# block 1

block_1/util_map.png
Drawn at 3 px/um. The die is cut into 9 by 9 equal tiles; white is low, dark blue is high, 0 to 100% covered.
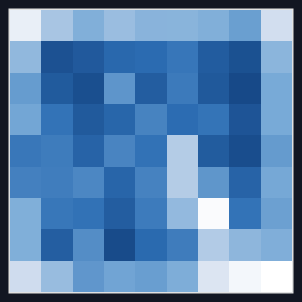

==> config.mk <==
export PLATFORM = sky130hd
export DESIGN_NAME = writeback_select_unit
export DESIGN_NICKNAME = d
export VERILOG_FILES = /design/src/rtl/writeback_select_unit.sv
export SDC_FILE = /design/constraint.sdc
export NUM_CORES = 1
export LEC_CHECK = 0
export ABC_CLOCK_PERIOD_IN_PS = 2400
export CAP_MARGIN = 0
export CORE_MARGIN = 2
export CORE_UTILIZATION = 40
export DETAILED_ROUTE_END_ITERATION = 8
export GPL_TIMING_DRIVEN = 0
export PLACE_DENSITY = 0.8
export SYNTH_ARGS = -nofsm -noshare
export SYNTH_HDL_FRONTEND = slang
export SYNTH_SLANG_ARGS = --single-unit
==> constraint.sdc <==
create_clock -name clk -period 2.4 [get_ports clk]
set_clock_uncertainty 0.15 [all_clocks]
set_input_delay 0.72 -clock clk [delete_from_list [all_inputs] [get_ports clk]]
set_output_delay 0.72 -clock clk [all_outputs]
set_load 0.01 [all_outputs]
==> src/rtl/writeback_select_unit.sv <==
// Writeback source selector: picks the register-file write value,
// waiting for load data with a timeout and holding it until accepted.
module writeback_select_unit #(
  parameter int WIDTH     = 32,
  parameter int CONST_VAL = 227,
  parameter int TIMEOUT   = 15
) (
  input  logic             clk,
  input  logic             reset,
  input  logic             start,
  input  logic [2:0]       memtoreg,
  input  logic [1:0]       size,
  input  logic             sign_ext,
  input  logic [WIDTH-1:0] alu_out,
  input  logic [WIDTH-1:0] mdr,
  input  logic [WIDTH-1:0] exc_addr,
  input  logic [WIDTH-1:0] pc,
  input  logic             mem_valid,
  input  logic             wb_ready,
  output logic             wb_valid,
  output logic [WIDTH-1:0] wb_data,
  output logic             busy,
  output logic             err_sel,
  output logic             err_timeout
);

  localparam int CW = (TIMEOUT > 1) ? $clog2(TIMEOUT) : 1;

  localparam logic [1:0] IDLE     = 2'd0;
  localparam logic [1:0] WAIT_MEM = 2'd1;
  localparam logic [1:0] HOLD     = 2'd2;

  logic [1:0]       state;
  logic [1:0]       size_q;
  logic             sext_q;
  logic [2:0]       sel_q;
  logic [CW-1:0]    cnt;
  logic [WIDTH-1:0] sel_data;
  logic             sel_bad;

  function automatic logic [WIDTH-1:0] extract(
    input logic [WIDTH-1:0] d,
    input logic [1:0]       sz,
    input logic             sx
  );
    logic [WIDTH-1:0] r;
    case (sz)
      2'b01:   r = {{(WIDTH-16){sx & d[15]}}, d[15:0]};
      2'b10:   r = {{(WIDTH-8){sx & d[7]}}, d[7:0]};
      default: r = d;
    endcase
    return r;
  endfunction

  // mdr is not a direct pick here; it is resolved later in WAIT_MEM
  always_comb begin
    sel_data = '0;
    sel_bad  = 1'b0;
    case (memtoreg)
      3'b000:  sel_data = alu_out;
      3'b010:  sel_data = WIDTH'(CONST_VAL);
      3'b011:  sel_data = exc_addr;
      3'b100:  sel_data = pc;
      3'b001:  sel_data = '0;
      default: sel_bad  = 1'b1;
    endcase
  end

  assign busy = (state != IDLE);

  always_ff @(posedge clk or posedge reset) begin
    if (reset) begin
      state       <= IDLE;
      size_q      <= 2'b00;
      sext_q      <= 1'b0;
      sel_q       <= 3'b000;
      cnt         <= '0;
      wb_valid    <= 1'b0;
      wb_data     <= '0;
      err_sel     <= 1'b0;
      err_timeout <= 1'b0;
    end else begin
      case (state)
        IDLE: begin
          if (start) begin
            size_q      <= size;
            sext_q      <= sign_ext;
            sel_q       <= memtoreg;
            cnt         <= '0;
            err_sel     <= sel_bad;
            err_timeout <= 1'b0;
            if (memtoreg == 3'b001) begin
              state <= WAIT_MEM;
            end else begin
              wb_data  <= sel_data;
              wb_valid <= 1'b1;
              state    <= HOLD;
            end
          end
        end
        WAIT_MEM: begin
          if (mem_valid && sel_q == 3'b001) begin
            wb_data  <= extract(mdr, size_q, sext_q);
            wb_valid <= 1'b1;
            state    <= HOLD;
          end else if (cnt == CW'(TIMEOUT-1)) begin
            wb_data     <= '0;
            err_timeout <= 1'b1;
            wb_valid    <= 1'b1;
            state       <= HOLD;
          end else begin
            cnt <= cnt + 1'b1;
          end
        end
        HOLD: begin
          if (wb_ready) begin
            wb_valid <= 1'b0;
            state    <= IDLE;
          end
        end
        default: state <= IDLE;
      endcase
    end
  end

endmodule

# block 2

**config.mk**
```make
export PLATFORM = sky130hd
export DESIGN_NAME = seg_scan_ctrl
export DESIGN_NICKNAME = d
export VERILOG_FILES = /design/src/rtl/seg_scan_ctrl.sv
export SDC_FILE = /design/constraint.sdc
export NUM_CORES = 1
export LEC_CHECK = 0
export ABC_AREA = 1
export CORE_ASPECT_RATIO = 0.6
export CORE_MARGIN = 1.5
export CORE_UTILIZATION = 30
export CTS_BUF_LIST = sky130_fd_sc_hd__clkbuf_8
export DETAILED_ROUTE_END_ITERATION = 6
export GPL_ROUTABILITY_DRIVEN = 0
export GPL_TIMING_DRIVEN = 1
export PLACE_DENSITY = 0.58
export SYNTH_ARGS = -nofsm -noshare
export SYNTH_HDL_FRONTEND = slang
export SYNTH_HIERARCHICAL = 1
export SYNTH_SLANG_ARGS = --single-unit
```
**constraint.sdc**
```tcl
create_clock -name clk -period 4.3 [get_ports clk]
set_clock_uncertainty 0.1 [all_clocks]
set_input_delay 1.29 -clock clk [delete_from_list [all_inputs] [get_ports clk]]
set_output_delay 1.29 -clock clk [all_outputs]
set_load 0.02 [all_outputs]
```
**src/rtl/seg_scan_ctrl.sv**
```systemverilog
// seg_scan_ctrl: time-multiplexed scan controller for an N-digit common-anode
// seven-segment display. Each digit gets an optional all-off gap and then a
// SHOW slot. The displayed value is double-buffered: a load goes into a
// shadow copy, and that copy moves to the display only at a frame boundary.
// Optional feature macro: SEG_SCAN_DIM_EN adds a 3-bit live brightness input
// that shortens the lit part of each SHOW slot.
// All of an/seg/dp/frame_done are registered. They are decoded from the
// next-state values, so they change on the same edge that enters a state.

module sevenSegDec (
  input  logic [3:0] hex,
  output logic [6:0] seg
);
  // Active-low segment patterns, seg[6]=a .. seg[0]=g.
  always_comb begin
    case (hex)
      4'h0: seg = 7'h01;
      4'h1: seg = 7'h4F;
      4'h2: seg = 7'h12;
      4'h3: seg = 7'h06;
      4'h4: seg = 7'h4C;
      4'h5: seg = 7'h24;
      4'h6: seg = 7'h20;
      4'h7: seg = 7'h0F;
      4'h8: seg = 7'h00;
      4'h9: seg = 7'h04;
      4'hA: seg = 7'h08;
      4'hB: seg = 7'h60;
      4'hC: seg = 7'h31;
      4'hD: seg = 7'h42;
      4'hE: seg = 7'h30;
      default: seg = 7'h38;
    endcase
  end
endmodule

module seg_scan_ctrl #(
  parameter int NUM_DIGITS   = 4,
  parameter int DIGIT_CYCLES = 25_000,
  parameter int GAP_CYCLES   = 100,
  parameter int BLINK_CYCLES = 25_000_000
) (
  input  logic                    clk,
  input  logic                    reset,
  input  logic [4*NUM_DIGITS-1:0] value,
  input  logic [NUM_DIGITS-1:0]   dp_in,
  input  logic                    load,
  input  logic                    lz_blank,
  input  logic [NUM_DIGITS-1:0]   blink_mask,
`ifdef SEG_SCAN_DIM_EN
  input  logic [2:0]              bright,
`endif
  output logic [NUM_DIGITS-1:0]   an,
  output logic [6:0]              seg,
  output logic                    dp,
  output logic                    frame_done,
  output logic                    dbg_state
);

  typedef enum logic {ST_GAP = 1'b0, ST_SHOW = 1'b1} state_t;

  localparam int MAX_LEN = (DIGIT_CYCLES > GAP_CYCLES) ? DIGIT_CYCLES : GAP_CYCLES;
  localparam int CNT_W   = $clog2(MAX_LEN + 1);
  localparam int IDX_W   = $clog2(NUM_DIGITS);
  localparam int BLK_W   = $clog2(BLINK_CYCLES + 1);

  localparam logic [CNT_W-1:0] GAP_LAST = CNT_W'((GAP_CYCLES > 0) ? GAP_CYCLES - 1 : 0);
  localparam logic [CNT_W-1:0] DIG_LAST = CNT_W'(DIGIT_CYCLES - 1);
  localparam logic [IDX_W-1:0] IDX_LAST = IDX_W'(NUM_DIGITS - 1);
  localparam logic [BLK_W-1:0] BLK_LAST = BLK_W'(BLINK_CYCLES - 1);
  localparam state_t RESET_ST = (GAP_CYCLES == 0) ? ST_SHOW : ST_GAP;

  state_t                  state_q, state_d;
  logic [CNT_W-1:0]        slot_q, slot_d;
  logic [IDX_W-1:0]        idx_q, idx_d;
  logic [4*NUM_DIGITS-1:0] shadow_q, shadow_d, disp_q, disp_d;
  logic [NUM_DIGITS-1:0]   shadow_dp_q, shadow_dp_d, disp_dp_q, disp_dp_d;
  logic                    pending_q, pending_d;
  logic [BLK_W-1:0]        blink_cnt_q, blink_cnt_d;
  logic                    blink_ph_q, blink_ph_d;
  logic                    frame_d, lit_d;
  logic [NUM_DIGITS-1:0]   an_d;
  logic [6:0]              seg_d, dec_seg;
  logic                    dp_d;
  logic [3:0]              nib_d;
`ifdef SEG_SCAN_DIM_EN
  logic [31:0]             dim_lim;
`endif

  assign dbg_state = state_q;

  sevenSegDec u_dec (.hex(nib_d), .seg(dec_seg));

  // Next-state: scan sequencing, shadow/commit, blink timer and output decode.
  always_comb begin
    state_d     = state_q;
    slot_d      = slot_q + 1'b1;
    idx_d       = idx_q;
    frame_d     = 1'b0;
    shadow_d    = shadow_q;
    shadow_dp_d = shadow_dp_q;
    disp_d      = disp_q;
    disp_dp_d   = disp_dp_q;
    pending_d   = pending_q;

    case (state_q)
      ST_GAP: begin
        if (slot_q == GAP_LAST) begin
          state_d = ST_SHOW;
          slot_d  = '0;
        end
      end
      default: begin
        if (slot_q == DIG_LAST) begin
          slot_d  = '0;
          state_d = (GAP_CYCLES == 0) ? ST_SHOW : ST_GAP;
          idx_d   = (idx_q == IDX_LAST) ? '0 : idx_q + 1'b1;
          if (idx_q == IDX_LAST) begin
            frame_d = 1'b1;
            if (pending_q) begin
              disp_d    = shadow_q;
              disp_dp_d = shadow_dp_q;
              pending_d = 1'b0;
            end
          end
        end
      end
    endcase

    // A load on the commit edge lands after the commit, so it stays pending.
    if (load) begin
      shadow_d    = value;
      shadow_dp_d = dp_in;
      pending_d   = 1'b1;
    end

    if (blink_cnt_q == BLK_LAST) begin
      blink_cnt_d = '0;
      blink_ph_d  = ~blink_ph_q;
    end else begin
      blink_cnt_d = blink_cnt_q + 1'b1;
      blink_ph_d  = blink_ph_q;
    end

    // The digit is lit only if it is in SHOW and no blanking source applies.
    nib_d = 4'(disp_d >> {idx_d, 2'b00});
    lit_d = (state_d == ST_SHOW);
    if (lz_blank && (idx_d != '0) && ((disp_d >> {idx_d, 2'b00}) == '0)) lit_d = 1'b0;
    if (blink_ph_d && blink_mask[idx_d]) lit_d = 1'b0;
`ifdef SEG_SCAN_DIM_EN
    dim_lim = ((32'(bright) + 32'd1) * 32'(DIGIT_CYCLES)) >> 3;
    if (32'(slot_d) >= dim_lim) lit_d = 1'b0;
`endif

    an_d  = '1;
    seg_d = 7'h7F;
    dp_d  = 1'b1;
    if (lit_d) begin
      an_d[idx_d] = 1'b0;
      seg_d       = dec_seg;
      dp_d        = ~disp_dp_d[idx_d];
    end
  end

  // State and registered outputs; reset aborts the scan and drops any pending load.
  always_ff @(posedge clk) begin
    if (reset) begin
      state_q     <= RESET_ST;
      slot_q      <= '0;
      idx_q       <= '0;
      shadow_q    <= '0;
      shadow_dp_q <= '0;
      disp_q      <= '0;
      disp_dp_q   <= '0;
      pending_q   <= 1'b0;
      blink_cnt_q <= '0;
      blink_ph_q  <= 1'b0;
      an          <= '1;
      seg         <= 7'h7F;
      dp          <= 1'b1;
      frame_done  <= 1'b0;
    end else begin
      state_q     <= state_d;
      slot_q      <= slot_d;
      idx_q       <= idx_d;
      shadow_q    <= shadow_d;
      shadow_dp_q <= shadow_dp_d;
      disp_q      <= disp_d;
      disp_dp_q   <= disp_dp_d;
      pending_q   <= pending_d;
      blink_cnt_q <= blink_cnt_d;
      blink_ph_q  <= blink_ph_d;
      an          <= an_d;
      seg         <= seg_d;
      dp          <= dp_d;
      frame_done  <= frame_d;
    end
  end

endmodule

```
# block 3

==> src/rtl/wb_pkg.sv <==
// Shared types for the dual-lane writeback queue: data width, the x0 register
// index, the issue-pair record and the pair canonicalization helper.
package wb_pkg;

  localparam int XLEN = 64;
  localparam logic [4:0] REG_ZERO = 5'd0;

  typedef struct packed {
    logic            wen0;
    logic [4:0]      rd0;
    logic [XLEN-1:0] data0;
    logic            wen1;
    logic [4:0]      rd1;
    logic [XLEN-1:0] data1;
  } wb_pair_t;

  // x0 writes are dropped; on a same-pair WAW the younger lane 1 wins.
  function automatic wb_pair_t canonicalize(input wb_pair_t p);
    wb_pair_t c;
    c = p;
    if (c.rd0 == REG_ZERO) c.wen0 = 1'b0;
    if (c.rd1 == REG_ZERO) c.wen1 = 1'b0;
    if (c.wen0 && c.wen1 && (c.rd0 == c.rd1)) c.wen0 = 1'b0;
    return c;
  endfunction

endpackage

==> src/rtl/wb_fwd_lookup.sv <==
// One forwarding query over the output register and all queued pairs;
// the youngest pending write to the queried register wins.
module wb_fwd_lookup
  import wb_pkg::*;
#(
  parameter int DEPTH = 4
) (
  input  wb_pair_t                 entries_i [DEPTH],
  input  wb_pair_t                 out_pair_i,
  input  logic [$clog2(DEPTH)-1:0] head_i,
  input  logic [$clog2(DEPTH):0]   count_i,
  input  logic [4:0]               addr_i,
  output logic                     hit_o,
  output logic [XLEN-1:0]          data_o
);

  localparam int PW = $clog2(DEPTH);

  logic [PW-1:0] idx;

  // Walk oldest to youngest so later matches overwrite earlier ones.
  always_comb begin
    hit_o  = 1'b0;
    data_o = '0;
    idx    = '0;
    if (out_pair_i.wen0 && (out_pair_i.rd0 == addr_i)) begin
      hit_o  = 1'b1;
      data_o = out_pair_i.data0;
    end
    if (out_pair_i.wen1 && (out_pair_i.rd1 == addr_i)) begin
      hit_o  = 1'b1;
      data_o = out_pair_i.data1;
    end
    for (int i = 0; i < DEPTH; i++) begin
      idx = head_i + PW'(i);
      if (i < int'(count_i)) begin
        if (entries_i[idx].wen0 && (entries_i[idx].rd0 == addr_i)) begin
          hit_o  = 1'b1;
          data_o = entries_i[idx].data0;
        end
        if (entries_i[idx].wen1 && (entries_i[idx].rd1 == addr_i)) begin
          hit_o  = 1'b1;
          data_o = entries_i[idx].data1;
        end
      end
    end
    if (addr_i == REG_ZERO) begin
      hit_o  = 1'b0;
      data_o = '0;
    end
  end

endmodule

==> src/rtl/wb_commit_queue.sv <==
// In-order dual-lane writeback queue draining one issue pair per cycle onto
// the register-file write ports. Define WB_FWD_EN to add forwarding lookups.
module wb_commit_queue
  import wb_pkg::*;
#(
  parameter int DEPTH = 4
) (
  input  logic                     clk,
  input  logic                     rst,
  input  logic                     in_valid,
  output logic                     in_ready,
  input  logic                     in_wen0,
  input  logic                     in_wen1,
  input  logic [4:0]               in_rd0,
  input  logic [4:0]               in_rd1,
  input  logic [XLEN-1:0]          in_data0,
  input  logic [XLEN-1:0]          in_data1,
  input  logic                     drain_en,
  output logic                     Wen1,
  output logic                     Wen2,
  output logic [4:0]               Rd_addr1,
  output logic [4:0]               Rd_addr2,
  output logic [XLEN-1:0]          write_data1,
  output logic [XLEN-1:0]          write_data2,
`ifdef WB_FWD_EN
  input  logic [3:0][4:0]          fwd_addr,
  output logic [3:0]               fwd_hit,
  output logic [3:0][XLEN-1:0]     fwd_data,
`endif
  output logic [$clog2(DEPTH):0]   count
);

  localparam int PW = $clog2(DEPTH);
  localparam int CW = PW + 1;

  wb_pair_t      entries_q [DEPTH];
  wb_pair_t      out_q, out_d, in_pair;
  logic [PW-1:0] head_q, head_d, tail_q, tail_d;
  logic [CW-1:0] count_q, count_d;
  logic          push, pop;

  assign in_ready = (count_q < CW'(DEPTH)) && !rst;
  assign push     = in_valid && in_ready;
  assign pop      = drain_en && (count_q != '0);
  assign in_pair  = canonicalize('{wen0: in_wen0, rd0: in_rd0, data0: in_data0,
                                   wen1: in_wen1, rd1: in_rd1, data1: in_data1});

  // Without a pop the write enables drop while address and data hold.
  always_comb begin
    head_d  = head_q;
    tail_d  = tail_q;
    count_d = count_q;
    out_d   = out_q;
    out_d.wen0 = 1'b0;
    out_d.wen1 = 1'b0;
    if (push) tail_d = tail_q + 1'b1;
    if (pop) begin
      head_d = head_q + 1'b1;
      out_d  = entries_q[head_q];
    end
    case ({push, pop})
      2'b10:   count_d = count_q + 1'b1;
      2'b01:   count_d = count_q - 1'b1;
      default: count_d = count_q;
    endcase
  end

  always_ff @(posedge clk) begin
    if (rst) begin
      head_q  <= '0;
      tail_q  <= '0;
      count_q <= '0;
      out_q   <= '0;
    end else begin
      head_q  <= head_d;
      tail_q  <= tail_d;
      count_q <= count_d;
      out_q   <= out_d;
    end
  end

  // Storage needs no reset; occupancy is governed by count_q alone.
  always_ff @(posedge clk) begin
    if (push) entries_q[tail_q] <= in_pair;
  end

  assign Wen1        = out_q.wen0;
  assign Rd_addr1    = out_q.rd0;
  assign write_data1 = out_q.data0;
  assign Wen2        = out_q.wen1;
  assign Rd_addr2    = out_q.rd1;
  assign write_data2 = out_q.data1;
  assign count       = count_q;

`ifdef WB_FWD_EN
  for (genvar g = 0; g < 4; g++) begin : gen_fwd
    wb_fwd_lookup #(.DEPTH(DEPTH)) u_lookup (
      .entries_i  (entries_q),
      .out_pair_i (out_q),
      .head_i     (head_q),
      .count_i    (count_q),
      .addr_i     (fwd_addr[g]),
      .hit_o      (fwd_hit[g]),
      .data_o     (fwd_data[g])
    );
  end
`endif

endmodule

==> config.mk <==
export PLATFORM = sky130hd
export DESIGN_NAME = wb_commit_queue
export DESIGN_NICKNAME = d
export VERILOG_FILES = /design/src/rtl/wb_pkg.sv /design/src/rtl/wb_fwd_lookup.sv /design/src/rtl/wb_commit_queue.sv
export SDC_FILE = /design/constraint.sdc
export NUM_CORES = 1
export LEC_CHECK = 0
export CORE_ASPECT_RATIO = 0.7
export CORE_UTILIZATION = 60
export DETAILED_ROUTE_END_ITERATION = 7
export PLACE_DENSITY = 0.85
export SYNTH_ARGS = -nofsm -noshare
export SYNTH_HDL_FRONTEND = slang
export SYNTH_SLANG_ARGS = --single-unit
==> constraint.sdc <==
create_clock -name clk -period 11.1 [get_ports clk]
set_input_delay 2.775 -clock clk [delete_from_list [all_inputs] [get_ports clk]]
set_output_delay 2.775 -clock clk [all_outputs]
set_load 0.005 [all_outputs]
# block 4

[config.mk]
export PLATFORM = sky130hd
export DESIGN_NAME = jtpopeye_objdma
export DESIGN_NICKNAME = d
export VERILOG_FILES = /design/src/rtl/jtpopeye_objdma.sv
export SDC_FILE = /design/constraint.sdc
export NUM_CORES = 1
export LEC_CHECK = 0
export CAP_MARGIN = 20
export CORE_MARGIN = 2
export CORE_UTILIZATION = 30
export DETAILED_ROUTE_END_ITERATION = 12
export HOLD_SLACK_MARGIN = 0.02
export PLACE_DENSITY_LB_ADDON = 0.15
export SYNTH_ARGS = -nofsm -noshare
export SYNTH_HDL_FRONTEND = slang
export SYNTH_SLANG_ARGS = --single-unit
[constraint.sdc]
create_clock -name clk -period 2.2 [get_ports clk]
set_input_delay 0.22 -clock clk [delete_from_list [all_inputs] [get_ports clk]]
set_output_delay 0.22 -clock clk [all_outputs]
set_load 0.02 [all_outputs]
[src/rtl/jtpopeye_objdma.sv]
// jtpopeye_objdma: object-table DMA engine.
//
// On each rising edge of VB the engine requests the main CPU bus. Once the bus
// is acknowledged, it copies ENTRIES records of BYTES bytes each from main RAM
// (starting at BASE, wrapping modulo 2^AW) into the object buffer write port.
// It then releases the bus.
//
// Optional build macro: JTPOPEYE_OBJDMA_DBLBUF_EN
//   defined   - obj_bank toggles after every complete frame; writes target ~obj_bank
//   undefined - obj_bank is tied to 0 (single buffer)
//
// Ports:
//   clk, rst_n       clock, asynchronous active-low reset
//   cen              byte-rate clock enable
//   VB               vertical blank
//   busrq_n/busak_n  CPU bus request / acknowledge (active low)
//   AD_DMA, dma_cs   source byte address and read strobe
//   DD_DMA           read data, valid one cen after the address
//   obj_we/addr/data object buffer write port (one-clk strobe, byte 0 in LSBs)
//   obj_bank         buffer bank selector
//   done             one-clk pulse at the end of a transfer
//   incomplete       last transfer was cut short
`timescale 1ns/1ps

module jtpopeye_objdma #(
    parameter int unsigned AW      = 10,
    parameter int unsigned BASE    = 0,
    parameter int unsigned ENTRIES = 64,
    parameter int unsigned BYTES   = 4,
    parameter int unsigned OAW     = 6
) (
    input  logic              clk,
    input  logic              rst_n,
    input  logic              cen,
    input  logic              VB,
    output logic              busrq_n,
    input  logic              busak_n,
    output logic [AW-1:0]     AD_DMA,
    output logic              dma_cs,
    input  logic [7:0]        DD_DMA,
    output logic              obj_we,
    output logic [OAW-1:0]    obj_addr,
    output logic [8*BYTES-1:0] obj_data,
    output logic              obj_bank,
    output logic              done,
    output logic              incomplete
);

    localparam int unsigned DW = 8 * BYTES;
    localparam int unsigned RW = (ENTRIES > 1) ? $clog2(ENTRIES) : 1;

    typedef enum logic [2:0] {
        StIdle,
        StReq,
        StAddr,
        StData,
        StNext,
        StRel
    } state_e;

    state_e        state;
    logic          vb_q;
    logic          cs_q;
    logic          abort_q;
    logic [RW-1:0] rec_q;
    logic [1:0]    byte_q;
    logic          vb_fall;
    logic          byte_more;
    logic          rec_last;

    function automatic logic [AW-1:0] src_addr(input logic [RW-1:0] r, input logic [1:0] b);
        return AW'(BASE + 32'(r) * BYTES + 32'(b));
    endfunction

    assign vb_fall   = vb_q & ~VB;
    assign byte_more = 32'(byte_q) < (BYTES - 1);
    assign rec_last  = 32'(rec_q) == (ENTRIES - 1);

    // The strobe is gated by the acknowledge so it drops immediately when the
    // CPU takes the bus back. The FSM freezes in the same cycle.
    assign dma_cs = cs_q & ~busak_n;

`ifdef JTPOPEYE_OBJDMA_DBLBUF_EN
    logic bank_q;
    assign obj_bank = bank_q;
`else
    assign obj_bank = 1'b0;
`endif

    always_ff @(posedge clk or negedge rst_n) begin
        if (!rst_n) begin
            state      <= StIdle;
            vb_q       <= 1'b0;
            cs_q       <= 1'b0;
            abort_q    <= 1'b0;
            rec_q      <= '0;
            byte_q     <= '0;
            busrq_n    <= 1'b1;
            AD_DMA     <= AW'(BASE);
            obj_we     <= 1'b0;
            obj_addr   <= '0;
            obj_data   <= '0;
            done       <= 1'b0;
            incomplete <= 1'b0;
`ifdef JTPOPEYE_OBJDMA_DBLBUF_EN
            bank_q     <= 1'b0;
`endif
        end else begin
            // Strobes last exactly one clk even when cen is high for longer.
            obj_we <= 1'b0;
            done   <= 1'b0;
            if (cen) begin
                vb_q <= VB;
                case (state)
                    StIdle: begin
                        if (VB && !vb_q) begin
                            busrq_n    <= 1'b0;
                            incomplete <= 1'b0;
                            state      <= StReq;
                        end
                    end
                    StReq: begin
                        if (!VB) begin
                            // Blanking ended before the CPU let go of the bus.
                            busrq_n    <= 1'b1;
                            incomplete <= 1'b1;
                            done       <= 1'b1;
                            state      <= StIdle;
                        end else if (!busak_n) begin
                            cs_q   <= 1'b1;
                            AD_DMA <= src_addr(rec_q, byte_q);
                            state  <= StAddr;
                        end
                    end
                    StAddr: begin
                        if (vb_fall) abort_q <= 1'b1;
                        if (!busak_n) begin
                            cs_q  <= 1'b0;
                            state <= StData;
                        end
                    end
                    StData: begin
                        if (vb_fall) abort_q <= 1'b1;
                        if (!busak_n) begin
                            for (int unsigned i = 0; i < BYTES; i++) begin
                                if (byte_q == 2'(i)) obj_data[8*i +: 8] <= DD_DMA;
                            end
                            if (byte_more) begin
                                byte_q <= byte_q + 2'd1;
                                AD_DMA <= src_addr(rec_q, byte_q + 2'd1);
                                cs_q   <= 1'b1;
                                state  <= StAddr;
                            end else begin
                                obj_we   <= 1'b1;
                                obj_addr <= OAW'(rec_q);
                                state    <= StNext;
                            end
                        end
                    end
                    StNext: begin
                        if (rec_last || abort_q || vb_fall) begin
                            incomplete <= abort_q | vb_fall;
                            state      <= StRel;
                        end else begin
                            rec_q  <= rec_q + RW'(1);
                            byte_q <= '0;
                            AD_DMA <= src_addr(rec_q + RW'(1), 2'd0);
                            cs_q   <= 1'b1;
                            state  <= StAddr;
                        end
                    end
                    StRel: begin
                        busrq_n <= 1'b1;
                        cs_q    <= 1'b0;
                        done    <= 1'b1;
                        rec_q   <= '0;
                        byte_q  <= '0;
                        abort_q <= 1'b0;
                        AD_DMA  <= AW'(BASE);
`ifdef JTPOPEYE_OBJDMA_DBLBUF_EN
                        // Only a fully written bank is handed to the display.
                        if (!incomplete) bank_q <= ~bank_q;
`endif
                        state   <= StIdle;
                    end
                    default: state <= StIdle;
                endcase
            end
        end
    end

    // DW is the record width; keep it visible for readers of the port list.
    logic [DW-1:0] unused_dw;
    assign unused_dw = obj_data;

endmodule

block_3/util_map.png
Drawn at 1 px/um. The die is cut into 25 by 17 equal tiles; white is low, dark blue is high, 0 to 100% covered.
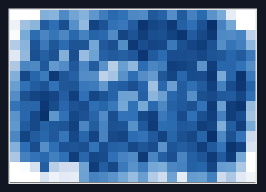
53% of the tiles are over 75% full. The fullest tile reaches 100%. 3.1% of the tiles are nearly empty.

block_3/m4.png
Drawn at 1.5 px/um.
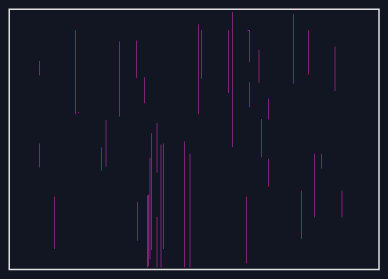
The layer carries 1490 um of wire. The wires run mostly vertical. 23 nets have wire on it. The longest straight run is 89.8 um. The layer holds 2.9% of the routed length.

==> impl_metrics.ini, block 3 <==
; implementation run metrics
[outcome]
status = complete, no violations

[job]
warning_count = 29
maxCapViolations = 0

[global_route]
grt_util_met2_pct = 39.5
top_usage_layer = met2
grt_pass1_wl_um = 73800
use_met1_pct = 32.7
grt_max_degree = 60

[yosys]
synth-seq-cells = 709
ys_types = 28
syn-cell-area_um2 = 24900
syn_nets = 1255
xor_area_share_pct = 0.352

[clock_network]
cts_root_buf = clkbuf_16
cts_tree = done
cts-resized-gates = 0
post-cts-setup-buffer-count = 0
worstSkewPairLatency_ns = 0.60

[pwr]
p_int_mw = 5.00
comb_power_share_pct = 19.1
seqPwrFrac_pct = 49.4
clkPwrFrac_pct = 31.5
power_leader = sequential cells
seq_power_mw = 3.25

[worst_setup_path]
cp_top_family = buffers and inverters
reg2reg_from = count[2]$_SDFFE_PP0P_
path_buffers = 2
worst_r2r_endpoint = entries_q[1][16]$_DFFE_PP_
crit_arrival_ns = 4.20
cp_common_cell = clkdlybuf4s50_1
critPathKind = in2out

[placed_design]
gp_congestion = 0.769
place_inst = 1889

[layout]
final_core_util_pct = 73.8
lay_top_cells = 560 x edfxtp_1, 287 x clkdlybuf4s50_1, 147 x dfxtp_1

[sta]
worstMarginPinSlew_ns = 1.04
hold_violations = 0
tns_ns = 0
slew_headroom_pct = 30.7
finClkSkew_ns = 0.0299
worst_slack_ns = 4.13
rsz0062_at_grt = no
min_period_ns = 6.97
whs_ns = 0.479

[routing]
firstDrtPassIters = 4
wl_per_cell_um = 25.2
drt-met1-wl_um = 20500
route.met3.wl_um = 3030
dr.max_layer_used = met5
drc = 0

[floorplan]
io_pins = 288
die_x_um = 246

[hold_path]
whs_path_depth = 1
[block 3: cell type report]
cell class              instances  area [um2]
clock inverters                19         158
fillers                      2255       10700
multi-input cells             326        4740
well taps                     544         681
clock buffers                  95        1810
repair buffers                304        3000
inverters                       6        22.5
diodes                          3        7.51
flip-flops and latches        709       19800
[block 3: flip-flops by register name (all words and copies together) (netlist names), named ones only]
name,count
Wen1,1
write_data1,64
Rd_addr1,5
head_q,2
Rd_addr2,5
entries_q,560
count,3
write_data2,64
Wen2,1
tail_q,2
block_2/congestion_map.png
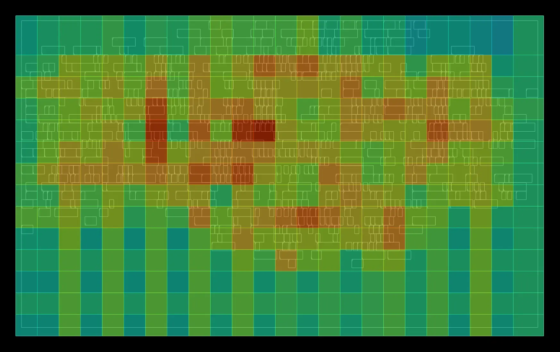
final core utilization: 35.3%
met3 Track Usage GR: 3.49%
Avg WL per Cell: 11.8 um
met2 Resource Use GR: 18.0%
Total GRT Usage: 14.1%

block_2/layers.png
Drawn at 4 px/um. Two of the layers only.
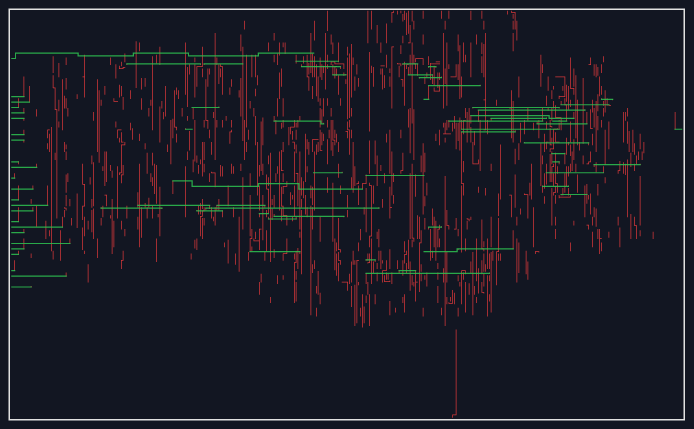
Key: M2 = red [wire length 3840 um]; M3 = green [wire length 801 um]

==> impl_metrics.ini, block 2 <==
; implementation run metrics
[outcome]
status = complete, no violations

[floorplan]
rows = 36
chipArea_um2 = 17200
die_x_um = 168
die_y_um = 102
core_area_um2 = 16100

[yosys]
synth-seq-cells = 98
syn_inst = 711
top_area_share_pct = 39.8
yosys.stat.seqShare_pct = 39.8
ys.warnings.count = 6
ys_area_um2 = 4920
synthTopCellsByCount = 154 x nand2_1, 111 x nor2_1, 98 x dfxtp_1

[pwr]
clkPwrFrac_pct = 37.7
ir_drop_uv = 130

[routing]
firstDrtPassIters = 4
drt-met1-wl_um = 6560
vias = 4351
drc = 0

[worst_setup_path]
end_kind = register
crit_arrival_ns = 3.31
critPathMaxStageDelay_ns = 0.37
cp_cell_sequence = ha_1 > nand2_2 > inv_1 > nand2_1 > nor2_1 > nand3_1 > o21ai_1 > nand2_1 > nand2_1 > nor2_1 > nor2_1 > inv_1 > inv_1 > ha_1 > nand3_1 > nand2_1 > inv_1 > nand3_2
critPathKind = reg2reg

[hold_path]
holdPathEnd = blink_cnt_q[0]$_SDFF_PP0_

[placed_design]
port_buffers = 41
dp_hpwl_um = 8440
place_inst = 944

[clock_network]
clockBufferDepth = 2

[layout]
top_regs = blink_cnt_q: 25 flops, disp_q: 16 flops, shadow_q: 16 flops
final_cells = 960

[job]
maxCapViolations = 0

[sta]
timing.fmax_ghz = 0.315

[global_route]
grt_pass1_vias = 3793
[block 2: metrics by stage]
step	util, %	setup slack (ns)	total power, mW	instance area, um2
6_report	35.3	1.12	1.62	5700
3_3_place_gp	34.1	0.912	1.03	5500
5_1_grt	35.3	0.763	1.70	5700
3_5_place_dp	34.1	0.925	1.03	5500
4_1_cts	35.3	1.19	1.65	5700
2_1_floorplan	-	1.73	0.993	4920
[block 2: cell type report]
type | count | area, um2
multi-input combinational | 486 | 2430
tap | 209 | 262
fill | 1744 | 10400
inverter | 106 | 405
timing repair buffer | 45 | 440
clock buffer | 9 | 124
sequential | 98 | 1960
clock inverter | 7 | 76.3
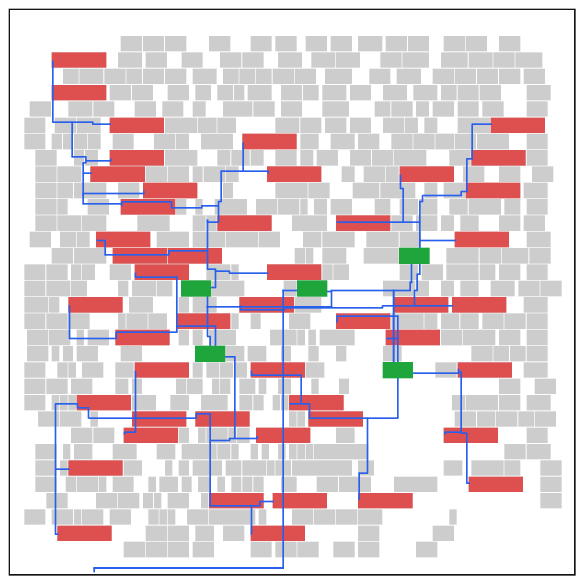
block_1/clock_wires.png
Drawn at 6 px/um.
Key: clock wires = blue [length 709 um]; flip-flops = red [count 47]; clock-net drivers = green [count 5]
There are 6 routed clock nets.

About block_1/util_map.png:
30% of the tiles are over 75% full. The emptiest ninth of the die: south-east. 1.2% of the tiles are nearly empty. The mean over all tiles is 60%. The fullest tile reaches 90%.

==> impl_metrics.ini, block 1 <==
; implementation run metrics
[global_route]
use_met1_pct = 31.6
grt_pass1_vias = 3370
overflow = 0

[worst_setup_path]
startpoint_type = input pin
end_kind = register
reg2reg_from = cnt[0]$_DFFE_PP0P_
critPathMaxStageDelay_ns = 0.53
cp_top_family = buffers and inverters
worst-path-stages = 7
cp_cell_sequence = clkdlybuf4s50_1 > nand4bb_4 > a31oi_4 > nor2b_4 > buf_6 > buf_8 > mux2_4

[routing]
drt-met1-wl_um = 4650
wl_per_cell_um = 18.9
routed_wl_um = 11300

[clock_network]
cts_root_buf = clkbuf_8
clockBufferDepth = 2
hold_buffers = 0
cts-resized-gates = 36

[placed_design]
place_ws_ns = -0.724
port_buffers = 172

[yosys]
yosys.area_share.adder_pct = 1.54
syn_nets = 455
ys_types = 42

[pwr]
ir_drop_uv = 503
swShare_pct = 37.3

[job]
maxCapViolations = 0

[floorplan]
chipArea_um2 = 8840
rows = 32
die_x_um = 94.0

[sta]
fin_crit_sh_pct = 99.4

[layout]
drive_gt1_share_pct = 22.8

[outcome]
status = complete, no violations

[hold_path]
holdPathEnd = err_sel$_DFFE_PP0P_
==> block 1: layout make-up <==
type / count / area [um2] / share of cell area, %
inverter: 11 / 41.3 / 0.765
clock inverter: 2 / 17.5 / 0.324
clock buffer: 6 / 72.6 / 1.34
sequential: 47 / 1180 / 21.8
multi-input combinational: 225 / 1980 / 36.7
tap: 102 / 128 / 2.36
buffer: 29 / 219 / 4.05
timing repair buffer: 176 / 1760 / 32.6
==> block 1: sequential cells by signal (all words and copies together), names as in the netlist <==
signal / count
sext_q: 1
sel_q: 3
state: 2
err_sel: 1
wb_data: 32
cnt: 4
size_q: 2
err_timeout: 1
wb_valid: 1
block_4/util_map.png
Drawn at 3 px/um. The die is cut into 10 by 10 equal tiles; white is low, dark blue is high, 0 to 100% covered.
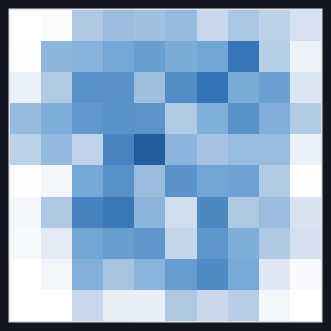
The mean over all tiles is 36%. 1.0% of the tiles are over 75% full. The emptiest ninth of the die: south-west.

block_4/congestion_map.png
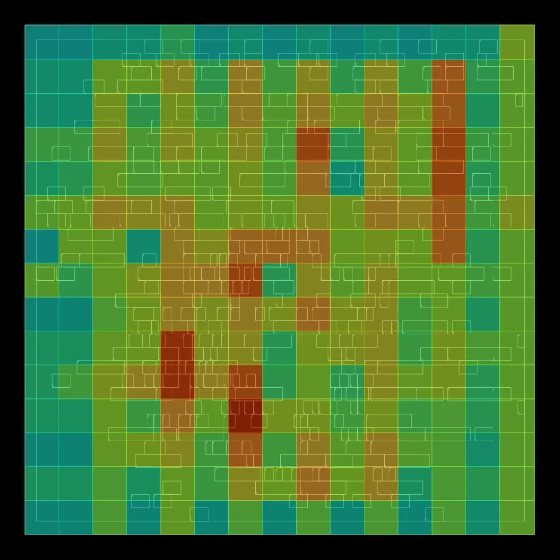
met2 Resource Use GR: 19.7%
met3 Track Usage GR: 3.15%

==> impl_metrics.ini, block 4 <==
; implementation run metrics
[layout]
nonClockInverterCount = 7

[sta]
finClkSkew_ns = 0.0119
fin_crit_sh_pct = 95.2
worst_slack_ns = 0.105

[worst_setup_path]
critPathMaxStageDelay_ns = 0.44
cp_cell_sequence = ha_1 > and3_1 > a311oi_4 > o21a_2 > nand2_2 > mux2_4

[yosys]
yosys.stat.seqShare_pct = 53.8
top_cell = dfrtp_1
ys_area_um2 = 2980

[floorplan]
rows = 36
core_area_um2 = 9730

[global_route]
grt_usage_pct = 13.4
grt_max_degree = 65

[placed_design]
place_ws_ns = 0.0515

[routing]
firstDrtPassIters = 4

[outcome]
status = complete, no violations
==> block 4: routing by layer <==
| layer | wire (um) | vias to the layer above | GRT usage [%] |
|---|---|---|---|
| li1 | - | 1052 | - |
| met1 | 3470 | 1020 | 19.1 |
| met2 | 3080 | 50 | 19.7 |
| met3 | 294 | 7 | 3.15 |
| met4 | 78 | 0 | 5.41 |
| met5 | 0 | - | 0 |
==> block 4: flip-flops by register name, summed over array words and instances (netlist names), 2 cells and up <==
register,flops
AD_DMA,8
byte_q,2
obj_addr,6
obj_data,32
rec_q,6
state,3

==> screenshots <==
Floorplan with the power grid.
panel A
Drawn at 4 px/um. Pins as bars on the die edge.
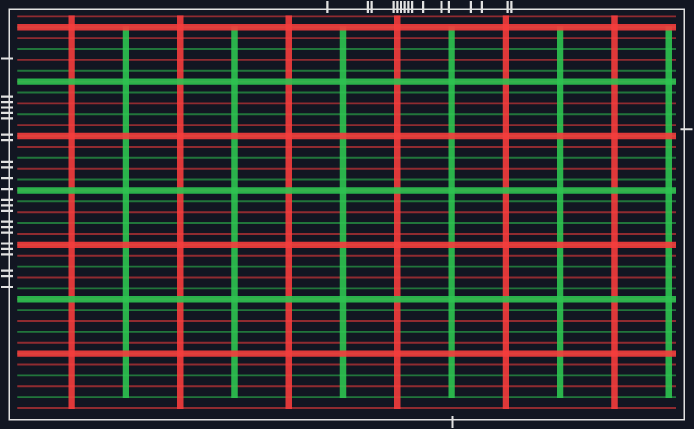
panel B
Drawn at 4 px/um. Pins as bars on the die edge.
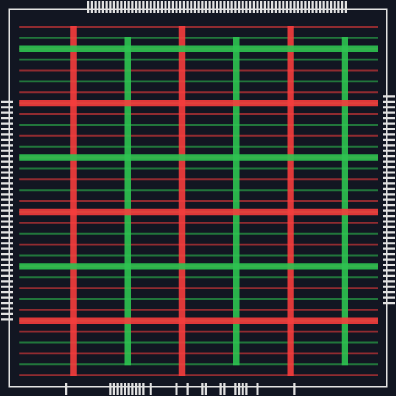
panel C
Drawn at 4 px/um. Pins as bars on the die edge.
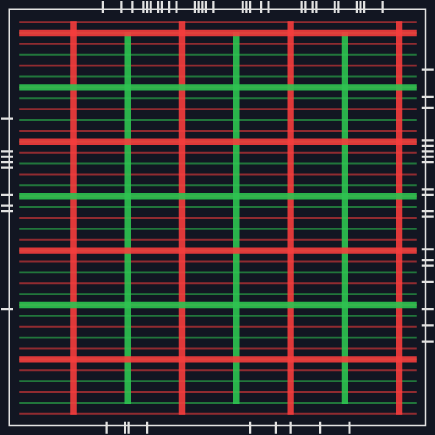
panel D
Drawn at 2 px/um. Pins as bars on the die edge.
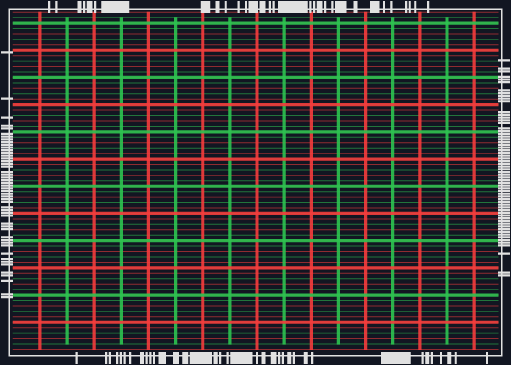
Of these, smallest die: panel B
Panel A is block 2.
Panel D is block 3.
Panel B is block 1.
Panel C is block 4.

Key to panel C:
Key: VSS = red; VDD = green
37 met1 rails follow the rows. The core has 36 rows. 7 straps on met4. 7 straps on met5.


# block 5

block_5/congestion_map.png
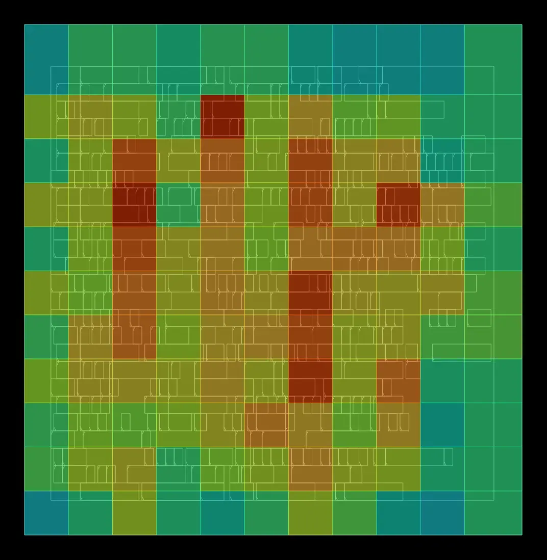

===== src/rtl/ram_dma.sv =====
// Single-channel RAM-to-RAM copy engine: READ/WRITE ping-pong over one RAM port.
// Optional fill mode (constant write, no reads) is enabled by defining RAM_DMA_FILL_EN.
module ram_dma #(
    parameter int ADDR_W = 6,
    parameter int DATA_W = 16
) (
    input  logic              clk,
    input  logic              reset_n,
    input  logic              start,
    input  logic [ADDR_W-1:0] src,
    input  logic [ADDR_W-1:0] dst,
    input  logic [ADDR_W:0]   len,
`ifdef RAM_DMA_FILL_EN
    input  logic              fill,
    input  logic [DATA_W-1:0] fill_value,
`endif
    output logic              busy,
    output logic              done,
    output logic              mem_load,
    output logic [ADDR_W-1:0] mem_address,
    output logic [DATA_W-1:0] mem_in,
    input  logic [DATA_W-1:0] mem_out
);

    typedef enum logic [1:0] {IDLE, READ, WRITE, DONE} state_t;

    localparam logic [ADDR_W:0] ONE = 1;

    state_t            state, state_n;
    logic [ADDR_W-1:0] src_r, dst_r;
    logic [ADDR_W:0]   len_r, i;
    logic [DATA_W-1:0] data_r;
    logic              fill_mode;
    logic              start_fill;
    logic              last;

`ifdef RAM_DMA_FILL_EN
    logic fill_r;
    assign fill_mode  = fill_r;
    assign start_fill = fill;
`else
    assign fill_mode  = 1'b0;
    assign start_fill = 1'b0;
`endif

    // i is ADDR_W+1 bits wide so a full 2^ADDR_W-word transfer terminates
    assign last = ((i + ONE) >= len_r);

    always_ff @(posedge clk or negedge reset_n) begin
        if (!reset_n) state <= IDLE;
        else          state <= state_n;
    end

    always_comb begin
        state_n     = state;
        busy        = 1'b0;
        done        = 1'b0;
        mem_load    = 1'b0;
        mem_address = '0;
        mem_in      = '0;
        case (state)
            IDLE: begin
                if (start) begin
                    if (len == '0)      state_n = DONE;
                    else if (start_fill) state_n = WRITE;
                    else                state_n = READ;
                end
            end
            READ: begin
                busy        = 1'b1;
                mem_address = src_r + i[ADDR_W-1:0];
                state_n     = WRITE;
            end
            WRITE: begin
                busy        = 1'b1;
                mem_load    = 1'b1;
                mem_address = dst_r + i[ADDR_W-1:0];
                mem_in      = data_r;
                if (last)           state_n = DONE;
                else if (fill_mode) state_n = WRITE;
                else                state_n = READ;
            end
            DONE: begin
                busy    = 1'b1;
                done    = 1'b1;
                state_n = IDLE;
            end
            default: state_n = IDLE;
        endcase
    end

    always_ff @(posedge clk or negedge reset_n) begin
        if (!reset_n) begin
            src_r  <= '0;
            dst_r  <= '0;
            len_r  <= '0;
            i      <= '0;
            data_r <= '0;
`ifdef RAM_DMA_FILL_EN
            fill_r <= 1'b0;
`endif
        end else begin
            case (state)
                IDLE: if (start) begin
                    src_r <= src;
                    dst_r <= dst;
                    len_r <= len;
                    i     <= '0;
`ifdef RAM_DMA_FILL_EN
                    // fill mode reuses the data register as the constant source
                    fill_r <= fill;
                    if (fill) data_r <= fill_value;
`endif
                end
                READ:    data_r <= mem_out;
                WRITE:   i <= i + ONE;
                default: ;
            endcase
        end
    end

endmodule


===== config.mk =====
export PLATFORM = sky130hd
export DESIGN_NAME = ram_dma
export DESIGN_NICKNAME = d
export VERILOG_FILES = /design/src/rtl/ram_dma.sv
export SDC_FILE = /design/constraint.sdc
export NUM_CORES = 1
export LEC_CHECK = 0
export ABC_AREA = 1
export CORE_AREA = 4 4 74 76
export DETAILED_ROUTE_END_ITERATION = 8
export DIE_AREA = 0 0 78 80
export PLACE_DENSITY = 0.83
export RECOVER_POWER = 25
export SLEW_MARGIN = 40
export SYNTH_ARGS = -nofsm -noshare
export SYNTH_HDL_FRONTEND = slang
export SYNTH_SLANG_ARGS = --single-unit

===== constraint.sdc =====
create_clock -name clk -period 5.7 [get_ports clk]
set_input_delay 1.71 -clock clk [delete_from_list [all_inputs] [get_ports clk]]
set_output_delay 1.71 -clock clk [all_outputs]
set_load 0.05 [all_outputs]

# block 6

**config.mk**
```make
export PLATFORM = sky130hd
export DESIGN_NAME = video_timing_controller
export DESIGN_NICKNAME = d
export VERILOG_FILES = /design/src/rtl/video_timing_controller.sv
export SDC_FILE = /design/constraint.sdc
export NUM_CORES = 1
export LEC_CHECK = 0
export CAP_MARGIN = 30
export CORE_MARGIN = 2
export CORE_UTILIZATION = 35
export CTS_CLUSTER_DIAMETER = 120
export DETAILED_ROUTE_END_ITERATION = 6
export PLACE_DENSITY = 0.64
export SYNTH_ARGS = -nofsm -noshare
export SYNTH_HDL_FRONTEND = slang
export SYNTH_SLANG_ARGS = --single-unit
```
**constraint.sdc**
```tcl
create_clock -name clock -period 2.33 [get_ports clock]
set_clock_uncertainty 0.05 [all_clocks]
set_input_delay 0.699 -clock clock [delete_from_list [all_inputs] [get_ports clock]]
set_output_delay 0.699 -clock clock [all_outputs]
set_load 0.03 [all_outputs]
```
**src/rtl/video_timing_controller.sv**
```systemverilog
// Raster timing generator: coupled horizontal/vertical segment machines that
// produce registered sync, data-enable, pixel coordinates and line/frame strobes.
module video_timing_controller #(
  parameter int H_ACTIVE = 1280,
  parameter int H_FP     = 110,
  parameter int H_SYNC   = 40,
  parameter int H_BP     = 220,
  parameter int V_ACTIVE = 720,
  parameter int V_FP     = 5,
  parameter int V_SYNC   = 5,
  parameter int V_BP     = 20,
  parameter bit HS_POL   = 1'b1,
  parameter bit VS_POL   = 1'b1,
  parameter int X_W      = 12,
  parameter int Y_W      = 11
) (
  input  logic           clock,
  input  logic           reset,
  input  logic           run,
  output logic           idle,
  output logic [1:0]     h_state,
  output logic [1:0]     v_state,
  output logic           hsync,
  output logic           vsync,
  output logic           de,
  output logic [X_W-1:0] x,
  output logic [Y_W-1:0] y,
  output logic           line_start,
  output logic           frame_start
);

  function automatic int max4(int a, int b, int c, int d);
    int m;
    m = a;
    if (b > m) m = b;
    if (c > m) m = c;
    if (d > m) m = d;
    return m;
  endfunction

  localparam int H_MAX = max4(H_ACTIVE, H_FP, H_SYNC, H_BP);
  localparam int V_MAX = max4(V_ACTIVE, V_FP, V_SYNC, V_BP);
  localparam int H_CW  = (H_MAX > 1) ? $clog2(H_MAX) : 1;
  localparam int V_CW  = (V_MAX > 1) ? $clog2(V_MAX) : 1;

  typedef enum logic [1:0] {
    SEG_BP     = 2'b00,
    SEG_ACTIVE = 2'b01,
    SEG_FP     = 2'b10,
    SEG_SYNC   = 2'b11
  } seg_e;

  function automatic seg_e next_seg(seg_e s);
    case (s)
      SEG_BP:     return SEG_ACTIVE;
      SEG_ACTIVE: return SEG_FP;
      SEG_FP:     return SEG_SYNC;
      default:    return SEG_BP;
    endcase
  endfunction

  function automatic logic [H_CW-1:0] h_last(seg_e s);
    case (s)
      SEG_BP:     return H_CW'(H_BP - 1);
      SEG_ACTIVE: return H_CW'(H_ACTIVE - 1);
      SEG_FP:     return H_CW'(H_FP - 1);
      default:    return H_CW'(H_SYNC - 1);
    endcase
  endfunction

  function automatic logic [V_CW-1:0] v_last(seg_e s);
    case (s)
      SEG_BP:     return V_CW'(V_BP - 1);
      SEG_ACTIVE: return V_CW'(V_ACTIVE - 1);
      SEG_FP:     return V_CW'(V_FP - 1);
      default:    return V_CW'(V_SYNC - 1);
    endcase
  endfunction

  logic            idle_q, idle_d;
  seg_e            h_seg_q, h_seg_d;
  seg_e            v_seg_q, v_seg_d;
  logic [H_CW-1:0] h_cnt_q, h_cnt_d;
  logic [V_CW-1:0] v_cnt_q, v_cnt_d;
  logic            hsync_q, hsync_d;
  logic            vsync_q, vsync_d;
  logic            de_q, de_d;
  logic [X_W-1:0]  x_q, x_d;
  logic [Y_W-1:0]  y_q, y_d;
  logic            line_start_q, line_start_d;
  logic            frame_start_q, frame_start_d;

  logic h_end, v_end, line_end, frame_end;

  always_comb begin
    h_end     = (h_cnt_q == h_last(h_seg_q));
    v_end     = (v_cnt_q == v_last(v_seg_q));
    line_end  = h_end && (h_seg_q == SEG_SYNC);
    frame_end = line_end && v_end && (v_seg_q == SEG_SYNC);
  end

  always_comb begin
    // NOTE: every _d gets a default first so no path through this block infers a latch.
    idle_d        = 1'b1;
    h_seg_d       = SEG_BP;
    v_seg_d       = SEG_BP;
    h_cnt_d       = '0;
    v_cnt_d       = '0;
    line_start_d  = 1'b0;
    frame_start_d = 1'b0;

    if (idle_q) begin
      if (run) begin
        idle_d        = 1'b0;
        line_start_d  = 1'b1;
        frame_start_d = 1'b1;
      end
    end else if (!(frame_end && !run)) begin
      // Running, or at a frame boundary with run still high: keep sequencing.
      idle_d  = 1'b0;
      v_seg_d = v_seg_q;
      v_cnt_d = v_cnt_q;
      if (h_end) begin
        h_seg_d = next_seg(h_seg_q);
        h_cnt_d = '0;
      end else begin
        h_seg_d = h_seg_q;
        h_cnt_d = h_cnt_q + 1'b1;
      end
      if (line_end) begin
        line_start_d = 1'b1;
        if (v_end) begin
          v_seg_d = next_seg(v_seg_q);
          v_cnt_d = '0;
        end else begin
          v_cnt_d = v_cnt_q + 1'b1;
        end
      end
      frame_start_d = frame_end;
    end

    // Idle parks both machines in BP with zero counts, so these decode to reset values.
    hsync_d = (h_seg_d == SEG_SYNC) ? HS_POL : ~HS_POL;
    vsync_d = (v_seg_d == SEG_SYNC) ? VS_POL : ~VS_POL;
    de_d    = (h_seg_d == SEG_ACTIVE) && (v_seg_d == SEG_ACTIVE);
    x_d     = (h_seg_d == SEG_ACTIVE) ? X_W'(h_cnt_d) : '0;
    y_d     = (v_seg_d == SEG_ACTIVE) ? Y_W'(v_cnt_d) : '0;
  end

  // NOTE: state registers use non-blocking assignments so all flops update together.
  always_ff @(posedge clock) begin
    if (reset) begin
      idle_q        <= 1'b1;
      h_seg_q       <= SEG_BP;
      v_seg_q       <= SEG_BP;
      h_cnt_q       <= '0;
      v_cnt_q       <= '0;
      hsync_q       <= ~HS_POL;
      vsync_q       <= ~VS_POL;
      de_q          <= 1'b0;
      x_q           <= '0;
      y_q           <= '0;
      line_start_q  <= 1'b0;
      frame_start_q <= 1'b0;
    end else begin
      idle_q        <= idle_d;
      h_seg_q       <= h_seg_d;
      v_seg_q       <= v_seg_d;
      h_cnt_q       <= h_cnt_d;
      v_cnt_q       <= v_cnt_d;
      hsync_q       <= hsync_d;
      vsync_q       <= vsync_d;
      de_q          <= de_d;
      x_q           <= x_d;
      y_q           <= y_d;
      line_start_q  <= line_start_d;
      frame_start_q <= frame_start_d;
    end
  end

  assign idle        = idle_q;
  assign h_state     = h_seg_q;
  assign v_state     = v_seg_q;
  assign hsync       = hsync_q;
  assign vsync       = vsync_q;
  assign de          = de_q;
  assign x           = x_q;
  assign y           = y_q;
  assign line_start  = line_start_q;
  assign frame_start = frame_start_q;

endmodule

```
# block 7

==> config.mk <==
export PLATFORM = sky130hd
export DESIGN_NAME = normal_div
export DESIGN_NICKNAME = d
export VERILOG_FILES = /design/src/rtl/normal_pkg.sv /design/src/rtl/div_step.sv /design/src/rtl/normal_div.sv
export SDC_FILE = /design/constraint.sdc
export NUM_CORES = 1
export LEC_CHECK = 0
export ABC_CLOCK_PERIOD_IN_PS = 2300
export CORE_MARGIN = 8
export CORE_UTILIZATION = 35
export DETAILED_ROUTE_END_ITERATION = 16
export PLACE_DENSITY = 0.55
export SLEW_MARGIN = 20
export SYNTH_ARGS = -nofsm -noshare
export SYNTH_HDL_FRONTEND = slang
export SYNTH_SLANG_ARGS = --single-unit
==> constraint.sdc <==
create_clock -name clk -period 2.3 [get_ports clk]
set_clock_uncertainty 0.05 [all_clocks]
set_input_delay 0.345 -clock clk [delete_from_list [all_inputs] [get_ports clk]]
set_output_delay 0.345 -clock clk [all_outputs]
set_load 0.02 [all_outputs]
==> src/rtl/normal_pkg.sv <==
// Shared types and width helpers for the normal multiply / divide datapaths.
package normal_pkg;

    typedef enum logic [1:0] {
        IDLE,
        BUSY,
        DONE
    } state_t;

    // Dividend/quotient width for a given operand width: 2*DATA_W+1.
    function automatic int unsigned qw_of(input int unsigned dw);
        return 2 * dw + 1;
    endfunction

    function automatic int unsigned cnt_w_of(input int unsigned dw);
        return $clog2(2 * dw + 1);
    endfunction

    // Quotient reported on divide-by-zero; sliced to QW at the use site.
    localparam logic [63:0] DBZ_Q = '1;

endpackage

==> src/rtl/div_step.sv <==
// One combinational restoring-division iteration: shift in a dividend bit, trial-subtract.
module div_step #(
    parameter int unsigned DATA_W = 8
) (
    input  logic [DATA_W:0]   rem,
    input  logic              din,
    input  logic [DATA_W-1:0] c,
    output logic [DATA_W:0]   rem_next,
    output logic              qbit
);

    logic [DATA_W+1:0] shifted;
    logic [DATA_W+1:0] diff;

    always_comb begin
        shifted  = {rem, din};
        diff     = shifted - {2'b00, c};
        // Borrow out of the extra top bit means the trial subtraction went negative.
        qbit     = ~diff[DATA_W+1];
        rem_next = qbit ? diff[DATA_W:0] : shifted[DATA_W:0];
    end

endmodule

==> src/rtl/normal_div.sv <==
// Sequential restoring divider recovering (a+b) and remainder from y = (a+b)*c, one bit per clock.
module normal_div
    import normal_pkg::*;
#(
    parameter int unsigned DATA_W = 8
) (
    input  logic                clk,
    input  logic                rst,
    input  logic                in_valid,
    output logic                in_ready,
    input  logic [2*DATA_W:0]   y,
    input  logic [DATA_W-1:0]   c,
    output logic                out_valid,
    input  logic                out_ready,
    output logic [2*DATA_W:0]   q,
    output logic [DATA_W-1:0]   r,
    output logic                dbz
);

    localparam int unsigned QW = qw_of(DATA_W);
    localparam int unsigned CW = cnt_w_of(DATA_W);

    state_t            state;
    logic [CW-1:0]     cnt;
    logic [QW-1:0]     sreg;
    logic [DATA_W:0]   rem;
    logic [DATA_W-1:0] div_c;
    logic [DATA_W:0]   rem_next;
    logic              qbit;

    div_step #(.DATA_W(DATA_W)) u_step (
        .rem      (rem),
        .din      (sreg[QW-1]),
        .c        (div_c),
        .rem_next (rem_next),
        .qbit     (qbit)
    );

    // sreg shifts dividend bits out of the top while quotient bits enter at the bottom,
    // so after QW iterations it holds the full quotient.
    always_ff @(posedge clk) begin
        if (rst) begin
            state     <= IDLE;
            in_ready  <= 1'b1;
            out_valid <= 1'b0;
            q         <= '0;
            r         <= '0;
            dbz       <= 1'b0;
            cnt       <= '0;
            sreg      <= '0;
            rem       <= '0;
            div_c     <= '0;
        end else begin
            case (state)
                IDLE: begin
                    if (in_valid) begin
                        sreg     <= y;
                        div_c    <= c;
                        rem      <= '0;
                        cnt      <= CW'(QW - 1);
                        in_ready <= 1'b0;
                        if (c == '0) begin
                            state     <= DONE;
                            q         <= DBZ_Q[QW-1:0];
                            r         <= '0;
                            dbz       <= 1'b1;
                            out_valid <= 1'b1;
                        end else begin
                            state <= BUSY;
                        end
                    end
                end
                BUSY: begin
                    sreg <= {sreg[QW-2:0], qbit};
                    rem  <= rem_next;
                    cnt  <= cnt - 1'b1;
                    if (cnt == '0) begin
                        state     <= DONE;
                        q         <= {sreg[QW-2:0], qbit};
                        r         <= rem_next[DATA_W-1:0];
                        dbz       <= 1'b0;
                        out_valid <= 1'b1;
                    end
                end
                DONE: begin
                    if (out_ready) begin
                        state     <= IDLE;
                        out_valid <= 1'b0;
                        in_ready  <= 1'b1;
                    end
                end
                default: begin
                    state     <= IDLE;
                    in_ready  <= 1'b1;
                    out_valid <= 1'b0;
                end
            endcase
        end
    end

endmodule

# block 8

File: src/rtl/adder_arb_pkg.sv
// Shared types and defaults for the round-robin adder arbiter.
// Build option ADDER_ARB_STALL_EN adds a res_ready back-pressure input and the HOLD state.
package adder_arb_pkg;

    localparam int NREQ_DEF = 4;
    localparam int W_DEF    = 6;
    localparam int IDW_DEF  = $clog2(NREQ_DEF);

    typedef enum logic [1:0] {
        IDLE = 2'd0,
        BUSY = 2'd1,
        HOLD = 2'd2
    } arb_state_e;

    // Pointer advance with wrap from n-1 back to 0.
    function automatic int wrap_inc(input int i, input int n);
        return (i + 1 >= n) ? 0 : i + 1;
    endfunction

endpackage

File: src/rtl/adder.sv
// Shared W-bit unsigned adder datapath: {cout, s} = x + y.
module adder #(
    parameter int W = 6
) (
    input  logic [W-1:0] x,
    input  logic [W-1:0] y,
    output logic [W-1:0] s,
    output logic         cout
);

    assign {cout, s} = {1'b0, x} + {1'b0, y};

endmodule

File: src/rtl/adder_arbiter_rr_pick.sv
// Combinational round-robin picker: the first eligible request at or after ptr, wrapping.
module rr_pick #(
    parameter int  N   = 4,
    localparam int IDW = $clog2(N)
) (
    input  logic [N-1:0]   req,
    input  logic [N-1:0]   mask,
    input  logic [IDW-1:0] ptr,
    output logic [N-1:0]   onehot,
    output logic [IDW-1:0] idx,
    output logic           any
);

    logic [N-1:0]   elig_s;
    logic [IDW-1:0] cand_s;
    logic           found_s;

    assign elig_s = req & mask;

    // Scan N candidates starting at ptr; the first hit wins.
    always_comb begin
        found_s = 1'b0;
        idx     = '0;
        cand_s  = '0;
        onehot  = '0;
        for (int k = 0; k < N; k++) begin
            cand_s = IDW'((int'(ptr) + k) % N);
            if (!found_s && elig_s[cand_s]) begin
                found_s = 1'b1;
                idx     = cand_s;
            end else begin
                found_s = found_s;
            end
        end
        onehot[idx] = found_s;
        any         = found_s;
    end

endmodule

File: src/rtl/adder_arbiter.sv
// NREQ requesters share one adder through a round-robin arbiter; results appear one edge after the grant.
// Optional ADDER_ARB_STALL_EN adds res_ready; a refused result freezes the pipe in HOLD.
module adder_arbiter
    import adder_arb_pkg::*;
#(
    parameter int  NREQ = NREQ_DEF,
    parameter int  W    = W_DEF,
    localparam int IDW  = $clog2(NREQ)
) (
    input  logic              clk,
    input  logic              rst_n,
`ifdef ADDER_ARB_STALL_EN
    input  logic              res_ready,
`endif
    input  logic [NREQ-1:0]   req,
    input  logic [NREQ*W-1:0] x_in,
    input  logic [NREQ*W-1:0] y_in,
    output logic [NREQ-1:0]   gnt,
    output logic              res_valid,
    output logic [IDW-1:0]    res_id,
    output logic [W-1:0]      res_sum,
    output logic              res_cout
);

    arb_state_e      state_q, state_d;
    logic [IDW-1:0]  ptr_q, ptr_d;
    logic [W-1:0]    x_q, x_d, y_q, y_d;
    logic [IDW-1:0]  id_q, id_d;
    logic [NREQ-1:0] gnt_q, gnt_d;
    logic            res_valid_q, res_valid_d;
    logic [IDW-1:0]  res_id_q, res_id_d;
    logic [W-1:0]    res_sum_q, res_sum_d;
    logic            res_cout_q, res_cout_d;

    logic [NREQ-1:0] pick_onehot_s;
    logic [IDW-1:0]  pick_idx_s;
    logic            pick_any_s;
    logic [W-1:0]    sel_x_s, sel_y_s;
    logic [W-1:0]    add_sum_s;
    logic            add_cout_s;
    logic            stall_s;
    logic            op_live_s;

    adder #(.W(W)) u_adder (
        .x    (x_q),
        .y    (y_q),
        .s    (add_sum_s),
        .cout (add_cout_s)
    );

    // A requester granted last cycle is masked out this cycle.
    rr_pick #(.N(NREQ)) u_pick (
        .req    (req),
        .mask   (~gnt_q),
        .ptr    (ptr_q),
        .onehot (pick_onehot_s),
        .idx    (pick_idx_s),
        .any    (pick_any_s)
    );

`ifdef ADDER_ARB_STALL_EN
    logic hold_op_q, hold_op_d;
    assign stall_s   = res_valid_q & ~res_ready;
    assign op_live_s = (state_q == BUSY) | ((state_q == HOLD) & hold_op_q);
`else
    assign stall_s   = 1'b0;
    assign op_live_s = (state_q == BUSY);
`endif

    // AND-OR mux of the winning requester's operand slices.
    always_comb begin
        sel_x_s = '0;
        sel_y_s = '0;
        for (int i = 0; i < NREQ; i++) begin
            sel_x_s = sel_x_s | (x_in[i*W +: W] & {W{pick_onehot_s[i]}});
            sel_y_s = sel_y_s | (y_in[i*W +: W] & {W{pick_onehot_s[i]}});
        end
    end

    // Next-state: stall freezes everything, otherwise retire the live op and accept a new winner.
    always_comb begin
        state_d     = state_q;
        ptr_d       = ptr_q;
        x_d         = x_q;
        y_d         = y_q;
        id_d        = id_q;
        gnt_d       = '0;
        res_valid_d = 1'b0;
        res_id_d    = res_id_q;
        res_sum_d   = res_sum_q;
        res_cout_d  = res_cout_q;
`ifdef ADDER_ARB_STALL_EN
        hold_op_d   = hold_op_q;
`endif
        if (stall_s) begin
            state_d     = HOLD;
            res_valid_d = res_valid_q;
`ifdef ADDER_ARB_STALL_EN
            hold_op_d   = op_live_s;
`endif
        end else begin
            if (op_live_s) begin
                res_valid_d = 1'b1;
                res_id_d    = id_q;
                res_sum_d   = add_sum_s;
                res_cout_d  = add_cout_s;
            end else begin
                res_valid_d = 1'b0;
            end
            if (pick_any_s) begin
                x_d     = sel_x_s;
                y_d     = sel_y_s;
                id_d    = pick_idx_s;
                gnt_d   = pick_onehot_s;
                ptr_d   = IDW'(wrap_inc(int'(pick_idx_s), NREQ));
                state_d = BUSY;
            end else begin
                state_d = IDLE;
            end
        end
    end

    // State registers with synchronous active-low reset.
    always_ff @(posedge clk) begin
        if (!rst_n) begin
            state_q     <= IDLE;
            ptr_q       <= '0;
            x_q         <= '0;
            y_q         <= '0;
            id_q        <= '0;
            gnt_q       <= '0;
            res_valid_q <= 1'b0;
            res_id_q    <= '0;
            res_sum_q   <= '0;
            res_cout_q  <= 1'b0;
`ifdef ADDER_ARB_STALL_EN
            hold_op_q   <= 1'b0;
`endif
        end else begin
            state_q     <= state_d;
            ptr_q       <= ptr_d;
            x_q         <= x_d;
            y_q         <= y_d;
            id_q        <= id_d;
            gnt_q       <= gnt_d;
            res_valid_q <= res_valid_d;
            res_id_q    <= res_id_d;
            res_sum_q   <= res_sum_d;
            res_cout_q  <= res_cout_d;
`ifdef ADDER_ARB_STALL_EN
            hold_op_q   <= hold_op_d;
`endif
        end
    end

    assign gnt       = gnt_q;
    assign res_valid = res_valid_q;
    assign res_id    = res_id_q;
    assign res_sum   = res_sum_q;
    assign res_cout  = res_cout_q;

endmodule
File: config.mk
export PLATFORM = sky130hd
export DESIGN_NAME = adder_arbiter
export DESIGN_NICKNAME = d
export VERILOG_FILES = /design/src/rtl/adder_arb_pkg.sv /design/src/rtl/adder.sv /design/src/rtl/adder_arbiter_rr_pick.sv /design/src/rtl/adder_arbiter.sv
export SDC_FILE = /design/constraint.sdc
export NUM_CORES = 1
export LEC_CHECK = 0
export CELL_PAD_IN_SITES_DETAIL_PLACEMENT = 1
export CELL_PAD_IN_SITES_GLOBAL_PLACEMENT = 2
export CORE_AREA = 2 2 84 86
export CTS_CLUSTER_DIAMETER = 120
export DETAILED_ROUTE_END_ITERATION = 6
export DIE_AREA = 0 0 86 88
export PLACE_DENSITY_LB_ADDON = 0.2
export SETUP_SLACK_MARGIN = 0.4
export SYNTH_ARGS = -nofsm -noshare
export SYNTH_HDL_FRONTEND = slang
export SYNTH_SLANG_ARGS = --single-unit
File: constraint.sdc
create_clock -name clk -period 6.5 [get_ports clk]
set_input_delay 0.975 -clock clk [delete_from_list [all_inputs] [get_ports clk]]
set_output_delay 0.975 -clock clk [all_outputs]
set_load 0.02 [all_outputs]
# block 9

==> src/rtl/regfile_2w2r.sv <==
// Two-write, two-read register file with write-to-read bypass and a reset
// sweep that clears every register before normal operation begins.
module regfile_2w2r #(
  parameter int DATA_WIDTH    = 32,
  parameter int DEPTH         = 32,
  parameter int ADDRESS_WIDTH = 5,
  parameter int BYPASS        = 1
) (
  input  logic                     Clk,
  input  logic                     Reset,
  input  logic [ADDRESS_WIDTH-1:0] RA,
  input  logic [ADDRESS_WIDTH-1:0] RB,
  output logic [DATA_WIDTH-1:0]    BusA,
  output logic [DATA_WIDTH-1:0]    BusB,
  input  logic [ADDRESS_WIDTH-1:0] RW0,
  input  logic [DATA_WIDTH-1:0]    BusW0,
  input  logic                     RegWr0,
  input  logic [ADDRESS_WIDTH-1:0] RW1,
  input  logic [DATA_WIDTH-1:0]    BusW1,
  input  logic                     RegWr1,
  output logic                     Busy
);

  localparam logic [0:0] ST_CLEAR = 1'b0;
  localparam logic [0:0] ST_RUN   = 1'b1;
  localparam logic [ADDRESS_WIDTH-1:0] LAST_IDX  = ADDRESS_WIDTH'(DEPTH - 1);
  localparam logic [ADDRESS_WIDTH-1:0] FIRST_IDX = ADDRESS_WIDTH'(1);

  logic [0:0]               state_q, state_d;
  logic [ADDRESS_WIDTH-1:0] idx_q, idx_d;
  logic                     busy_q, busy_d;
  logic [DATA_WIDTH-1:0]    regs_q [DEPTH];
  logic [DATA_WIDTH-1:0]    regs_d [DEPTH];
  logic                     we0, we1;

  function automatic logic [DATA_WIDTH-1:0] read_sel(
    input logic [ADDRESS_WIDTH-1:0] raddr,
    input logic [DATA_WIDTH-1:0]    stored,
    input logic                     busy,
    input logic                     wr0,
    input logic [ADDRESS_WIDTH-1:0] waddr0,
    input logic [DATA_WIDTH-1:0]    wdata0,
    input logic                     wr1,
    input logic [ADDRESS_WIDTH-1:0] waddr1,
    input logic [DATA_WIDTH-1:0]    wdata1
  );
    logic [DATA_WIDTH-1:0] r;
    r = stored;
    if (raddr == '0 || busy) begin
      r = '0;
    end else if (BYPASS != 0 && wr1 && waddr1 == raddr) begin
      r = wdata1;
    end else if (BYPASS != 0 && wr0 && waddr0 == raddr) begin
      r = wdata0;
    end
    return r;
  endfunction

  // Sweep sequencer: idx walks 1..DEPTH-1 and never wraps onto register 0
  always_comb begin
    state_d = state_q;
    idx_d   = idx_q;
    if (state_q == ST_CLEAR) begin
      if (idx_q == LAST_IDX) begin
        state_d = ST_RUN;
      end else begin
        idx_d = idx_q + 1'b1;
      end
    end
    busy_d = (state_d == ST_CLEAR);
  end

  always_ff @(posedge Clk) begin
    if (Reset) begin
      state_q <= ST_CLEAR;
      idx_q   <= FIRST_IDX;
      busy_q  <= 1'b1;
    end else begin
      state_q <= state_d;
      idx_q   <= idx_d;
      busy_q  <= busy_d;
    end
  end

  // Port 1 is applied last so it wins a same-address collision
  assign we0 = RegWr0 && (RW0 != '0);
  assign we1 = RegWr1 && (RW1 != '0);

  always_comb begin
    regs_d = regs_q;
    if (!Reset) begin
      if (state_q == ST_CLEAR) begin
        regs_d[idx_q] = '0;
      end else begin
        if (we0) regs_d[RW0] = BusW0;
        if (we1) regs_d[RW1] = BusW1;
      end
    end
  end

  always_ff @(posedge Clk) begin
    regs_q <= regs_d;
  end

  always_comb begin
    BusA = read_sel(RA, regs_q[RA], busy_q, RegWr0, RW0, BusW0, RegWr1, RW1, BusW1);
    BusB = read_sel(RB, regs_q[RB], busy_q, RegWr0, RW0, BusW0, RegWr1, RW1, BusW1);
  end

  assign Busy = busy_q;

endmodule

==> config.mk <==
export PLATFORM = sky130hd
export DESIGN_NAME = regfile_2w2r
export DESIGN_NICKNAME = d
export VERILOG_FILES = /design/src/rtl/regfile_2w2r.sv
export SDC_FILE = /design/constraint.sdc
export NUM_CORES = 2
export LEC_CHECK = 0
export CAP_MARGIN = 20
export CORE_ASPECT_RATIO = 1.75
export CORE_UTILIZATION = 45
export DETAILED_ROUTE_END_ITERATION = 8
export SKIP_CTS_REPAIR_TIMING = 1
export SLEW_MARGIN = 30
export SYNTH_ARGS = -nofsm -noshare
export SYNTH_HDL_FRONTEND = slang
export SYNTH_SLANG_ARGS = --single-unit
==> constraint.sdc <==
create_clock -name Clk -period 25 [get_ports Clk]
set_clock_uncertainty 0.05 [all_clocks]
set_input_delay 2.5 -clock Clk [delete_from_list [all_inputs] [get_ports Clk]]
set_output_delay 2.5 -clock Clk [all_outputs]
set_load 0.01 [all_outputs]
block_7/util_map.png
Drawn at 2 px/um. The die is cut into 11 by 11 equal tiles; white is low, dark blue is high, 0 to 100% covered.
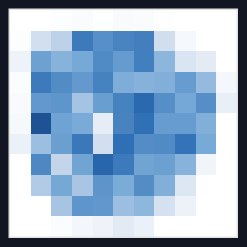
2.5% of the tiles are over 75% full. 26% of the tiles are nearly empty. The densest ninth of the die: center. The emptiest ninth of the die: south-east. The fullest tile reaches 86%.

==> impl_metrics.ini, block 7 <==
; implementation run metrics
[routing]
first_iter_violations = 110
vias = 2903
firstDrtPassIters = 4
ant_nets = 0

[worst_setup_path]
reg2reg_depth = 8
cp_top_family = AND-OR/OR-AND gates
worst-path-stages = 8
end_kind = register
reg2reg_from = div_c[1]$_SDFFE_PP0P_

[yosys]
edf_count = 0
synth-cells-yosys = 383
flop_cell = dfxtp_1
synth-seq-cells = 69
syn_inst = 383
synth.cellmix.simpleShare_pct = 18.0
yosys.area_share.adder_pct = 4.38

[layout]
top_regs = q: 17 flops, sreg: 17 flops, rem: 9 flops
fillers = 911
clkbuf_count = 9
nonClockInverterCount = 13
largest_class = logic gates
area_growth_syn_to_layout_pct = 29.9
diodes = 0
comb_share_pct = 41.9
final_core_util_pct = 46.7

[clock_network]
path_clk_slew_ns = 0.08
cts_root_buf = clkbuf_8

[floorplan]
taps = 111

[placed_design]
port_buffers = 56
dp_hpwl_um = 6160
gp_congestion = 0.818

[job]
maxCapViolations = 0

[sta]
slew_headroom_pct = 61.5
tns_ns = 0
setup_viol = 0
timing.fmax_ghz = 0.447

[pwr]
swShare_pct = 38.7
p_switching_mw = 2.06

[outcome]
status = complete, no violations
block 7: layer usage:
metal	track usage, %	wire [um]
met1	15.8	3890
met2	22.8	4090
met3	4.63	415
met4	4.71	134
met5	0	0
block 7: repair_timing:
action / CTS / global route
hold buffers: 0 / 0
resized: 1 / 14
pin swaps: 0 / 2
cloned: 0 / 0
setup endpoints to repair: 1 / 17
setup buffers: 0 / 1
block 7: per-stage QoR:
stage | worst slack, ns | instances
final | 0.0611 | 563
after global routing | -0.0135 | 563
after CTS | 0.0287 | 562
after detailed placement | 0.0216 | 546
after global placement | 0.0293 | 546
after floorplan | 0.203 | 383
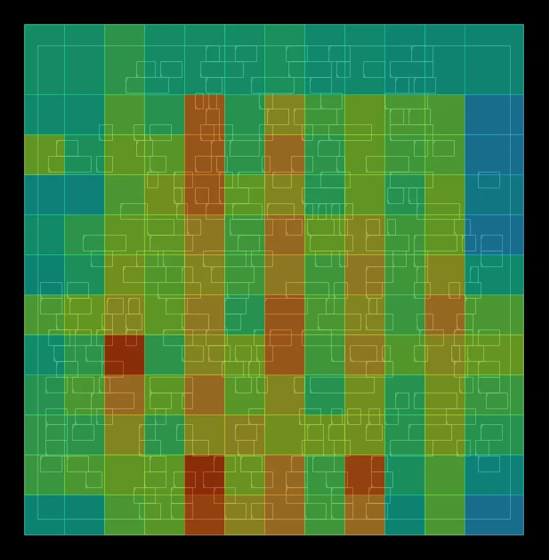
block_8/congestion_map.png
Total GRT Usage: 14.1%
Avg WL per Cell: 15.7 um
met1 Use GR: 15.1%

==> impl_metrics.ini, block 8 <==
; implementation run metrics
[outcome]
status = complete, no violations

[hold_path]
whs_path_depth = 2
min_path_type = reg2reg

[yosys]
syn_nets = 249
aoi_share_pct = 26.9
yosysTopAreaCell = dfxtp_1
synthTopCellsByCount = 31 x dfxtp_1, 24 x a22oi_1, 14 x nand3_1
syn_inst = 184
yosys.stat.seqShare_pct = 36.5
mux_share_pct = 2.94
synth-cells-yosys = 184
top_cell = dfxtp_1
async_reset_ff_share_pct = 0

[sta]
setup_viol = 0
fin_crit_sh_pct = 52.5
whs_ns = 0.474
hold_violations = 0
finalMaxSlewViolations = 0
rsz0062_at_grt = no

[floorplan]
fp-utilization_pct = 25.6
core_area_um2 = 6640

[clock_network]
clockBufferDepth = 2
cts-resized-gates = 0
worstSkewPairLatency_ns = 0.28
cts_sinks = 31
htreeDepth = 2
cts_buffers = 5

[job]
warning_count = 29

[layout]
nonClockInverterCount = 9
buf_share_pct = 26.6
clkbuf_count = 6
largest_class = logic gates
clockNetworkAreaShare_pct = 4.66
final_core_util_pct = 38.0

[pwr]
swShare_pct = 37.0
seqPwrFrac_pct = 31.0
powerComb_uw = 454
seq_power_uw = 293
power_leader = combinational cells
p_total_uw = 943

[worst_setup_path]
reg2reg_depth = 8
r2r_setup_slack_ns = 3.92
startpoint_type = input pin
critPathKind = in2reg
crit_arrival_ns = 3.59
crit_path_top_delay_cell = or4_4

[placed_design]
place_ws_ns = 2.76
port_buffers = 67

[global_route]
grt_max_degree = 37
top_usage_layer = met2

[routing]
ant_nets = 0
vias = 1620
viasPerCell = 4.97
firstDrtPassIters = 4
drc = 0
route.met3.wl_um = 155
-- block 8: cells in the final DEF, fill, tap and decap left out, types with 2 or more instances in the layout --
master	count
clkdlybuf4s50_1	67
dfxtp_1	31
a22oi_1	24
nand3_1	14
nor2b_1	11
o211a_1	11
ha_1	10
inv_1	9
and3_1	9
nand2_1	8
clkbuf_8	6
o21ai_0	5
mux2i_1	5
a211oi_1	3
and2_1	3
nor3b_1	2
nand2b_1	2
o211ai_1	2
o21a_1	2
a31oi_1	2
a21boi_0	2
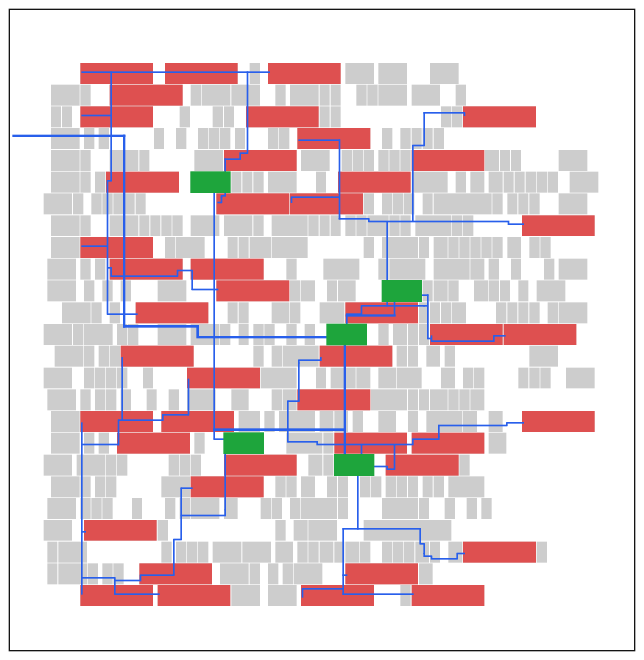
block_5/clock_wires.png
Drawn at 8 px/um.
Key: clock-net drivers = green [count 5]; clock wires = blue [length 568 um]; flip-flops = red [count 44]
There are 6 routed clock nets.

block_5/floorplan.png
Drawn at 6 px/um. Pins as bars on the die edge.
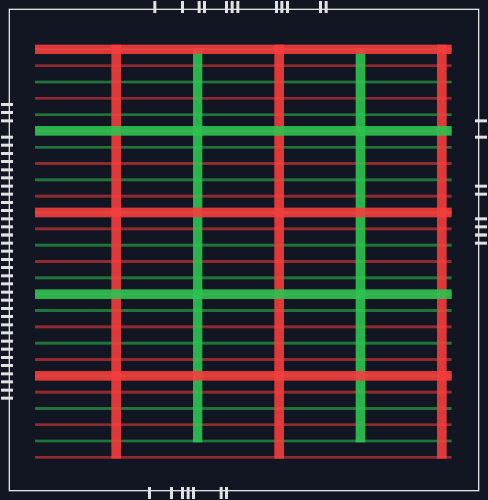
Key: VSS = red; VDD = green
5 straps on met5. The core has 25 rows.

## Picture notes: block_5/congestion_map.png
Total GRT Usage: 20.7%
met3 Track Usage GR: 7.34%
Avg WL per Cell: 12.5 um
met2 Resource Use GR: 34.7%
busiest grt layer: met2

==> impl_metrics.ini, block 5 <==
; implementation run metrics
[outcome]
status = finished with violations
violations = max-capacitance violations, max-slew violations

[clock_network]
cts_buffers = 5
worstSkewPairLatency_ns = 0.29
cts_root_buf = clkbuf_8
cts_sinks = 44
post-cts-setup-buffer-count = 0
cts-resized-gates = 0
htreeDepth = 2
clockBufferDepth = 2
hold_buffers = 0
path_clk_slew_ns = 0.08

[layout]
final_core_util_pct = 68.9
drive_gt1_share_pct = 2.95
final_net_count = 462
fin_area_um2 = 3250
lay_top_cells = 167 x nand2_1, 61 x clkdlybuf4s50_1, 50 x inv_1
diodes = 0
layout_top_cell = nand2_1

[worst_setup_path]
reg2reg_from = i[1]$_DFFE_PN0P_
crit_path_start = state[0]$_DFFE_PN0P_
cp_cell_sequence = inv_1 > ha_1 > inv_2 > nand2_1 > nand2_1 > ha_1 > fa_1 > nand2_1 > nand2_1 > a21oi_1 > nor2_1 > nor2_1 > clkdlybuf4s50_1
crit_fanout = 8
path_buffers = 3
cp_top_family = buffers and inverters
worst-path-stages = 13
reg2reg_depth = 12
worstSetupEndpoint = mem_address[4]
cp_common_cell = nand2_1

[routing]
first_iter_violations = 206
drt-met1-wl_um = 2510
vias = 2260
ant_nets = 0
route.met3.wl_um = 527
dr_wl_met2_um = 2850
drc = 0

[global_route]
use_met1_pct = 25.6
overflow = 0

[yosys]
edf_count = 0
ys_area_um2 = 2480
aoi_share_pct = 4.65
synth-seq-cells = 44
ys.warnings.count = 0
top_cell = nand2_1
syn-cell-area_um2 = 2480
mux_share_pct = 0
yosys.area_share.adder_pct = 9.39

[floorplan]
io_pins = 63
die_y_um = 80
rows = 25
die_x_um = 78

[pwr]
p_leak_nw = 1.84
ir_drop_uv = 302

[placed_design]
port_buffers = 62
gp_congestion = 0.918

[sta]
slew_headroom_pct = -59.9
rsz0062_at_grt = no
hold_violations = 0
tns_ns = 0
finalMaxSlewViolations = 45
setup_viol = 0
fin_crit_sh_pct = 87.9

[job]
maxCapViolations = 1

[hold_path]
holdPathEnd = data_r[10]$_DFFE_PN0P_
block 5: registers in the layout, indices dropped and copies added (netlist names):
signal,cells
data_r,16
i,7
len_r,7
dst_r,6
src_r,6
state,2
block 5: cell type report:
class | count | area [um2]
Fill cell | 394 | 1470
Multi-Input combinational cell | 240 | 1140
Sequential cell | 44 | 1100
Timing Repair Buffer | 63 | 622
Inverter | 52 | 195
Tap cell | 67 | 83.8
Clock buffer | 5 | 68.8
Clock inverter | 3 | 42.5
block 5: where the power goes:
part / internal (mW) / switching, mW
Sequential: 0.444 / 0.0815
Combinational: 0.285 / 0.557
Clock: 0.130 / 0.111
Total: 0.859 / 0.749
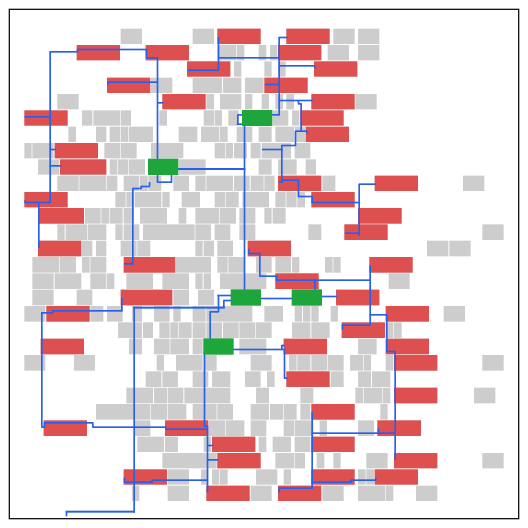
block_6/clock_wires.png
Drawn at 6 px/um.
Key: clock wires = blue [length 601 um]; flip-flops = red [count 52]; clock-net drivers = green [count 5]
There are 6 routed clock nets. Position of the flops: spread over the die.

block_6/congestion_map.png
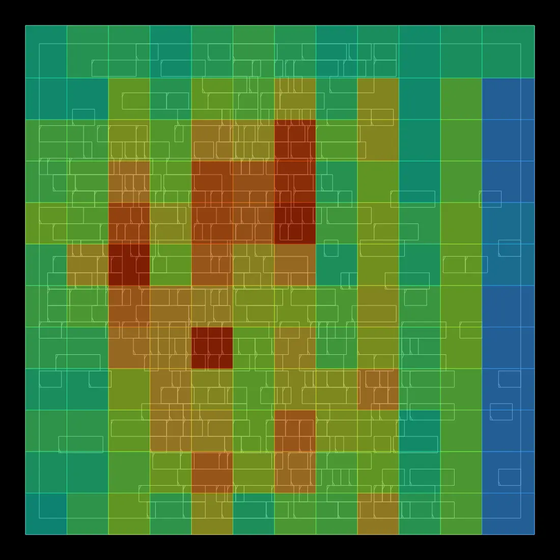
met1 Use GR: 21.2%
busiest grt layer: met2
met3 Track Usage GR: 2.95%
met2 Resource Use GR: 21.3%

==> impl_metrics.ini, block 6 <==
; implementation run metrics
[outcome]
status = complete, no violations

[floorplan]
die_x_um = 84.6
fp-utilization_pct = 36.0
core_area_um2 = 6310
chipArea_um2 = 7160
taps = 77
rows = 29

[layout]
comb_share_pct = 40.7
buf_share_pct = 18.7
layout.area.seq_um2 = 1050
n_sequential_cell = 52
layout_top_cell = dfxtp_1
lay_top_cells = 48 x dfxtp_1, 44 x nor2_1, 34 x buf_4

[sta]
fin_crit_sh_pct = 97.6
whs_ns = 0.492
worstMarginPinSlew_ns = 0.522
slew_headroom_pct = 64.7
setup_viol = 0
min_period_ns = 2.27

[routing]
ant_nets = 0
drc = 0
first_iter_violations = 105
wl_per_cell_um = 13.0
routed_wl_um = 5150

[job]
maxCapViolations = 0

[yosys]
syn_inst = 249
aoi_share_pct = 10.1
yosysTopAreaCell = dfxtp_1
synth-seq-cells = 52
synth-cells-yosys = 249
edf_count = 0
topCellsByArea = dfxtp_1 46%, nor2_1 7.3%, ha_1 6.6%
synth.cellmix.simpleShare_pct = 27.9
ys_top_logic_family = simple AND/OR/NAND/NOR gates
mux_share_pct = 0.880
top_cell = dfxtp_1

[placed_design]
port_buffers = 33
dp_hpwl_um = 3600
gp_congestion = 0.823

[worst_setup_path]
crit_arrival_ns = 2.45
worst_r2r_endpoint = y[6]$_SDFF_PP0_
crit_path_start = h_state[0]$_SDFF_PP0_
critPathMaxStageDelay_ns = 0.53
startpoint_type = register
path_buffers = 2
crit_required_ns = 2.50

[hold_path]
whs_path_depth = 2

[pwr]
p_per_area_nw_per_um2 = 475

[global_route]
grt_pass1_vias = 1798
overflow = 0
grt_max_degree = 17

[clock_network]
cts_root_buf = clkbuf_8
post-cts-setup-buffer-count = 3
htreeDepth = 2
hold_buffers = 0
block 6: metal layers:
layer / share of wire (%) / wire, um / vias up / global-route usage [%]
li1: - / - / 993 / -
met1: 50 / 2600 / 903 / 21.2
met2: 43 / 2220 / 48 / 21.3
met3: 4.4 / 224 / 11 / 2.95
met4: 1.9 / 99 / 0 / 5.77
met5: 0 / 0 / - / 0
block 6: power breakdown:
part           switching [mW]  internal, mW  total (mW)
Sequential            0.00427         0.890       0.895
Clock                   0.299         0.243       0.542
Combinational          0.0356        0.0226      0.0583
Total                   0.339          1.16        1.49
block_9/m4.png
Drawn at 1 px/um.
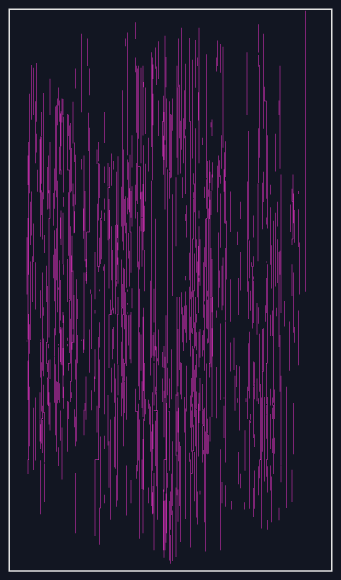
The layer holds 8.7% of the routed length. 216 nets have wire on it. The wires run mostly vertical. The layer carries 30.3 mm of wire. The longest straight run is 281 um.

block_9/util_map.png
Drawn at 0.5 px/um. The die is cut into 16 by 28 equal tiles; white is low, dark blue is high, 0 to 100% covered.
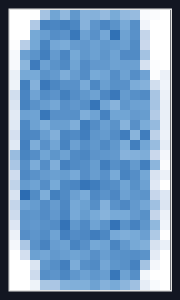
The mean over all tiles is 47%. 7.6% of the tiles are nearly empty. The fullest tile reaches 76%. The emptiest ninth of the die: north-east. 0.20% of the tiles are over 75% full.

==> impl_metrics.ini, block 9 <==
; implementation run metrics
[outcome]
status = complete, no violations

[yosys]
topCellsByArea = edfxtp_1 38%, mux2i_1 15%, a22o_1 10%
syn-cell-area_um2 = 80100
syn_nets = 7821
syn_inst = 7728
top_cell = mux2i_1
ys_types = 54
xor_area_share_pct = 0.251

[worst_setup_path]
critPathMaxStageDelay_ns = 0.81
crit_path_top_delay_cell = buf_4
reg2reg_from = state_q$_SDFF_PP0_
crit_required_ns = 22.45
crit_arrival_ns = 8.09
crit_fanout = 62
worstSetupEndpoint = BusA[7]

[floorplan]
die_y_um = 560
chipArea_um2 = 180000
die_x_um = 321
fp-utilization_pct = 45.4
rows = 204
io_pins = 153
core_area_um2 = 177000

[job]
maxCapViolations = 0

[clock_network]
cts_tree = done
cts_sinks = 1031
clockBufferDepth = 3
htreeDepth = 3
worstSkewPairLatency_ns = 0.75
path_clk_slew_ns = 0.07
cts_root_buf = clkbuf_16

[pwr]
power_leader = sequential cells
comb_power_share_pct = 17.6
seq_power_mw = 2.16
p_int_mw = 3.36
power_clock_mw = 1.76
p_total_mw = 4.76
swShare_pct = 29.3

[global_route]
grt_pass1_wl_um = 500000
antenna_found_initial = 27
grt_pass1_vias = 68400

[sta]
timing.fmax_ghz = 0.0940
min_period_ns = 10.64
whs_ns = 0.490
setup_viol = 0
worst_slack_ns = 14.36

[routing]
firstDrtPassIters = 7
dr_wl_met2_um = 156000
dr.max_layer_used = met5
viasPerCell = 7.44
ant_nets = 0
route.met3.wl_um = 43200
routed_wl_um = 350000

[layout]
final_core_util_pct = 49.2
largest_register = regs_q
top_regs = regs_q: 1024 flops, idx_q: 5 flops
drive_gt1_share_pct = 12.1
largest_reg_flops = 1024
layout_top_cell = mux2i_1
final_net_count = 7287

[hold_path]
hold_start = idx_q[1]$_SDFFE_PP0P_
whs_path_depth = 2
holdPathEnd = idx_q[1]$_SDFFE_PP0P_

[placed_design]
gp_congestion = 0.901
place_ws_ns = 14.34
==> block 9: per-stage QoR <==
step	instances	cell area, um2
final	9661	87000
after global routing	9655	86900
after CTS	9647	86800
after detailed placement	9448	83200
after global placement	9442	82900
after floorplan	7728	80100
==> block 9: area by class of cell <==
type	instances	area (um2)	area share [%]
multi-input combinational	5629	45700	52.6
sequential	1031	30900	35.5
timing repair buffer	388	3620	4.16
tap	2369	2960	3.41
clock buffer	129	2850	3.27
clock inverter	70	728	0.837
inverter	37	145	0.167
antenna	8	20.0	0.0230

# block 10

block_10/congestion_map.png
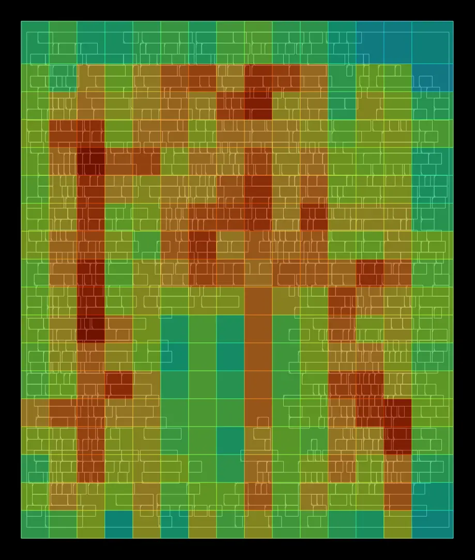

File: src/rtl/id_decode_stage_if.sv
// Signal bundle between the decode stage and its surroundings: IF/ID input,
// register-file read port, write-back bypass and the ID/EX pipeline register.
interface id_decode_stage_if #(
  parameter int DW = 16,
  parameter int AW = 3
);
  logic [15:0]   if_id_instr;
  logic [15:0]   if_id_pc;
  logic          if_id_valid;
  logic          flush;
  logic [AW-1:0] rf_rd_addr1;
  logic [AW-1:0] rf_rd_addr2;
  logic [DW-1:0] rf_rd_data1;
  logic [DW-1:0] rf_rd_data2;
  logic          wb_wr_en;
  logic [AW-1:0] wb_wr_dest;
  logic [DW-1:0] wb_wr_data;
  logic          stall;
  logic          id_ex_valid;
  logic [15:0]   id_ex_pc;
  logic [DW-1:0] id_ex_rs_data;
  logic [DW-1:0] id_ex_rt_data;
  logic [DW-1:0] id_ex_imm;
  logic [AW-1:0] id_ex_rs;
  logic [AW-1:0] id_ex_rt;
  logic [AW-1:0] id_ex_dest;
  logic          id_ex_reg_write;
  logic          id_ex_mem_read;
  logic          id_ex_mem_write;
  logic          id_ex_mem_to_reg;
  logic          id_ex_alu_src;
  logic          id_ex_branch;
  logic          id_ex_jump;
  logic          id_ex_illegal;
  logic [2:0]    id_ex_alu_op;
  logic [15:0]   stall_count;

  modport master (
    output if_id_instr, if_id_pc, if_id_valid, flush,
    output rf_rd_data1, rf_rd_data2,
    output wb_wr_en, wb_wr_dest, wb_wr_data,
    input  rf_rd_addr1, rf_rd_addr2, stall,
    input  id_ex_valid, id_ex_pc, id_ex_rs_data, id_ex_rt_data, id_ex_imm,
    input  id_ex_rs, id_ex_rt, id_ex_dest,
    input  id_ex_reg_write, id_ex_mem_read, id_ex_mem_write, id_ex_mem_to_reg,
    input  id_ex_alu_src, id_ex_branch, id_ex_jump, id_ex_illegal, id_ex_alu_op,
    input  stall_count
  );

  modport slave (
    input  if_id_instr, if_id_pc, if_id_valid, flush,
    input  rf_rd_data1, rf_rd_data2,
    input  wb_wr_en, wb_wr_dest, wb_wr_data,
    output rf_rd_addr1, rf_rd_addr2, stall,
    output id_ex_valid, id_ex_pc, id_ex_rs_data, id_ex_rt_data, id_ex_imm,
    output id_ex_rs, id_ex_rt, id_ex_dest,
    output id_ex_reg_write, id_ex_mem_read, id_ex_mem_write, id_ex_mem_to_reg,
    output id_ex_alu_src, id_ex_branch, id_ex_jump, id_ex_illegal, id_ex_alu_op,
    output stall_count
  );
endinterface

File: src/rtl/id_decode_stage.sv
// Decode stage of the 16-bit, 8-register pipeline: decode, register read with
// write-back bypass, load-use stall, flush handling and the ID/EX register.
module id_decode_stage #(
  parameter int          DW        = 16,
  parameter int          AW        = 3,
  parameter logic [15:0] STALL_MAX = 16'hFFFF
) (
  input logic              clk,
  input logic              rst_n,
  id_decode_stage_if.slave bus
);

  typedef enum logic [3:0] {
    OP_RTYPE = 4'h0,
    OP_ADDI  = 4'h1,
    OP_LW    = 4'h2,
    OP_SW    = 4'h3,
    OP_BEQ   = 4'h4,
    OP_JMP   = 4'h5
  } opcode_e;

  typedef struct packed {
    logic          valid;
    logic [15:0]   pc;
    logic [DW-1:0] rs_data;
    logic [DW-1:0] rt_data;
    logic [DW-1:0] imm;
    logic [AW-1:0] rs;
    logic [AW-1:0] rt;
    logic [AW-1:0] dest;
    logic          reg_write;
    logic          mem_read;
    logic          mem_write;
    logic          mem_to_reg;
    logic          alu_src;
    logic          branch;
    logic          jump;
    logic          illegal;
    logic [2:0]    alu_op;
  } id_ex_t;

  logic [3:0]    op_f;
  logic [AW-1:0] rs_f, rt_f, rd_f;
  logic [2:0]    funct_f;
  logic [5:0]    imm6_f;
  logic [11:0]   target_f;

  assign op_f     = bus.if_id_instr[15:12];
  assign rs_f     = bus.if_id_instr[11:9];
  assign rt_f     = bus.if_id_instr[8:6];
  assign rd_f     = bus.if_id_instr[5:3];
  assign funct_f  = bus.if_id_instr[2:0];
  assign imm6_f   = bus.if_id_instr[5:0];
  assign target_f = bus.if_id_instr[11:0];

  assign bus.rf_rd_addr1 = rs_f;
  assign bus.rf_rd_addr2 = rt_f;

  // Operand read: r0 is zero, then the same-cycle write-back wins over the
  // register file, which only commits that value at the coming edge.
  logic [DW-1:0] rs_val, rt_val;

  always_comb begin
    // NOTE: every variable gets a default before any branch, so no path leaves
    // it unassigned and no latch is inferred.
    rs_val = bus.rf_rd_data1;
    rt_val = bus.rf_rd_data2;
    if (rs_f == '0)                                     rs_val = '0;
    else if (bus.wb_wr_en && (bus.wb_wr_dest == rs_f)) rs_val = bus.wb_wr_data;
    if (rt_f == '0)                                     rt_val = '0;
    else if (bus.wb_wr_en && (bus.wb_wr_dest == rt_f)) rt_val = bus.wb_wr_data;
  end

  id_ex_t dec;
  logic   reads_rs, reads_rt;

  always_comb begin
    dec       = '0;
    reads_rs  = 1'b0;
    reads_rt  = 1'b0;
    dec.valid = 1'b1;
    dec.pc    = bus.if_id_pc;
    case (op_f)
      OP_RTYPE: begin
        reads_rs      = 1'b1;
        reads_rt      = 1'b1;
        dec.dest      = rd_f;
        dec.reg_write = 1'b1;
        dec.alu_op    = funct_f;
      end
      OP_ADDI, OP_LW: begin
        reads_rs       = 1'b1;
        dec.dest       = rt_f;
        dec.alu_src    = 1'b1;
        dec.reg_write  = 1'b1;
        dec.imm        = {{(DW-6){imm6_f[5]}}, imm6_f};
        dec.mem_read   = (op_f == OP_LW);
        dec.mem_to_reg = (op_f == OP_LW);
      end
      OP_SW: begin
        reads_rs      = 1'b1;
        reads_rt      = 1'b1;
        dec.mem_write = 1'b1;
        dec.alu_src   = 1'b1;
        dec.imm       = {{(DW-6){imm6_f[5]}}, imm6_f};
      end
      OP_BEQ: begin
        reads_rs   = 1'b1;
        reads_rt   = 1'b1;
        dec.branch = 1'b1;
        dec.alu_op = 3'b001;
        dec.imm    = {{(DW-6){imm6_f[5]}}, imm6_f};
      end
      OP_JMP: begin
        dec.jump = 1'b1;
        dec.imm  = {{(DW-12){1'b0}}, target_f};
      end
      default: dec.illegal = 1'b1;
    endcase
    if (dec.dest == '0) dec.reg_write = 1'b0;
    // Unread operand slots are zeroed so EX never forwards into a phantom source.
    dec.rs      = reads_rs ? rs_f   : '0;
    dec.rt      = reads_rt ? rt_f   : '0;
    dec.rs_data = reads_rs ? rs_val : '0;
    dec.rt_data = reads_rt ? rt_val : '0;
  end

  id_ex_t      id_ex_q, id_ex_d;
  logic [15:0] stall_cnt_q, stall_cnt_d;
  logic        load_use, stall_raw;

  assign load_use = id_ex_q.valid && id_ex_q.mem_read && (id_ex_q.dest != '0) &&
                    bus.if_id_valid &&
                    ((reads_rs && (rs_f == id_ex_q.dest)) ||
                     (reads_rt && (rt_f == id_ex_q.dest)));
  assign stall_raw = load_use && !bus.flush;
  assign bus.stall = stall_raw && rst_n;

  always_comb begin
    id_ex_d     = dec;
    stall_cnt_d = stall_cnt_q;
    if (bus.flush || load_use || !bus.if_id_valid) id_ex_d = '0;
    if (stall_raw && (stall_cnt_q != STALL_MAX))   stall_cnt_d = stall_cnt_q + 16'd1;
  end

  always_ff @(posedge clk or negedge rst_n) begin
    if (!rst_n) begin
      id_ex_q     <= '0;
      stall_cnt_q <= '0;
    end else begin
      // NOTE: non-blocking assignments so every register samples pre-edge values.
      id_ex_q     <= id_ex_d;
      stall_cnt_q <= stall_cnt_d;
    end
  end

  assign bus.id_ex_valid      = id_ex_q.valid;
  assign bus.id_ex_pc         = id_ex_q.pc;
  assign bus.id_ex_rs_data    = id_ex_q.rs_data;
  assign bus.id_ex_rt_data    = id_ex_q.rt_data;
  assign bus.id_ex_imm        = id_ex_q.imm;
  assign bus.id_ex_rs         = id_ex_q.rs;
  assign bus.id_ex_rt         = id_ex_q.rt;
  assign bus.id_ex_dest       = id_ex_q.dest;
  assign bus.id_ex_reg_write  = id_ex_q.reg_write;
  assign bus.id_ex_mem_read   = id_ex_q.mem_read;
  assign bus.id_ex_mem_write  = id_ex_q.mem_write;
  assign bus.id_ex_mem_to_reg = id_ex_q.mem_to_reg;
  assign bus.id_ex_alu_src    = id_ex_q.alu_src;
  assign bus.id_ex_branch     = id_ex_q.branch;
  assign bus.id_ex_jump       = id_ex_q.jump;
  assign bus.id_ex_illegal    = id_ex_q.illegal;
  assign bus.id_ex_alu_op     = id_ex_q.alu_op;
  assign bus.stall_count      = stall_cnt_q;

endmodule

File: src/flat_wrapper.sv
// flat-port wrapper written by rule: the top's interface ports become plain ports
module id_decode_stage_flat 
#(
  parameter int          DW        = 16,
  parameter int          AW        = 3,
  parameter logic [15:0] STALL_MAX = 16'hFFFF
)
  (clk, rst_n, bus_if_id_instr, bus_if_id_pc, bus_if_id_valid, bus_flush, bus_rf_rd_data1, bus_rf_rd_data2, bus_wb_wr_en, bus_wb_wr_dest, bus_wb_wr_data, bus_rf_rd_addr1, bus_rf_rd_addr2, bus_stall, bus_id_ex_valid, bus_id_ex_pc, bus_id_ex_rs_data, bus_id_ex_rt_data, bus_id_ex_imm, bus_id_ex_rs, bus_id_ex_rt, bus_id_ex_dest, bus_id_ex_reg_write, bus_id_ex_mem_read, bus_id_ex_mem_write, bus_id_ex_mem_to_reg, bus_id_ex_alu_src, bus_id_ex_branch, bus_id_ex_jump, bus_id_ex_illegal, bus_id_ex_alu_op, bus_stall_count);
  id_decode_stage_if #(.DW(DW), .AW(AW)) bus_i ();
  input logic clk;
  input logic rst_n;
  input wire logic [$bits(bus_i.if_id_instr)-1:0] bus_if_id_instr;
  input wire logic [$bits(bus_i.if_id_pc)-1:0] bus_if_id_pc;
  input wire logic [$bits(bus_i.if_id_valid)-1:0] bus_if_id_valid;
  input wire logic [$bits(bus_i.flush)-1:0] bus_flush;
  input wire logic [$bits(bus_i.rf_rd_data1)-1:0] bus_rf_rd_data1;
  input wire logic [$bits(bus_i.rf_rd_data2)-1:0] bus_rf_rd_data2;
  input wire logic [$bits(bus_i.wb_wr_en)-1:0] bus_wb_wr_en;
  input wire logic [$bits(bus_i.wb_wr_dest)-1:0] bus_wb_wr_dest;
  input wire logic [$bits(bus_i.wb_wr_data)-1:0] bus_wb_wr_data;
  output wire logic [$bits(bus_i.rf_rd_addr1)-1:0] bus_rf_rd_addr1;
  output wire logic [$bits(bus_i.rf_rd_addr2)-1:0] bus_rf_rd_addr2;
  output wire logic [$bits(bus_i.stall)-1:0] bus_stall;
  output wire logic [$bits(bus_i.id_ex_valid)-1:0] bus_id_ex_valid;
  output wire logic [$bits(bus_i.id_ex_pc)-1:0] bus_id_ex_pc;
  output wire logic [$bits(bus_i.id_ex_rs_data)-1:0] bus_id_ex_rs_data;
  output wire logic [$bits(bus_i.id_ex_rt_data)-1:0] bus_id_ex_rt_data;
  output wire logic [$bits(bus_i.id_ex_imm)-1:0] bus_id_ex_imm;
  output wire logic [$bits(bus_i.id_ex_rs)-1:0] bus_id_ex_rs;
  output wire logic [$bits(bus_i.id_ex_rt)-1:0] bus_id_ex_rt;
  output wire logic [$bits(bus_i.id_ex_dest)-1:0] bus_id_ex_dest;
  output wire logic [$bits(bus_i.id_ex_reg_write)-1:0] bus_id_ex_reg_write;
  output wire logic [$bits(bus_i.id_ex_mem_read)-1:0] bus_id_ex_mem_read;
  output wire logic [$bits(bus_i.id_ex_mem_write)-1:0] bus_id_ex_mem_write;
  output wire logic [$bits(bus_i.id_ex_mem_to_reg)-1:0] bus_id_ex_mem_to_reg;
  output wire logic [$bits(bus_i.id_ex_alu_src)-1:0] bus_id_ex_alu_src;
  output wire logic [$bits(bus_i.id_ex_branch)-1:0] bus_id_ex_branch;
  output wire logic [$bits(bus_i.id_ex_jump)-1:0] bus_id_ex_jump;
  output wire logic [$bits(bus_i.id_ex_illegal)-1:0] bus_id_ex_illegal;
  output wire logic [$bits(bus_i.id_ex_alu_op)-1:0] bus_id_ex_alu_op;
  output wire logic [$bits(bus_i.stall_count)-1:0] bus_stall_count;
  assign bus_i.if_id_instr = bus_if_id_instr;
  assign bus_i.if_id_pc = bus_if_id_pc;
  assign bus_i.if_id_valid = bus_if_id_valid;
  assign bus_i.flush = bus_flush;
  assign bus_i.rf_rd_data1 = bus_rf_rd_data1;
  assign bus_i.rf_rd_data2 = bus_rf_rd_data2;
  assign bus_i.wb_wr_en = bus_wb_wr_en;
  assign bus_i.wb_wr_dest = bus_wb_wr_dest;
  assign bus_i.wb_wr_data = bus_wb_wr_data;
  assign bus_rf_rd_addr1 = bus_i.rf_rd_addr1;
  assign bus_rf_rd_addr2 = bus_i.rf_rd_addr2;
  assign bus_stall = bus_i.stall;
  assign bus_id_ex_valid = bus_i.id_ex_valid;
  assign bus_id_ex_pc = bus_i.id_ex_pc;
  assign bus_id_ex_rs_data = bus_i.id_ex_rs_data;
  assign bus_id_ex_rt_data = bus_i.id_ex_rt_data;
  assign bus_id_ex_imm = bus_i.id_ex_imm;
  assign bus_id_ex_rs = bus_i.id_ex_rs;
  assign bus_id_ex_rt = bus_i.id_ex_rt;
  assign bus_id_ex_dest = bus_i.id_ex_dest;
  assign bus_id_ex_reg_write = bus_i.id_ex_reg_write;
  assign bus_id_ex_mem_read = bus_i.id_ex_mem_read;
  assign bus_id_ex_mem_write = bus_i.id_ex_mem_write;
  assign bus_id_ex_mem_to_reg = bus_i.id_ex_mem_to_reg;
  assign bus_id_ex_alu_src = bus_i.id_ex_alu_src;
  assign bus_id_ex_branch = bus_i.id_ex_branch;
  assign bus_id_ex_jump = bus_i.id_ex_jump;
  assign bus_id_ex_illegal = bus_i.id_ex_illegal;
  assign bus_id_ex_alu_op = bus_i.id_ex_alu_op;
  assign bus_stall_count = bus_i.stall_count;
  id_decode_stage #(.DW(DW), .AW(AW), .STALL_MAX(STALL_MAX)) u_core (.clk(clk), .rst_n(rst_n), .bus(bus_i));
endmodule
File: config.mk
export PLATFORM = sky130hd
export DESIGN_NAME = id_decode_stage_flat
export DESIGN_NICKNAME = d
export VERILOG_FILES = /design/src/rtl/id_decode_stage_if.sv /design/src/rtl/id_decode_stage.sv /design/src/flat_wrapper.sv
export SDC_FILE = /design/constraint.sdc
export NUM_CORES = 1
export LEC_CHECK = 0
export ABC_AREA = 1
export CORE_ASPECT_RATIO = 1.2
export CORE_UTILIZATION = 35
export CTS_BUF_LIST = sky130_fd_sc_hd__clkbuf_8
export CTS_CLUSTER_DIAMETER = 200
export CTS_CLUSTER_SIZE = 8
export DETAILED_ROUTE_END_ITERATION = 6
export PLACE_DENSITY = 0.71
export SYNTH_ARGS = -nofsm -noshare
export SYNTH_HDL_FRONTEND = slang
export SYNTH_SLANG_ARGS = --single-unit
File: constraint.sdc
create_clock -name clk -period 1.6 [get_ports clk]
set_input_delay 0.4 -clock clk [delete_from_list [all_inputs] [get_ports clk]]
set_output_delay 0.4 -clock clk [all_outputs]
set_load 0.005 [all_outputs]
# block 11

===== config.mk =====
export PLATFORM = sky130hd
export DESIGN_NAME = multi_pwm_flat
export DESIGN_NICKNAME = d
export VERILOG_FILES = /design/src/rtl/multi_pwm_if.sv /design/src/rtl/multi_pwm.sv /design/src/flat_wrapper.sv
export SDC_FILE = /design/constraint.sdc
export NUM_CORES = 1
export LEC_CHECK = 0
export ABC_AREA = 1
export CORE_MARGIN = 8
export CORE_UTILIZATION = 45
export CTS_BUF_LIST = sky130_fd_sc_hd__clkbuf_8
export CTS_CLUSTER_SIZE = 24
export DETAILED_ROUTE_END_ITERATION = 10
export PLACE_DENSITY_LB_ADDON = 0.08
export REMOVE_ABC_BUFFERS = 1
export SLEW_MARGIN = 20
export SYNTH_ARGS = -nofsm -noshare
export SYNTH_HDL_FRONTEND = slang
export SYNTH_SLANG_ARGS = --single-unit

===== constraint.sdc =====
create_clock -name clk -period 5 [get_ports clk]
set_clock_uncertainty 0.2 [all_clocks]
set_input_delay 1 -clock clk [delete_from_list [all_inputs] [get_ports clk]]
set_output_delay 1 -clock clk [all_outputs]
set_load 0.01 [all_outputs]

===== src/rtl/multi_pwm_if.sv =====
// Bus bundle for multi_pwm: duty/load/enable in, PWM and interrupt status out.
interface multi_pwm_if #(
   parameter int N_CH = 2,
   parameter int DW   = 10
);
   logic                ce;
   logic [N_CH*DW-1:0]  duty;
   logic                load;
   logic                pending;
   logic [N_CH-1:0]     pwm_s;
   logic                clk_int;
   logic                irq_pulse;

   // Controller side: drives enable, duty requests and load strobe.
   modport master (
      output ce, duty, load,
      input  pending, pwm_s, clk_int, irq_pulse
   );

   // PWM block side.
   modport slave (
      input  ce, duty, load,
      output pending, pwm_s, clk_int, irq_pulse
   );
endinterface


===== src/rtl/multi_pwm.sv =====
// Multi-channel PWM generator with double-buffered duty registers and a
// period-derived interrupt square wave plus start-of-cycle pulse.
module multi_pwm #(
   parameter int N_CH       = 2,
   parameter int DW         = 10,
   parameter int PRESC      = 600,
   parameter int INT_DIV    = 40,
   parameter int INT_HIGH   = 20,
   parameter int INTERLEAVE = 0
) (
   input  logic          clk,
   input  logic          rst_n,
   multi_pwm_if.slave    bus
);

   localparam int PW = $clog2(PRESC);
   localparam int IW = $clog2(INT_DIV);

   localparam logic [PW-1:0] PRESC_MAX  = PW'(PRESC - 1);
   localparam logic [IW-1:0] INT_MAX    = IW'(INT_DIV - 1);
   localparam logic [IW-1:0] INT_HIGH_C = IW'(INT_HIGH);
   localparam logic [DW-1:0] CAR_MAX    = '1;
   // Phase step between adjacent channels when carriers are interleaved.
   localparam logic [DW-1:0] CAR_STEP   = DW'((1 << DW) / N_CH);

   logic [PW-1:0]      presc_q,     presc_d;
   logic [DW-1:0]      carrier_q,   carrier_d;
   logic [IW-1:0]      int_cnt_q,   int_cnt_d;
   logic [N_CH*DW-1:0] shadow_q,    shadow_d;
   logic [N_CH*DW-1:0] active_q,    active_d;
   logic               pending_q,   pending_d;
   logic [N_CH-1:0]    pwm_s_q,     pwm_s_d;
   logic               clk_int_q,   clk_int_d;
   logic               irq_pulse_q, irq_pulse_d;

   logic               tick;
   logic               boundary;
   logic [DW-1:0]      ch_car [N_CH];

   // Per-channel carrier: shared carrier, optionally phase-shifted per channel.
   always_comb begin
      for (int i = 0; i < N_CH; i++) begin
         ch_car[i] = (INTERLEAVE != 0) ? carrier_q + DW'(i) * CAR_STEP : carrier_q;
      end
   end

   // Next-state logic: prescaler, carrier, interrupt counter, duty buffering.
   always_comb begin
      // NOTE: every _d gets a default first so no path through this block
      // leaves it unassigned, which would otherwise infer a latch.
      tick        = bus.ce && (presc_q == PRESC_MAX);
      boundary    = tick && (carrier_q == CAR_MAX);
      presc_d     = presc_q;
      carrier_d   = carrier_q;
      int_cnt_d   = int_cnt_q;
      shadow_d    = shadow_q;
      active_d    = active_q;
      pending_d   = pending_q;
      pwm_s_d     = pwm_s_q;
      clk_int_d   = clk_int_q;
      irq_pulse_d = 1'b0;

      if (bus.ce) begin
         presc_d   = tick ? '0 : presc_q + 1'b1;
         clk_int_d = (int_cnt_q < INT_HIGH_C);
         for (int i = 0; i < N_CH; i++) begin
            pwm_s_d[i] = (ch_car[i] < active_q[i*DW +: DW]);
         end
      end

      if (tick) begin
         carrier_d = carrier_q + 1'b1;
      end

      if (boundary) begin
         int_cnt_d   = (int_cnt_q == INT_MAX) ? '0 : int_cnt_q + 1'b1;
         irq_pulse_d = (int_cnt_q == INT_MAX);
         if (pending_q) begin
            active_d  = shadow_q;
            pending_d = 1'b0;
         end
      end

      // A load is honoured regardless of ce; on a boundary it bypasses the
      // shadow so the new duty governs the period that is just starting.
      if (bus.load) begin
         shadow_d = bus.duty;
         if (boundary) begin
            active_d  = bus.duty;
            pending_d = 1'b0;
         end else begin
            pending_d = 1'b1;
         end
      end
   end

   // State registers with asynchronous clear.
   always_ff @(posedge clk or negedge rst_n) begin
      if (!rst_n) begin
         presc_q     <= '0;
         carrier_q   <= '0;
         int_cnt_q   <= '0;
         shadow_q    <= '0;
         active_q    <= '0;
         pending_q   <= 1'b0;
         pwm_s_q     <= '0;
         clk_int_q   <= 1'b0;
         irq_pulse_q <= 1'b0;
      end else begin
         // NOTE: non-blocking so every flop samples the pre-edge values.
         presc_q     <= presc_d;
         carrier_q   <= carrier_d;
         int_cnt_q   <= int_cnt_d;
         shadow_q    <= shadow_d;
         active_q    <= active_d;
         pending_q   <= pending_d;
         pwm_s_q     <= pwm_s_d;
         clk_int_q   <= clk_int_d;
         irq_pulse_q <= irq_pulse_d;
      end
   end

   assign bus.pending   = pending_q;
   assign bus.pwm_s     = pwm_s_q;
   assign bus.clk_int   = clk_int_q;
   assign bus.irq_pulse = irq_pulse_q;

endmodule

===== src/flat_wrapper.sv =====
// flat-port wrapper written by rule: the top's interface ports become plain ports
module multi_pwm_flat 
#(
   parameter int N_CH       = 2,
   parameter int DW         = 10,
   parameter int PRESC      = 600,
   parameter int INT_DIV    = 40,
   parameter int INT_HIGH   = 20,
   parameter int INTERLEAVE = 0
)
  (clk, rst_n, bus_ce, bus_duty, bus_load, bus_pending, bus_pwm_s, bus_clk_int, bus_irq_pulse);
  multi_pwm_if #(.N_CH(N_CH), .DW(DW)) bus_i ();
  input  logic clk;
  input  logic rst_n;
  input wire logic [$bits(bus_i.ce)-1:0] bus_ce;
  input wire logic [$bits(bus_i.duty)-1:0] bus_duty;
  input wire logic [$bits(bus_i.load)-1:0] bus_load;
  output wire logic [$bits(bus_i.pending)-1:0] bus_pending;
  output wire logic [$bits(bus_i.pwm_s)-1:0] bus_pwm_s;
  output wire logic [$bits(bus_i.clk_int)-1:0] bus_clk_int;
  output wire logic [$bits(bus_i.irq_pulse)-1:0] bus_irq_pulse;
  assign bus_i.ce = bus_ce;
  assign bus_i.duty = bus_duty;
  assign bus_i.load = bus_load;
  assign bus_pending = bus_i.pending;
  assign bus_pwm_s = bus_i.pwm_s;
  assign bus_clk_int = bus_i.clk_int;
  assign bus_irq_pulse = bus_i.irq_pulse;
  multi_pwm #(.N_CH(N_CH), .DW(DW), .PRESC(PRESC), .INT_DIV(INT_DIV), .INT_HIGH(INT_HIGH), .INTERLEAVE(INTERLEAVE)) u_core (.clk(clk), .rst_n(rst_n), .bus(bus_i));
endmodule

# block 12

--- src/rtl/root_issue_queue.sv ---
// Request FIFO and one-at-a-time issue sequencer in front of the k-th root engine.
// Optional feature: define ROOTQ_EXP1_BYPASS_EN to answer exponent-1 requests locally.
module root_issue_queue #(
    parameter int DEPTH = 4,
    parameter int PTR_W = 2
) (
    input  logic        clk,
    input  logic        rst_n,
    input  logic        in_valid,
    output logic        in_ready,
    input  logic [9:0]  in_data_1,
    input  logic [2:0]  in_data_2,
    output logic        root_in_valid,
    output logic [9:0]  root_data_1,
    output logic [2:0]  root_data_2,
    input  logic        root_out_valid,
    input  logic [19:0] root_out_data,
    output logic        out_valid,
    output logic [19:0] out_data,
    output logic [2:0]  out_exp,
    output logic        err_exp0
);

    typedef enum logic [1:0] {
        IDLE  = 2'd0,
        ISSUE = 2'd1,
        WAIT  = 2'd2
    } state_t;

    localparam logic [PTR_W:0] FULL_CNT = (PTR_W + 1)'(DEPTH);

    state_t           state;
    state_t           state_nxt;
    logic [12:0]      mem [DEPTH];
    logic [PTR_W-1:0] wr_ptr;
    logic [PTR_W-1:0] rd_ptr;
    logic [PTR_W:0]   count;
    logic [12:0]      head;
    logic             accept;
    logic             push;
    logic             pop;
    logic             capture;
    logic             bypass;

    assign in_ready = (count != FULL_CNT);
    assign accept   = in_valid && in_ready;
    assign push     = accept && (in_data_2 != 3'd0);
    assign head     = mem[rd_ptr];

`ifdef ROOTQ_EXP1_BYPASS_EN
    assign bypass = (head[2:0] == 3'd1);
`else
    assign bypass = 1'b0;
`endif

    // Storage carries no reset; validity is tracked by count alone.
    always_ff @(posedge clk) begin
        if (push) begin
            mem[wr_ptr] <= {in_data_1, in_data_2};
        end
    end

    always_ff @(posedge clk or negedge rst_n) begin
        if (!rst_n) begin
            wr_ptr <= '0;
            rd_ptr <= '0;
            count  <= '0;
        end else begin
            if (push) begin
                wr_ptr <= wr_ptr + 1'b1;
            end
            if (pop) begin
                rd_ptr <= rd_ptr + 1'b1;
            end
            case ({push, pop})
                2'b10:   count <= count + 1'b1;
                2'b01:   count <= count - 1'b1;
                default: count <= count;
            endcase
        end
    end

    always_ff @(posedge clk or negedge rst_n) begin
        if (!rst_n) begin
            state <= IDLE;
        end else begin
            state <= state_nxt;
        end
    end

    always_comb begin
        state_nxt = state;
        case (state)
            IDLE:    if (pop && !bypass) state_nxt = ISSUE;
            ISSUE:   state_nxt = WAIT;
            WAIT:    if (root_out_valid) state_nxt = IDLE;
            default: state_nxt = IDLE;
        endcase
    end

    always_comb begin
        pop           = (state == IDLE) && (count != '0);
        root_in_valid = (state == ISSUE);
        capture       = (state == WAIT) && root_out_valid;
    end

    // Hold registers stay put from the pop edge until the next pop.
    always_ff @(posedge clk or negedge rst_n) begin
        if (!rst_n) begin
            root_data_1 <= '0;
            root_data_2 <= '0;
            out_valid   <= 1'b0;
            out_data    <= '0;
            out_exp     <= '0;
            err_exp0    <= 1'b0;
        end else begin
            out_valid <= 1'b0;
            out_data  <= '0;
            out_exp   <= '0;
            err_exp0  <= accept && (in_data_2 == 3'd0);
            if (capture) begin
                out_valid <= 1'b1;
                out_data  <= root_out_data;
                out_exp   <= root_data_2;
            end else if (pop && bypass) begin
                out_valid <= 1'b1;
                out_data  <= {head[12:3], 10'b0};
                out_exp   <= 3'd1;
            end
            if (pop) begin
                root_data_1 <= head[12:3];
                root_data_2 <= head[2:0];
            end
        end
    end

endmodule
--- config.mk ---
export PLATFORM = sky130hd
export DESIGN_NAME = root_issue_queue
export DESIGN_NICKNAME = d
export VERILOG_FILES = /design/src/rtl/root_issue_queue.sv
export SDC_FILE = /design/constraint.sdc
export NUM_CORES = 1
export LEC_CHECK = 0
export ABC_AREA = 1
export CAP_MARGIN = 10
export CORE_UTILIZATION = 25
export CTS_BUF_LIST = sky130_fd_sc_hd__clkbuf_4 sky130_fd_sc_hd__clkbuf_8
export DETAILED_ROUTE_END_ITERATION = 6
export DONT_BUFFER_PORTS = 1
export GPL_ROUTABILITY_DRIVEN = 1
export SLEW_MARGIN = 0
export SYNTH_ARGS = -nofsm -noshare
export SYNTH_HDL_FRONTEND = slang
export SYNTH_SLANG_ARGS = --single-unit
--- constraint.sdc ---
create_clock -name clk -period 2.55 [get_ports clk]
set_clock_uncertainty 0.1 [all_clocks]
set_input_delay 0.255 -clock clk [delete_from_list [all_inputs] [get_ports clk]]
set_output_delay 0.255 -clock clk [all_outputs]
set_load 0.1 [all_outputs]

==> notes/layouts.md <==
Pictures saved along the way, in no particular order.

Clock wires, drivers and flops.
(a)
Drawn at 6 px/um.
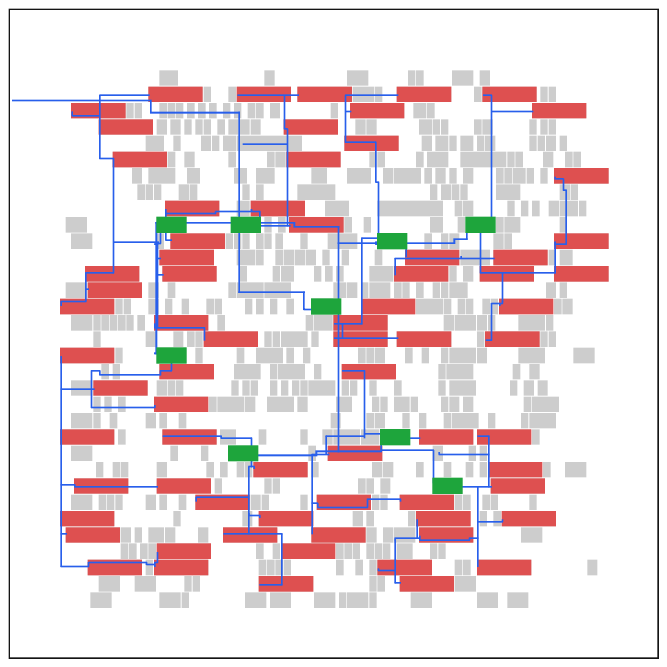
(b)
Drawn at 4 px/um.
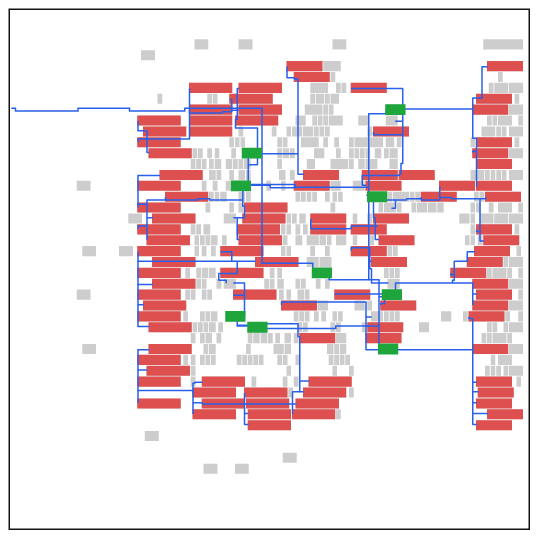
(c)
Drawn at 4 px/um.
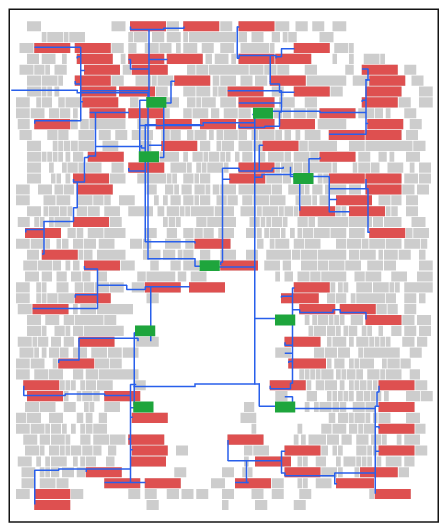
- smallest die: (a)
- largest die: (b)
(b) comes from block 12.
(c) comes from block 10.
(a) comes from block 11.

block_10/m4.png
Drawn at 3 px/um.
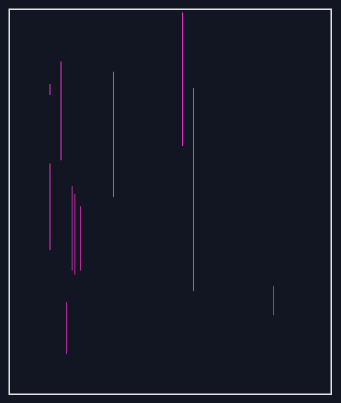
The layer carries 320 um of wire. The layer holds 2.0% of the routed length. The longest straight run is 67.3 um. 11 nets have wire on it.

Notes on block_10/congestion_map.png above:
met2 Resource Use GR: 42.0%
met3 Track Usage GR: 6.91%

==> impl_metrics.ini, block 10 <==
; implementation run metrics
[worst_setup_path]
crit_arrival_ns = 1.61
reg2reg_from = u_core.bus.id_ex_dest[2]$_DFF_PN0_
crit_path_start = u_core.bus.id_ex_dest[0]$_DFF_PN0_
crit_fanout = 4

[sta]
worst_slack_ns = -0.410
tns_ns = -26.91
setup_viol = 100
timing.fmax_ghz = 0.497
worstMarginPinSlew_ns = 0.515

[yosys]
syn-cell-area_um2 = 4620
synthTopCellsByCount = 119 x nand2_1, 97 x dfrtp_1, 93 x nor2_1
yosys.stat.seqShare_pct = 52.6
synth.cellmix.simpleShare_pct = 27.7
ys.warnings.count = 0

[placed_design]
dp_hpwl_um = 10900
gp_congestion = 0.900

[floorplan]
die_y_um = 128
fp-utilization_pct = 36.1
core_area_um2 = 12800
chipArea_um2 = 13700

[global_route]
grt_pass1_vias = 4844
use_met1_pct = 25.0

[routing]
dr.max_layer_used = met4
wl_per_cell_um = 15.9
routed_wl_um = 16200

[outcome]
violations = negative setup slack
status = finished with violations

[pwr]
power_leader = sequential cells
power_clock_mw = 1.60

[layout]
fin_area_um2 = 8520
diodes = 0

[clock_network]
worstSkewPairLatency_ns = 0.37
path_clk_slew_ns = 0.10
==> block 10: area by class of cell <==
| cell class | count | share of cell area, % |
|---|---|---|
| timing repair buffer | 318 | 37.7 |
| multi-input combinational | 345 | 25.6 |
| inverter | 78 | 3.44 |
| sequential | 97 | 28.6 |
| clock inverter | 6 | 0.734 |
| tap | 164 | 2.41 |
| clock buffer | 10 | 1.62 |
==> block 10: worst reg2reg max path, delay by kind of cell (launching register included) <==
| kind | cells | cell delay [ns] |
|---|---|---|
| and+or+nand+nor | 8 | 0.59 |
| buffers and inverters | 7 | 0.90 |
| DFF | 1 | 0.44 |
block_11/congestion_map.png
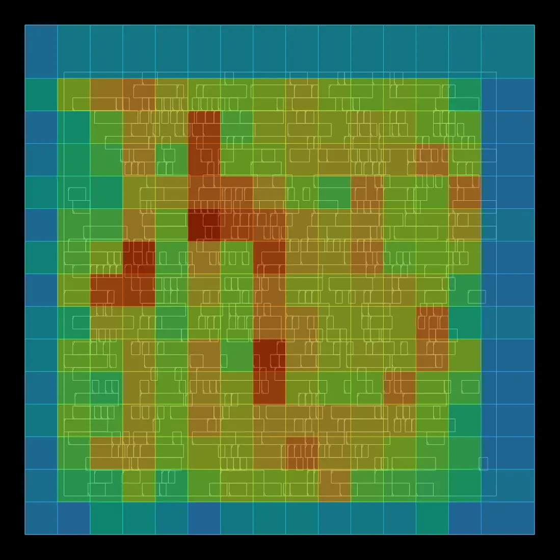
met2 Resource Use GR: 22.9%
met1 Use GR: 21.0%

==> impl_metrics.ini, block 11 <==
; implementation run metrics
[outcome]
status = complete, no violations

[floorplan]
die_x_um = 108
rows = 33

[global_route]
grt_pass1_wl_um = 14000

[worst_setup_path]
path_buffers = 3
cp_common_cell = nand2_1
crit_fanout = 22

[yosys]
edf_count = 0
synth-cells-yosys = 479
yosysTopAreaCell = dfrtp_1
syn_inst = 479
syn-cell-area_um2 = 3800

[sta]
fin_crit_sh_pct = 70.0
min_period_ns = 3.50
setup_viol = 0

[layout]
layout_top_cell = nand2_1

[clock_network]
post-cts-setup-buffer-count = 0

[pwr]
p_per_area_nw_per_um2 = 312

[job]
warning_count = 25

[hold_path]
min_path_type = reg2reg

[placed_design]
port_buffers = 28
## block 11: layout make-up
class,instances,area [um2]
clock buffers,10,138
well taps,105,131
flip-flops and latches,71,1780
fillers,795,3870
clock inverters,6,85.1
inverters,52,195
repair buffers,30,290
multi-input cells,344,1730
## block 11: routing by layer
layer  track usage (%)  share of wire (%)
met1              21.0                 52
met2              22.9                 44
met3              4.01                3.1
met4              4.16                1.1
met5                 0                  0
## block 11: stage by stage
stage	cells	util (%)
after floorplan	467	-
after global placement	602	50.2
after detailed placement	602	50.2
after CTS	618	52.9
after global routing	618	52.9
final	618	52.9
block_12/congestion_map.png
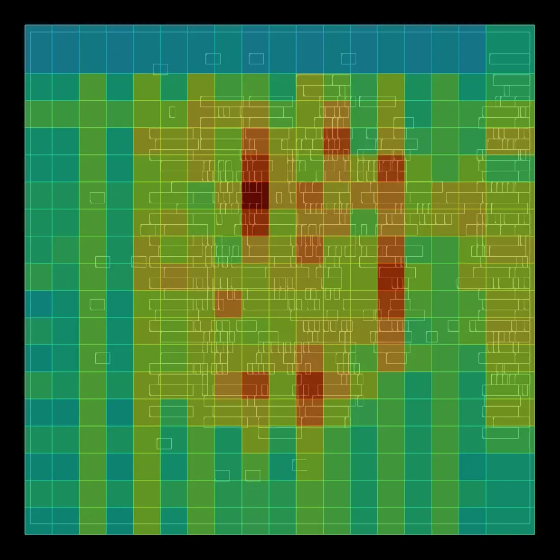
met2 Resource Use GR: 17.6%
Total GRT Usage: 10.2%
met1 Use GR: 11.5%
Avg WL per Cell: 11.8 um
final core utilization: 31.0%

==> impl_metrics.ini, block 12 <==
; implementation run metrics
[routing]
route.met3.wl_um = 670
dr.max_layer_used = met4
dr_wl_met2_um = 3740
drt-met1-wl_um = 3420

[layout]
final_net_count = 492
lay_top_cells = 115 x nand2_1, 92 x inv_1, 52 x edfxtp_1
n_sequential_cell = 99
logic_gate_count = 194
logic_area_um2 = 878

[sta]
timing.fmax_ghz = 0.484
setup_viol = 0

[clock_network]
htreeDepth = 3
post-cts-setup-buffer-count = 0
cts_buffers = 9
clockBufferDepth = 2
cts_root_buf = clkbuf_8

[worst_setup_path]
reg2reg_from = state[1]$_DFFE_PN0P_
crit_required_ns = 2.70
reg2reg_depth = 9
worst-path-stages = 9
crit_path_start = state[1]$_DFFE_PN0P_
critPathMaxStageDelay_ns = 0.43
cp_cell_sequence = nor2_1 > nand2_4 > inv_6 > ha_1 > inv_1 > fa_1 > nand2_1 > nand3_1 > xor2_1
worst_r2r_endpoint = count[2]$_DFFE_PN0P_

[floorplan]
taps = 216
fp-utilization_pct = 25.6
core_area_um2 = 15900

[yosys]
flop_cell = edfxtp_1
synthTopCellsByCount = 116 x nand2_1, 92 x inv_1, 52 x edfxtp_1

[global_route]
antenna_found_initial = 1
grt_max_degree = 48
gr-usage-met3_pct = 4.17

[pwr]
power_leader = sequential cells
seq_power_mw = 3.05
clkPwrFrac_pct = 15.3
swShare_pct = 49.9

[job]
warning_count = 29

[outcome]
status = complete, no violations
==> block 12: cells by family after synthesis <==
kind of cell | Yosys count | synth area share (%)
simple gates | 181 | 18.1
buf+inv | 106 | 11.3
flops | 99 | 67.2
fa+ha+maj | 6 | 2.03
xor+xnor | 4 | 0.860
compound gates | 3 | 0.430
==> block 12: sequential cells by signal, summed over array words and instances (netlist names) <==
signal,flops
count,3
root_data_2,3
err_exp0,1
out_valid,1
wr_ptr,2
out_data,20
mem,52
state,2
root_data_1,10
rd_ptr,2
out_exp,3


==> gallery <==
Signal wires by layer.
image #1
Drawn at 6 px/um. Two of the layers only.
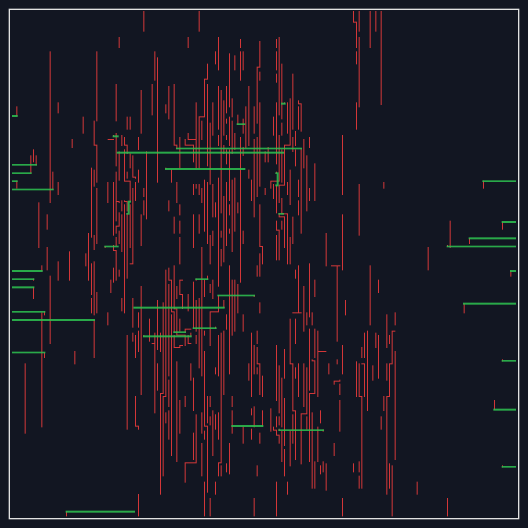
image #2
Drawn at 6 px/um. Two of the layers only.
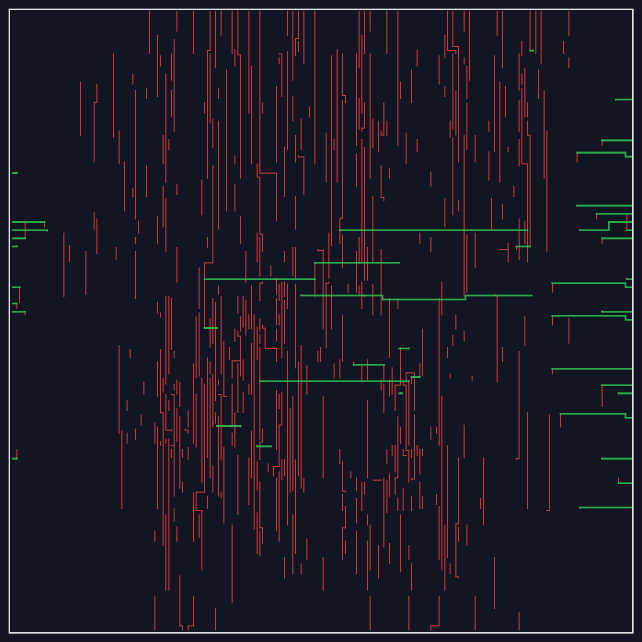
image #3
Drawn at 4 px/um. Two of the layers only.
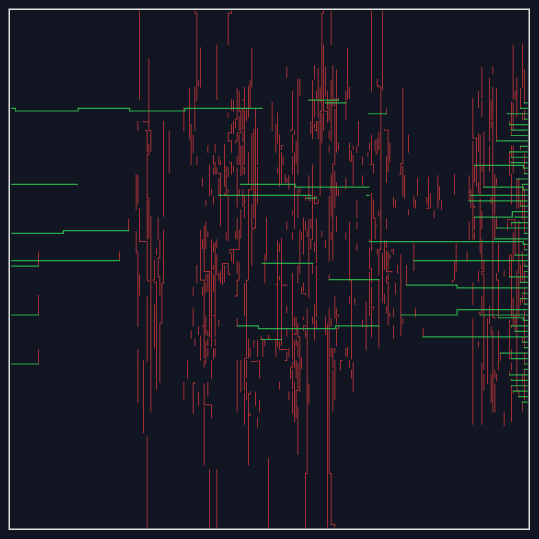
image #4
Drawn at 8 px/um. Two of the layers only.
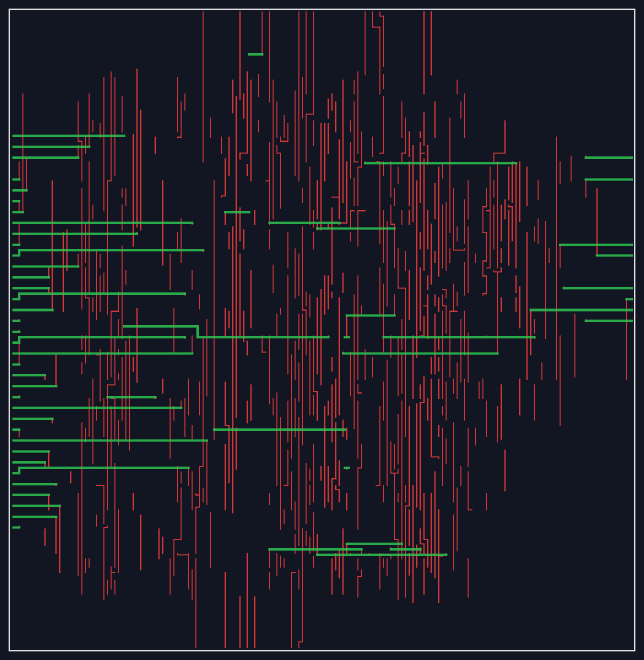
image #5
Drawn at 4 px/um. Two of the layers only.
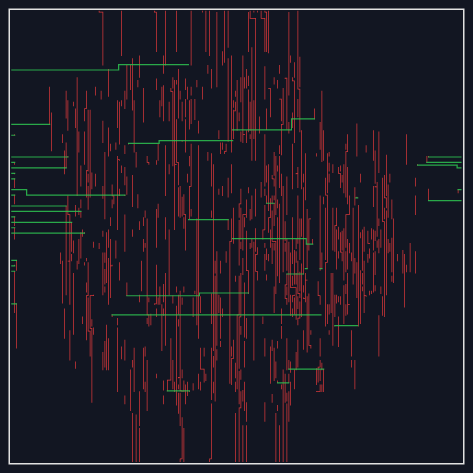
image #6
Drawn at 6 px/um. Two of the layers only.
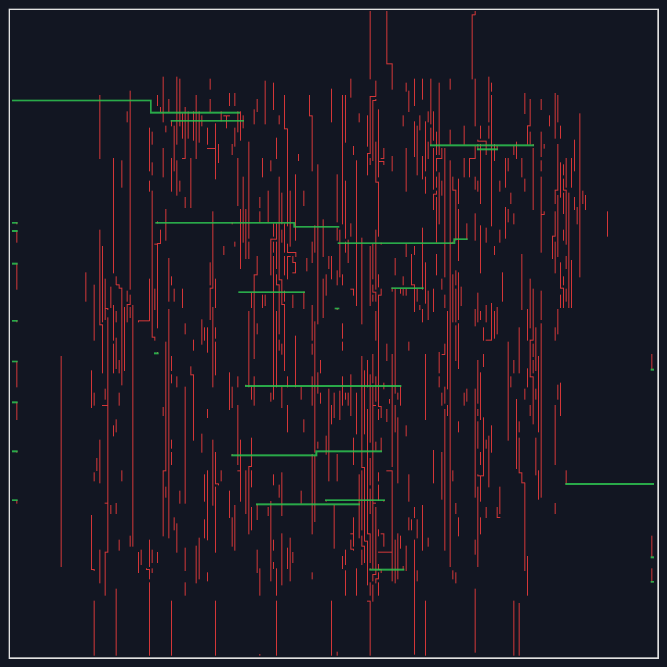
- least wire: image #1
image #3: block 12
image #5: block 7
image #1: block 6
image #4: block 5
image #2: block 4
image #6: block 11


==> screenshots <==
Floorplan with the power grid.
picture 1
Drawn at 1 px/um. Pins as bars on the die edge.
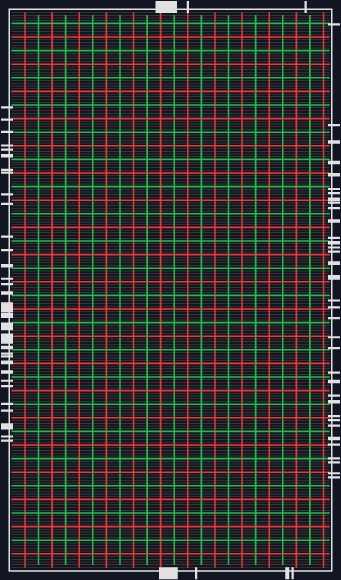
picture 2
Drawn at 4 px/um. Pins as bars on the die edge.
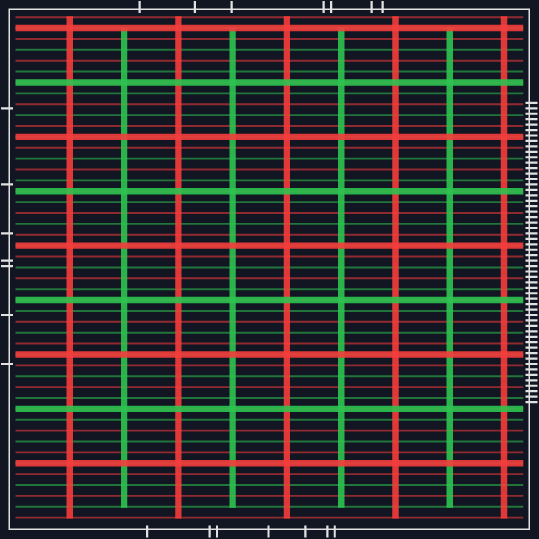
picture 3
Drawn at 4 px/um. Pins as bars on the die edge.
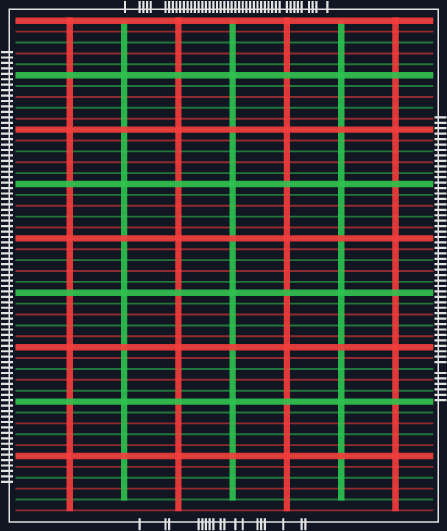
picture 4
Drawn at 4 px/um. Pins as bars on the die edge.
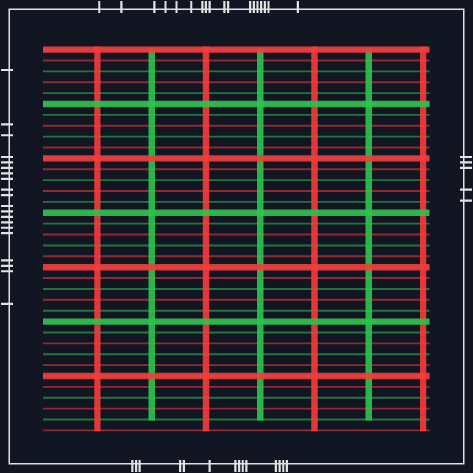
picture 5
Drawn at 4 px/um. Pins as bars on the die edge.
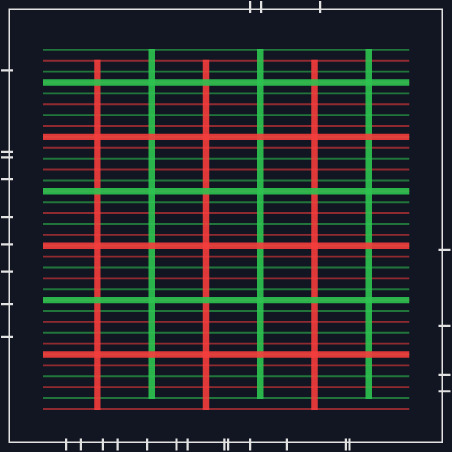
picture 6
Drawn at 6 px/um. Pins as bars on the die edge.
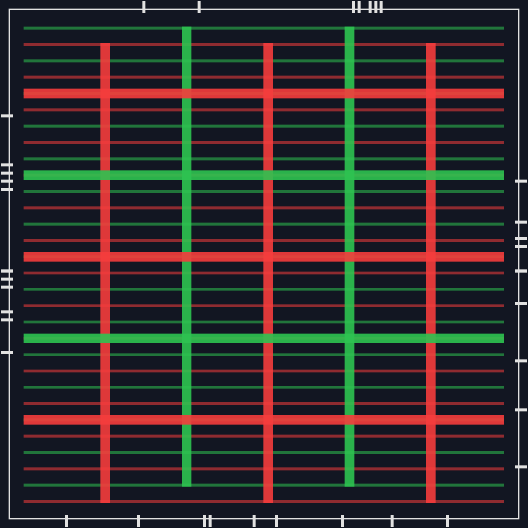
The one with the most pins is picture 3.
| from | picture |
|---|---|
| block 7 | picture 4 |
| block 9 | picture 1 |
| block 11 | picture 5 |
| block 6 | picture 6 |
| block 10 | picture 3 |
| block 12 | picture 2 |

Key to picture 6:
Key: VSS = red; VDD = green
The core has 29 rows. 5 straps on met4. 36 signal pins sit on the boundary. 30 met1 rails follow the rows. 5 straps on met5.

No activity file was given, so power comes from the tool's default toggle rates.
